=== traffic_phase_timer ===
==> traffic_phase_timer/closeup.png <==
Window x 60 to 80, y 13 to 33 microns. Cells in gray, sequential cells in the stronger gray; small squares are vias.
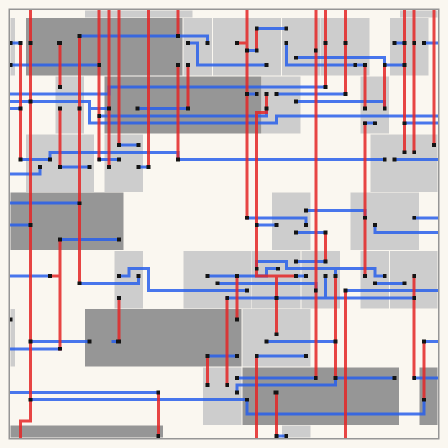

**src/rtl/traffic_phase_timer.sv**
```systemverilog
// traffic_phase_timer: paces the traffic light sequencer.
// Decodes the lamp pattern into a phase and times each phase from its entry.
// Each dwell is counted in prescaler ticks. When the dwell expires, one step pulse
// drives the sequencer. Main green is extended while there is no demand. Illegal
// lamp patterns, or lamps that do not change after a step, latch a sticky fault.
module traffic_phase_timer #(
    parameter int CLK_PER_TICK = 50_000_000,
    parameter int CNT_W        = 8,
    parameter int T_MAIN_GRN   = 20,
    parameter int T_YEL        = 3,
    parameter int T_ALLRED     = 2,
    parameter int T_SIDE_GRN   = 10,
    parameter int T_PED        = 8,
    parameter int T_CHG_TO     = 2
) (
    input  logic             clk,
    input  logic             reset,
    input  logic             run,
    input  logic             MG,
    input  logic             MY,
    input  logic             MR,
    input  logic             SG,
    input  logic             SY,
    input  logic             SR,
    input  logic             pedLight,
    input  logic             pedOn,
    input  logic             sideReq,
    output logic             step,
    output logic [2:0]       phase,
    output logic [CNT_W-1:0] remaining,
    output logic             fault,
    output logic             flash
);

    localparam int PRESC_W = $clog2(CLK_PER_TICK);
    localparam logic [PRESC_W-1:0] PRESC_ZERO = {PRESC_W{1'b0}};
    localparam logic [PRESC_W-1:0] PRESC_ONE  = PRESC_W'(1'b1);
    localparam logic [PRESC_W-1:0] PRESC_LAST = PRESC_W'(CLK_PER_TICK - 1);

    localparam logic [CNT_W-1:0] CNT_ZERO = {CNT_W{1'b0}};
    localparam logic [CNT_W-1:0] CNT_ONE  = CNT_W'(1'b1);
    // The change watchdog faults on the tick that brings its count up to T_CHG_TO.
    localparam logic [CNT_W-1:0] CHG_LAST = (T_CHG_TO > 0) ? CNT_W'(T_CHG_TO - 1) : CNT_ZERO;

    // Phase codes seen on the phase output.
    localparam logic [2:0] PH_GR  = 3'd0;
    localparam logic [2:0] PH_YR  = 3'd1;
    localparam logic [2:0] PH_RR  = 3'd2;
    localparam logic [2:0] PH_RG  = 3'd3;
    localparam logic [2:0] PH_RY  = 3'd4;
    localparam logic [2:0] PH_PED = 3'd5;
    localparam logic [2:0] PH_BAD = 3'd7;

    // Scheduler states.
    localparam logic [2:0] S_IDLE  = 3'd0;
    localparam logic [2:0] S_LOAD  = 3'd1;
    localparam logic [2:0] S_COUNT = 3'd2;
    localparam logic [2:0] S_STEP  = 3'd3;
    localparam logic [2:0] S_WAIT  = 3'd4;
    localparam logic [2:0] S_FAULT = 3'd5;

    logic [2:0]         r_state;
    logic [2:0]         r_cur_ph;
    logic [CNT_W-1:0]   r_rem;
    logic [CNT_W-1:0]   r_chg_cnt;
    logic [PRESC_W-1:0] r_presc;
    logic               r_step;
    logic               r_fault;
    logic               r_flash;

    logic [2:0]         w_phase;
    logic               w_main_one;
    logic               w_side_one;
    logic               w_tick;
    logic               w_bad;
    logic               w_hold;
    logic [CNT_W-1:0]   w_rem_next;

    // Dwell in ticks for a phase. A zero dwell still counts as one tick, so every
    // phase lasts at least one tick.
    function automatic logic [CNT_W-1:0] dwell_of(input logic [2:0] ph);
        logic [CNT_W-1:0] d;
        case (ph)
            PH_GR:        d = CNT_W'(T_MAIN_GRN);
            PH_YR, PH_RY: d = CNT_W'(T_YEL);
            PH_RR:        d = CNT_W'(T_ALLRED);
            PH_RG:        d = CNT_W'(T_SIDE_GRN);
            PH_PED:       d = CNT_W'(T_PED);
            default:      d = CNT_ONE;
        endcase
        return (d == CNT_ZERO) ? CNT_ONE : d;
    endfunction

    // A legal pattern lights exactly one lamp on each road.
    assign w_main_one = (MG & ~MY & ~MR) | (~MG & MY & ~MR) | (~MG & ~MY & MR);
    assign w_side_one = (SG & ~SY & ~SR) | (~SG & SY & ~SR) | (~SG & ~SY & SR);

    // Decode the lamp pattern into a phase; anything unrecognised is invalid.
    always_comb begin
        w_phase = PH_BAD;
        if (w_main_one && w_side_one) begin
            if (MG && SR) begin
                w_phase = PH_GR;
            end else if (MY && SR) begin
                w_phase = PH_YR;
            end else if (MR && SR && !pedLight) begin
                w_phase = PH_RR;
            end else if (MR && SR && pedLight) begin
                w_phase = PH_PED;
            end else if (MR && SG) begin
                w_phase = PH_RG;
            end else if (MR && SY) begin
                w_phase = PH_RY;
            end else begin
                w_phase = PH_BAD;
            end
        end else begin
            w_phase = PH_BAD;
        end
    end

    assign w_tick = run & (r_presc == PRESC_LAST);
    assign w_bad  = (w_phase == PH_BAD);
    // Main green is held past its minimum while nobody is waiting.
    assign w_hold = (r_cur_ph == PH_GR) & ~sideReq & ~pedOn;

    // Dwell count after this cycle's tick, saturating at zero.
    always_comb begin
        w_rem_next = r_rem;
        if (w_tick && (r_rem != CNT_ZERO)) begin
            w_rem_next = r_rem - CNT_ONE;
        end else begin
            w_rem_next = r_rem;
        end
    end

    // Tick prescaler. Restarts at phase load and at each step, so dwells and the
    // change watchdog are timed from their own start. Frozen while run is low.
    always_ff @(posedge clk) begin
        if (reset) begin
            r_presc <= PRESC_ZERO;
        end else if ((r_state == S_LOAD) || (r_state == S_STEP)) begin
            r_presc <= PRESC_ZERO;
        end else if (run) begin
            r_presc <= (r_presc == PRESC_LAST) ? PRESC_ZERO : (r_presc + PRESC_ONE);
        end else begin
            r_presc <= r_presc;
        end
    end

    // Scheduler FSM: load dwell, count down or hold, pulse step, wait for lamp change.
    always_ff @(posedge clk) begin
        if (reset) begin
            r_state   <= S_IDLE;
            r_cur_ph  <= PH_GR;
            r_rem     <= CNT_ZERO;
            r_chg_cnt <= CNT_ZERO;
            r_step    <= 1'b0;
            r_fault   <= 1'b0;
            r_flash   <= 1'b0;
        end else begin
            r_step <= 1'b0;
            case (r_state)
                S_IDLE: begin
                    if (w_bad) begin
                        r_state <= S_FAULT;
                        r_fault <= 1'b1;
                    end else begin
                        r_state <= S_LOAD;
                    end
                end
                S_LOAD: begin
                    if (w_bad) begin
                        r_state <= S_FAULT;
                        r_fault <= 1'b1;
                        r_rem   <= CNT_ZERO;
                    end else begin
                        r_rem    <= dwell_of(w_phase);
                        r_cur_ph <= w_phase;
                        r_state  <= S_COUNT;
                    end
                end
                S_COUNT: begin
                    if (w_bad) begin
                        r_state <= S_FAULT;
                        r_fault <= 1'b1;
                        r_rem   <= CNT_ZERO;
                    end else begin
                        r_rem <= w_rem_next;
                        if (run && (w_rem_next == CNT_ZERO) && !w_hold) begin
                            r_step  <= 1'b1;
                            r_state <= S_STEP;
                        end else begin
                            r_state <= S_COUNT;
                        end
                    end
                end
                S_STEP: begin
                    r_chg_cnt <= CNT_ZERO;
                    if (w_bad) begin
                        r_state <= S_FAULT;
                        r_fault <= 1'b1;
                        r_rem   <= CNT_ZERO;
                    end else begin
                        r_state <= S_WAIT;
                    end
                end
                S_WAIT: begin
                    if (w_bad) begin
                        r_state <= S_FAULT;
                        r_fault <= 1'b1;
                        r_rem   <= CNT_ZERO;
                    end else if (w_phase != r_cur_ph) begin
                        r_state <= S_LOAD;
                    end else if (w_tick) begin
                        if (r_chg_cnt >= CHG_LAST) begin
                            r_state <= S_FAULT;
                            r_fault <= 1'b1;
                            r_rem   <= CNT_ZERO;
                        end else begin
                            r_chg_cnt <= r_chg_cnt + CNT_ONE;
                        end
                    end else begin
                        r_state <= S_WAIT;
                    end
                end
                S_FAULT: begin
                    if (w_tick) begin
                        r_flash <= ~r_flash;
                    end else begin
                        r_flash <= r_flash;
                    end
                end
                default: begin
                    r_state <= S_FAULT;
                    r_fault <= 1'b1;
                    r_rem   <= CNT_ZERO;
                end
            endcase
        end
    end

    assign step      = r_step;
    assign phase     = w_phase;
    assign remaining = r_rem;
    assign fault     = r_fault;
    assign flash     = r_flash;

endmodule

```
**config.mk**
```make
export PLATFORM = sky130hd
export DESIGN_NAME = traffic_phase_timer
export DESIGN_NICKNAME = d
export VERILOG_FILES = /design/src/rtl/traffic_phase_timer.sv
export SDC_FILE = /design/constraint.sdc
export NUM_CORES = 1
export LEC_CHECK = 0
export ABC_CLOCK_PERIOD_IN_PS = 5300
export CAP_MARGIN = 20
export CORE_MARGIN = 5
export CORE_UTILIZATION = 45
export DETAILED_ROUTE_END_ITERATION = 6
export PLACE_DENSITY_LB_ADDON = 0.25
export SETUP_SLACK_MARGIN = 0.02
export SLEW_MARGIN = 0
export SYNTH_ARGS = -nofsm -noshare
export SYNTH_HDL_FRONTEND = slang
export SYNTH_SLANG_ARGS = --single-unit
export TNS_END_PERCENT = 20
```
**constraint.sdc**
```tcl
create_clock -name clk -period 5.3 [get_ports clk]
set_input_delay 1.06 -clock clk [delete_from_list [all_inputs] [get_ports clk]]
set_output_delay 1.06 -clock clk [all_outputs]
set_load 0.03 [all_outputs]
```
=== ac_motor_vector_time_pipe ===
File: config.mk
export PLATFORM = sky130hd
export DESIGN_NAME = ac_motor_vector_time_pipe
export DESIGN_NICKNAME = d
export VERILOG_FILES = /design/src/rtl/ac_motor_vector_time_pipe.sv
export SDC_FILE = /design/constraint.sdc
export NUM_CORES = 2
export LEC_CHECK = 0
export CORE_MARGIN = 2
export CORE_UTILIZATION = 40
export CTS_CLUSTER_SIZE = 20
export DETAILED_ROUTE_END_ITERATION = 8
export GPL_TIMING_DRIVEN = 0
export SLEW_MARGIN = 40
export SYNTH_ARGS = -nofsm -noshare
export SYNTH_HDL_FRONTEND = slang
export SYNTH_SLANG_ARGS = --single-unit
File: constraint.sdc
create_clock -name CLK -period 7.9 [get_ports CLK]
set_input_delay 0.79 -clock CLK [delete_from_list [all_inputs] [get_ports CLK]]
set_output_delay 0.79 -clock CLK [all_outputs]
set_load 0.005 [all_outputs]
File: src/rtl/ac_motor_vector_time_pipe.sv
// SVM dwell-time pipeline: owns the sample timer and turns U_STR and the
// sector sine weights into T1/T2/T0 with overmodulation clamping.
module ac_motor_vector_time_pipe #(
  parameter int BITS   = 12,
  parameter int F_CLK  = 100000000,
  parameter int F_TAST = 5000,
  parameter int T_W    = 15,
  parameter int CLAMP  = 1
) (
  input  logic            CLK,
  input  logic            RST_N,
  input  logic [BITS-1:0] U_STR,
  input  logic [BITS-1:0] SIN_POSITIVE,
  input  logic [BITS-1:0] SIN_NEGATIVE,
  input  logic            IN_VALID,
  output logic            TICK,
  output logic [T_W-1:0]  T_HIGH,
  output logic [T_W-1:0]  T_LOW,
  output logic [T_W-1:0]  T_ZERO,
  output logic            OUT_VALID,
  output logic            SAT,
  output logic            STALE
);

  localparam int T_TAST = F_CLK / F_TAST;
  localparam int KW = T_W + BITS;
  localparam int PW = T_W + 2 * BITS;
  localparam logic [T_W-1:0] T_MAX  = T_W'(T_TAST);
  localparam logic [T_W-1:0] T_LAST = T_W'(T_TAST - 1);
  localparam logic [T_W:0]   T_EXT  = (T_W + 1)'(T_TAST);

  logic [T_W-1:0]  cnt;
  logic            launch;
  logic            v1, v2, v3;
  logic [KW-1:0]   k1;
  logic [BITS-1:0] sp1, sn1;
  logic [PW-1:0]   pp2, pn2;
  logic [T_W-1:0]  t1_3, t2_3;
  logic [T_W:0]    s3;
  logic [T_W:0]    e, hf, hc;
  logic [T_W-1:0]  nh, nl, nz;
  logic            nsat;

  assign TICK   = (cnt == T_LAST);
  assign launch = TICK & IN_VALID;

  always_ff @(posedge CLK or negedge RST_N) begin
    if (!RST_N) begin
      cnt <= '0;
    end else if (TICK) begin
      cnt <= '0;
    end else begin
      cnt <= cnt + 1'b1;
    end
  end

  // Capture and the K product share the TICK edge so results land at c4.
  always_ff @(posedge CLK or negedge RST_N) begin
    if (!RST_N) begin
      v1   <= 1'b0;
      v2   <= 1'b0;
      v3   <= 1'b0;
      k1   <= '0;
      sp1  <= '0;
      sn1  <= '0;
      pp2  <= '0;
      pn2  <= '0;
      t1_3 <= '0;
      t2_3 <= '0;
      s3   <= '0;
    end else begin
      v1 <= launch;
      v2 <= v1;
      v3 <= v2;
      if (launch) begin
        k1  <= KW'(T_MAX) * KW'(U_STR);
        sp1 <= SIN_POSITIVE;
        sn1 <= SIN_NEGATIVE;
      end
      if (v1) begin
        pp2 <= PW'(k1) * PW'(sp1);
        pn2 <= PW'(k1) * PW'(sn1);
      end
      if (v2) begin
        t1_3 <= pp2[2*BITS +: T_W];
        t2_3 <= pn2[2*BITS +: T_W];
        s3   <= {1'b0, pp2[2*BITS +: T_W]}
              + {1'b0, pn2[2*BITS +: T_W]};
      end
    end
  end

  // Excess is split floor/ceil between T1 and T2 so the sum stays T_TAST.
  always_comb begin
    e    = s3 - T_EXT;
    hf   = e >> 1;
    hc   = e - hf;
    nh   = t1_3;
    nl   = t2_3;
    nz   = T_MAX - s3[T_W-1:0];
    nsat = 1'b0;
    if (s3 > T_EXT) begin
      nz   = '0;
      nsat = 1'b1;
      if (CLAMP != 0) begin
        if ({1'b0, t1_3} < hf) begin
          nh = '0;
          nl = T_MAX;
        end else if ({1'b0, t2_3} < hc) begin
          nh = T_MAX;
          nl = '0;
        end else begin
          nh = t1_3 - hf[T_W-1:0];
          nl = t2_3 - hc[T_W-1:0];
        end
      end else begin
        nh = (t1_3 > T_MAX) ? T_MAX : t1_3;
        nl = (t2_3 > T_MAX) ? T_MAX : t2_3;
      end
    end
  end

  always_ff @(posedge CLK or negedge RST_N) begin
    if (!RST_N) begin
      T_HIGH    <= '0;
      T_LOW     <= '0;
      T_ZERO    <= T_MAX;
      SAT       <= 1'b0;
      OUT_VALID <= 1'b0;
      STALE     <= 1'b0;
    end else begin
      OUT_VALID <= v3;
      if (v3) begin
        T_HIGH <= nh;
        T_LOW  <= nl;
        T_ZERO <= nz;
        SAT    <= nsat;
      end
      if (TICK && !IN_VALID) begin
        STALE <= 1'b1;
      end else if (v3) begin
        STALE <= 1'b0;
      end
    end
  end

endmodule

=== instruction_fetch ===
`config.mk`:
```
export PLATFORM = sky130hd
export DESIGN_NAME = instruction_fetch
export DESIGN_NICKNAME = d
export VERILOG_FILES = /design/src/rtl/instruction_fetch.sv
export SDC_FILE = /design/constraint.sdc
export NUM_CORES = 1
export LEC_CHECK = 0
export CAP_MARGIN = 0
export CORE_MARGIN = 10
export CORE_UTILIZATION = 55
export CTS_CLUSTER_DIAMETER = 150
export DETAILED_ROUTE_END_ITERATION = 16
export PLACE_DENSITY = 0.95
export SLEW_MARGIN = 40
export SYNTH_ARGS = -nofsm -noshare
export SYNTH_HDL_FRONTEND = slang
export SYNTH_SLANG_ARGS = --single-unit
```
`constraint.sdc`:
```
create_clock -name clk -period 9.4 [get_ports clk]
set_input_delay 2.82 -clock clk [delete_from_list [all_inputs] [get_ports clk]]
set_output_delay 2.82 -clock clk [all_outputs]
set_load 0.01 [all_outputs]
```
`src/rtl/instruction_fetch.sv`:
```
// rtl/instruction_fetch.sv - rv32i fetch stage: PC, credit-limited imem requests, {pc, instr} FIFO to decode
// Redirect flushes the FIFO and turns in-flight responses into discards.
module instruction_fetch #(
   parameter int              XLEN     = 32,
   parameter logic [XLEN-1:0] RESET_PC = '0,
   parameter int              DEPTH    = 2
) (
   input  logic            clk,
   input  logic            rst_n,
   output logic            imem_req_valid,
   input  logic            imem_req_ready,
   output logic [XLEN-1:0] imem_req_addr,
   input  logic            imem_resp_valid,
   input  logic [31:0]     imem_resp_data,
   input  logic            redirect,
   input  logic [XLEN-1:0] redirect_pc,
   output logic            instr_valid,
   input  logic            instr_ready,
   output logic [31:0]     instruction,
   output logic [XLEN-1:0] instr_pc,
   output logic [XLEN-1:0] instr_pc_plus4
);
   localparam int          AW    = $clog2(DEPTH);
   localparam int          CW    = $clog2(DEPTH + 1);
   localparam logic [CW:0] LIMIT = (CW + 1)'(DEPTH);
   localparam logic [31:0] NOP   = 32'h00000013;

   logic [XLEN-1:0] fetch_pc;
   logic [XLEN-1:0] resp_pc;
   logic [CW-1:0]   outstanding;
   logic [CW-1:0]   discard;
   logic [CW-1:0]   count;
   logic [AW-1:0]   rd_ptr;
   logic [AW-1:0]   wr_ptr;
   logic [XLEN-1:0] pc_mem   [DEPTH];
   logic [31:0]     data_mem [DEPTH];

   logic            accept;
   logic            push;
   logic            pop;
   logic            resp_drop;
   logic [CW:0]     in_use;
   logic [XLEN-1:0] target;
   logic [CW-1:0]   outstanding_after_resp;

   // Requests in flight plus buffered entries never exceed DEPTH, so every kept response has a slot.
   assign in_use         = {1'b0, outstanding} + {1'b0, count};
   assign imem_req_valid = rst_n && !redirect && (in_use < LIMIT);
   assign imem_req_addr  = fetch_pc;

   assign accept    = imem_req_valid && imem_req_ready;
   assign push      = imem_resp_valid && (discard == '0) && !redirect;
   assign resp_drop = imem_resp_valid && (discard != '0);
   assign pop       = instr_valid && instr_ready && !redirect;

   assign target                 = redirect_pc & ~XLEN'(3);
   assign outstanding_after_resp = outstanding - CW'(imem_resp_valid);

   always_ff @(posedge clk or negedge rst_n) begin
      if (!rst_n) begin
         fetch_pc    <= RESET_PC;
         resp_pc     <= RESET_PC;
         outstanding <= '0;
         discard     <= '0;
         count       <= '0;
         rd_ptr      <= '0;
         wr_ptr      <= '0;
      end else if (redirect) begin
         // Whatever is still in flight after this cycle's response belongs to the old stream.
         fetch_pc    <= target;
         resp_pc     <= target;
         outstanding <= outstanding_after_resp;
         discard     <= outstanding_after_resp;
         count       <= '0;
         rd_ptr      <= '0;
         wr_ptr      <= '0;
      end else begin
         if (accept)
            fetch_pc <= fetch_pc + XLEN'(4);
         if (push) begin
            resp_pc <= resp_pc + XLEN'(4);
            wr_ptr  <= wr_ptr + AW'(1);
         end
         if (pop)
            rd_ptr <= rd_ptr + AW'(1);
         if (resp_drop)
            discard <= discard - CW'(1);
         outstanding <= outstanding + CW'(accept) - CW'(imem_resp_valid);
         count       <= count + CW'(push) - CW'(pop);
      end
   end

   always_ff @(posedge clk) begin
      if (push) begin
         pc_mem[wr_ptr]   <= resp_pc;
         data_mem[wr_ptr] <= imem_resp_data;
      end
   end

   assign instr_valid    = (count != '0);
   assign instruction    = instr_valid ? data_mem[rd_ptr] : NOP;
   assign instr_pc       = instr_valid ? pc_mem[rd_ptr] : '0;
   assign instr_pc_plus4 = instr_pc + XLEN'(4);

endmodule

```
==> traffic_phase_timer/clock_wires.png <==
(3 px per micron)
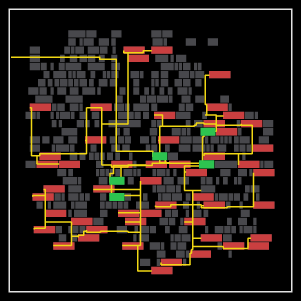
flip-flops -> red  # count 51
clock wires -> yellow  # length 680 microns
clock-net drivers -> green  # count 5
routed clock nets = 6

Notes on traffic_phase_timer/closeup.png above:
M2 -> red
M1 -> blue
most frequent = dfxtp_1 (5)
sequential cells in the window = 5
netlist names of flops here include = r_presc (5)
cells with their middle in the window = 26

==> run summary, traffic_phase_timer <==
Sequential cell area share -> 0.293
Well Taps -> 96
Switching share of power -> 0.244
Top Layout Cells -> 51 x dfxtp_1, 48 x nor2_1, 25 x clkdlybuf4s50_1, 21 x nand2_1, 20 x nand3_1
Largest cell class -> combinational gates
Fin Clk Skew -> 0.00759 ns
Synth Seq Share -> 0.324
Met3 Resource Use GR -> 0.0298
Post-cts resize count -> 0
Die area -> 0.00877 sq mm
Status -> finished clean
Unique masters post-synth -> 76
Count of tool warnings -> 29
Grt met1 use -> 0.205
Total Routed Length -> 6840 microns
Most common cell in the synthesized netlist -> dfxtp_1
Hold-fix buffers, CTS -> 0
Clk sink count -> 51
-- traffic_phase_timer: kinds of logic (layout without fill, tap and decap cells) --
kind of cell / after synthesis / count (layout) / share of synthesized area
and+or+nand+nor: 172 / 172 / 0.325
AOI/OAI and AO/OA: 75 / 75 / 0.177
DFF: 51 / 51 / 0.324
buffers and inverters: 30 / 46 / 0.0620
xor gates and xnor gates: 28 / 28 / 0.0779
adders and majority gates: 6 / 6 / 0.0239
muxes: 3 / 3 / 0.00954
-- traffic_phase_timer: sequential cells by signal, indices dropped and copies added, names as in the netlist --
signal,flops
r_presc,26
r_chg_cnt,8
r_state,3
fault,1
step,1
flash,1
r_cur_ph,3
remaining,8
-- traffic_phase_timer: critical path, delay by kind of cell --
family / cells / cell delay, ns
buffers and inverters: 3 / 1.33
AOI/OAI and AO/OA: 3 / 0.87
-- traffic_phase_timer: path summary, 6_finish.rpt --
path	startpoint	end	slack, ns	cells after the start
max	SR	phase[0]	0.97	6
min	r_chg_cnt[5]	r_chg_cnt[5]	0.47	1
max reg2reg	r_presc[7]	remaining[6]	2.68	7
min reg2reg	r_chg_cnt[5]	r_chg_cnt[5]	0.47	1
==> instruction_fetch/closeup.png <==
Window x 103 to 123, y 28 to 48 microns. Cells in gray, sequential cells in the stronger gray; small squares are vias.
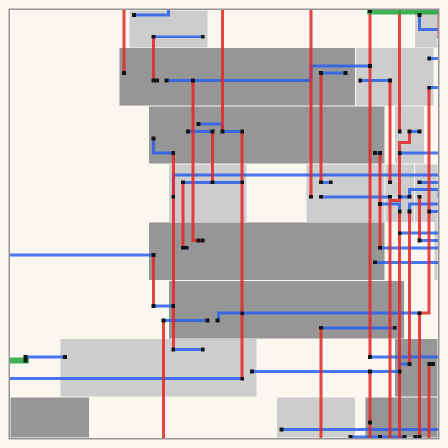
M3 -> green
M2 -> red
M1 -> blue
sequential cells in the window = 4
netlist names of flops here include = data_mem (4)
most frequent = edfxtp_1 (4), clkdlybuf4s50_1 (4), nor2_1 (3)
cells with their middle in the window = 13

==> run summary, instruction_fetch <==
Pwr top -> sequential cells
# rows -> 47
Power Dens Cells -> 207 mW/mm^2
Logic area -> 0.00364 sq mm
Largest registers -> data_mem (64), pc_mem (60)
Fp util -> 0.563
Post-DP HPWL -> 17000 microns
Total Power -> 2.49 mW
Antenna Nets Post-Route -> 0
Critical Path Sink -> instr_pc_plus4[12]
XOR/XNOR Area Share -> 0.0589
Unique masters post-synth -> 54
Family with the most delay on the worst path -> simple AND/OR/NAND/NOR gates
Final Core Density -> 0.722
Worst reg2reg path startpoint -> count[0]
R2R cell count -> 11
Flops after synth -> 192
Status -> finished clean
==> instruction_fetch: synthesized netlist by cell type (8+ instances only) <==
master	count	area [sq um]
inv_1	20	75.1
xor2_1	49	429
o311ai_0	15	131
a21oi_1	8	40.0
o21ai_0	50	250
nor2_1	80	300
and3_1	9	56.3
clkbuf_1	13	48.8
edfxtp_1	124	3720
nand2_1	73	274
o211ai_1	13	97.6
and2_1	8	50.1
mux2i_1	62	621
and4_1	9	78.8
xnor2_1	14	123
nand4_1	21	131
dfrtp_1	68	1700
buf_4	8	60.1
nor3_1	15	75.1
nand3_1	39	195
buf_2	19	95.1
ha_1	9	113
==> instruction_fetch: layout make-up <==
type	count	share of cell area
clock buffer	23	0.0443
timing repair buffer	198	0.164
tap	220	0.0229
sequential	192	0.452
clock inverter	9	0.00750
multi-input combinational	544	0.303
inverter	21	0.00656
==> instruction_fetch: cell families (layout without fill, tap and decap cells) <==
logic type      Yosys count  after routing
simple gates            299            299
compound gates          102            102
buf+inv                  68            251
flops                   192            192
fa+ha+maj                10             10
xor+xnor                 63             63
other cells               1              6
mux                      64             64
==> ac_motor_vector_time_pipe/congestion_map.png <==
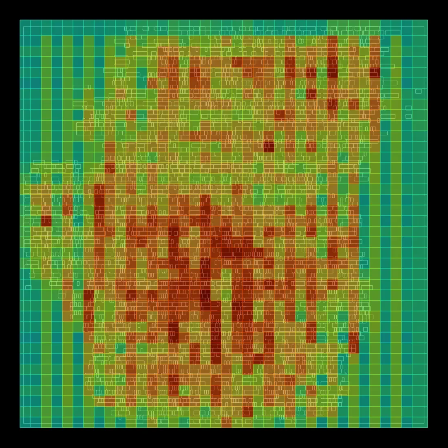
met3 Resource Use GR: 0.0441
GRT busiest layer: met2
grt met1 use: 0.315

==> run summary, ac_motor_vector_time_pipe <==
Status -> finished clean
DRC Markers -> 0
Wire length of the first global-routing pass -> 121000 microns
Switching share of power -> 0.520
Area share, top type -> 0.311
Fp util -> 0.406
Clk sink count -> 188
Pre-CTS WS -> 0.884 ns
Chip area line of the yosys report -> 0.0273 sq mm
Fmax -> 143 MHz
Slew margin rel. -> 0.413
Num CTS Buffers -> 17
Hold-fix buffers, CTS -> 0
Via count -> 20.6k
CTS tree -> yes
Clock transition at path regs -> 0.10 ns
Internal -> 4.28 mW
XOR/XNOR Area Share -> 0.0397
1st-iter DRT viols -> 1445
Final Setup Violations -> 0
Routability cong. -> 0.898
Biggest area cells -> fa_1 31%, dfrtp_1 17%, ha_1 12%, inv_1 7.8%, nand2_1 7.4%
Biggest area consumer among synthesized cells -> fa_1
# Cells Yosys -> 3027
Top reg by flops -> k1
Seq. pwr -> 1.35 mW
FFs w/ async S/R, synth -> 1.00
RSZ-0062 raised after global routing -> false
VDD IR-drop max -> 0.000259 V
Worst-Margin Slew -> 0.881 ns
==> ac_motor_vector_time_pipe: final cells by class <==
cell class | count | area, sq um
clock buffers | 17 | 425
inverters | 570 | 2140
plain buffers | 134 | 515
multi-input cells | 2135 | 20000
clock inverters | 15 | 188
fillers | 6565 | 37400
well taps | 873 | 1090
repair buffers | 93 | 980
flip-flops and latches | 188 | 4710
==> ac_motor_vector_time_pipe: metal layers <==
| layer | GRT usage | up-vias |
|---|---|---|
| li1 | - | 9657 |
| met1 | 0.315 | 10243 |
| met2 | 0.345 | 592 |
| met3 | 0.0441 | 99 |
| met4 | 0.0608 | 0 |
| met5 | 0 | - |
==> ac_motor_vector_time_pipe: worst paths after layout <==
check | end | slack (ns) | start | depth (start not counted)
max | pn2[38] | 0.92 | k1[11] | 20
min reg2reg | v2 | 0.37 | v1 | 0
max in group asynchronous | sp1[0] | 6.93 | RST_N | 3
max reg2reg | pn2[38] | 0.92 | k1[11] | 20
min | T_ZERO[7] | 0.10 | RST_N | 1
min in group CLK | v2 | 0.37 | v1 | 0

==> notes/layouts.md <==
Pictures saved along the way, in no particular order.

Wiring by layer.
(a)
(2 px per micron)
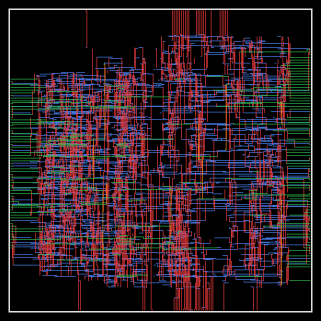
(b)
(1.5 px per micron)
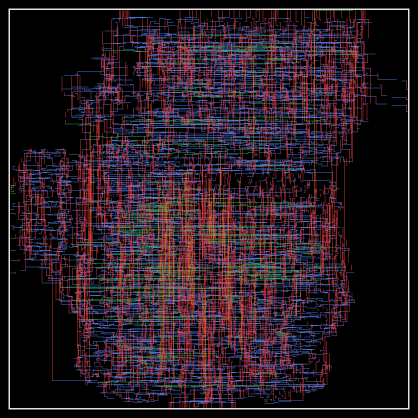
(c)
(4 px per micron)
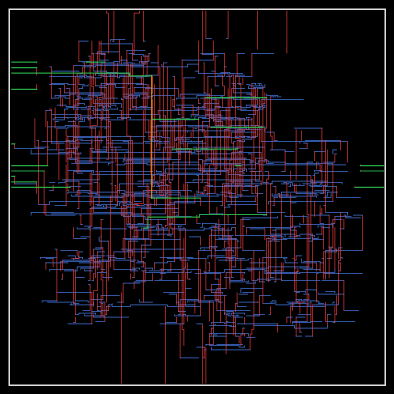
- ac_motor_vector_time_pipe = (b)
- instruction_fetch = (a)
- traffic_phase_timer = (c)
- largest die: (b)
- most wire: (b)

Key to (a):
M3 -> green  # wire length 2640 microns
M2 -> red  # wire length 11000 microns
M1 -> blue  # wire length 9780 microns
M4 -> orange  # wire length 252 microns


=== tail_mem_sequencer ===
==> tail_mem_sequencer/clock_wires.png <==
(3 px per micron)
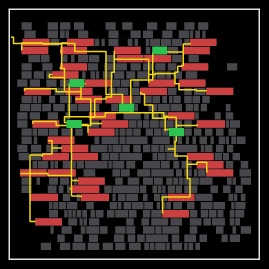

`src/rtl/tail_mem_sequencer.sv`:
```
// Snake tail shift sequencer: shifts the tail through a single-port RAM,
// checks the new head for collision and shares the port with the renderer.
module tail_mem_sequencer #(
  parameter int WORD_W   = 12,
  parameter int CNT_W    = 7,
  parameter int MEM_SIZE = 100
) (
  input  logic              clk,
  input  logic              rst,
  input  logic              start,
  input  logic              grow,
  input  logic              clear,
  input  logic [WORD_W-1:0] head_prev,
  input  logic [WORD_W-1:0] head_new,
  input  logic [WORD_W-1:0] mem_rdata,
  input  logic [CNT_W-1:0]  disp_addr,
  output logic [CNT_W-1:0]  mem_addr,
  output logic              mem_we,
  output logic [WORD_W-1:0] mem_wdata,
  output logic              disp_grant,
  output logic              busy,
  output logic              done,
  output logic              collision,
  output logic [CNT_W-1:0]  num_tails,
  output logic              full
);

  typedef enum logic [2:0] {
    S_IDLE,
    S_RD,
    S_WR,
    S_APPEND,
    S_FIN
  } state_t;

  state_t            r_state;
  state_t            w_next;
  logic [CNT_W-1:0]  r_idx;
  logic [CNT_W-1:0]  r_num_tails;
  logic [WORD_W-1:0] r_carry;
  logic [WORD_W-1:0] r_head_new;
  logic              r_grow_eff;
  logic              r_collision;
  logic              w_full;
  logic              w_last;
  logic              w_hit;

  assign w_full = (r_num_tails == CNT_W'(MEM_SIZE));
  assign w_last = (r_idx == r_num_tails - CNT_W'(1));
  // The last old entry only matters if it survives the shift.
  assign w_hit  = (mem_rdata == r_head_new) &&
                  !(w_last && !r_grow_eff);

  assign collision = r_collision;
  assign num_tails = r_num_tails;
  assign full      = w_full;

  always_comb begin
    w_next     = r_state;
    mem_addr   = disp_addr;
    mem_we     = 1'b0;
    mem_wdata  = r_carry;
    disp_grant = 1'b1;
    busy       = 1'b0;
    done       = 1'b0;
    unique case (r_state)
      S_IDLE: begin
        if (start) begin
          if (r_num_tails != '0)
            w_next = S_RD;
          else if (grow && !w_full)
            w_next = S_APPEND;
          else
            w_next = S_FIN;
        end
      end
      S_RD: begin
        mem_addr   = r_idx;
        disp_grant = 1'b0;
        busy       = 1'b1;
        w_next     = S_WR;
      end
      S_WR: begin
        mem_addr   = r_idx;
        mem_we     = 1'b1;
        disp_grant = 1'b0;
        busy       = 1'b1;
        if (!w_last)
          w_next = S_RD;
        else if (r_grow_eff)
          w_next = S_APPEND;
        else
          w_next = S_FIN;
      end
      S_APPEND: begin
        mem_addr   = r_num_tails;
        mem_we     = 1'b1;
        disp_grant = 1'b0;
        busy       = 1'b1;
        w_next     = S_FIN;
      end
      S_FIN: begin
        done   = 1'b1;
        w_next = S_IDLE;
      end
      default: w_next = S_IDLE;
    endcase
    if (clear)
      w_next = S_IDLE;
  end

  always_ff @(posedge clk or posedge rst) begin
    if (rst) begin
      r_state     <= S_IDLE;
      r_idx       <= '0;
      r_num_tails <= '0;
      r_carry     <= '0;
      r_head_new  <= '0;
      r_grow_eff  <= 1'b0;
      r_collision <= 1'b0;
    end else begin
      r_state <= w_next;
      if (clear) begin
        r_num_tails <= '0;
        r_collision <= 1'b0;
      end else begin
        case (r_state)
          S_IDLE: begin
            if (start) begin
              r_carry     <= head_prev;
              r_head_new  <= head_new;
              r_grow_eff  <= grow & ~w_full;
              r_idx       <= '0;
              r_collision <= 1'b0;
            end
          end
          S_WR: begin
            r_carry <= mem_rdata;
            if (w_hit)
              r_collision <= 1'b1;
            if (!w_last)
              r_idx <= r_idx + CNT_W'(1);
          end
          S_APPEND: r_num_tails <= r_num_tails + CNT_W'(1);
          default: ;
        endcase
      end
    end
  end

endmodule

```
`config.mk`:
```
export PLATFORM = sky130hd
export DESIGN_NAME = tail_mem_sequencer
export DESIGN_NICKNAME = d
export VERILOG_FILES = /design/src/rtl/tail_mem_sequencer.sv
export SDC_FILE = /design/constraint.sdc
export NUM_CORES = 1
export LEC_CHECK = 0
export CORE_MARGIN = 2
export CORE_UTILIZATION = 42
export CTS_CLUSTER_DIAMETER = 30
export DETAILED_ROUTE_END_ITERATION = 16
export PLACE_DENSITY_LB_ADDON = 0.15
export SLEW_MARGIN = 20
export SYNTH_ARGS = -nofsm -noshare
export SYNTH_HDL_FRONTEND = slang
export SYNTH_SLANG_ARGS = --single-unit
export TNS_END_PERCENT = 10
```
`constraint.sdc`:
```
create_clock -name clk -period 1.93 [get_ports clk]
set_input_delay 0.2895 -clock clk [delete_from_list [all_inputs] [get_ports clk]]
set_output_delay 0.2895 -clock clk [all_outputs]
set_load 0.01 [all_outputs]
```
=== seg_scan_decoder ===
## src/rtl/seg_scan_pkg.sv

```systemverilog
`default_nettype none
// ============================================================================
//  Module      : seg_scan_pkg
//  Description : Shared constants for the 7-segment scan decoder: segment
//                lookup table (bit0=a .. bit6=g), BCD codes for blank and
//                unrecognised digits, and the capture FSM state encoding.
//  Revision    : 1.0 - initial release
// ============================================================================
package seg_scan_pkg;

    localparam logic [3:0] BCD_BLANK     = 4'hF;
    localparam logic [3:0] BCD_BAD       = 4'hE;
    localparam logic [6:0] SEG_BLANK     = 7'h00;
    localparam int         NUM_SEG_CODES = 10;

    // Index i holds the segment pattern that displays decimal digit i.
    localparam logic [6:0] SEG_LUT [NUM_SEG_CODES] = '{
        7'h3F, 7'h06, 7'h5B, 7'h4F, 7'h66,
        7'h6D, 7'h7D, 7'h07, 7'h7F, 7'h6F
    };

    typedef enum logic [1:0] {
        IDLE   = 2'd0,
        SETTLE = 2'd1,
        HOLD   = 2'd2
    } seg_state_e;

endpackage : seg_scan_pkg
`default_nettype wire

```

## src/rtl/seg7_to_bcd.sv

```systemverilog
`default_nettype none
// ============================================================================
//  Module      : seg7_to_bcd
//  Description : Combinational 7-segment to BCD decoder. Known digit patterns
//                map to 0-9, an all-dark pattern maps to BCD_BLANK and any
//                other pattern maps to BCD_BAD.
//  Revision    : 1.0 - initial release
// ============================================================================
module seg7_to_bcd
    import seg_scan_pkg::*;
(
    input  logic [6:0] i_seg,
    output logic [3:0] o_bcd
);

    // Walk the digit table; the default covers blank and unrecognised codes.
    always_comb begin
        o_bcd = (i_seg == SEG_BLANK) ? BCD_BLANK : BCD_BAD;
        for (int i = 0; i < NUM_SEG_CODES; i++) begin
            if (i_seg == SEG_LUT[i]) begin
                o_bcd = 4'(i);
            end
        end
    end

endmodule : seg7_to_bcd
`default_nettype wire

```

## src/rtl/seg_scan_decoder.sv

```systemverilog
`default_nettype none
// ============================================================================
//  Module      : seg_scan_decoder
//  Description : Monitors a multiplexed 7-segment bus (segments + one-hot
//                digit select), captures each digit once its (dx,seg) pair
//                has been stable for STABLE_CYCLES cycles, and publishes the
//                recovered BCD value once every digit of a scan is captured.
//                Flags unrecognised patterns and a stalled scan.
//                Optional macro SEG_ERR_CNT_EN adds an 8-bit saturating count
//                of O_bad pulses on port O_err_cnt.
//  Revision    : 1.0 - initial release
// ============================================================================
module seg_scan_decoder
    import seg_scan_pkg::*;
#(
    parameter int NUM_DIGITS    = 2,
    parameter int STABLE_CYCLES = 4,   // effective minimum is 2
    parameter int TIMEOUT       = 1000
) (
    input  logic                    I_clk,
    input  logic                    I_rst,
    input  logic [6:0]              I_led,
    input  logic [NUM_DIGITS-1:0]   I_dx,
    output logic [4*NUM_DIGITS-1:0] O_bcd,
    output logic                    O_frame_vld,
    output logic                    O_bad,
    output logic                    O_stale
`ifdef SEG_ERR_CNT_EN
    ,
    output logic [7:0]              O_err_cnt
`endif
);

    localparam int c_CNT_W = $clog2(STABLE_CYCLES + 1);
    localparam int c_TO_W  = $clog2(TIMEOUT + 1);
    localparam logic [c_CNT_W-1:0] c_CNT_ONE  = c_CNT_W'(1);
    localparam logic [c_CNT_W-1:0] c_CNT_LAST = c_CNT_W'(STABLE_CYCLES - 1);
    localparam logic [c_TO_W-1:0]  c_TO_MAX   = c_TO_W'(TIMEOUT);

    seg_state_e                r_state;
    logic [NUM_DIGITS-1:0]     r_sample_dx;
    logic [6:0]                r_sample_led;
    logic [c_CNT_W-1:0]        r_stable_cnt;
    logic [4*NUM_DIGITS-1:0]   r_shadow;
    logic [NUM_DIGITS-1:0]     r_mask;
    logic [4*NUM_DIGITS-1:0]   r_bcd;
    logic                      r_frame_vld;
    logic                      r_bad;
    logic [c_TO_W-1:0]         r_to_cnt;

    logic [3:0]                w_dec;
    logic                      w_dx_valid;
    logic                      w_same;
    logic                      w_capture;
    logic                      w_mask_full;
    logic [NUM_DIGITS-1:0]     w_cap_mask;

    // Only the sampled pattern is ever captured, so decode that.
    seg7_to_bcd u_dec (
        .i_seg (r_sample_led),
        .o_bcd (w_dec)
    );

    assign w_dx_valid  = $onehot(I_dx);
    assign w_same      = (I_dx == r_sample_dx) && (I_led == r_sample_led);
    // The cycle that would bring the stable count to STABLE_CYCLES captures.
    assign w_capture   = (r_state == SETTLE) && w_same && (r_stable_cnt == c_CNT_LAST);
    assign w_mask_full = &r_mask;
    assign w_cap_mask  = w_capture ? r_sample_dx : '0;

    // Stability tracker: sample a valid digit select, count identical cycles,
    // then hold until the bus moves on (re-evaluated in that same cycle).
    always_ff @(posedge I_clk) begin
        if (I_rst) begin
            r_state      <= IDLE;
            r_sample_dx  <= '0;
            r_sample_led <= '0;
            r_stable_cnt <= '0;
        end else begin
            case (r_state)
                IDLE: begin
                    if (w_dx_valid) begin
                        r_state      <= SETTLE;
                        r_sample_dx  <= I_dx;
                        r_sample_led <= I_led;
                        r_stable_cnt <= c_CNT_ONE;
                    end
                end
                SETTLE: begin
                    if (w_same) begin
                        r_stable_cnt <= r_stable_cnt + c_CNT_ONE;
                        if (w_capture) begin
                            r_state <= HOLD;
                        end
                    end else if (w_dx_valid) begin
                        r_sample_dx  <= I_dx;
                        r_sample_led <= I_led;
                        r_stable_cnt <= c_CNT_ONE;
                    end else begin
                        r_state      <= IDLE;
                        r_stable_cnt <= '0;
                    end
                end
                HOLD: begin
                    if (!w_same) begin
                        if (w_dx_valid) begin
                            r_state      <= SETTLE;
                            r_sample_dx  <= I_dx;
                            r_sample_led <= I_led;
                            r_stable_cnt <= c_CNT_ONE;
                        end else begin
                            r_state      <= IDLE;
                            r_stable_cnt <= '0;
                        end
                    end
                end
                default: begin
                    r_state      <= IDLE;
                    r_stable_cnt <= '0;
                end
            endcase
        end
    end

    // Shadow capture, captured-digit mask and frame publication; a capture
    // landing on the frame cycle seeds the next frame's mask.
    always_ff @(posedge I_clk) begin
        if (I_rst) begin
            r_shadow    <= {NUM_DIGITS{BCD_BLANK}};
            r_mask      <= '0;
            r_bcd       <= {NUM_DIGITS{BCD_BLANK}};
            r_frame_vld <= 1'b0;
            r_bad       <= 1'b0;
        end else begin
            r_frame_vld <= w_mask_full;
            r_bad       <= w_capture && (w_dec == BCD_BAD);
            if (w_mask_full) begin
                r_bcd  <= r_shadow;
                r_mask <= w_cap_mask;
            end else begin
                r_mask <= r_mask | w_cap_mask;
            end
            for (int i = 0; i < NUM_DIGITS; i++) begin
                if (w_capture && r_sample_dx[i]) begin
                    r_shadow[4*i +: 4] <= w_dec;
                end
            end
        end
    end

    // Frame watchdog: restarts on every published frame, saturates at TIMEOUT.
    always_ff @(posedge I_clk) begin
        if (I_rst) begin
            r_to_cnt <= '0;
        end else if (r_frame_vld) begin
            r_to_cnt <= '0;
        end else if (r_to_cnt != c_TO_MAX) begin
            r_to_cnt <= r_to_cnt + c_TO_W'(1);
        end
    end

    assign O_bcd       = r_bcd;
    assign O_frame_vld = r_frame_vld;
    assign O_bad       = r_bad;
    assign O_stale     = (r_to_cnt == c_TO_MAX);

`ifdef SEG_ERR_CNT_EN
    logic [7:0] r_err_cnt;

    // Count bad-pattern pulses, holding at the top value.
    always_ff @(posedge I_clk) begin
        if (I_rst) begin
            r_err_cnt <= '0;
        end else if (r_bad && (r_err_cnt != 8'hFF)) begin
            r_err_cnt <= r_err_cnt + 8'd1;
        end
    end

    assign O_err_cnt = r_err_cnt;
`endif

endmodule : seg_scan_decoder
`default_nettype wire

```

## config.mk

```make
export PLATFORM = sky130hd
export DESIGN_NAME = seg_scan_decoder
export DESIGN_NICKNAME = d
export VERILOG_FILES = /design/src/rtl/seg_scan_pkg.sv /design/src/rtl/seg7_to_bcd.sv /design/src/rtl/seg_scan_decoder.sv
export SDC_FILE = /design/constraint.sdc
export NUM_CORES = 1
export LEC_CHECK = 0
export CORE_AREA = 2 2 67 69
export DETAILED_ROUTE_END_ITERATION = 10
export DIE_AREA = 0 0 69 71
export PLACE_DENSITY = 0.78
export SETUP_SLACK_MARGIN = 0.15
export SYNTH_ARGS = -nofsm -noshare
export SYNTH_HDL_FRONTEND = slang
export SYNTH_SLANG_ARGS = --single-unit
```

## constraint.sdc

```tcl
create_clock -name I_clk -period 3.4 [get_ports I_clk]
set_clock_uncertainty 0.2 [all_clocks]
set_input_delay 0.51 -clock I_clk [delete_from_list [all_inputs] [get_ports I_clk]]
set_output_delay 0.51 -clock I_clk [all_outputs]
set_load 0.02 [all_outputs]
```

=== inst_fetch ===
`config.mk`:
```
export PLATFORM = sky130hd
export DESIGN_NAME = inst_fetch
export DESIGN_NICKNAME = d
export VERILOG_FILES = /design/src/rtl/inst_fetch.sv
export SDC_FILE = /design/constraint.sdc
export NUM_CORES = 1
export LEC_CHECK = 0
export ABC_AREA = 1
export CAP_MARGIN = 20
export CORE_MARGIN = 2
export CORE_UTILIZATION = 65
export CTS_CLUSTER_DIAMETER = 150
export DETAILED_ROUTE_END_ITERATION = 8
export DONT_BUFFER_PORTS = 1
export GPL_ROUTABILITY_DRIVEN = 0
export PLACE_DENSITY = 0.84
export RECOVER_POWER = 25
export SYNTH_ARGS = -nofsm -noshare
export SYNTH_HDL_FRONTEND = slang
export SYNTH_SLANG_ARGS = --single-unit
```
`constraint.sdc`:
```
create_clock -name clk -period 4.6 [get_ports clk]
set_input_delay 0.92 -clock clk [delete_from_list [all_inputs] [get_ports clk]]
set_output_delay 0.92 -clock clk [all_outputs]
set_load 0.01 [all_outputs]
```
`src/rtl/inst_fetch.sv`:
```
// Instruction fetch stage: a three-state request/hold FSM that fetches one word at pc,
// holds it for decode, and redirects pc on jump or taken branch when decode consumes it.
module inst_fetch #(
  parameter logic [31:0] RESET_PC = 32'h0000_0000
) (
  input  logic        clk,
  input  logic        rst,
  output logic        inst_req,
  output logic [31:0] inst_addr,
  input  logic        inst_ack,
  input  logic [31:0] inst_rdata,
  output logic        instr_valid,
  output logic [31:0] instr,
  output logic [5:0]  op,
  output logic [31:0] pc,
  output logic [31:0] pc_plus4,
  input  logic        instr_ready,
  input  logic        jump,
  input  logic        branch_taken,
  output logic [31:0] retire_cnt
);

  typedef enum logic [1:0] {
    S_IDLE,
    S_REQ,
    S_HOLD
  } state_t;

  state_t      state;
  logic        consume;
  logic [31:0] branch_off;
  logic [31:0] next_pc;

  assign inst_addr = pc;
  assign op        = instr[31:26];
  assign pc_plus4  = pc + 32'd4;
  assign consume   = (state == S_HOLD) && instr_valid && instr_ready;

  always_comb begin
    branch_off = {{14{instr[15]}}, instr[15:0], 2'b00};
    next_pc    = pc_plus4;
    // Jump has priority over a taken branch.
    if (jump) begin
      next_pc = {pc_plus4[31:28], instr[25:0], 2'b00};
    end else if (branch_taken) begin
      next_pc = pc_plus4 + branch_off;
    end
  end

  always_ff @(posedge clk or posedge rst) begin
    if (rst) begin
      state       <= S_IDLE;
      pc          <= RESET_PC;
      instr       <= 32'h0;
      instr_valid <= 1'b0;
      inst_req    <= 1'b0;
      retire_cnt  <= 32'h0;
    end else begin
      case (state)
        S_IDLE: begin
          state    <= S_REQ;
          inst_req <= 1'b1;
        end
        S_REQ: begin
          if (inst_ack) begin
            instr       <= inst_rdata;
            instr_valid <= 1'b1;
            inst_req    <= 1'b0;
            state       <= S_HOLD;
          end
        end
        S_HOLD: begin
          if (consume) begin
            pc          <= next_pc;
            instr_valid <= 1'b0;
            retire_cnt  <= retire_cnt + 32'd1;
            inst_req    <= 1'b1;
            state       <= S_REQ;
          end
        end
        default: begin
          state    <= S_IDLE;
          inst_req <= 1'b0;
        end
      endcase
    end
  end

endmodule

```
==> inst_fetch/m4.png <==
(3 px per micron)
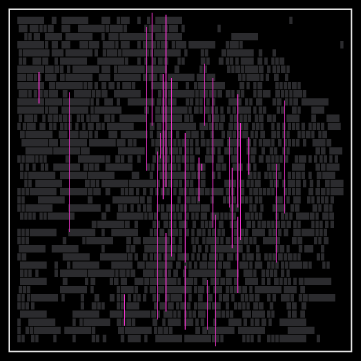
nets with wire on the layer = 26
longest straight run = 59.2 microns
share of all routed wire = 3.7%
Total Routed Length: 22600 microns
via count: 7481

==> run summary, inst_fetch <==
Max Cap Viol -> 3
# Cells Yosys -> 1161
Hold EP -> state[0]
Global route total overflow -> 0
Fp util -> 0.658
Instance count on the critical path -> 16
Slew Limit Fails -> 148
Num CTS Buffers -> 9
Final Setup Violations -> 0
Failing checks -> capacitance limit, slew limit
Fin Clk Skew -> 0.00913 ns
Reg-to-reg endpoint -> inst_addr[22]
GRT busiest layer -> met2
Post-DP HPWL -> 17400 microns
Fin. Hold Viols -> 0
Avg WL per Cell -> 17.8 microns
EDFF count, synth -> 0
Status -> complete, but fails checks
IO Pins -> 206
Worst setup EP type -> register
Final nets -> 1193
Unique masters post-synth -> 48
Worst setup margin -> 0.986 ns
Chip area line of the yosys report -> 0.00781 sq mm
==> inst_fetch: registers in the layout, indices dropped and copies added (netlist names) <==
| register | count |
|---|---|
| instr | 32 |
| inst_addr | 30 |
| state | 2 |
| instr_valid | 1 |
| retire_cnt | 32 |
==> inst_fetch: cell type report <==
type | instances | area [sq um] | area share
clock inverter | 7 | 77.6 | 0.00977
inverter | 148 | 557 | 0.0701
clock buffer | 9 | 225 | 0.0284
timing repair buffer | 5 | 50.0 | 0.00630
sequential | 97 | 2430 | 0.306
multi-input combinational | 856 | 4420 | 0.557
tap | 147 | 184 | 0.0232
==> inst_fetch: logic make-up after synthesis <==
group / synth area share
DFF: 0.311
adders and majority gates: 0.0619
xor gates and xnor gates: 0.0627
AOI/OAI and AO/OA: 0.102
other: 0.000480
and+or+nand+nor: 0.336
buffers and inverters: 0.126
==> inst_fetch: power by group <==
group | switching [mW] | internal [mW]
Clock | 0.347 | 0.429
Sequential | 0.822 | 1.14
Combinational | 2.41 | 1.21
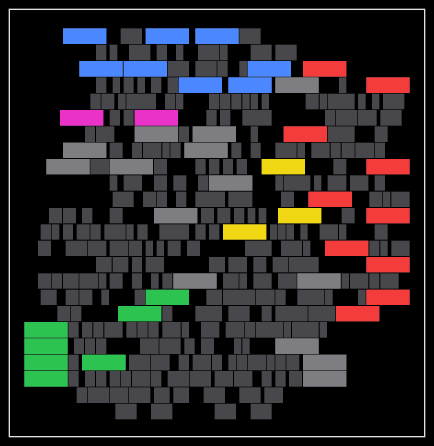
(seg_scan_decoder/ff_map.png)
(6 px per micron) Other sequential cells in the stronger gray, the rest of the logic in the fainter gray.
O_bcd -> blue  # flops 8
r_to_cnt -> red  # flops 10
r_sample_led -> green  # flops 7, where bottom left
r_mask -> magenta  # flops 2
r_stable_cnt -> yellow  # flops 3
not colored = 14
Seq. pwr: 0.603 mW
Sequential Area: 881 sq um
sequential cell area share: 0.337

==> seg_scan_decoder/layers.png <==
(6 px per micron)
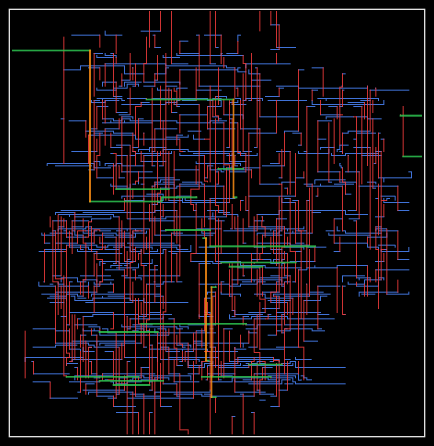
M4 -> orange  # wire length 80.2 microns
M2 -> red  # wire length 2250 microns
M1 -> blue  # wire length 2160 microns
M3 -> green  # wire length 183 microns

==> run summary, seg_scan_decoder <==
WP data required -> 3.38 ns
Clk. pwr -> 0.303 mW
Layout cells sized above 1 -> 0.0816
Placed cell areas -> 0.00254 sq mm
Clk sink count -> 44
Number of port buffers -> 21
Mapped Area -> 0.00232 sq mm
Flops after synth -> 44
Status -> finished clean
Most used cell along the critical path -> mux2_4
Initial antenna violation count -> 0
Synth Instances -> 281
Antenna Nets Post-Route -> 0
Inverters, non-clock -> 11
Crit-path cells -> clkdlybuf4s50_1 > inv_2 > a221o_1 > or4_1 > mux2_4 > mux2_4
Num CTS Buffers -> 5
Pin count of the biggest net entering global routing -> 16
## seg_scan_decoder: critical path: cells and delay by family
kind,cells,cell delay (ns)
AOI/OAI and AO/OA,1,0.40
buffers and inverters,2,0.65
muxes,2,0.62
and+or+nand+nor,1,0.58
## seg_scan_decoder: per-layer routing
layer	up-vias	GRT usage
li1	1034	-
met1	942	0.262
met2	40	0.326
met3	8	0.0442
met4	0	0.0675
met5	-	0
## seg_scan_decoder: flip-flops by register name (all words and copies together) (netlist names), 2 cells and up
| register | flops |
|---|---|
| O_bcd | 8 |
| r_mask | 2 |
| r_sample_dx | 2 |
| r_sample_led | 7 |
| r_shadow | 8 |
| r_stable_cnt | 3 |
| r_state | 2 |
| r_to_cnt | 10 |
## seg_scan_decoder: final timing paths
| kind | start | to | slack (ns) | cells past startpoint |
|---|---|---|---|---|
| worst max-delay path | I_dx[0] | r_state[0] | 0.62 | 6 |
| worst min register to register | r_stable_cnt[1] | r_stable_cnt[1] | 0.27 | 2 |
| worst min-delay path | r_stable_cnt[1] | r_stable_cnt[1] | 0.27 | 2 |
| worst max register to register | r_sample_led[2] | r_state[0] | 0.81 | 5 |
==> tail_mem_sequencer/ff_map.png <==
(6 px per micron) Other sequential cells in the stronger gray, the rest of the logic in the fainter gray.
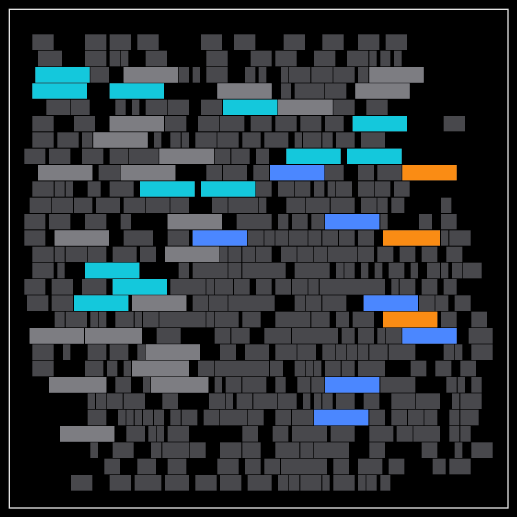
r_idx -> blue  # flops 7
r_head_new -> cyan  # flops 12
r_state -> orange  # flops 3
Final Core Density: 0.706
Sequential Area: 0.00108 sq mm
sequential cell area share: 0.257
Seq. pwr: 1.19 mW

## Picture notes: tail_mem_sequencer/clock_wires.png
clock-net drivers -> green  # count 5
flip-flops -> red  # count 43
clock wires -> yellow  # length 541 microns
routed clock nets = 6

==> run summary, tail_mem_sequencer <==
Final Setup Violations -> 12
H-tree depth -> 2
Initial antenna violation count -> 0
Synth Seq Share -> 0.412
Met3 Wirelength -> 483 microns
Failing checks -> setup timing
Worst setup margin -> -0.238 ns
Top Layout Cells -> 67 x clkdlybuf4s50_1, 65 x buf_4, 38 x dfrtp_1, 27 x nand2_1, 17 x o21ai_0
Fin Hold WS -> 0.339 ns
Final Non-Filler Cells -> 487
Biggest area consumer among synthesized cells -> dfrtp_1
Placed cell areas -> 0.00388 sq mm
Worst setup EP type -> register
Multi-input gate share of total cell area -> 0.378
Status -> complete, but fails checks
Met2 Routed Length -> 4040 microns
XOR/XNOR Area Share -> 0.0967
EDFF count, synth -> 0
IO Pins -> 80
Met3 Resource Use GR -> 0.0417
Post-synth top cells -> 43 x dfrtp_1, 29 x nand2_1, 26 x o21ai_0, 18 x nor2_1
CLK BUF -> 7
Met1 Wirelength -> 3320 microns
DR vias/cell -> 5.28
Fmax -> 461 MHz
[tail_mem_sequencer: sequential cells by signal, indices dropped and copies added (netlist names)]
signal	flops
r_head_new	12
mem_wdata	12
collision	1
num_tails	7
r_grow_eff	1
r_state	3
r_idx	7
[tail_mem_sequencer: how the worst max path moves through the flow]
stage	start	end	slack, ns
after global routing	num_tails[1]	collision	-0.32
after detailed placement	num_tails[1]	r_idx[5]	-0.19
after CTS	num_tails[1]	r_idx[5]	-0.21
after floorplan	num_tails[3]	r_idx[3]	-0.12
after global placement	num_tails[1]	r_idx[6]	-0.14
final	num_tails[1]	collision	-0.24
[tail_mem_sequencer: what timing repair did]
item,in CTS,in global routing
setup buffers,5,1
resized,33,44
cloned,0,1
pin swaps,2,14
endpoints found under the setup margin,22,33
[tail_mem_sequencer: report_power, final]
part	internal, mW	switching, mW
logic	0.552	0.417
registers	1.07	0.119
clock network	0.387	0.306
total	2.01	0.842
[tail_mem_sequencer: worst register-to-register path, stage by stage (launching register included)]
cell and delay (ns):
dfrtp_2 0.43, or4_4 0.53, nor2_4 0.12, xnor2_2 0.15, buf_4 0.19, nor4_4 0.05
buf_4 0.15, nor4_1 0.34, o21a_1 0.16

## Gallery

Track usage over the die.
picture 1
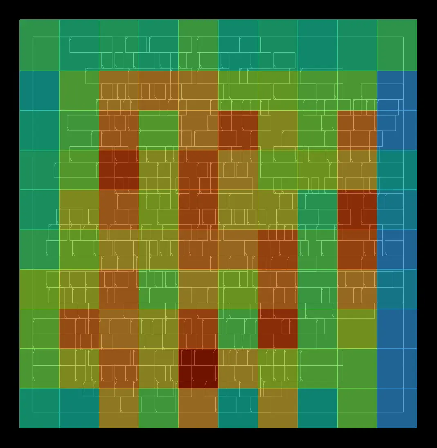
picture 2
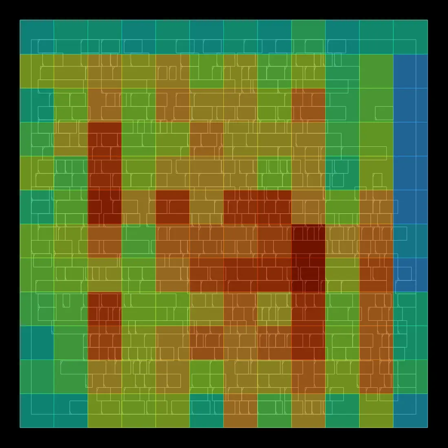
picture 3
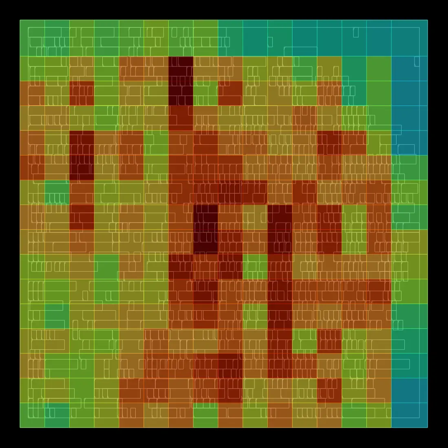
picture 3: inst_fetch
picture 1: seg_scan_decoder
picture 2: tail_mem_sequencer
Of these, highest track usage: picture 3
Of these, least wire per cell: picture 1


=== bat_program_loader ===
--- src/rtl/bat_pkg.sv ---
// Shared BatAmateur definitions: program-loader state encoding and RAM port constants.
package bat_pkg;

  typedef enum logic [2:0] {
    IDLE      = 3'd0,
    QUIESCE   = 3'd1,
    WAIT_WORD = 3'd2,
    WRITE     = 3'd3,
    RELEASE   = 3'd4
  } loader_state_e;

  localparam logic RAM_RW_WRITE = 1'b1;
  localparam int   DATA_W       = 16;

endpackage

--- src/rtl/bat_program_loader.sv ---
// Halts the CPU, streams LENGTH words into RAM from BASE_ADDR, then pulses CPU reset.
// Outputs are registered from the next state; WORD_READY is additionally gated by ABORT.
module bat_program_loader #(
  parameter int SETTLE_CYCLES = 2,
  parameter int DATA_W        = bat_pkg::DATA_W,
  parameter int ADDR_W        = 16
) (
  input  logic              CLK,
  input  logic              RST,
  input  logic              START,
  input  logic              ABORT,
  input  logic [ADDR_W-1:0] BASE_ADDR,
  input  logic [15:0]       LENGTH,
  input  logic              WORD_VALID,
  input  logic [DATA_W-1:0] WORD_DATA,
  output logic              WORD_READY,
  output logic              HALT,
  output logic              CPU_RST,
  output logic [ADDR_W-1:0] ADDRESS,
  output logic [DATA_W-1:0] BUS_OUT,
  output logic              BUS_OE,
  output logic              EXT_RAM_EN,
  output logic              EXT_RAM_RW,
  output logic              BUSY,
  output logic              DONE,
  output logic              ABORTED
);

  localparam logic [3:0] SETTLE_LAST = 4'(SETTLE_CYCLES - 1);

  bat_pkg::loader_state_e state_q, state_d;
  logic [3:0]        settle_q, settle_d;
  logic [15:0]       count_q, count_d;
  logic [ADDR_W-1:0] addr_q, addr_d;
  logic [DATA_W-1:0] bus_out_q, bus_out_d;
  logic              aborted_q, aborted_d;
  logic              ready_q, halt_q, cpu_rst_q, busy_q, done_q;
  logic              oe_q, en_q, rw_q;
  logic [ADDR_W-1:0] address_q;
  logic              xfer;

  assign xfer = (state_q == bat_pkg::WAIT_WORD) && WORD_VALID && !ABORT;

  always_comb begin
    state_d   = state_q;
    settle_d  = settle_q;
    count_d   = count_q;
    addr_d    = addr_q;
    bus_out_d = bus_out_q;
    aborted_d = aborted_q;
    if (state_q != bat_pkg::IDLE && ABORT) begin
      aborted_d = 1'b1;
    end
    case (state_q)
      bat_pkg::IDLE: begin
        if (START) begin
          addr_d    = BASE_ADDR;
          count_d   = LENGTH;
          settle_d  = 4'd0;
          aborted_d = 1'b0;
          state_d   = bat_pkg::QUIESCE;
        end
      end
      bat_pkg::QUIESCE: begin
        if (ABORT) begin
          state_d = bat_pkg::RELEASE;
        end else if (settle_q == SETTLE_LAST) begin
          state_d = (count_q == 16'd0) ? bat_pkg::RELEASE : bat_pkg::WAIT_WORD;
        end else begin
          settle_d = settle_q + 4'd1;
        end
      end
      bat_pkg::WAIT_WORD: begin
        if (ABORT) begin
          state_d = bat_pkg::RELEASE;
        end else if (xfer) begin
          bus_out_d = WORD_DATA;
          state_d   = bat_pkg::WRITE;
        end
      end
      bat_pkg::WRITE: begin
        // The write in flight always completes; ABORT only shortens what follows.
        addr_d  = addr_q + ADDR_W'(1);
        count_d = count_q - 16'd1;
        state_d = (ABORT || count_q == 16'd1) ? bat_pkg::RELEASE : bat_pkg::WAIT_WORD;
      end
      bat_pkg::RELEASE: state_d = bat_pkg::IDLE;
      default:          state_d = bat_pkg::IDLE;
    endcase
  end

  always_ff @(posedge CLK or posedge RST) begin
    if (RST) begin
      state_q   <= bat_pkg::IDLE;
      settle_q  <= 4'd0;
      count_q   <= 16'd0;
      addr_q    <= '0;
      bus_out_q <= '0;
      aborted_q <= 1'b0;
      ready_q   <= 1'b0;
      halt_q    <= 1'b0;
      cpu_rst_q <= 1'b0;
      busy_q    <= 1'b0;
      done_q    <= 1'b0;
      oe_q      <= 1'b0;
      en_q      <= 1'b0;
      rw_q      <= 1'b0;
      address_q <= '0;
    end else begin
      state_q   <= state_d;
      settle_q  <= settle_d;
      count_q   <= count_d;
      addr_q    <= addr_d;
      aborted_q <= aborted_d;
      bus_out_q <= (state_d == bat_pkg::WRITE) ? bus_out_d : '0;
      ready_q   <= (state_d == bat_pkg::WAIT_WORD);
      halt_q    <= (state_d != bat_pkg::IDLE);
      busy_q    <= (state_d != bat_pkg::IDLE);
      cpu_rst_q <= (state_d == bat_pkg::RELEASE);
      done_q    <= (state_q == bat_pkg::RELEASE);
      oe_q      <= (state_d == bat_pkg::WRITE);
      en_q      <= (state_d == bat_pkg::WRITE);
      rw_q      <= (state_d == bat_pkg::WRITE) & bat_pkg::RAM_RW_WRITE;
      address_q <= (state_d == bat_pkg::WRITE) ? addr_q : '0;
    end
  end

  assign WORD_READY = ready_q & ~ABORT;
  assign HALT       = halt_q;
  assign CPU_RST    = cpu_rst_q;
  assign ADDRESS    = address_q;
  assign BUS_OUT    = bus_out_q;
  assign BUS_OE     = oe_q;
  assign EXT_RAM_EN = en_q;
  assign EXT_RAM_RW = rw_q;
  assign BUSY       = busy_q;
  assign DONE       = done_q;
  assign ABORTED    = aborted_q;

endmodule

--- config.mk ---
export PLATFORM = sky130hd
export DESIGN_NAME = bat_program_loader
export DESIGN_NICKNAME = d
export VERILOG_FILES = /design/src/rtl/bat_pkg.sv /design/src/rtl/bat_program_loader.sv
export SDC_FILE = /design/constraint.sdc
export NUM_CORES = 1
export LEC_CHECK = 0
export CAP_MARGIN = 0
export CELL_PAD_IN_SITES_DETAIL_PLACEMENT = 0
export CELL_PAD_IN_SITES_GLOBAL_PLACEMENT = 1
export CORE_MARGIN = 4
export CORE_UTILIZATION = 37
export CTS_CLUSTER_DIAMETER = 40
export DETAILED_ROUTE_END_ITERATION = 8
export PLACE_DENSITY = 0.89
export SYNTH_ARGS = -nofsm -noshare
export SYNTH_HDL_FRONTEND = slang
export SYNTH_SLANG_ARGS = --single-unit
export TNS_END_PERCENT = 1
--- constraint.sdc ---
create_clock -name CLK -period 3.5 [get_ports CLK]
set_input_delay 0.7 -clock CLK [delete_from_list [all_inputs] [get_ports CLK]]
set_output_delay 0.7 -clock CLK [all_outputs]
set_load 0.005 [all_outputs]
=== lcd_hex_display ===
**src/rtl/lcd_hex_display.sv**
```systemverilog
// Drives an HD44780 16x2 LCD in 8-bit write-only mode. It renders up to two
// latched DATA_W-bit values as uppercase hex, one value per line.
module lcd_hex_display #(
    parameter int DATA_W      = 32,
    parameter int NUM_CH      = 2,
    parameter int PREFIX      = 1,
    parameter int POWERUP_CYC = 1000000,
    parameter int EN_CYC      = 16,
    parameter int GAP_CYC     = 2000,
    parameter int CLEAR_CYC   = 80000,
    localparam int CH_W       = (NUM_CH > 1) ? $clog2(NUM_CH) : 1
) (
    input  logic              CLK,
    input  logic              Reset,
    input  logic              wr_en,
    input  logic [CH_W-1:0]   wr_ch,
    input  logic [DATA_W-1:0] wr_data,
    output logic              busy,
    output logic [7:0]        LCD_DATA,
    output logic              LCD_RW,
    output logic              LCD_EN,
    output logic              LCD_RS,
    output logic              LCD_ON,
    output logic              LCD_BLON
);

    localparam int NCHARS = DATA_W / 4 + 2 * PREFIX;

    typedef enum logic [2:0] {PWRUP, INIT, IDLE, ADDR, CHARS} state_t;
    typedef enum logic [1:0] {PH_SETUP, PH_EN, PH_WAIT} phase_t;

    state_t            state, nx_state;
    phase_t            phase;
    logic [31:0]       cnt;
    logic [31:0]       wait_len;
    logic [4:0]        idx, nx_idx;
    logic              line, nx_line;
    logic              start;
    logic              tx_done;
    logic [7:0]        nx_byte;
    logic [CH_W-1:0]   pick;
    logic [NUM_CH-1:0] dirty;
    logic [DATA_W-1:0] shadow [NUM_CH];
    logic [DATA_W-1:0] render;

    function automatic logic [7:0] hex_char(input logic [3:0] n);
        return (n < 4'd10) ? (8'h30 + {4'h0, n}) : (8'h37 + {4'h0, n});
    endfunction

    function automatic logic [7:0] tx_byte(input state_t st, input logic [4:0] i,
                                           input logic ln, input logic [DATA_W-1:0] val);
        logic [DATA_W-1:0] sh;
        int k;
        tx_byte = 8'h00;
        case (st)
            INIT: begin
                case (i)
                    5'd0:    tx_byte = 8'h38;
                    5'd1:    tx_byte = 8'h0C;
                    5'd2:    tx_byte = 8'h01;
                    default: tx_byte = 8'h06;
                endcase
            end
            ADDR: tx_byte = ln ? 8'hC0 : 8'h80;
            CHARS: begin
                if (PREFIX != 0 && i == 5'd0) begin
                    tx_byte = 8'h30;
                end else if (PREFIX != 0 && i == 5'd1) begin
                    tx_byte = 8'h78;
                end else begin
                    k  = int'(i) - 2 * PREFIX;
                    sh = val >> (DATA_W - 4 - 4 * k);
                    tx_byte = hex_char(sh[3:0]);
                end
            end
            default: tx_byte = 8'h00;
        endcase
    endfunction

    assign LCD_RW   = 1'b0;
    assign LCD_ON   = 1'b1;
    assign LCD_BLON = 1'b1;
    assign busy     = (state != IDLE) || (|dirty);

    // Decide the next transaction; its byte is loaded when SETUP is entered.
    always_comb begin
        wait_len = (state == INIT && idx == 5'd2) ? 32'(CLEAR_CYC) : 32'(GAP_CYC);
        tx_done  = (phase == PH_WAIT) && (cnt == wait_len - 32'd1);
        pick     = '0;
        for (int c = NUM_CH - 1; c >= 0; c--) begin
            if (dirty[c]) pick = CH_W'(c);
        end
        start    = 1'b0;
        nx_state = state;
        nx_idx   = idx;
        nx_line  = line;
        case (state)
            PWRUP: begin
                if (cnt == 32'(POWERUP_CYC - 1)) begin
                    start    = 1'b1;
                    nx_state = INIT;
                    nx_idx   = '0;
                end
            end
            IDLE: begin
                if (|dirty) begin
                    start    = 1'b1;
                    nx_state = ADDR;
                    nx_idx   = '0;
                    nx_line  = (NUM_CH > 1) && (pick == CH_W'(1));
                end
            end
            INIT: begin
                if (tx_done) begin
                    if (idx == 5'd3) begin
                        nx_state = IDLE;
                    end else begin
                        start  = 1'b1;
                        nx_idx = idx + 5'd1;
                    end
                end
            end
            ADDR: begin
                if (tx_done) begin
                    start    = 1'b1;
                    nx_state = CHARS;
                    nx_idx   = '0;
                end
            end
            CHARS: begin
                if (tx_done) begin
                    if (idx == 5'(NCHARS - 1)) begin
                        nx_state = IDLE;
                    end else begin
                        start  = 1'b1;
                        nx_idx = idx + 5'd1;
                    end
                end
            end
            default: nx_state = IDLE;
        endcase
        nx_byte = tx_byte(nx_state, nx_idx, nx_line, render);
    end

    always_ff @(posedge CLK or posedge Reset) begin
        if (Reset) begin
            state    <= PWRUP;
            phase    <= PH_SETUP;
            cnt      <= '0;
            idx      <= '0;
            line     <= 1'b0;
            LCD_EN   <= 1'b0;
            LCD_RS   <= 1'b0;
            LCD_DATA <= 8'h00;
            render   <= '0;
            dirty    <= '1;
            for (int c = 0; c < NUM_CH; c++) shadow[c] <= '0;
        end else begin
            state <= nx_state;
            idx   <= nx_idx;
            line  <= nx_line;
            if (start) begin
                phase    <= PH_SETUP;
                cnt      <= '0;
                LCD_DATA <= nx_byte;
                LCD_RS   <= (nx_state == CHARS);
            end else if (nx_state == IDLE) begin
                phase <= PH_SETUP;
                cnt   <= '0;
            end else begin
                case (phase)
                    PH_SETUP: begin
                        if (state == PWRUP) begin
                            cnt <= cnt + 32'd1;
                        end else begin
                            phase  <= PH_EN;
                            LCD_EN <= 1'b1;
                            cnt    <= '0;
                        end
                    end
                    PH_EN: begin
                        if (cnt == 32'(EN_CYC - 1)) begin
                            LCD_EN <= 1'b0;
                            phase  <= PH_WAIT;
                            cnt    <= '0;
                        end else begin
                            cnt <= cnt + 32'd1;
                        end
                    end
                    default: cnt <= cnt + 32'd1;
                endcase
            end
            // Snapshot clear first so a same-cycle write re-marks the channel dirty.
            if (state == IDLE && (|dirty)) begin
                for (int c = 0; c < NUM_CH; c++) begin
                    if (pick == CH_W'(c)) begin
                        render   <= shadow[c];
                        dirty[c] <= 1'b0;
                    end
                end
            end
            for (int c = 0; c < NUM_CH; c++) begin
                if (wr_en && (NUM_CH == 1 || wr_ch == CH_W'(c))) begin
                    shadow[c] <= wr_data;
                    dirty[c]  <= 1'b1;
                end
            end
        end
    end

endmodule

```
**config.mk**
```make
export PLATFORM = sky130hd
export DESIGN_NAME = lcd_hex_display
export DESIGN_NICKNAME = d
export VERILOG_FILES = /design/src/rtl/lcd_hex_display.sv
export SDC_FILE = /design/constraint.sdc
export NUM_CORES = 1
export LEC_CHECK = 0
export CORE_MARGIN = 5
export CORE_UTILIZATION = 35
export DETAILED_ROUTE_END_ITERATION = 10
export PLACE_DENSITY = 0.65
export RECOVER_POWER = 100
export SYNTH_ARGS = -nofsm -noshare
export SYNTH_HDL_FRONTEND = slang
export SYNTH_SLANG_ARGS = --single-unit
```
**constraint.sdc**
```tcl
create_clock -name CLK -period 5.5 [get_ports CLK]
set_clock_uncertainty 0.2 [all_clocks]
set_input_delay 1.1 -clock CLK [delete_from_list [all_inputs] [get_ports CLK]]
set_output_delay 1.1 -clock CLK [all_outputs]
set_load 0.02 [all_outputs]
```

## Gallery

Wiring by layer.
shot_01.png
(4 px per micron)
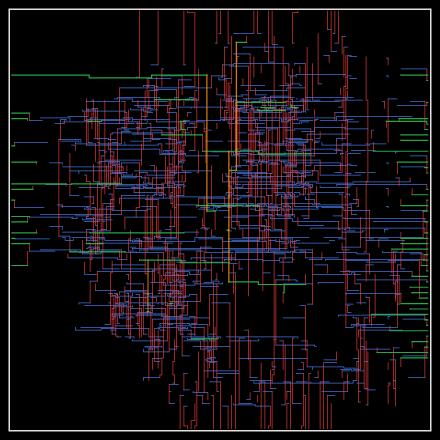
shot_02.png
(2 px per micron)
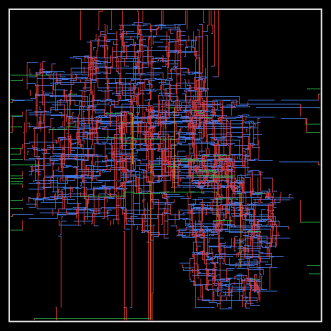
- most wire: shot_02.png
- largest die: shot_02.png
- shot_02.png = lcd_hex_display
- shot_01.png = bat_program_loader

==> lcd_hex_display/closeup.png <==
Window x 107 to 127, y 29 to 49 microns. Cells in gray, sequential cells in the stronger gray; small squares are vias.
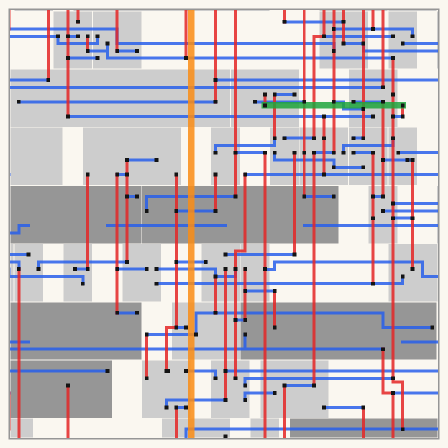
M1 -> blue
M3 -> green
M4 -> orange
M2 -> red
cells with their middle in the window = 29
most frequent = nor2_1 (5), dfrtp_1 (5), nand3_1 (4)
netlist names of flops here include = cnt (5)
sequential cells in the window = 5

==> lcd_hex_display/congestion_map.png <==
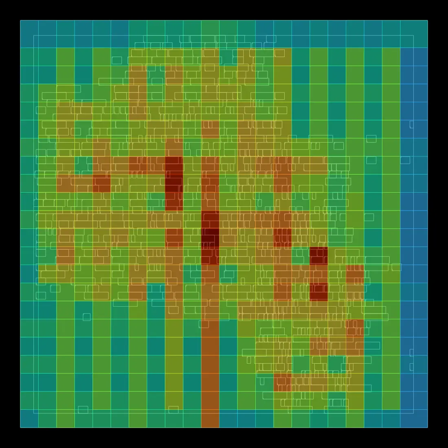
All-Layer GR Usage: 0.132
Final Core Density: 0.415
GRT busiest layer: met2
grt met1 use: 0.182

==> run summary, lcd_hex_display <==
Antenna Nets Post-Route -> 0
Max Cap Viol -> 3
Critical Path Sink -> LCD_DATA[5]
Crit-path cells -> nor4_1 > and4_1 > and4bb_1 > nand3_1 > a21oi_1 > mux4_2 > mux2_1 > a21boi_0 > a211o_1 > nand2_1
Ys flop type -> dfrtp_1
Placed cell areas -> 0.00808 sq mm
Instance count on the critical path -> 10
Crit path time final -> 4.76 ns
Status -> complete, but fails checks
Worst-Margin Slew -> 3.37 ns
Vias in the first global route -> 5210
Failing checks -> capacitance limit, slew limit
Fin. Hold Viols -> 0
Layout cells sized above 1 -> 0.166
Origin of the worst min-delay path -> cnt[0]
Non-clock buffer share -> 0.0567
Chip area line of the yosys report -> 0.00739 sq mm
# rows -> 53
Slew Limit Fails -> 164
Pin count of the biggest net entering global routing -> 96
Maximum buffer depth of the clock tree -> 2
Biggest area consumer among synthesized cells -> dfrtp_1
Crit path buffers/inverters -> 0
HP Class -> reg2reg
lcd_hex_display: where the power goes:
group	internal, mW	switching (mW)	leakage (nW)	total [mW]
registers	1.18	0.0335	1.95	1.21
clock network	0.751	0.503	0.318	1.25
logic	0.0937	0.0679	1.39	0.162
lcd_hex_display: layer usage:
| layer | global-route usage | part of all wire |
|---|---|---|
| met2 | 0.208 | 0.47 |
| met1 | 0.182 | 0.48 |
| met3 | 0.0300 | 0.033 |
| met4 | 0.0383 | 0.015 |
| met5 | 0 | 0 |
lcd_hex_display: flip-flops by register name (all words and copies together) (netlist names):
signal and count:
dirty 2, phase 2, render 32, cnt 32, state 3, line 1
LCD_RS 1, idx 5, LCD_DATA 8, LCD_EN 1, shadow 64
lcd_hex_display: synth_stat cells, types with 9 or more instances:
| cell type | count |
|---|---|
| mux2i_1 | 35 |
| mux2_2 | 65 |
| xor2_1 | 18 |
| nor3_1 | 10 |
| nor2b_1 | 9 |
| nor2_1 | 52 |
| xnor2_1 | 17 |
| clkbuf_1 | 21 |
| dfrtp_1 | 149 |
| nand3_1 | 20 |
| a21oi_1 | 15 |
| o21ai_0 | 44 |
| nand2_1 | 67 |
| inv_1 | 18 |
==> bat_program_loader/clock_wires.png <==
(3 px per micron)
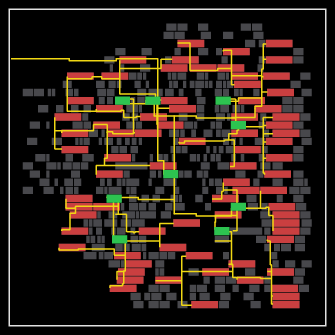
flip-flops -> red  # count 77
clock-net drivers -> green  # count 9
clock wires -> yellow  # length 944 microns
routed clock nets = 10
flops lie = spread over the die

==> run summary, bat_program_loader <==
Setup TNS -> 0 ns
Slew Limit Fails -> 0
Most used cell along the critical path -> clkdlybuf4s50_1
Clk latency of the worst-skew pair -> 0.35 ns
Comb power frac -> 0.287
Die y size -> 105 microns
Top cell excl fill/tap -> clkdlybuf4s50_1
Clock share of power -> 0.255
Worst setup SP type -> input port
WP data required -> 2.80 ns
Internal -> 1.98 mW
Share of power burned in registers -> 0.458
Num CTS Buffers -> 9
Pin count of the biggest net entering global routing -> 34
All-Layer GR Usage -> 0.151
Crit path DAT -> 1.82 ns
Status -> finished clean
Clk sink count -> 77
Setup Buffers After CTS -> 0
Post-synth top cells -> 77 x dfrtp_1, 32 x and2_1, 32 x nand2_1, 20 x nor2_1, 16 x nand3_1
Fmax -> 396 MHz
Family with the most delay on the worst path -> buffers and inverters
Max Cap Viol -> 0
Biggest area cells -> dfrtp_1 55%, and2_1 5.7%, nand2_1 3.4%, o211ai_1 3.2%, nand3_1 2.3%
EDFF count, synth -> 0
R2R Setup Slk -> 1.20 ns
Met2 Use GR -> 0.239
Met3 Wirelength -> 490 microns
FFs w/ async S/R, synth -> 1.00
Most common cell in the synthesized netlist -> dfrtp_1
## bat_program_loader: cell type report
| type | instances | area (sq um) | share of cell area |
|---|---|---|---|
| clock buffers | 11 | 151 | 0.0319 |
| multi-input cells | 226 | 1440 | 0.303 |
| clock inverters | 5 | 81.3 | 0.0171 |
| well taps | 111 | 139 | 0.0292 |
| inverters | 8 | 30.0 | 0.00632 |
| flip-flops and latches | 77 | 1930 | 0.406 |
| repair buffers | 100 | 983 | 0.207 |
## bat_program_loader: worst paths after layout
kind                             startpoint           to  cells past startpoint
worst max-delay path                  ABORT   WORD_READY                      3
worst min-delay path            count_q[12]  count_q[12]                      1
worst max register to register  count_q[10]         BUSY                      4
worst min register to register  count_q[12]  count_q[12]                      1
max in group asynchronous               RST  settle_q[1]                      3
min in group asynchronous               RST   addr_q[14]                      2
## bat_program_loader: sequential cells by signal (all words and copies together), names as in the netlist
| register | count |
|---|---|
| addr_q | 16 |
| ADDRESS | 16 |
| EXT_RAM_RW | 1 |
| BUSY | 1 |
| CPU_RST | 1 |
| settle_q | 4 |
| ready_q | 1 |
| ABORTED | 1 |
| DONE | 1 |
| BUS_OUT | 16 |
| count_q | 16 |
| state_q | 3 |

=== conv2d_seq_engine_flat ===
==> conv2d_seq_engine_flat/clock_wires.png <==
(1 px per micron)
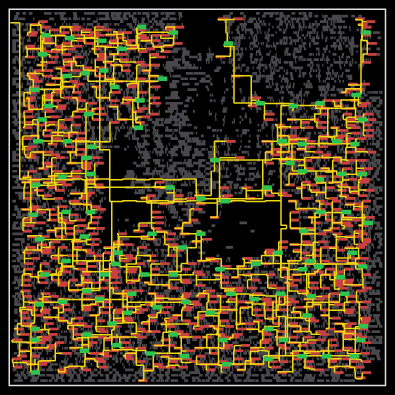

<file path="src/rtl/conv_pkg.sv">
// Shared definitions for the sequential 2-D convolution engine: FSM encoding and size helpers.
package conv_pkg;

  localparam int unsigned STATE_W = 3;

  localparam logic [2:0] S_IDLE  = 3'd0;
  localparam logic [2:0] S_MAC   = 3'd1;
  localparam logic [2:0] S_WRITE = 3'd2;
  localparam logic [2:0] S_FLUSH = 3'd3;
  localparam logic [2:0] S_DONE  = 3'd4;

  // Output extent of a valid (no padding) strided window sweep.
  function automatic int unsigned out_dim(input int unsigned in_dim, input int unsigned k,
                                          input int unsigned stride);
    return (in_dim - k) / stride + 1;
  endfunction

  // Counter/address width for n distinct values; never narrower than one bit.
  function automatic int unsigned addr_w(input int unsigned n);
    return (n > 1) ? $clog2(n) : 1;
  endfunction

endpackage

</file>
<file path="src/rtl/conv2d_seq_engine_if.sv">
// Result stream of the convolution engine: one requantised pixel plus its address per valid/ready beat.
interface conv2d_seq_engine_if #(
  parameter int unsigned DATA_W = 8,
  parameter int unsigned ADDR_W = 8
);
  logic [DATA_W-1:0] result;
  logic [ADDR_W-1:0] address_out;
  logic              result_valid;
  logic              result_ready;
  logic              result_last;

  modport master (output result, output address_out, output result_valid, output result_last,
                  input result_ready);
  modport slave  (input result, input address_out, input result_valid, input result_last,
                  output result_ready);
endinterface

</file>
<file path="src/rtl/conv_requant.sv">
// Combinational requantiser: rounding arithmetic right shift, saturation to DATA_W, optional ReLU.
module conv_requant #(
  parameter int unsigned DATA_W = 8,
  parameter int unsigned ACC_W  = 24
) (
  input  logic signed [ACC_W-1:0]  acc,
  input  logic        [4:0]        shift,
  input  logic                     relu_en,
  output logic        [DATA_W-1:0] result_c
);
  // One guard bit so the rounding add cannot wrap near the top of the accumulator range.
  localparam int unsigned EXT_W = ACC_W + 1;
  localparam int unsigned S_MAX = ACC_W - 1;
  localparam logic signed [EXT_W-1:0] SAT_HI = EXT_W'((2 ** (DATA_W - 1)) - 1);
  localparam logic signed [EXT_W-1:0] SAT_LO = EXT_W'(-(2 ** (DATA_W - 1)));

  logic        [4:0]       s;
  logic signed [EXT_W-1:0] ext;
  logic signed [EXT_W-1:0] rnd;
  logic signed [EXT_W-1:0] q;

  always_comb begin
    s   = (32'(shift) > S_MAX) ? 5'(S_MAX) : shift;
    ext = EXT_W'(acc);
    rnd = (s == 5'd0) ? '0 : (EXT_W'(1) <<< (s - 5'd1));
    q   = (ext + rnd) >>> s;
    if (q > SAT_HI)      result_c = SAT_HI[DATA_W-1:0];
    else if (q < SAT_LO) result_c = SAT_LO[DATA_W-1:0];
    else                 result_c = q[DATA_W-1:0];
    if (relu_en && result_c[DATA_W-1]) result_c = '0;
  end

endmodule

</file>
<file path="src/rtl/conv2d_seq_engine.sv">
// Sequential multi-channel, multi-filter valid 2-D convolution: one MAC per cycle, bias, requantise,
// and stream each output pixel with its address over a valid/ready interface.
module conv2d_seq_engine
  import conv_pkg::*;
#(
  parameter int unsigned WIDTH   = 8,
  parameter int unsigned HEIGHT  = 8,
  parameter int unsigned CHANNEL = 1,
  parameter int unsigned FILTER  = 4,
  parameter int unsigned KSIZE   = 3,
  parameter int unsigned STRIDE  = 1,
  parameter int unsigned DATA_W  = 8,
  parameter int unsigned ACC_W   = 24
) (
  input  logic                                         clk,
  input  logic                                         rst_n,
  input  logic                                         start,
  input  logic                                         relu_en,
  input  logic [4:0]                                   shift,
  input  logic [DATA_W*WIDTH*HEIGHT*CHANNEL-1:0]       indata,
  input  logic [DATA_W*FILTER*KSIZE*KSIZE*CHANNEL-1:0] filterWeight,
  input  logic [ACC_W*FILTER-1:0]                      bias,
  conv2d_seq_engine_if.master                          res,
  output logic                                         busy,
  output logic                                         finish
);
  localparam int unsigned OUT_W   = out_dim(WIDTH, KSIZE, STRIDE);
  localparam int unsigned OUT_H   = out_dim(HEIGHT, KSIZE, STRIDE);
  localparam int unsigned NMAC    = KSIZE * KSIZE * CHANNEL;
  localparam int unsigned NOUT    = FILTER * OUT_H * OUT_W;
  localparam int unsigned ADDR_W  = addr_w(NOUT);
  localparam int unsigned K_W     = addr_w(KSIZE);
  localparam int unsigned C_W     = addr_w(CHANNEL);
  localparam int unsigned X_W     = addr_w(OUT_W);
  localparam int unsigned Y_W     = addr_w(OUT_H);
  localparam int unsigned F_W     = addr_w(FILTER);
  localparam int unsigned IN_BITS = DATA_W * WIDTH * HEIGHT * CHANNEL;
  localparam int unsigned WT_BITS = DATA_W * FILTER * NMAC;
  localparam int unsigned B_BITS  = ACC_W * FILTER;

  localparam logic [K_W-1:0] K_LAST = K_W'(KSIZE - 1);
  localparam logic [C_W-1:0] C_LAST = C_W'(CHANNEL - 1);
  localparam logic [X_W-1:0] X_LAST = X_W'(OUT_W - 1);
  localparam logic [Y_W-1:0] Y_LAST = Y_W'(OUT_H - 1);
  localparam logic [F_W-1:0] F_LAST = F_W'(FILTER - 1);

  logic [STATE_W-1:0] state, state_d;
  logic [IN_BITS-1:0] in_q;
  logic [WT_BITS-1:0] w_q;
  logic [B_BITS-1:0]  bias_q;
  logic [4:0]         shift_q;
  logic               relu_q;

  logic [K_W-1:0]     kx, ky;
  logic [C_W-1:0]     c;
  logic [X_W-1:0]     ox, ox_n;
  logic [Y_W-1:0]     oy, oy_n;
  logic [F_W-1:0]     f, f_n;
  logic [ADDR_W-1:0]  addr_cnt;
  logic signed [ACC_W-1:0] acc, bias_nxt;

  logic               launch, mac_en, load, accept, mac_last, out_last;
  logic [31:0]        pix_idx, wgt_idx;
  logic signed [DATA_W-1:0]   px, wt;
  logic signed [2*DATA_W-1:0] prod;
  logic [DATA_W-1:0]  rq_c;

  // FSM next state and per-cycle datapath enables.
  always_comb begin
    state_d  = state;
    launch   = 1'b0;
    mac_en   = 1'b0;
    load     = 1'b0;
    accept   = res.result_valid && res.result_ready;
    mac_last = (kx == K_LAST) && (ky == K_LAST) && (c == C_LAST);
    out_last = (ox == X_LAST) && (oy == Y_LAST) && (f == F_LAST);
    case (state)
      S_IDLE:  if (start) begin launch = 1'b1; state_d = S_MAC; end
      S_MAC:   begin mac_en = 1'b1; if (mac_last) state_d = S_WRITE; end
      S_WRITE: if (!res.result_valid || res.result_ready) begin
                 load    = 1'b1;
                 state_d = out_last ? S_FLUSH : S_MAC;
               end
      S_FLUSH: if (accept) state_d = S_DONE;
      S_DONE:  state_d = S_IDLE;
      default: state_d = S_IDLE;
    endcase
  end

  always_ff @(posedge clk or negedge rst_n) begin
    if (!rst_n) state <= S_IDLE;
    else        state <= state_d;
  end

  // Operand fetch for the current window tap.
  always_comb begin
    pix_idx = (32'(c) * HEIGHT + 32'(oy) * STRIDE + 32'(ky)) * WIDTH + 32'(ox) * STRIDE + 32'(kx);
    wgt_idx = ((32'(f) * CHANNEL + 32'(c)) * KSIZE + 32'(ky)) * KSIZE + 32'(kx);
    px      = DATA_W'(in_q >> (pix_idx * DATA_W));
    wt      = DATA_W'(w_q >> (wgt_idx * DATA_W));
    prod    = px * wt;
  end

  // Next output position (ox fastest, then oy, then f) and the bias that seeds its accumulation.
  always_comb begin
    ox_n = ox + 1'b1;
    oy_n = oy;
    f_n  = f;
    if (ox == X_LAST) begin
      ox_n = '0;
      oy_n = oy + 1'b1;
      if (oy == Y_LAST) begin
        oy_n = '0;
        f_n  = (f == F_LAST) ? '0 : f + 1'b1;
      end
    end
    bias_nxt = ACC_W'(bias_q >> (32'(f_n) * ACC_W));
  end

  conv_requant #(.DATA_W(DATA_W), .ACC_W(ACC_W)) u_requant (
    .acc      (acc),
    .shift    (shift_q),
    .relu_en  (relu_q),
    .result_c (rq_c)
  );

  always_ff @(posedge clk or negedge rst_n) begin
    if (!rst_n) begin
      in_q  <= '0; w_q <= '0; bias_q <= '0; shift_q <= '0; relu_q <= 1'b0;
      kx    <= '0; ky  <= '0; c <= '0; ox <= '0; oy <= '0; f <= '0;
      addr_cnt <= '0;
      acc   <= '0;
      res.result       <= '0;
      res.address_out  <= '0;
      res.result_valid <= 1'b0;
      res.result_last  <= 1'b0;
      busy   <= 1'b0;
      finish <= 1'b0;
    end else begin
      busy   <= (state_d != S_IDLE);
      finish <= (state_d == S_DONE);
      if (launch) begin
        in_q  <= indata; w_q <= filterWeight; bias_q <= bias;
        shift_q <= shift; relu_q <= relu_en;
        kx <= '0; ky <= '0; c <= '0; ox <= '0; oy <= '0; f <= '0;
        addr_cnt <= '0;
        acc <= bias[ACC_W-1:0];
      end else if (mac_en) begin
        acc <= acc + ACC_W'(prod);
        if (kx == K_LAST) begin
          kx <= '0;
          if (ky == K_LAST) begin
            ky <= '0;
            c  <= (c == C_LAST) ? '0 : c + 1'b1;
          end else begin
            ky <= ky + 1'b1;
          end
        end else begin
          kx <= kx + 1'b1;
        end
      end else if (load) begin
        ox <= ox_n; oy <= oy_n; f <= f_n;
        addr_cnt <= addr_cnt + 1'b1;
        acc <= bias_nxt;
      end
      // Output register: reload wins over the drop caused by a same-cycle accept.
      if (load) begin
        res.result       <= rq_c;
        res.address_out  <= addr_cnt;
        res.result_last  <= out_last;
        res.result_valid <= 1'b1;
      end else if (accept) begin
        res.result_valid <= 1'b0;
      end
    end
  end

endmodule

</file>
<file path="src/flat_wrapper.sv">
// flat-port wrapper written by rule: the top's interface ports become plain ports
module conv2d_seq_engine_flat import conv_pkg::*;
#(
  parameter int unsigned WIDTH   = 8,
  parameter int unsigned HEIGHT  = 8,
  parameter int unsigned CHANNEL = 1,
  parameter int unsigned FILTER  = 4,
  parameter int unsigned KSIZE   = 3,
  parameter int unsigned STRIDE  = 1,
  parameter int unsigned DATA_W  = 8,
  parameter int unsigned ACC_W   = 24
)
  (clk, rst_n, start, relu_en, shift, indata, filterWeight, bias, busy, finish, res_result, res_address_out, res_result_valid, res_result_last, res_result_ready);
  conv2d_seq_engine_if #(.DATA_W(DATA_W), .ADDR_W(1)) res_i ();
  input  logic clk;
  input  logic rst_n;
  input  logic start;
  input  logic relu_en;
  input  logic [4:0] shift;
  input  logic [DATA_W*WIDTH*HEIGHT*CHANNEL-1:0] indata;
  input  logic [DATA_W*FILTER*KSIZE*KSIZE*CHANNEL-1:0] filterWeight;
  input  logic [ACC_W*FILTER-1:0] bias;
  output logic busy;
  output logic finish;
  output wire logic [$bits(res_i.result)-1:0] res_result;
  output wire logic [$bits(res_i.address_out)-1:0] res_address_out;
  output wire logic [$bits(res_i.result_valid)-1:0] res_result_valid;
  output wire logic [$bits(res_i.result_last)-1:0] res_result_last;
  input wire logic [$bits(res_i.result_ready)-1:0] res_result_ready;
  assign res_result = res_i.result;
  assign res_address_out = res_i.address_out;
  assign res_result_valid = res_i.result_valid;
  assign res_result_last = res_i.result_last;
  assign res_i.result_ready = res_result_ready;
  conv2d_seq_engine #(.WIDTH(WIDTH), .HEIGHT(HEIGHT), .CHANNEL(CHANNEL), .FILTER(FILTER), .KSIZE(KSIZE), .STRIDE(STRIDE), .DATA_W(DATA_W), .ACC_W(ACC_W)) u_core (.clk(clk), .rst_n(rst_n), .start(start), .relu_en(relu_en), .shift(shift), .indata(indata), .filterWeight(filterWeight), .bias(bias), .res(res_i), .busy(busy), .finish(finish));
endmodule
</file>
<file path="config.mk">
export PLATFORM = sky130hd
export DESIGN_NAME = conv2d_seq_engine_flat
export DESIGN_NICKNAME = d
export VERILOG_FILES = /design/src/rtl/conv_pkg.sv /design/src/rtl/conv2d_seq_engine_if.sv /design/src/rtl/conv_requant.sv /design/src/rtl/conv2d_seq_engine.sv /design/src/flat_wrapper.sv
export SDC_FILE = /design/constraint.sdc
export NUM_CORES = 2
export LEC_CHECK = 0
export ABC_AREA = 1
export CORE_MARGIN = 2
export CORE_UTILIZATION = 39
export CTS_CLUSTER_DIAMETER = 120
export DETAILED_ROUTE_END_ITERATION = 10
export HOLD_SLACK_MARGIN = 0.08
export PLACE_DENSITY = 0.61
export SLEW_MARGIN = 10
export SYNTH_ARGS = -nofsm -noshare
export SYNTH_HDL_FRONTEND = slang
export SYNTH_HIERARCHICAL = 1
export SYNTH_SLANG_ARGS = --single-unit
</file>
<file path="constraint.sdc">
create_clock -name clk -period 13.2 [get_ports clk]
set_input_delay 1.98 -clock clk [delete_from_list [all_inputs] [get_ports clk]]
set_output_delay 1.98 -clock clk [all_outputs]
set_load 0.1 [all_outputs]
</file>
=== char_stream_normalizer ===
$ cat src/rtl/char_stream_normalizer.sv
// Case-folding / whitespace-mapping byte FIFO feeding the begin/end block checker.
// Optional STREAM_WS_COLLAPSE_EN drops whitespace that follows whitespace (and leading whitespace).
module char_stream_normalizer #(
    parameter int DEPTH = 8,
    parameter int AW    = 3
) (
    input  logic          clk,
    input  logic          reset,
    input  logic          flush,
    input  logic          in_valid,
    input  logic [7:0]    in_char,
    output logic          in_ready,
    output logic          out_valid,
    output logic [7:0]    out_char,
    input  logic          out_ready,
    output logic [AW:0]   level
);
    localparam logic [AW:0] PTR_ONE = {{AW{1'b0}}, 1'b1};

    logic [7:0]  mem [DEPTH];
    logic [AW:0] wr_ptr;
    logic [AW:0] rd_ptr;
    logic [7:0]  mapped;
    logic        full;
    logic        empty;
    logic        push;
    logic        pop;
    logic        write_en;

    always_comb begin
        mapped = in_char;
        if (in_char >= 8'h41 && in_char <= 8'h5A)
            mapped = in_char + 8'h20;
        else if (in_char == 8'h09 || in_char == 8'h0A || in_char == 8'h0D)
            mapped = 8'h20;
    end

    assign full      = (wr_ptr[AW] != rd_ptr[AW]) && (wr_ptr[AW-1:0] == rd_ptr[AW-1:0]);
    assign empty     = (wr_ptr == rd_ptr);
    assign in_ready  = !full;
    assign out_valid = !empty;
    assign push      = in_valid && in_ready;
    assign pop       = out_valid && out_ready;
    assign level     = wr_ptr - rd_ptr;
    assign out_char  = mem[rd_ptr[AW-1:0]];

`ifdef STREAM_WS_COLLAPSE_EN
    logic last_ws;

    // The handshake still completes for a dropped space; only the write is suppressed.
    assign write_en = push && !(last_ws && mapped == 8'h20);

    always_ff @(posedge clk) begin
        if (reset || flush)
            last_ws <= 1'b1;
        else if (push)
            last_ws <= (mapped == 8'h20);
    end
`else
    assign write_en = push;
`endif

    always_ff @(posedge clk) begin
        if (reset) begin
            wr_ptr <= '0;
            rd_ptr <= '0;
        end else if (flush) begin
            wr_ptr <= '0;
            rd_ptr <= '0;
        end else begin
            if (write_en)
                wr_ptr <= wr_ptr + PTR_ONE;
            if (pop)
                rd_ptr <= rd_ptr + PTR_ONE;
        end
    end

    always_ff @(posedge clk) begin
        if (write_en && !reset && !flush)
            mem[wr_ptr[AW-1:0]] <= mapped;
    end
endmodule
$ cat config.mk
export PLATFORM = sky130hd
export DESIGN_NAME = char_stream_normalizer
export DESIGN_NICKNAME = d
export VERILOG_FILES = /design/src/rtl/char_stream_normalizer.sv
export SDC_FILE = /design/constraint.sdc
export NUM_CORES = 1
export LEC_CHECK = 0
export CORE_MARGIN = 3
export CORE_UTILIZATION = 60
export CTS_BUF_LIST = sky130_fd_sc_hd__clkbuf_16
export DETAILED_ROUTE_END_ITERATION = 16
export DONT_BUFFER_PORTS = 1
export PLACE_DENSITY = 0.78
export SLEW_MARGIN = 40
export SYNTH_ARGS = -nofsm -noshare
export SYNTH_HDL_FRONTEND = slang
export SYNTH_SLANG_ARGS = --single-unit
$ cat constraint.sdc
create_clock -name clk -period 4.7 [get_ports clk]
set_input_delay 0.47 -clock clk [delete_from_list [all_inputs] [get_ports clk]]
set_output_delay 0.47 -clock clk [all_outputs]
set_load 0.02 [all_outputs]
==> char_stream_normalizer/closeup.png <==
Window x 50 to 70, y 10 to 30 microns. Cells in gray, sequential cells in the stronger gray; small squares are vias.
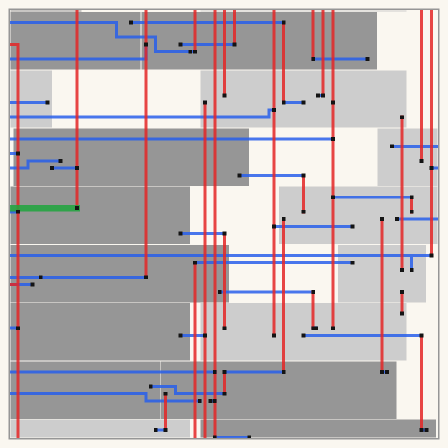
M3 -> green
M2 -> red
M1 -> blue
netlist names of flops here include = mem (8)
sequential cells in the window = 8
most frequent = edfxtp_1 (8), mux4_1 (3), mux2_2 (2)
cells with their middle in the window = 13

==> run summary, char_stream_normalizer <==
Area fraction in mux cells -> 0.163
DP Cell Count -> 256
Post-cts resize count -> 0
Ys flop type -> edfxtp_1
Met1 Wirelength -> 2450 microns
DR vias/cell -> 6.37
Initial DRT Pass Iterations -> 4
Syn avg cell area -> 17.0 sq um
CP peak stage delay -> 0.72 ns
Biggest area consumer among synthesized cells -> edfxtp_1
Crit-path cells -> inv_1 > ha_1 > nand3_1 > o21ai_2 > nor4b_1 > buf_4
Vias in the first global route -> 1821
Maximum buffer depth of the clock tree -> 2
CP Class -> reg2reg
Main logic family -> multiplexers
Avg WL per Cell -> 22.8 microns
XOR/XNOR Area Share -> 0.0270
RSZ-0062 raised after global routing -> false
Hold-fix buffers, CTS -> 0
Worst setup margin -> 1.80 ns
Post-layout period usage -> 0.618
Post-Synth AOI/OAI Area -> 0.0278
Status -> finished clean
Worst setup EP type -> register
Core area -> 0.00517 sq mm
HP Class -> in2reg
-- char_stream_normalizer: path summary, 6_finish.rpt --
check	start	to	slack, ns	cells past startpoint
worst max-delay path	wr_ptr[0]	mem[1][3]	1.80	6
worst min register to register	rd_ptr[1]	rd_ptr[1]	0.58	2
worst max register to register	wr_ptr[0]	mem[1][3]	1.80	6
worst min-delay path	in_char[4]	mem[1][4]	0.23	0
-- char_stream_normalizer: layout make-up --
cell class / count / area (sq um)
inverters: 7 / 26.3
clock buffers: 9 / 225
well taps: 70 / 87.6
fillers: 298 / 1440
multi-input cells: 100 / 1070
clock inverters: 6 / 154
flip-flops and latches: 75 / 2140
repair buffers: 4 / 30.0
-- char_stream_normalizer: synthesized netlist by cell type, types with 2 or more instances --
master	number
a21oi_1	4
and2_1	4
clkbuf_1	4
dfxtp_1	11
edfxtp_1	64
ha_1	6
inv_1	7
mux2_2	10
mux4_1	15
nand2_1	7
nand3_1	6
nand4_1	3
nor2_1	11
nor3_1	6
nor4_1	2
nor4b_1	2
o211ai_1	4
o21ai_0	2
xnor2_1	6
xor2_1	4
==> conv2d_seq_engine_flat/closeup.png <==
Window x 271 to 291, y 84 to 104 microns. Cells in gray, sequential cells in the stronger gray; small squares are vias.
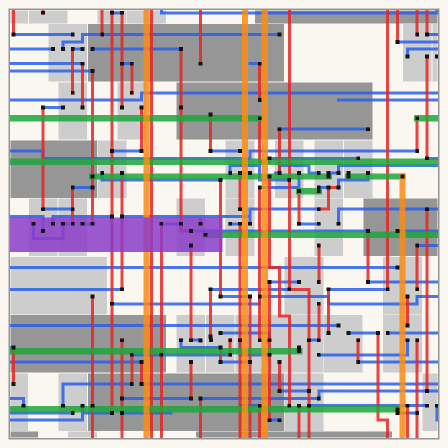
M3 -> green
M5 -> purple
M1 -> blue
M2 -> red
M4 -> orange
sequential cells in the window = 4
cells with their middle in the window = 29
most frequent = nand2_1 (13), nor2_1 (5), dfrtp_1 (4)
netlist names of flops here include = u_core/in_q (4)

==> conv2d_seq_engine_flat/m4.png <==
(1 px per micron)
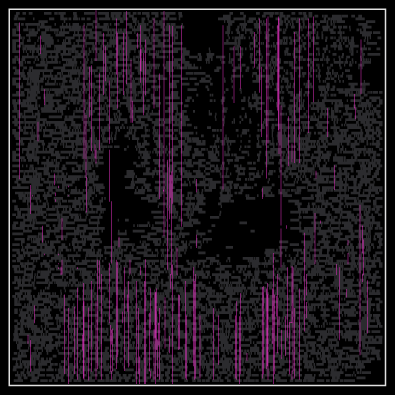
nets with wire on the layer = 135
share of all routed wire = 4.9%
main direction = vertical
longest straight run = 225 microns

Notes on conv2d_seq_engine_flat/clock_wires.png above:
clock-net drivers -> green  # count 109
clock wires -> yellow  # length 13700 microns
flip-flops -> red  # count 955
routed clock nets = 110
flops lie = spread over the die

==> run summary, conv2d_seq_engine_flat <==
Status -> finished clean
Syn avg cell area -> 7.34 sq um
Core area -> 0.137 sq mm
Biggest area consumer among synthesized cells -> dfrtp_1
Worst path slowest cell -> fa_1
Multi-input gate share of total cell area -> 0.387
1st-iter DRT viols -> 5367
Placed cell areas -> 0.0637 sq mm
Flops after synth -> 955
Post-synth top cells -> 3249 x nand2_1, 955 x dfrtp_1, 571 x nor2_1, 437 x nand3_1, 417 x o21ai_0
Wire length of the first global-routing pass -> 325000 microns
CP Class -> reg2reg
Clk latency of the worst-skew pair -> 0.74 ns
IO Pins -> 919
#MultiIn Comb -> 5488
All-Layer GR Usage -> 0.306
## conv2d_seq_engine_flat: cells in the final DEF, fill, tap and decap left out, drive strengths merged, types with 34 or more instances in the layout
cell type	netlist	final
clkdlybuf4s50	0	915
o21ai	449	449
o211ai	170	170
dfrtp	955	955
nand3	457	457
fa	112	112
clkbuf	212	166
nand4	34	34
a21oi	194	194
inv	441	445
nand2	3289	3289
ha	91	91
nor2	588	588
buf	205	62
diode	0	37
## conv2d_seq_engine_flat: state kept, by name, indices dropped and copies added (netlist names), 2 cells and up
name,count
u_core/in_q,512
u_core/w_q,288
u_core/bias_q,96
u_core/acc,24
u_core/res.result,8
u_core/shift_q,5
u_core/ox,3
u_core/oy,3
u_core/state,3
u_core/f,2
u_core/kx,2
u_core/ky,2
## conv2d_seq_engine_flat: worst min-delay path: stages (launching register included)
cell and delay [ns]:
dfrtp_1 0.34, nand2_1 0.05, nand2_1 0.05

=== mem_wb_stage ===
[src/rtl/mem_wb_stage.sv]
// mem_wb_stage: memory access / writeback / next-PC stage of the sequenced
// 64-bit RISC-V core. IDLE captures the execute-stage results on start, MEM
// runs the dmem req/ready handshake with a timeout, WB retires in one cycle.
module mem_wb_stage #(
  parameter int XLEN        = 64,
  parameter int MEM_TIMEOUT = 16
) (
  input  logic            clk,
  input  logic            rst_n,
  input  logic            start,
  input  logic [6:0]      opcode,
  input  logic [2:0]      func3,
  input  logic [4:0]      rd,
  input  logic [XLEN-1:0] alu_out,
  input  logic [2:0]      branch_sel,
  input  logic [XLEN-1:0] jal_output,
  input  logic [XLEN-1:0] store_data,
  input  logic [XLEN-1:0] pc,
  input  logic [XLEN-1:0] imm,
  output logic            busy,
  output logic            dmem_req,
  output logic            dmem_we,
  output logic [XLEN-1:0] dmem_addr,
  output logic [XLEN-1:0] dmem_wdata,
  input  logic            dmem_ready,
  input  logic [XLEN-1:0] dmem_rdata,
  output logic            rf_we,
  output logic [4:0]      rf_waddr,
  output logic [XLEN-1:0] rf_wdata,
  output logic [XLEN-1:0] pc_next,
  output logic            pc_valid,
  output logic            done,
  output logic            mem_err
);
  localparam logic [6:0] OP_LD   = 7'b0000011;
  localparam logic [6:0] OP_SD   = 7'b0100011;
  localparam logic [6:0] OP_IMM  = 7'b0010011;
  localparam logic [6:0] OP_REG  = 7'b0110011;
  localparam logic [6:0] OP_BR   = 7'b1100011;
  localparam logic [6:0] OP_JAL  = 7'b1101111;
  localparam logic [6:0] OP_JALR = 7'b1100111;
  localparam logic [7:0] TO_LAST = 8'(MEM_TIMEOUT - 1);

  typedef enum logic [1:0] {IDLE, MEM, WB} state_t;
  state_t state, state_nx;

  logic [6:0]      c_op;
  logic [2:0]      c_f3, c_bsel;
  logic [4:0]      c_rd;
  logic [XLEN-1:0] c_alu, c_jal, c_sd, c_pc, c_imm;
  logic [7:0]      cnt;
  logic            wen_q;

  // In IDLE the WB values are computed straight from the ports (capture and
  // WB entry happen on the same edge); in MEM they come from the captured copy.
  logic            sel;
  logic [6:0]      s_op;
  logic [2:0]      s_f3, s_bsel;
  logic [4:0]      s_rd;
  logic [XLEN-1:0] s_alu, s_jal, s_pc, s_imm, pc_inc, pc_imm;
  logic            s_mem, timeout_hit;
  logic            wb_we;
  logic [XLEN-1:0] wb_data, wb_pc;

  assign sel    = (state == IDLE);
  assign s_op   = sel ? opcode     : c_op;
  assign s_f3   = sel ? func3      : c_f3;
  assign s_bsel = sel ? branch_sel : c_bsel;
  assign s_rd   = sel ? rd         : c_rd;
  assign s_alu  = sel ? alu_out    : c_alu;
  assign s_jal  = sel ? jal_output : c_jal;
  assign s_pc   = sel ? pc         : c_pc;
  assign s_imm  = sel ? imm        : c_imm;
  assign pc_inc = s_pc + 1'b1;
  assign pc_imm = s_pc + s_imm;
  assign s_mem  = (s_op == OP_LD || s_op == OP_SD) && s_f3 == 3'b011;
  // Final unanswered cycle: the request has been up MEM_TIMEOUT cycles.
  assign timeout_hit = (state == MEM) && !dmem_ready && (cnt == TO_LAST);

  // State register
  always_ff @(posedge clk or negedge rst_n)
    if (!rst_n) state <= IDLE;
    else        state <= state_nx;

  // Next-state logic
  always_comb begin
    state_nx = state;
    case (state)
      IDLE:    if (start) state_nx = s_mem ? MEM : WB;
      MEM:     if (dmem_ready || timeout_hit) state_nx = WB;
      WB:      state_nx = IDLE;
      default: state_nx = IDLE;
    endcase
  end

  // Writeback values by instruction class; unknown classes retire as no-ops
  always_comb begin
    wb_we   = 1'b0;
    wb_data = rf_wdata;
    wb_pc   = pc_inc;
    case (s_op)
      OP_IMM, OP_REG: begin wb_we = 1'b1; wb_data = s_alu; end
      OP_LD: if (s_f3 == 3'b011 && !timeout_hit) begin
        wb_we = 1'b1; wb_data = dmem_rdata;
      end
      OP_BR:  wb_pc = (s_bsel != 3'b111) ? pc_imm : pc_inc;
      OP_JAL: begin wb_we = 1'b1; wb_data = s_jal; wb_pc = pc_imm; end
      OP_JALR: if (s_f3 == 3'b000) begin
        wb_we = 1'b1; wb_data = pc_inc; wb_pc = s_alu;
      end
      default: ;
    endcase
    if (s_rd == 5'd0) wb_we = 1'b0;
  end

  // Operand capture, timeout counter, sticky error and held WB outputs
  always_ff @(posedge clk or negedge rst_n) begin
    if (!rst_n) begin
      c_op <= '0; c_f3 <= '0; c_bsel <= '0; c_rd <= '0;
      c_alu <= '0; c_jal <= '0; c_sd <= '0; c_pc <= '0; c_imm <= '0;
      cnt <= '0; mem_err <= 1'b0; wen_q <= 1'b0;
      rf_waddr <= '0; rf_wdata <= '0; pc_next <= '0;
    end else begin
      if (state == IDLE && start) begin
        c_op <= opcode; c_f3 <= func3; c_bsel <= branch_sel; c_rd <= rd;
        c_alu <= alu_out; c_jal <= jal_output; c_sd <= store_data;
        c_pc <= pc; c_imm <= imm;
      end
      if (state == MEM && !dmem_ready) cnt <= cnt + 8'd1;
      else                             cnt <= '0;
      if (timeout_hit) mem_err <= 1'b1;
      if (state_nx == WB) begin
        wen_q    <= wb_we;
        rf_waddr <= s_rd;
        rf_wdata <= wb_data;
        pc_next  <= wb_pc;
      end
    end
  end

  // Outputs decoded from state and captured request fields
  always_comb begin
    busy       = (state != IDLE);
    dmem_req   = (state == MEM);
    dmem_we    = (state == MEM) && (c_op == OP_SD);
    dmem_addr  = c_alu;
    dmem_wdata = c_sd;
    rf_we      = (state == WB) && wen_q;
    pc_valid   = (state == WB);
    done       = (state == WB);
  end
endmodule

[config.mk]
export PLATFORM = sky130hd
export DESIGN_NAME = mem_wb_stage
export DESIGN_NICKNAME = d
export VERILOG_FILES = /design/src/rtl/mem_wb_stage.sv
export SDC_FILE = /design/constraint.sdc
export NUM_CORES = 1
export LEC_CHECK = 0
export CORE_MARGIN = 10
export CORE_UTILIZATION = 36
export DETAILED_ROUTE_END_ITERATION = 8
export DONT_BUFFER_PORTS = 1
export SYNTH_ARGS = -nofsm -noshare
export SYNTH_HDL_FRONTEND = slang
export SYNTH_SLANG_ARGS = --single-unit
[constraint.sdc]
create_clock -name clk -period 16 [get_ports clk]
set_clock_uncertainty 0.2 [all_clocks]
set_input_delay 3.2 -clock clk [delete_from_list [all_inputs] [get_ports clk]]
set_output_delay 3.2 -clock clk [all_outputs]
set_load 0.03 [all_outputs]
=== uart_tx ===
### src/rtl/uart_pkg.sv
// Shared UART definitions: FSM state names, line levels and default sizing.
// Used by the transmitter, its baud counter and the matching receiver.
package uart_pkg;

  typedef enum logic [2:0] {
    IDLE,
    START,
    DATA,
    PARITY,
    STOP
  } tx_state_e;

  localparam logic IDLE_LEVEL  = 1'b1;
  localparam logic START_LEVEL = 1'b0;

  localparam int DEF_SIZE         = 8;
  localparam int DEF_CLKS_PER_BIT = 16;

  // Counter width able to hold 0..n-1, never narrower than one bit.
  function automatic int cnt_width(input int n);
    return (n < 2) ? 1 : $clog2(n);
  endfunction

endpackage

### src/rtl/uart_baud_cnt.sv
// Bit-period cycle counter: counts 0..CLKS_PER_BIT-1 while enabled and wraps.
// Ports: clk, rst (sync, high), clear, en in; bit_end strobe out on last cycle.
module uart_baud_cnt
  import uart_pkg::*;
#(
  parameter int CLKS_PER_BIT = DEF_CLKS_PER_BIT,
  parameter int CW           = cnt_width(CLKS_PER_BIT)
) (
  input  logic clk,
  input  logic rst,
  input  logic clear,
  input  logic en,
  output logic bit_end
);

  localparam logic [CW-1:0] LAST = CW'(CLKS_PER_BIT - 1);

  logic [CW-1:0] count;

  assign bit_end = en && (count == LAST);

  always_ff @(posedge clk) begin
    if (rst) begin
      count <= '0;
    end else if (clear) begin
      count <= '0;
    end else if (en) begin
      count <= bit_end ? '0 : count + 1'b1;
    end
  end

endmodule

### src/rtl/uart_tx.sv
// UART transmitter: start bit, SIZE data bits LSB first, optional parity, stop bits.
// Ports: clk, rst (sync, high), tx_start, data_in in; tx, tx_busy, tx_done out.
module uart_tx
  import uart_pkg::*;
#(
  parameter int SIZE         = DEF_SIZE,
  parameter int CLKS_PER_BIT = DEF_CLKS_PER_BIT,
  parameter int PARITY_EN    = 0,
  parameter int PARITY_ODD   = 0,
  parameter int STOP_BITS    = 1
) (
  input  logic            clk,
  input  logic            rst,
  input  logic            tx_start,
  input  logic [SIZE-1:0] data_in,
  output logic            tx,
  output logic            tx_busy,
  output logic            tx_done
);

  localparam int IW = cnt_width(SIZE + 1);
  localparam int CW = cnt_width(CLKS_PER_BIT * STOP_BITS);

  localparam logic [IW-1:0] LAST_IDX  = IW'(SIZE - 1);
  localparam logic [IW-1:0] LAST_STOP = IW'(STOP_BITS - 1);
  localparam logic          PAR_ODD   = (PARITY_ODD != 0);
  localparam logic          PAR_EN    = (PARITY_EN != 0);

  tx_state_e       state_q, state_n;
  logic [SIZE-1:0] sh_q, sh_n;
  logic [IW-1:0]   idx_q, idx_n;
  logic            par_q, par_n;
  logic            tx_q, tx_n;
  logic            busy_q, busy_n;
  logic            done_q, done_n;
  logic            accept;
  logic            bit_end;
  logic            cnt_en;

  assign cnt_en  = (state_q != IDLE);
  assign tx      = tx_q;
  assign tx_busy = busy_q;
  assign tx_done = done_q;

  uart_baud_cnt #(
    .CLKS_PER_BIT(CLKS_PER_BIT),
    .CW          (CW)
  ) u_baud (
    .clk    (clk),
    .rst    (rst),
    .clear  (accept),
    .en     (cnt_en),
    .bit_end(bit_end)
  );

  // Outputs are computed for the next state and registered, so tx
  // changes exactly at the bit boundary with no input-to-output path.
  always_comb begin
    state_n = state_q;
    sh_n    = sh_q;
    idx_n   = idx_q;
    par_n   = par_q;
    tx_n    = tx_q;
    busy_n  = busy_q;
    done_n  = 1'b0;
    accept  = 1'b0;
    unique case (state_q)
      IDLE: begin
        tx_n   = IDLE_LEVEL;
        busy_n = 1'b0;
        if (tx_start) begin
          accept  = 1'b1;
          sh_n    = data_in;
          par_n   = (^data_in) ^ PAR_ODD;
          idx_n   = '0;
          state_n = START;
          tx_n    = START_LEVEL;
          busy_n  = 1'b1;
        end
      end
      START: begin
        if (bit_end) begin
          state_n = DATA;
          tx_n    = sh_q[0];
        end
      end
      DATA: begin
        if (bit_end) begin
          if (idx_q == LAST_IDX) begin
            idx_n = '0;
            if (PAR_EN) begin
              state_n = PARITY;
              tx_n    = par_q;
            end else begin
              state_n = STOP;
              tx_n    = IDLE_LEVEL;
            end
          end else begin
            idx_n = idx_q + 1'b1;
            sh_n  = sh_q >> 1;
            tx_n  = sh_n[0];
          end
        end
      end
      PARITY: begin
        if (bit_end) begin
          state_n = STOP;
          tx_n    = IDLE_LEVEL;
        end
      end
      STOP: begin
        if (bit_end) begin
          if (idx_q == LAST_STOP) begin
            idx_n   = '0;
            state_n = IDLE;
            busy_n  = 1'b0;
            done_n  = 1'b1;
          end else begin
            idx_n = idx_q + 1'b1;
          end
        end
      end
      default: begin
        state_n = IDLE;
        tx_n    = IDLE_LEVEL;
        busy_n  = 1'b0;
      end
    endcase
  end

  always_ff @(posedge clk) begin
    if (rst) begin
      state_q <= IDLE;
      sh_q    <= '0;
      idx_q   <= '0;
      par_q   <= 1'b0;
      tx_q    <= IDLE_LEVEL;
      busy_q  <= 1'b0;
      done_q  <= 1'b0;
    end else begin
      state_q <= state_n;
      sh_q    <= sh_n;
      idx_q   <= idx_n;
      par_q   <= par_n;
      tx_q    <= tx_n;
      busy_q  <= busy_n;
      done_q  <= done_n;
    end
  end

endmodule
### config.mk
export PLATFORM = sky130hd
export DESIGN_NAME = uart_tx
export DESIGN_NICKNAME = d
export VERILOG_FILES = /design/src/rtl/uart_pkg.sv /design/src/rtl/uart_baud_cnt.sv /design/src/rtl/uart_tx.sv
export SDC_FILE = /design/constraint.sdc
export NUM_CORES = 1
export LEC_CHECK = 0
export CAP_MARGIN = 20
export CORE_MARGIN = 4
export CORE_UTILIZATION = 60
export CTS_BUF_LIST = sky130_fd_sc_hd__clkbuf_4 sky130_fd_sc_hd__clkbuf_8
export DETAILED_ROUTE_END_ITERATION = 7
export PLACE_DENSITY_LB_ADDON = 0.1
export SETUP_SLACK_MARGIN = 0.15
export SYNTH_ARGS = -nofsm -noshare
export SYNTH_HDL_FRONTEND = slang
export SYNTH_HIERARCHICAL = 1
export SYNTH_SLANG_ARGS = --single-unit
### constraint.sdc
create_clock -name clk -period 4.6 [get_ports clk]
set_input_delay 1.38 -clock clk [delete_from_list [all_inputs] [get_ports clk]]
set_output_delay 1.38 -clock clk [all_outputs]
set_load 0.05 [all_outputs]
=== alu_issue ===
===== src/rtl/alu_issue.sv =====
// ALU issue stage: decodes one instruction into a single registered entry
// holding ALU operands and writeback info. Optional macro: ALU_ISSUE_FORWARD_EN.
module alu_issue (
    input  logic        clk,
    input  logic        rst,
    input  logic        in_valid,
    output logic        in_ready,
    input  logic [31:0] in_inst,
    input  logic [31:0] in_pc,
    input  logic [31:0] in_rs_val,
    input  logic [31:0] in_rt_val,
    input  logic        mem_wen,
    input  logic [4:0]  mem_waddr,
    input  logic [31:0] mem_wdata,
    input  logic        wb_wen,
    input  logic [4:0]  wb_waddr,
    input  logic [31:0] wb_wdata,
    input  logic        flush,
    output logic        out_valid,
    input  logic        out_ready,
    output logic [31:0] out_A,
    output logic [31:0] out_B,
    output logic [2:0]  out_ALUop,
    output logic        out_wen,
    output logic [4:0]  out_waddr,
    output logic [31:0] out_pc,
    output logic        out_illegal
);

    localparam logic [2:0] OP_AND  = 3'b000;
    localparam logic [2:0] OP_OR   = 3'b001;
    localparam logic [2:0] OP_ADD  = 3'b010;
    localparam logic [2:0] OP_SLTU = 3'b011;
    localparam logic [2:0] OP_XOR  = 3'b100;
    localparam logic [2:0] OP_NOR  = 3'b101;
    localparam logic [2:0] OP_SUB  = 3'b110;
    localparam logic [2:0] OP_SLT  = 3'b111;

    logic [5:0]  opcode;
    logic [5:0]  funct;
    logic [4:0]  rs;
    logic [4:0]  rt;
    logic [4:0]  rd;
    logic [15:0] imm;
    logic [31:0] sext;
    logic [31:0] zext;

    assign opcode = in_inst[31:26];
    assign rs     = in_inst[25:21];
    assign rt     = in_inst[20:16];
    assign rd     = in_inst[15:11];
    assign funct  = in_inst[5:0];
    assign imm    = in_inst[15:0];
    assign sext   = {{16{imm[15]}}, imm};
    assign zext   = {16'h0, imm};

    logic [31:0] rs_v;
    logic [31:0] rt_v;
    logic        use_rs;
    logic        use_rt;
    logic        wbmem_haz;
    logic        unused_ok;

`ifdef ALU_ISSUE_FORWARD_EN
    // MEM result is younger than WB, so it wins when both match
    assign rs_v = (rs != 5'd0 && mem_wen && mem_waddr == rs) ? mem_wdata :
                  (rs != 5'd0 && wb_wen && wb_waddr == rs)   ? wb_wdata  :
                  in_rs_val;
    assign rt_v = (rt != 5'd0 && mem_wen && mem_waddr == rt) ? mem_wdata :
                  (rt != 5'd0 && wb_wen && wb_waddr == rt)   ? wb_wdata  :
                  in_rt_val;
    assign wbmem_haz = 1'b0;
    assign unused_ok = ^in_inst[10:6];
`else
    assign rs_v = in_rs_val;
    assign rt_v = in_rt_val;
    assign wbmem_haz =
        (use_rs && rs != 5'd0 &&
         ((mem_wen && mem_waddr == rs) || (wb_wen && wb_waddr == rs))) ||
        (use_rt && rt != 5'd0 &&
         ((mem_wen && mem_waddr == rt) || (wb_wen && wb_waddr == rt)));
    assign unused_ok = ^{in_inst[10:6], mem_wdata, wb_wdata};
`endif

    logic [31:0] d_a;
    logic [31:0] d_b;
    logic [2:0]  d_op;
    logic [4:0]  d_waddr;
    logic        d_ill;

    // Decode the incoming instruction into operands, opcode and destination
    always_comb begin
        d_a     = rs_v;
        d_b     = sext;
        d_op    = OP_ADD;
        d_waddr = rt;
        d_ill   = 1'b0;
        use_rs  = 1'b1;
        use_rt  = 1'b0;
        unique case (opcode)
            6'b000000: begin
                d_b     = rt_v;
                d_waddr = rd;
                use_rt  = 1'b1;
                unique case (funct)
                    6'b100000, 6'b100001: d_op = OP_ADD;
                    6'b100010, 6'b100011: d_op = OP_SUB;
                    6'b100100: d_op = OP_AND;
                    6'b100101: d_op = OP_OR;
                    6'b100110: d_op = OP_XOR;
                    6'b100111: d_op = OP_NOR;
                    6'b101010: d_op = OP_SLT;
                    6'b101011: d_op = OP_SLTU;
                    default:   d_ill = 1'b1;
                endcase
            end
            6'b001001: d_op = OP_ADD;
            6'b001010: d_op = OP_SLT;
            6'b001011: d_op = OP_SLTU;
            6'b001100: begin d_op = OP_AND; d_b = zext; end
            6'b001101: begin d_op = OP_OR;  d_b = zext; end
            6'b001110: begin d_op = OP_XOR; d_b = zext; end
            6'b001111: begin
                d_a    = 32'h0;
                d_b    = {imm, 16'h0};
                use_rs = 1'b0;
            end
            default: d_ill = 1'b1;
        endcase
        if (d_ill) begin
            d_a     = 32'h0;
            d_b     = 32'h0;
            d_op    = OP_ADD;
            d_waddr = 5'd0;
            use_rs  = 1'b0;
            use_rt  = 1'b0;
        end
    end

    logic ex_haz;
    logic stall;
    logic capture;

    assign ex_haz = out_valid && out_wen &&
        ((use_rs && rs != 5'd0 && out_waddr == rs) ||
         (use_rt && rt != 5'd0 && out_waddr == rt));
    assign stall    = ex_haz || (in_valid && wbmem_haz);
    assign in_ready = !flush && !stall && (!out_valid || out_ready);
    assign capture  = in_valid && in_ready;

    // Single issue entry: flush beats capture, capture beats drain
    always_ff @(posedge clk or posedge rst) begin
        if (rst) begin
            out_valid   <= 1'b0;
            out_A       <= 32'h0;
            out_B       <= 32'h0;
            out_ALUop   <= 3'b000;
            out_wen     <= 1'b0;
            out_waddr   <= 5'd0;
            out_pc      <= 32'h0;
            out_illegal <= 1'b0;
        end else if (flush) begin
            out_valid <= 1'b0;
        end else if (capture) begin
            out_valid   <= 1'b1;
            out_A       <= d_a;
            out_B       <= d_b;
            out_ALUop   <= d_op;
            out_wen     <= !d_ill && (d_waddr != 5'd0);
            out_waddr   <= d_waddr;
            out_pc      <= in_pc;
            out_illegal <= d_ill;
        end else if (out_ready) begin
            out_valid <= 1'b0;
        end
    end

endmodule


===== config.mk =====
export PLATFORM = sky130hd
export DESIGN_NAME = alu_issue
export DESIGN_NICKNAME = d
export VERILOG_FILES = /design/src/rtl/alu_issue.sv
export SDC_FILE = /design/constraint.sdc
export NUM_CORES = 1
export LEC_CHECK = 0
export ABC_CLOCK_PERIOD_IN_PS = 11000
export CORE_ASPECT_RATIO = 0.7
export CORE_MARGIN = 5
export CORE_UTILIZATION = 41
export CTS_CLUSTER_SIZE = 28
export DETAILED_ROUTE_END_ITERATION = 10
export GPL_ROUTABILITY_DRIVEN = 0
export PLACE_DENSITY = 0.87
export SYNTH_ARGS = -nofsm -noshare
export SYNTH_HDL_FRONTEND = slang
export SYNTH_SLANG_ARGS = --single-unit

===== constraint.sdc =====
create_clock -name clk -period 11 [get_ports clk]
set_input_delay 2.2 -clock clk [delete_from_list [all_inputs] [get_ports clk]]
set_output_delay 2.2 -clock clk [all_outputs]
set_load 0.01 [all_outputs]

=== intc_ctrl ===
$ cat src/rtl/intc_ctrl.sv
`default_nettype none
// ============================================================================
// Module   : intc_ctrl
// Purpose  : Memory-mapped interrupt controller between peripheral interrupt
//            sources and the CPU's 8-bit one-hot interrupt input. Each channel
//            has a 3-flop synchroniser, edge/level mode, enable mask, pending
//            latch (write-1-to-clear), software force and fixed priority
//            (lowest index wins).
// Ports    : clk       - system clock
//            rst_n     - asynchronous active-low reset
//            src_in    - raw interrupt requests (async, active-high)
//            bus_addr  - CPU data address
//            bus_we    - write strobe
//            bus_wd    - write data
//            bus_rd    - combinational read data (0 when not decoded)
//            int_vec   - registered one-hot interrupt vector to the CPU
// Register map (word offset bus_addr[2:0]):
//            0 PEND (W1C)  1 EN  2 MODE (1=edge)  3 ID (RO)  4 FORCE (WO)
//            5..7 reserved, read 0
// Revision : 1.0 - initial release
// ============================================================================
module intc_ctrl #(
  parameter int          NUM_SRC   = 8,
  parameter logic [15:0] BASE_ADDR = 16'hFF40
) (
  input  logic               clk,
  input  logic               rst_n,
  input  logic [NUM_SRC-1:0] src_in,
  input  logic [15:0]        bus_addr,
  input  logic               bus_we,
  input  logic [15:0]        bus_wd,
  output logic [15:0]        bus_rd,
  output logic [7:0]         int_vec
);

  localparam logic [2:0] OFF_PEND  = 3'd0;
  localparam logic [2:0] OFF_EN    = 3'd1;
  localparam logic [2:0] OFF_MODE  = 3'd2;
  localparam logic [2:0] OFF_ID    = 3'd3;
  localparam logic [2:0] OFF_FORCE = 3'd4;

  logic [NUM_SRC-1:0] s1_q, s1_d;
  logic [NUM_SRC-1:0] s2_q, s2_d;
  logic [NUM_SRC-1:0] s3_q, s3_d;
  logic [NUM_SRC-1:0] pend_q, pend_d;
  logic [NUM_SRC-1:0] en_q, en_d;
  logic [NUM_SRC-1:0] mode_q, mode_d;
  logic [7:0]         int_vec_q, int_vec_d;

  logic               hit;
  logic [2:0]         off;
  logic [NUM_SRC-1:0] wd;
  logic [NUM_SRC-1:0] rise;
  logic [NUM_SRC-1:0] clr;
  logic [NUM_SRC-1:0] frc;
  logic [NUM_SRC-1:0] edge_next;
  logic [NUM_SRC-1:0] sel;
  logic [2:0]         id;
  logic               unused_wd;

  // Upper write-data bits beyond NUM_SRC are intentionally ignored.
  assign unused_wd = ^bus_wd;

  assign hit = (bus_addr[15:3] == BASE_ADDR[15:3]);
  assign off = bus_addr[2:0];
  assign wd  = bus_wd[NUM_SRC-1:0];

  // --------------------------------------------------------------------------
  // Next-state logic
  // --------------------------------------------------------------------------
  always_comb begin
    s1_d      = src_in;
    s2_d      = s1_q;
    s3_d      = s2_q;
    en_d      = en_q;
    mode_d    = mode_q;
    int_vec_d = '0;

    rise = s2_q & ~s3_q;
    clr  = (bus_we && hit && off == OFF_PEND)  ? wd : '0;
    frc  = (bus_we && hit && off == OFF_FORCE) ? wd : '0;

    // Edge channels: set (rise or force) dominates a simultaneous clear.
    edge_next = (pend_q & ~clr) | rise | frc;
    // Level channels simply mirror the synchronised source every cycle,
    // which also makes W1C and FORCE no-ops for them.
    pend_d = (mode_q & edge_next) | (~mode_q & s2_q);

    if (bus_we && hit && off == OFF_EN)   en_d   = wd;
    if (bus_we && hit && off == OFF_MODE) mode_d = wd;

    // Fixed priority: scan from the top so the lowest set index is left last.
    sel = pend_q & en_q;
    for (int i = NUM_SRC - 1; i >= 0; i--) begin
      if (sel[i]) begin
        int_vec_d    = '0;
        int_vec_d[i] = 1'b1;
      end
    end
  end

  // --------------------------------------------------------------------------
  // State registers
  // --------------------------------------------------------------------------
  always_ff @(posedge clk or negedge rst_n) begin
    if (!rst_n) begin
      s1_q      <= '0;
      s2_q      <= '0;
      s3_q      <= '0;
      pend_q    <= '0;
      en_q      <= '0;
      mode_q    <= '0;
      int_vec_q <= '0;
    end else begin
      s1_q      <= s1_d;
      s2_q      <= s2_d;
      s3_q      <= s3_d;
      pend_q    <= pend_d;
      en_q      <= en_d;
      mode_q    <= mode_d;
      int_vec_q <= int_vec_d;
    end
  end

  assign int_vec = int_vec_q;

  // --------------------------------------------------------------------------
  // Read path (combinational, zero-extended)
  // --------------------------------------------------------------------------
  always_comb begin
    id = 3'd0;
    for (int i = 7; i >= 0; i--) begin
      if (int_vec_q[i]) id = 3'(i);
    end

    bus_rd = '0;
    if (hit) begin
      case (off)
        OFF_PEND: bus_rd[NUM_SRC-1:0] = pend_q;
        OFF_EN:   bus_rd[NUM_SRC-1:0] = en_q;
        OFF_MODE: bus_rd[NUM_SRC-1:0] = mode_q;
        OFF_ID:   bus_rd = {(|int_vec_q), 12'b0, id};
        default:  bus_rd = '0;
      endcase
    end
  end

endmodule
`default_nettype wire

$ cat config.mk
export PLATFORM = sky130hd
export DESIGN_NAME = intc_ctrl
export DESIGN_NICKNAME = d
export VERILOG_FILES = /design/src/rtl/intc_ctrl.sv
export SDC_FILE = /design/constraint.sdc
export NUM_CORES = 1
export LEC_CHECK = 0
export CORE_UTILIZATION = 48
export DETAILED_ROUTE_END_ITERATION = 10
export GPL_TIMING_DRIVEN = 0
export PLACE_DENSITY = 0.75
export SYNTH_ARGS = -nofsm -noshare
export SYNTH_HDL_FRONTEND = slang
export SYNTH_SLANG_ARGS = --single-unit
export TNS_END_PERCENT = 5
$ cat constraint.sdc
create_clock -name clk -period 2.15 [get_ports clk]
set_input_delay 0.215 -clock clk [delete_from_list [all_inputs] [get_ports clk]]
set_output_delay 0.215 -clock clk [all_outputs]
set_load 0.01 [all_outputs]
==> mem_wb_stage/m4.png <==
(1 px per micron)
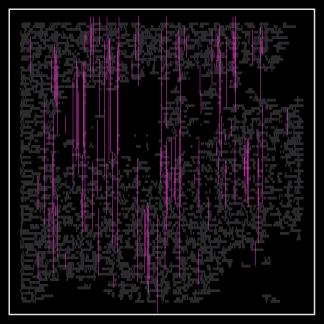
nets with wire on the layer = 87
main direction = vertical
wire length on this layer = 6530 microns
share of all routed wire = 5.0%
via count: 26.7k
Total Routed Length: 130000 microns

==> run summary, mem_wb_stage <==
Status -> complete, but fails checks
Failing checks -> slew limit
Yosys warnings -> 0
CP Class -> in2reg
Pwr top -> sequential cells
Clk latency of the worst-skew pair -> 0.64 ns
Worst setup EP type -> register
Most used cell along the critical path -> o21ai_0
Syn nets -> 4316
Comb power frac -> 0.214
Flop count -> 483
Cell area after layout -> 0.0316 sq mm
Fin Hold WS -> 0.271 ns
Hold EP -> c_pc[27]
Non-clock buffer share -> 0.00855
Slew Limit Fails -> 284
Clock share of power -> 0.335
-- mem_wb_stage: cell families (layout without fill, tap and decap cells) --
logic type               Yosys count  in the layout  synth area share
AND/OR/NAND/NOR                 2073           2073             0.291
AND-OR/OR-AND                    707            707             0.150
flip-flops                       483            483             0.417
buffers and inverters            290            179            0.0400
XOR/XNOR                         123            123            0.0372
multiplexers                     102            102            0.0358
adder cells (fa/ha/maj)           66             66            0.0288
other                              0              1                 0
-- mem_wb_stage: cells in the final DEF, fill, tap and decap left out, drive strengths merged, types with 16 or more instances in the layout --
cell,Yosys,routed
a221oi,34,34
nand2,1634,1634
a21oi,251,251
o22ai,28,28
a31oi,38,38
a21o,40,40
o21ai,169,169
nand3,61,61
o211ai,21,21
nor2,204,204
a2111oi,16,16
xor2,44,44
o221ai,19,19
ha,65,65
nor3,35,35
xnor2,79,79
mux2i,89,89
inv,46,49
buf,33,31
dfrtp,483,483
nand4,25,25
clkbuf,211,75
-- mem_wb_stage: per-stage QoR --
stage,utilization,worst slack [ns]
final,0.398,8.93
after detailed placement,0.373,8.35
after global routing,0.398,8.58
after global placement,0.373,8.42
after floorplan,-,9.12
after CTS,0.398,9.01
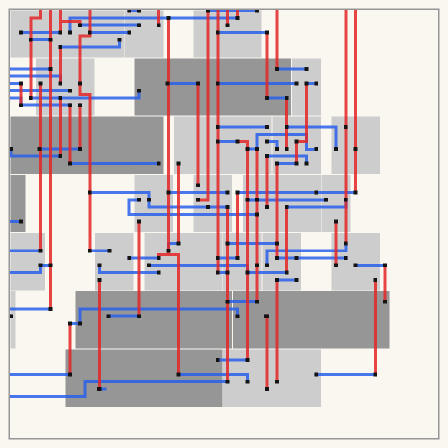
(uart_tx/closeup.png)
Window x 31 to 51, y 4 to 24 microns. Cells in gray, sequential cells in the stronger gray; small squares are vias.
M2 -> red
M1 -> blue
most frequent = dfxtp_1 (5), nor3_1 (4)
netlist names of flops here include = u_baud/count (4), sh_q (1)
cells with their middle in the window = 23
sequential cells in the window = 5

==> uart_tx/congestion_map.png <==
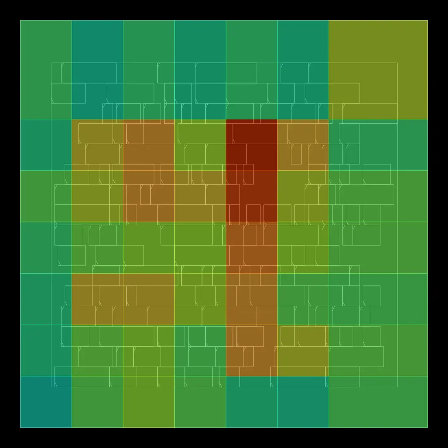
Avg WL per Cell: 14.1 microns
All-Layer GR Usage: 0.201
GRT busiest layer: met2
Final Core Density: 0.715
met3 Resource Use GR: 0.0272

==> run summary, uart_tx <==
Post-synth top cells -> 22 x dfxtp_1, 15 x nor2_1, 11 x mux2i_1, 6 x a21oi_1, 6 x nand2_1
Post-layout period usage -> 0.619
Final Non-Filler Cells -> 171
Crit path time final -> 2.85 ns
Worst path slowest cell -> clkdlybuf4s50_1
CP startpoint -> tx_busy
Number of port buffers -> 13
Final nets -> 159
FFs w/ async S/R, synth -> 0
IO Pins -> 14
Clk latency of the worst-skew pair -> 0.31 ns
Global route total overflow -> 0
Crit path DAT -> 1.47 ns
Initial DRT Pass Iterations -> 4
Post-cts resize count -> 0
Status -> finished clean
Die width -> 54.7 microns
Most common cell in the synthesized netlist -> dfxtp_1
Diode count -> 0
Ys flop type -> dfxtp_1
Crit path buffers/inverters -> 1
Mapped Area -> 0.00131 sq mm
-- uart_tx: routing by layer --
metal  share of wire  track usage  routed length, microns
met5               0            0                       0
met4           0.017       0.0954                      42
met3           0.047       0.0272                     113
met1            0.48        0.268                    1150
met2            0.46        0.315                    1110
-- uart_tx: cell type report --
cell class | instances | area share
Sequential cell | 22 | 0.305
Multi-Input combinational cell | 100 | 0.544
Tap cell | 27 | 0.0234
Inverter | 5 | 0.0130
Clock buffer | 4 | 0.0251
Timing Repair Buffer | 13 | 0.0900
-- uart_tx: how the worst max path moves through the flow --
stage                          end  slack, ns  depth (start not counted)
after detailed placement  idx_q[3]       1.42                          3
after floorplan            sh_q[3]       2.16                          7
after global placement     sh_q[7]       1.48                          7
after global routing      idx_q[3]       1.61                          4
after CTS                       tx       1.74                          1
final                      tx_busy       1.75                          1
-- uart_tx: power breakdown --
part           leakage (nW)  total [mW]  switching, mW  internal (mW)
clock                0.0210       0.108         0.0595         0.0483
combinational         0.312      0.0867         0.0468         0.0399
sequential            0.180       0.217         0.0135          0.203
-- uart_tx: sequential cells by signal (all words and copies together), names as in the netlist --
name,flops
state_q,3
tx,1
idx_q,4
sh_q,8
u_baud/count,4
tx_busy,1
tx_done,1
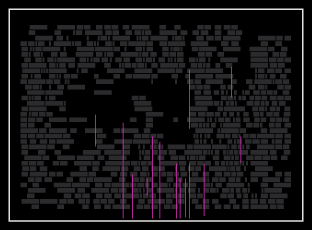
(alu_issue/m4.png)
(2 px per micron)
main direction = vertical
longest straight run = 47.6 microns

==> run summary, alu_issue <==
Status -> finished clean
Slew Limit Fails -> 0
CP Class -> in2out
Simple share -> 0.0986
Via count -> 4628
Max Cap Viol -> 0
Adder Area Share -> 0
Final Core Density -> 0.657
Initial antenna violation count -> 0
R2R Setup Slk -> 7.67 ns
Flops after synth -> 107
H-tree depth -> 3
Layout area overhead -> 55.4%
Area fraction in mux cells -> 0.217
Wire length of the first global-routing pass -> 26300 microns
Worst-path maximum fanout -> 34
-- alu_issue: power breakdown --
group	switching, mW	total (mW)	internal, mW
Clock	0.142	0.326	0.184
Sequential	0.0201	0.450	0.429
Combinational	0.0976	0.248	0.150
-- alu_issue: registers in the layout (all words and copies together) (netlist names) --
signal	cells
out_valid	1
out_waddr	5
out_B	32
out_wen	1
out_A	32
out_ALUop	3
out_pc	32
out_illegal	1
-- alu_issue: cell usage in the layout, fill, tap and decap left out, drive strengths merged --
cell,n
a211o,1
a211oi,1
a21boi,2
a21oi,8
a221oi,15
a22oi,17
a311oi,1
and2,1
and3,1
buf,5
bufinv,1
clkbuf,11
clkdlybuf4s50,252
clkinvlp,3
dfrtp,107
inv,37
mux2,74
mux2i,32
nand2,54
nand2b,2
nand3,6
nand4,5
nor2,35
nor2b,3
nor3,3
nor4,5
o2111ai,1
o21a,1
o21ai,5
o21bai,1
o22ai,2
o311ai,1
o32ai,1
or4,3
xnor2,22
xor2,8
-- alu_issue: cell type report --
type,count,area (sq um)
Multi-Input combinational cell,311,2370
Timing Repair Buffer,257,2560
Clock inverter,5,61.3
Sequential cell,107,2680
Fill cell,942,4300
Clock buffer,11,243
Tap cell,162,203
Inverter,36,138
==> intc_ctrl/congestion_map.png <==
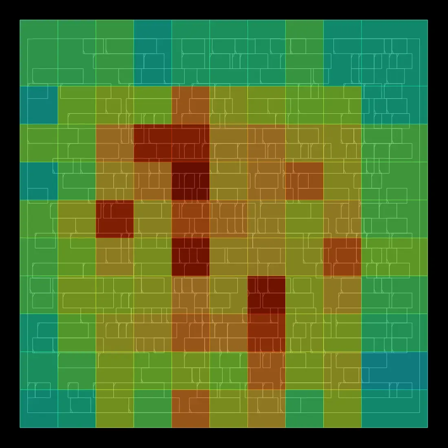
Final Core Density: 0.674
Avg WL per Cell: 15.0 microns

==> intc_ctrl/gates.png <==
(4 px per micron)
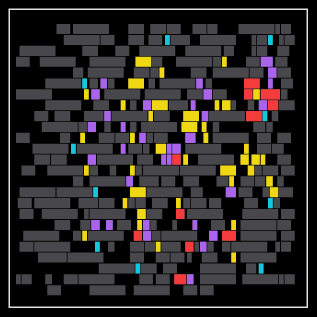
nand cells -> purple  # cells 32
nor cells -> yellow  # cells 39, most used nor2_1
inv cells -> cyan  # cells 10, most used inv_1, where spread over the die
and/or cells -> red  # cells 11, most used or4_4

==> run summary, intc_ctrl <==
Final Setup Violations -> 8
Switching share of power -> 0.221
Logic area -> 0.00104 sq mm
Worst setup margin -> -0.0971 ns
Internal -> 1.43 mW
Wire length of the first global-routing pass -> 9140 microns
Post-Synth AOI/OAI Area -> 0.106
R2R cell count -> 4
Crit path time final -> 2.25 ns
Max Cap Viol -> 0
Layout area overhead -> 30.8%
Worst setup EP type -> primary output
Number of port buffers -> 51
Clk. pwr -> 0.570 mW
Most used cell along the critical path -> buf_6
Status -> complete, but fails checks
Family with the most delay on the worst path -> simple AND/OR/NAND/NOR gates
Num CTS Buffers -> 5
Mapped Area -> 0.00250 sq mm
Pin count of the biggest net entering global routing -> 37
Top cell excl fill/tap -> dfrtp_1
Worst setup SP type -> input port
Failing checks -> setup timing
Crit path DAT -> 2.03 ns
Area fraction in mux cells -> 0.104
Comb power frac -> 0.093
All-Layer GR Usage -> 0.227
Maximum buffer depth of the clock tree -> 2
Slew Limit Fails -> 0
Fin Clk Skew -> 0.00815 ns
==> intc_ctrl: synth_stat cells, drive strengths merged, types with 2 or more instances <==
cell,count,area (sq um)
a2111oi,3,26.3
nor4,2,12.5
a21oi,8,40.0
nand2,8,30.0
nand3,10,50.1
nor3,3,15.0
clkbuf,4,15.0
a31oi,8,50.1
or4,3,26.3
nor2b,2,12.5
mux2i,8,80.1
mux2,16,180
a2bb2oi,2,17.5
nand3b,2,15.0
inv,10,37.5
nand4,10,62.6
o21ai,9,45.0
buf,11,77.6
and2,2,12.5
nor2,31,131
a21boi,8,60.1
dfrtp,56,1400
==> intc_ctrl: per-stage QoR <==
step / utilization / setup slack [ns] / hold WS, ns
CTS: 0.674 / -0.131 / 0.334
detailed placement: 0.645 / -0.954 / 0.206
global route: 0.674 / -0.141 / 0.336
finish: 0.674 / -0.0971 / 0.344
floorplan: - / 0.109 / -0.0806
global placement: 0.642 / -0.944 / 0.331
==> intc_ctrl: routing by layer <==
metal  GRT usage  vias up  part of all wire
met3      0.0610        6             0.065
met2       0.367       70              0.49
met4      0.0983        0             0.013
met1       0.290      958              0.43
li1            -      939                 -
met5           0        -                 0

==> layout pictures side by side <==
Wiring by layer.
image #1
(1 px per micron)
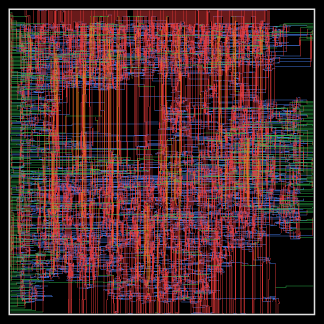
image #2
(4 px per micron)
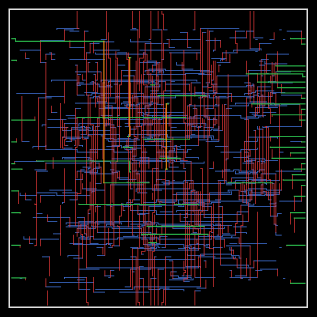
image #3
(6 px per micron)
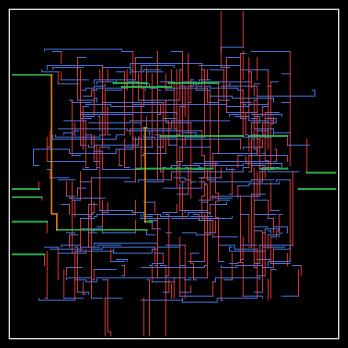
image #4
(2 px per micron)
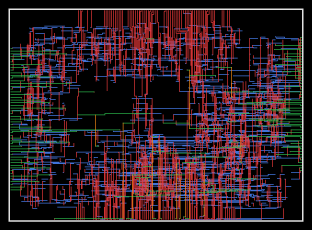
- image #3 = uart_tx
- image #4 = alu_issue
- image #2 = intc_ctrl
- image #1 = mem_wb_stage



==> gallery <==
Sequential cells grouped by signal name.
Plate I
(4 px per micron) Other sequential cells in the stronger gray, the rest of the logic in the fainter gray.
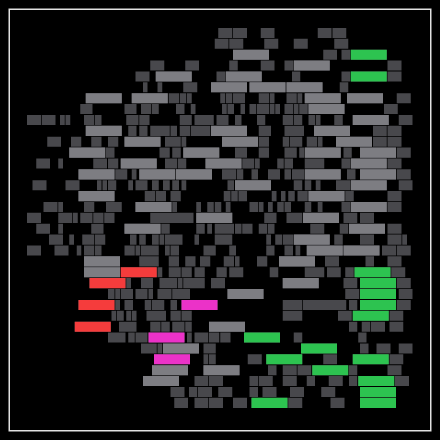
Plate II
(4 px per micron) Other sequential cells in the stronger gray, the rest of the logic in the fainter gray.
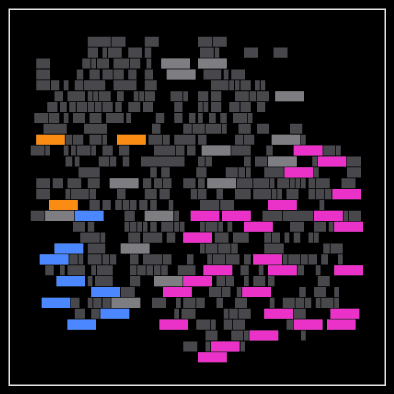
Plate III
(8 px per micron) Other sequential cells in the stronger gray, the rest of the logic in the fainter gray.
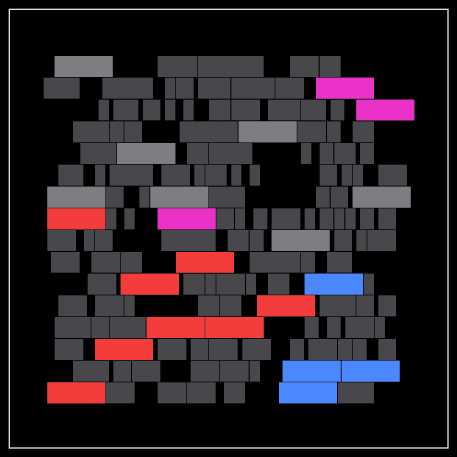
Plate III comes from uart_tx.
Plate II comes from traffic_phase_timer.
Plate I comes from bat_program_loader.
The one with the fewest cells is Plate III.
The one with the largest die is Plate I.

Key to Plate II:
r_presc -> magenta  # flops 26
r_chg_cnt -> blue  # flops 8, where bottom left
r_cur_ph -> orange  # flops 3


==> screenshots <==
Met4 routing.
panel A
(2 px per micron)
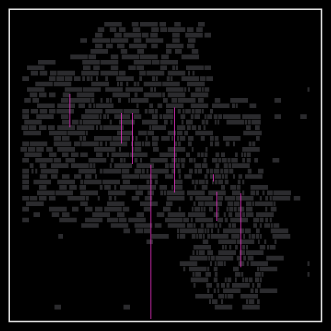
panel B
(2 px per micron)
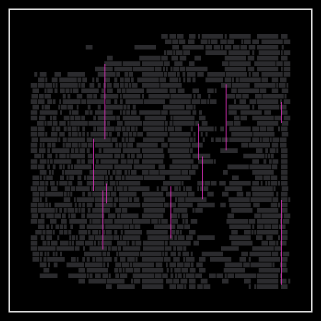
panel C
(1.5 px per micron)
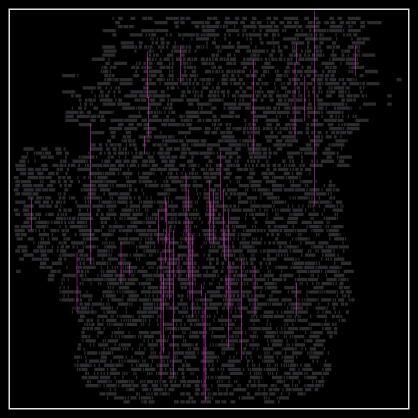
panel D
(4 px per micron)
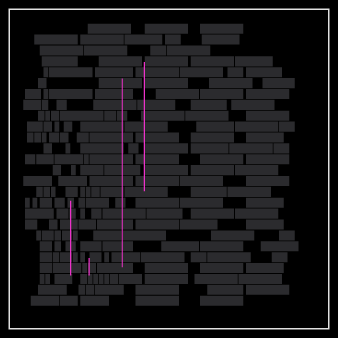
panel B: instruction_fetch
panel C: ac_motor_vector_time_pipe
panel A: lcd_hex_display
panel D: char_stream_normalizer
Of these, largest die: panel C

No activity file was given, so power comes from the tool's default toggle rates.
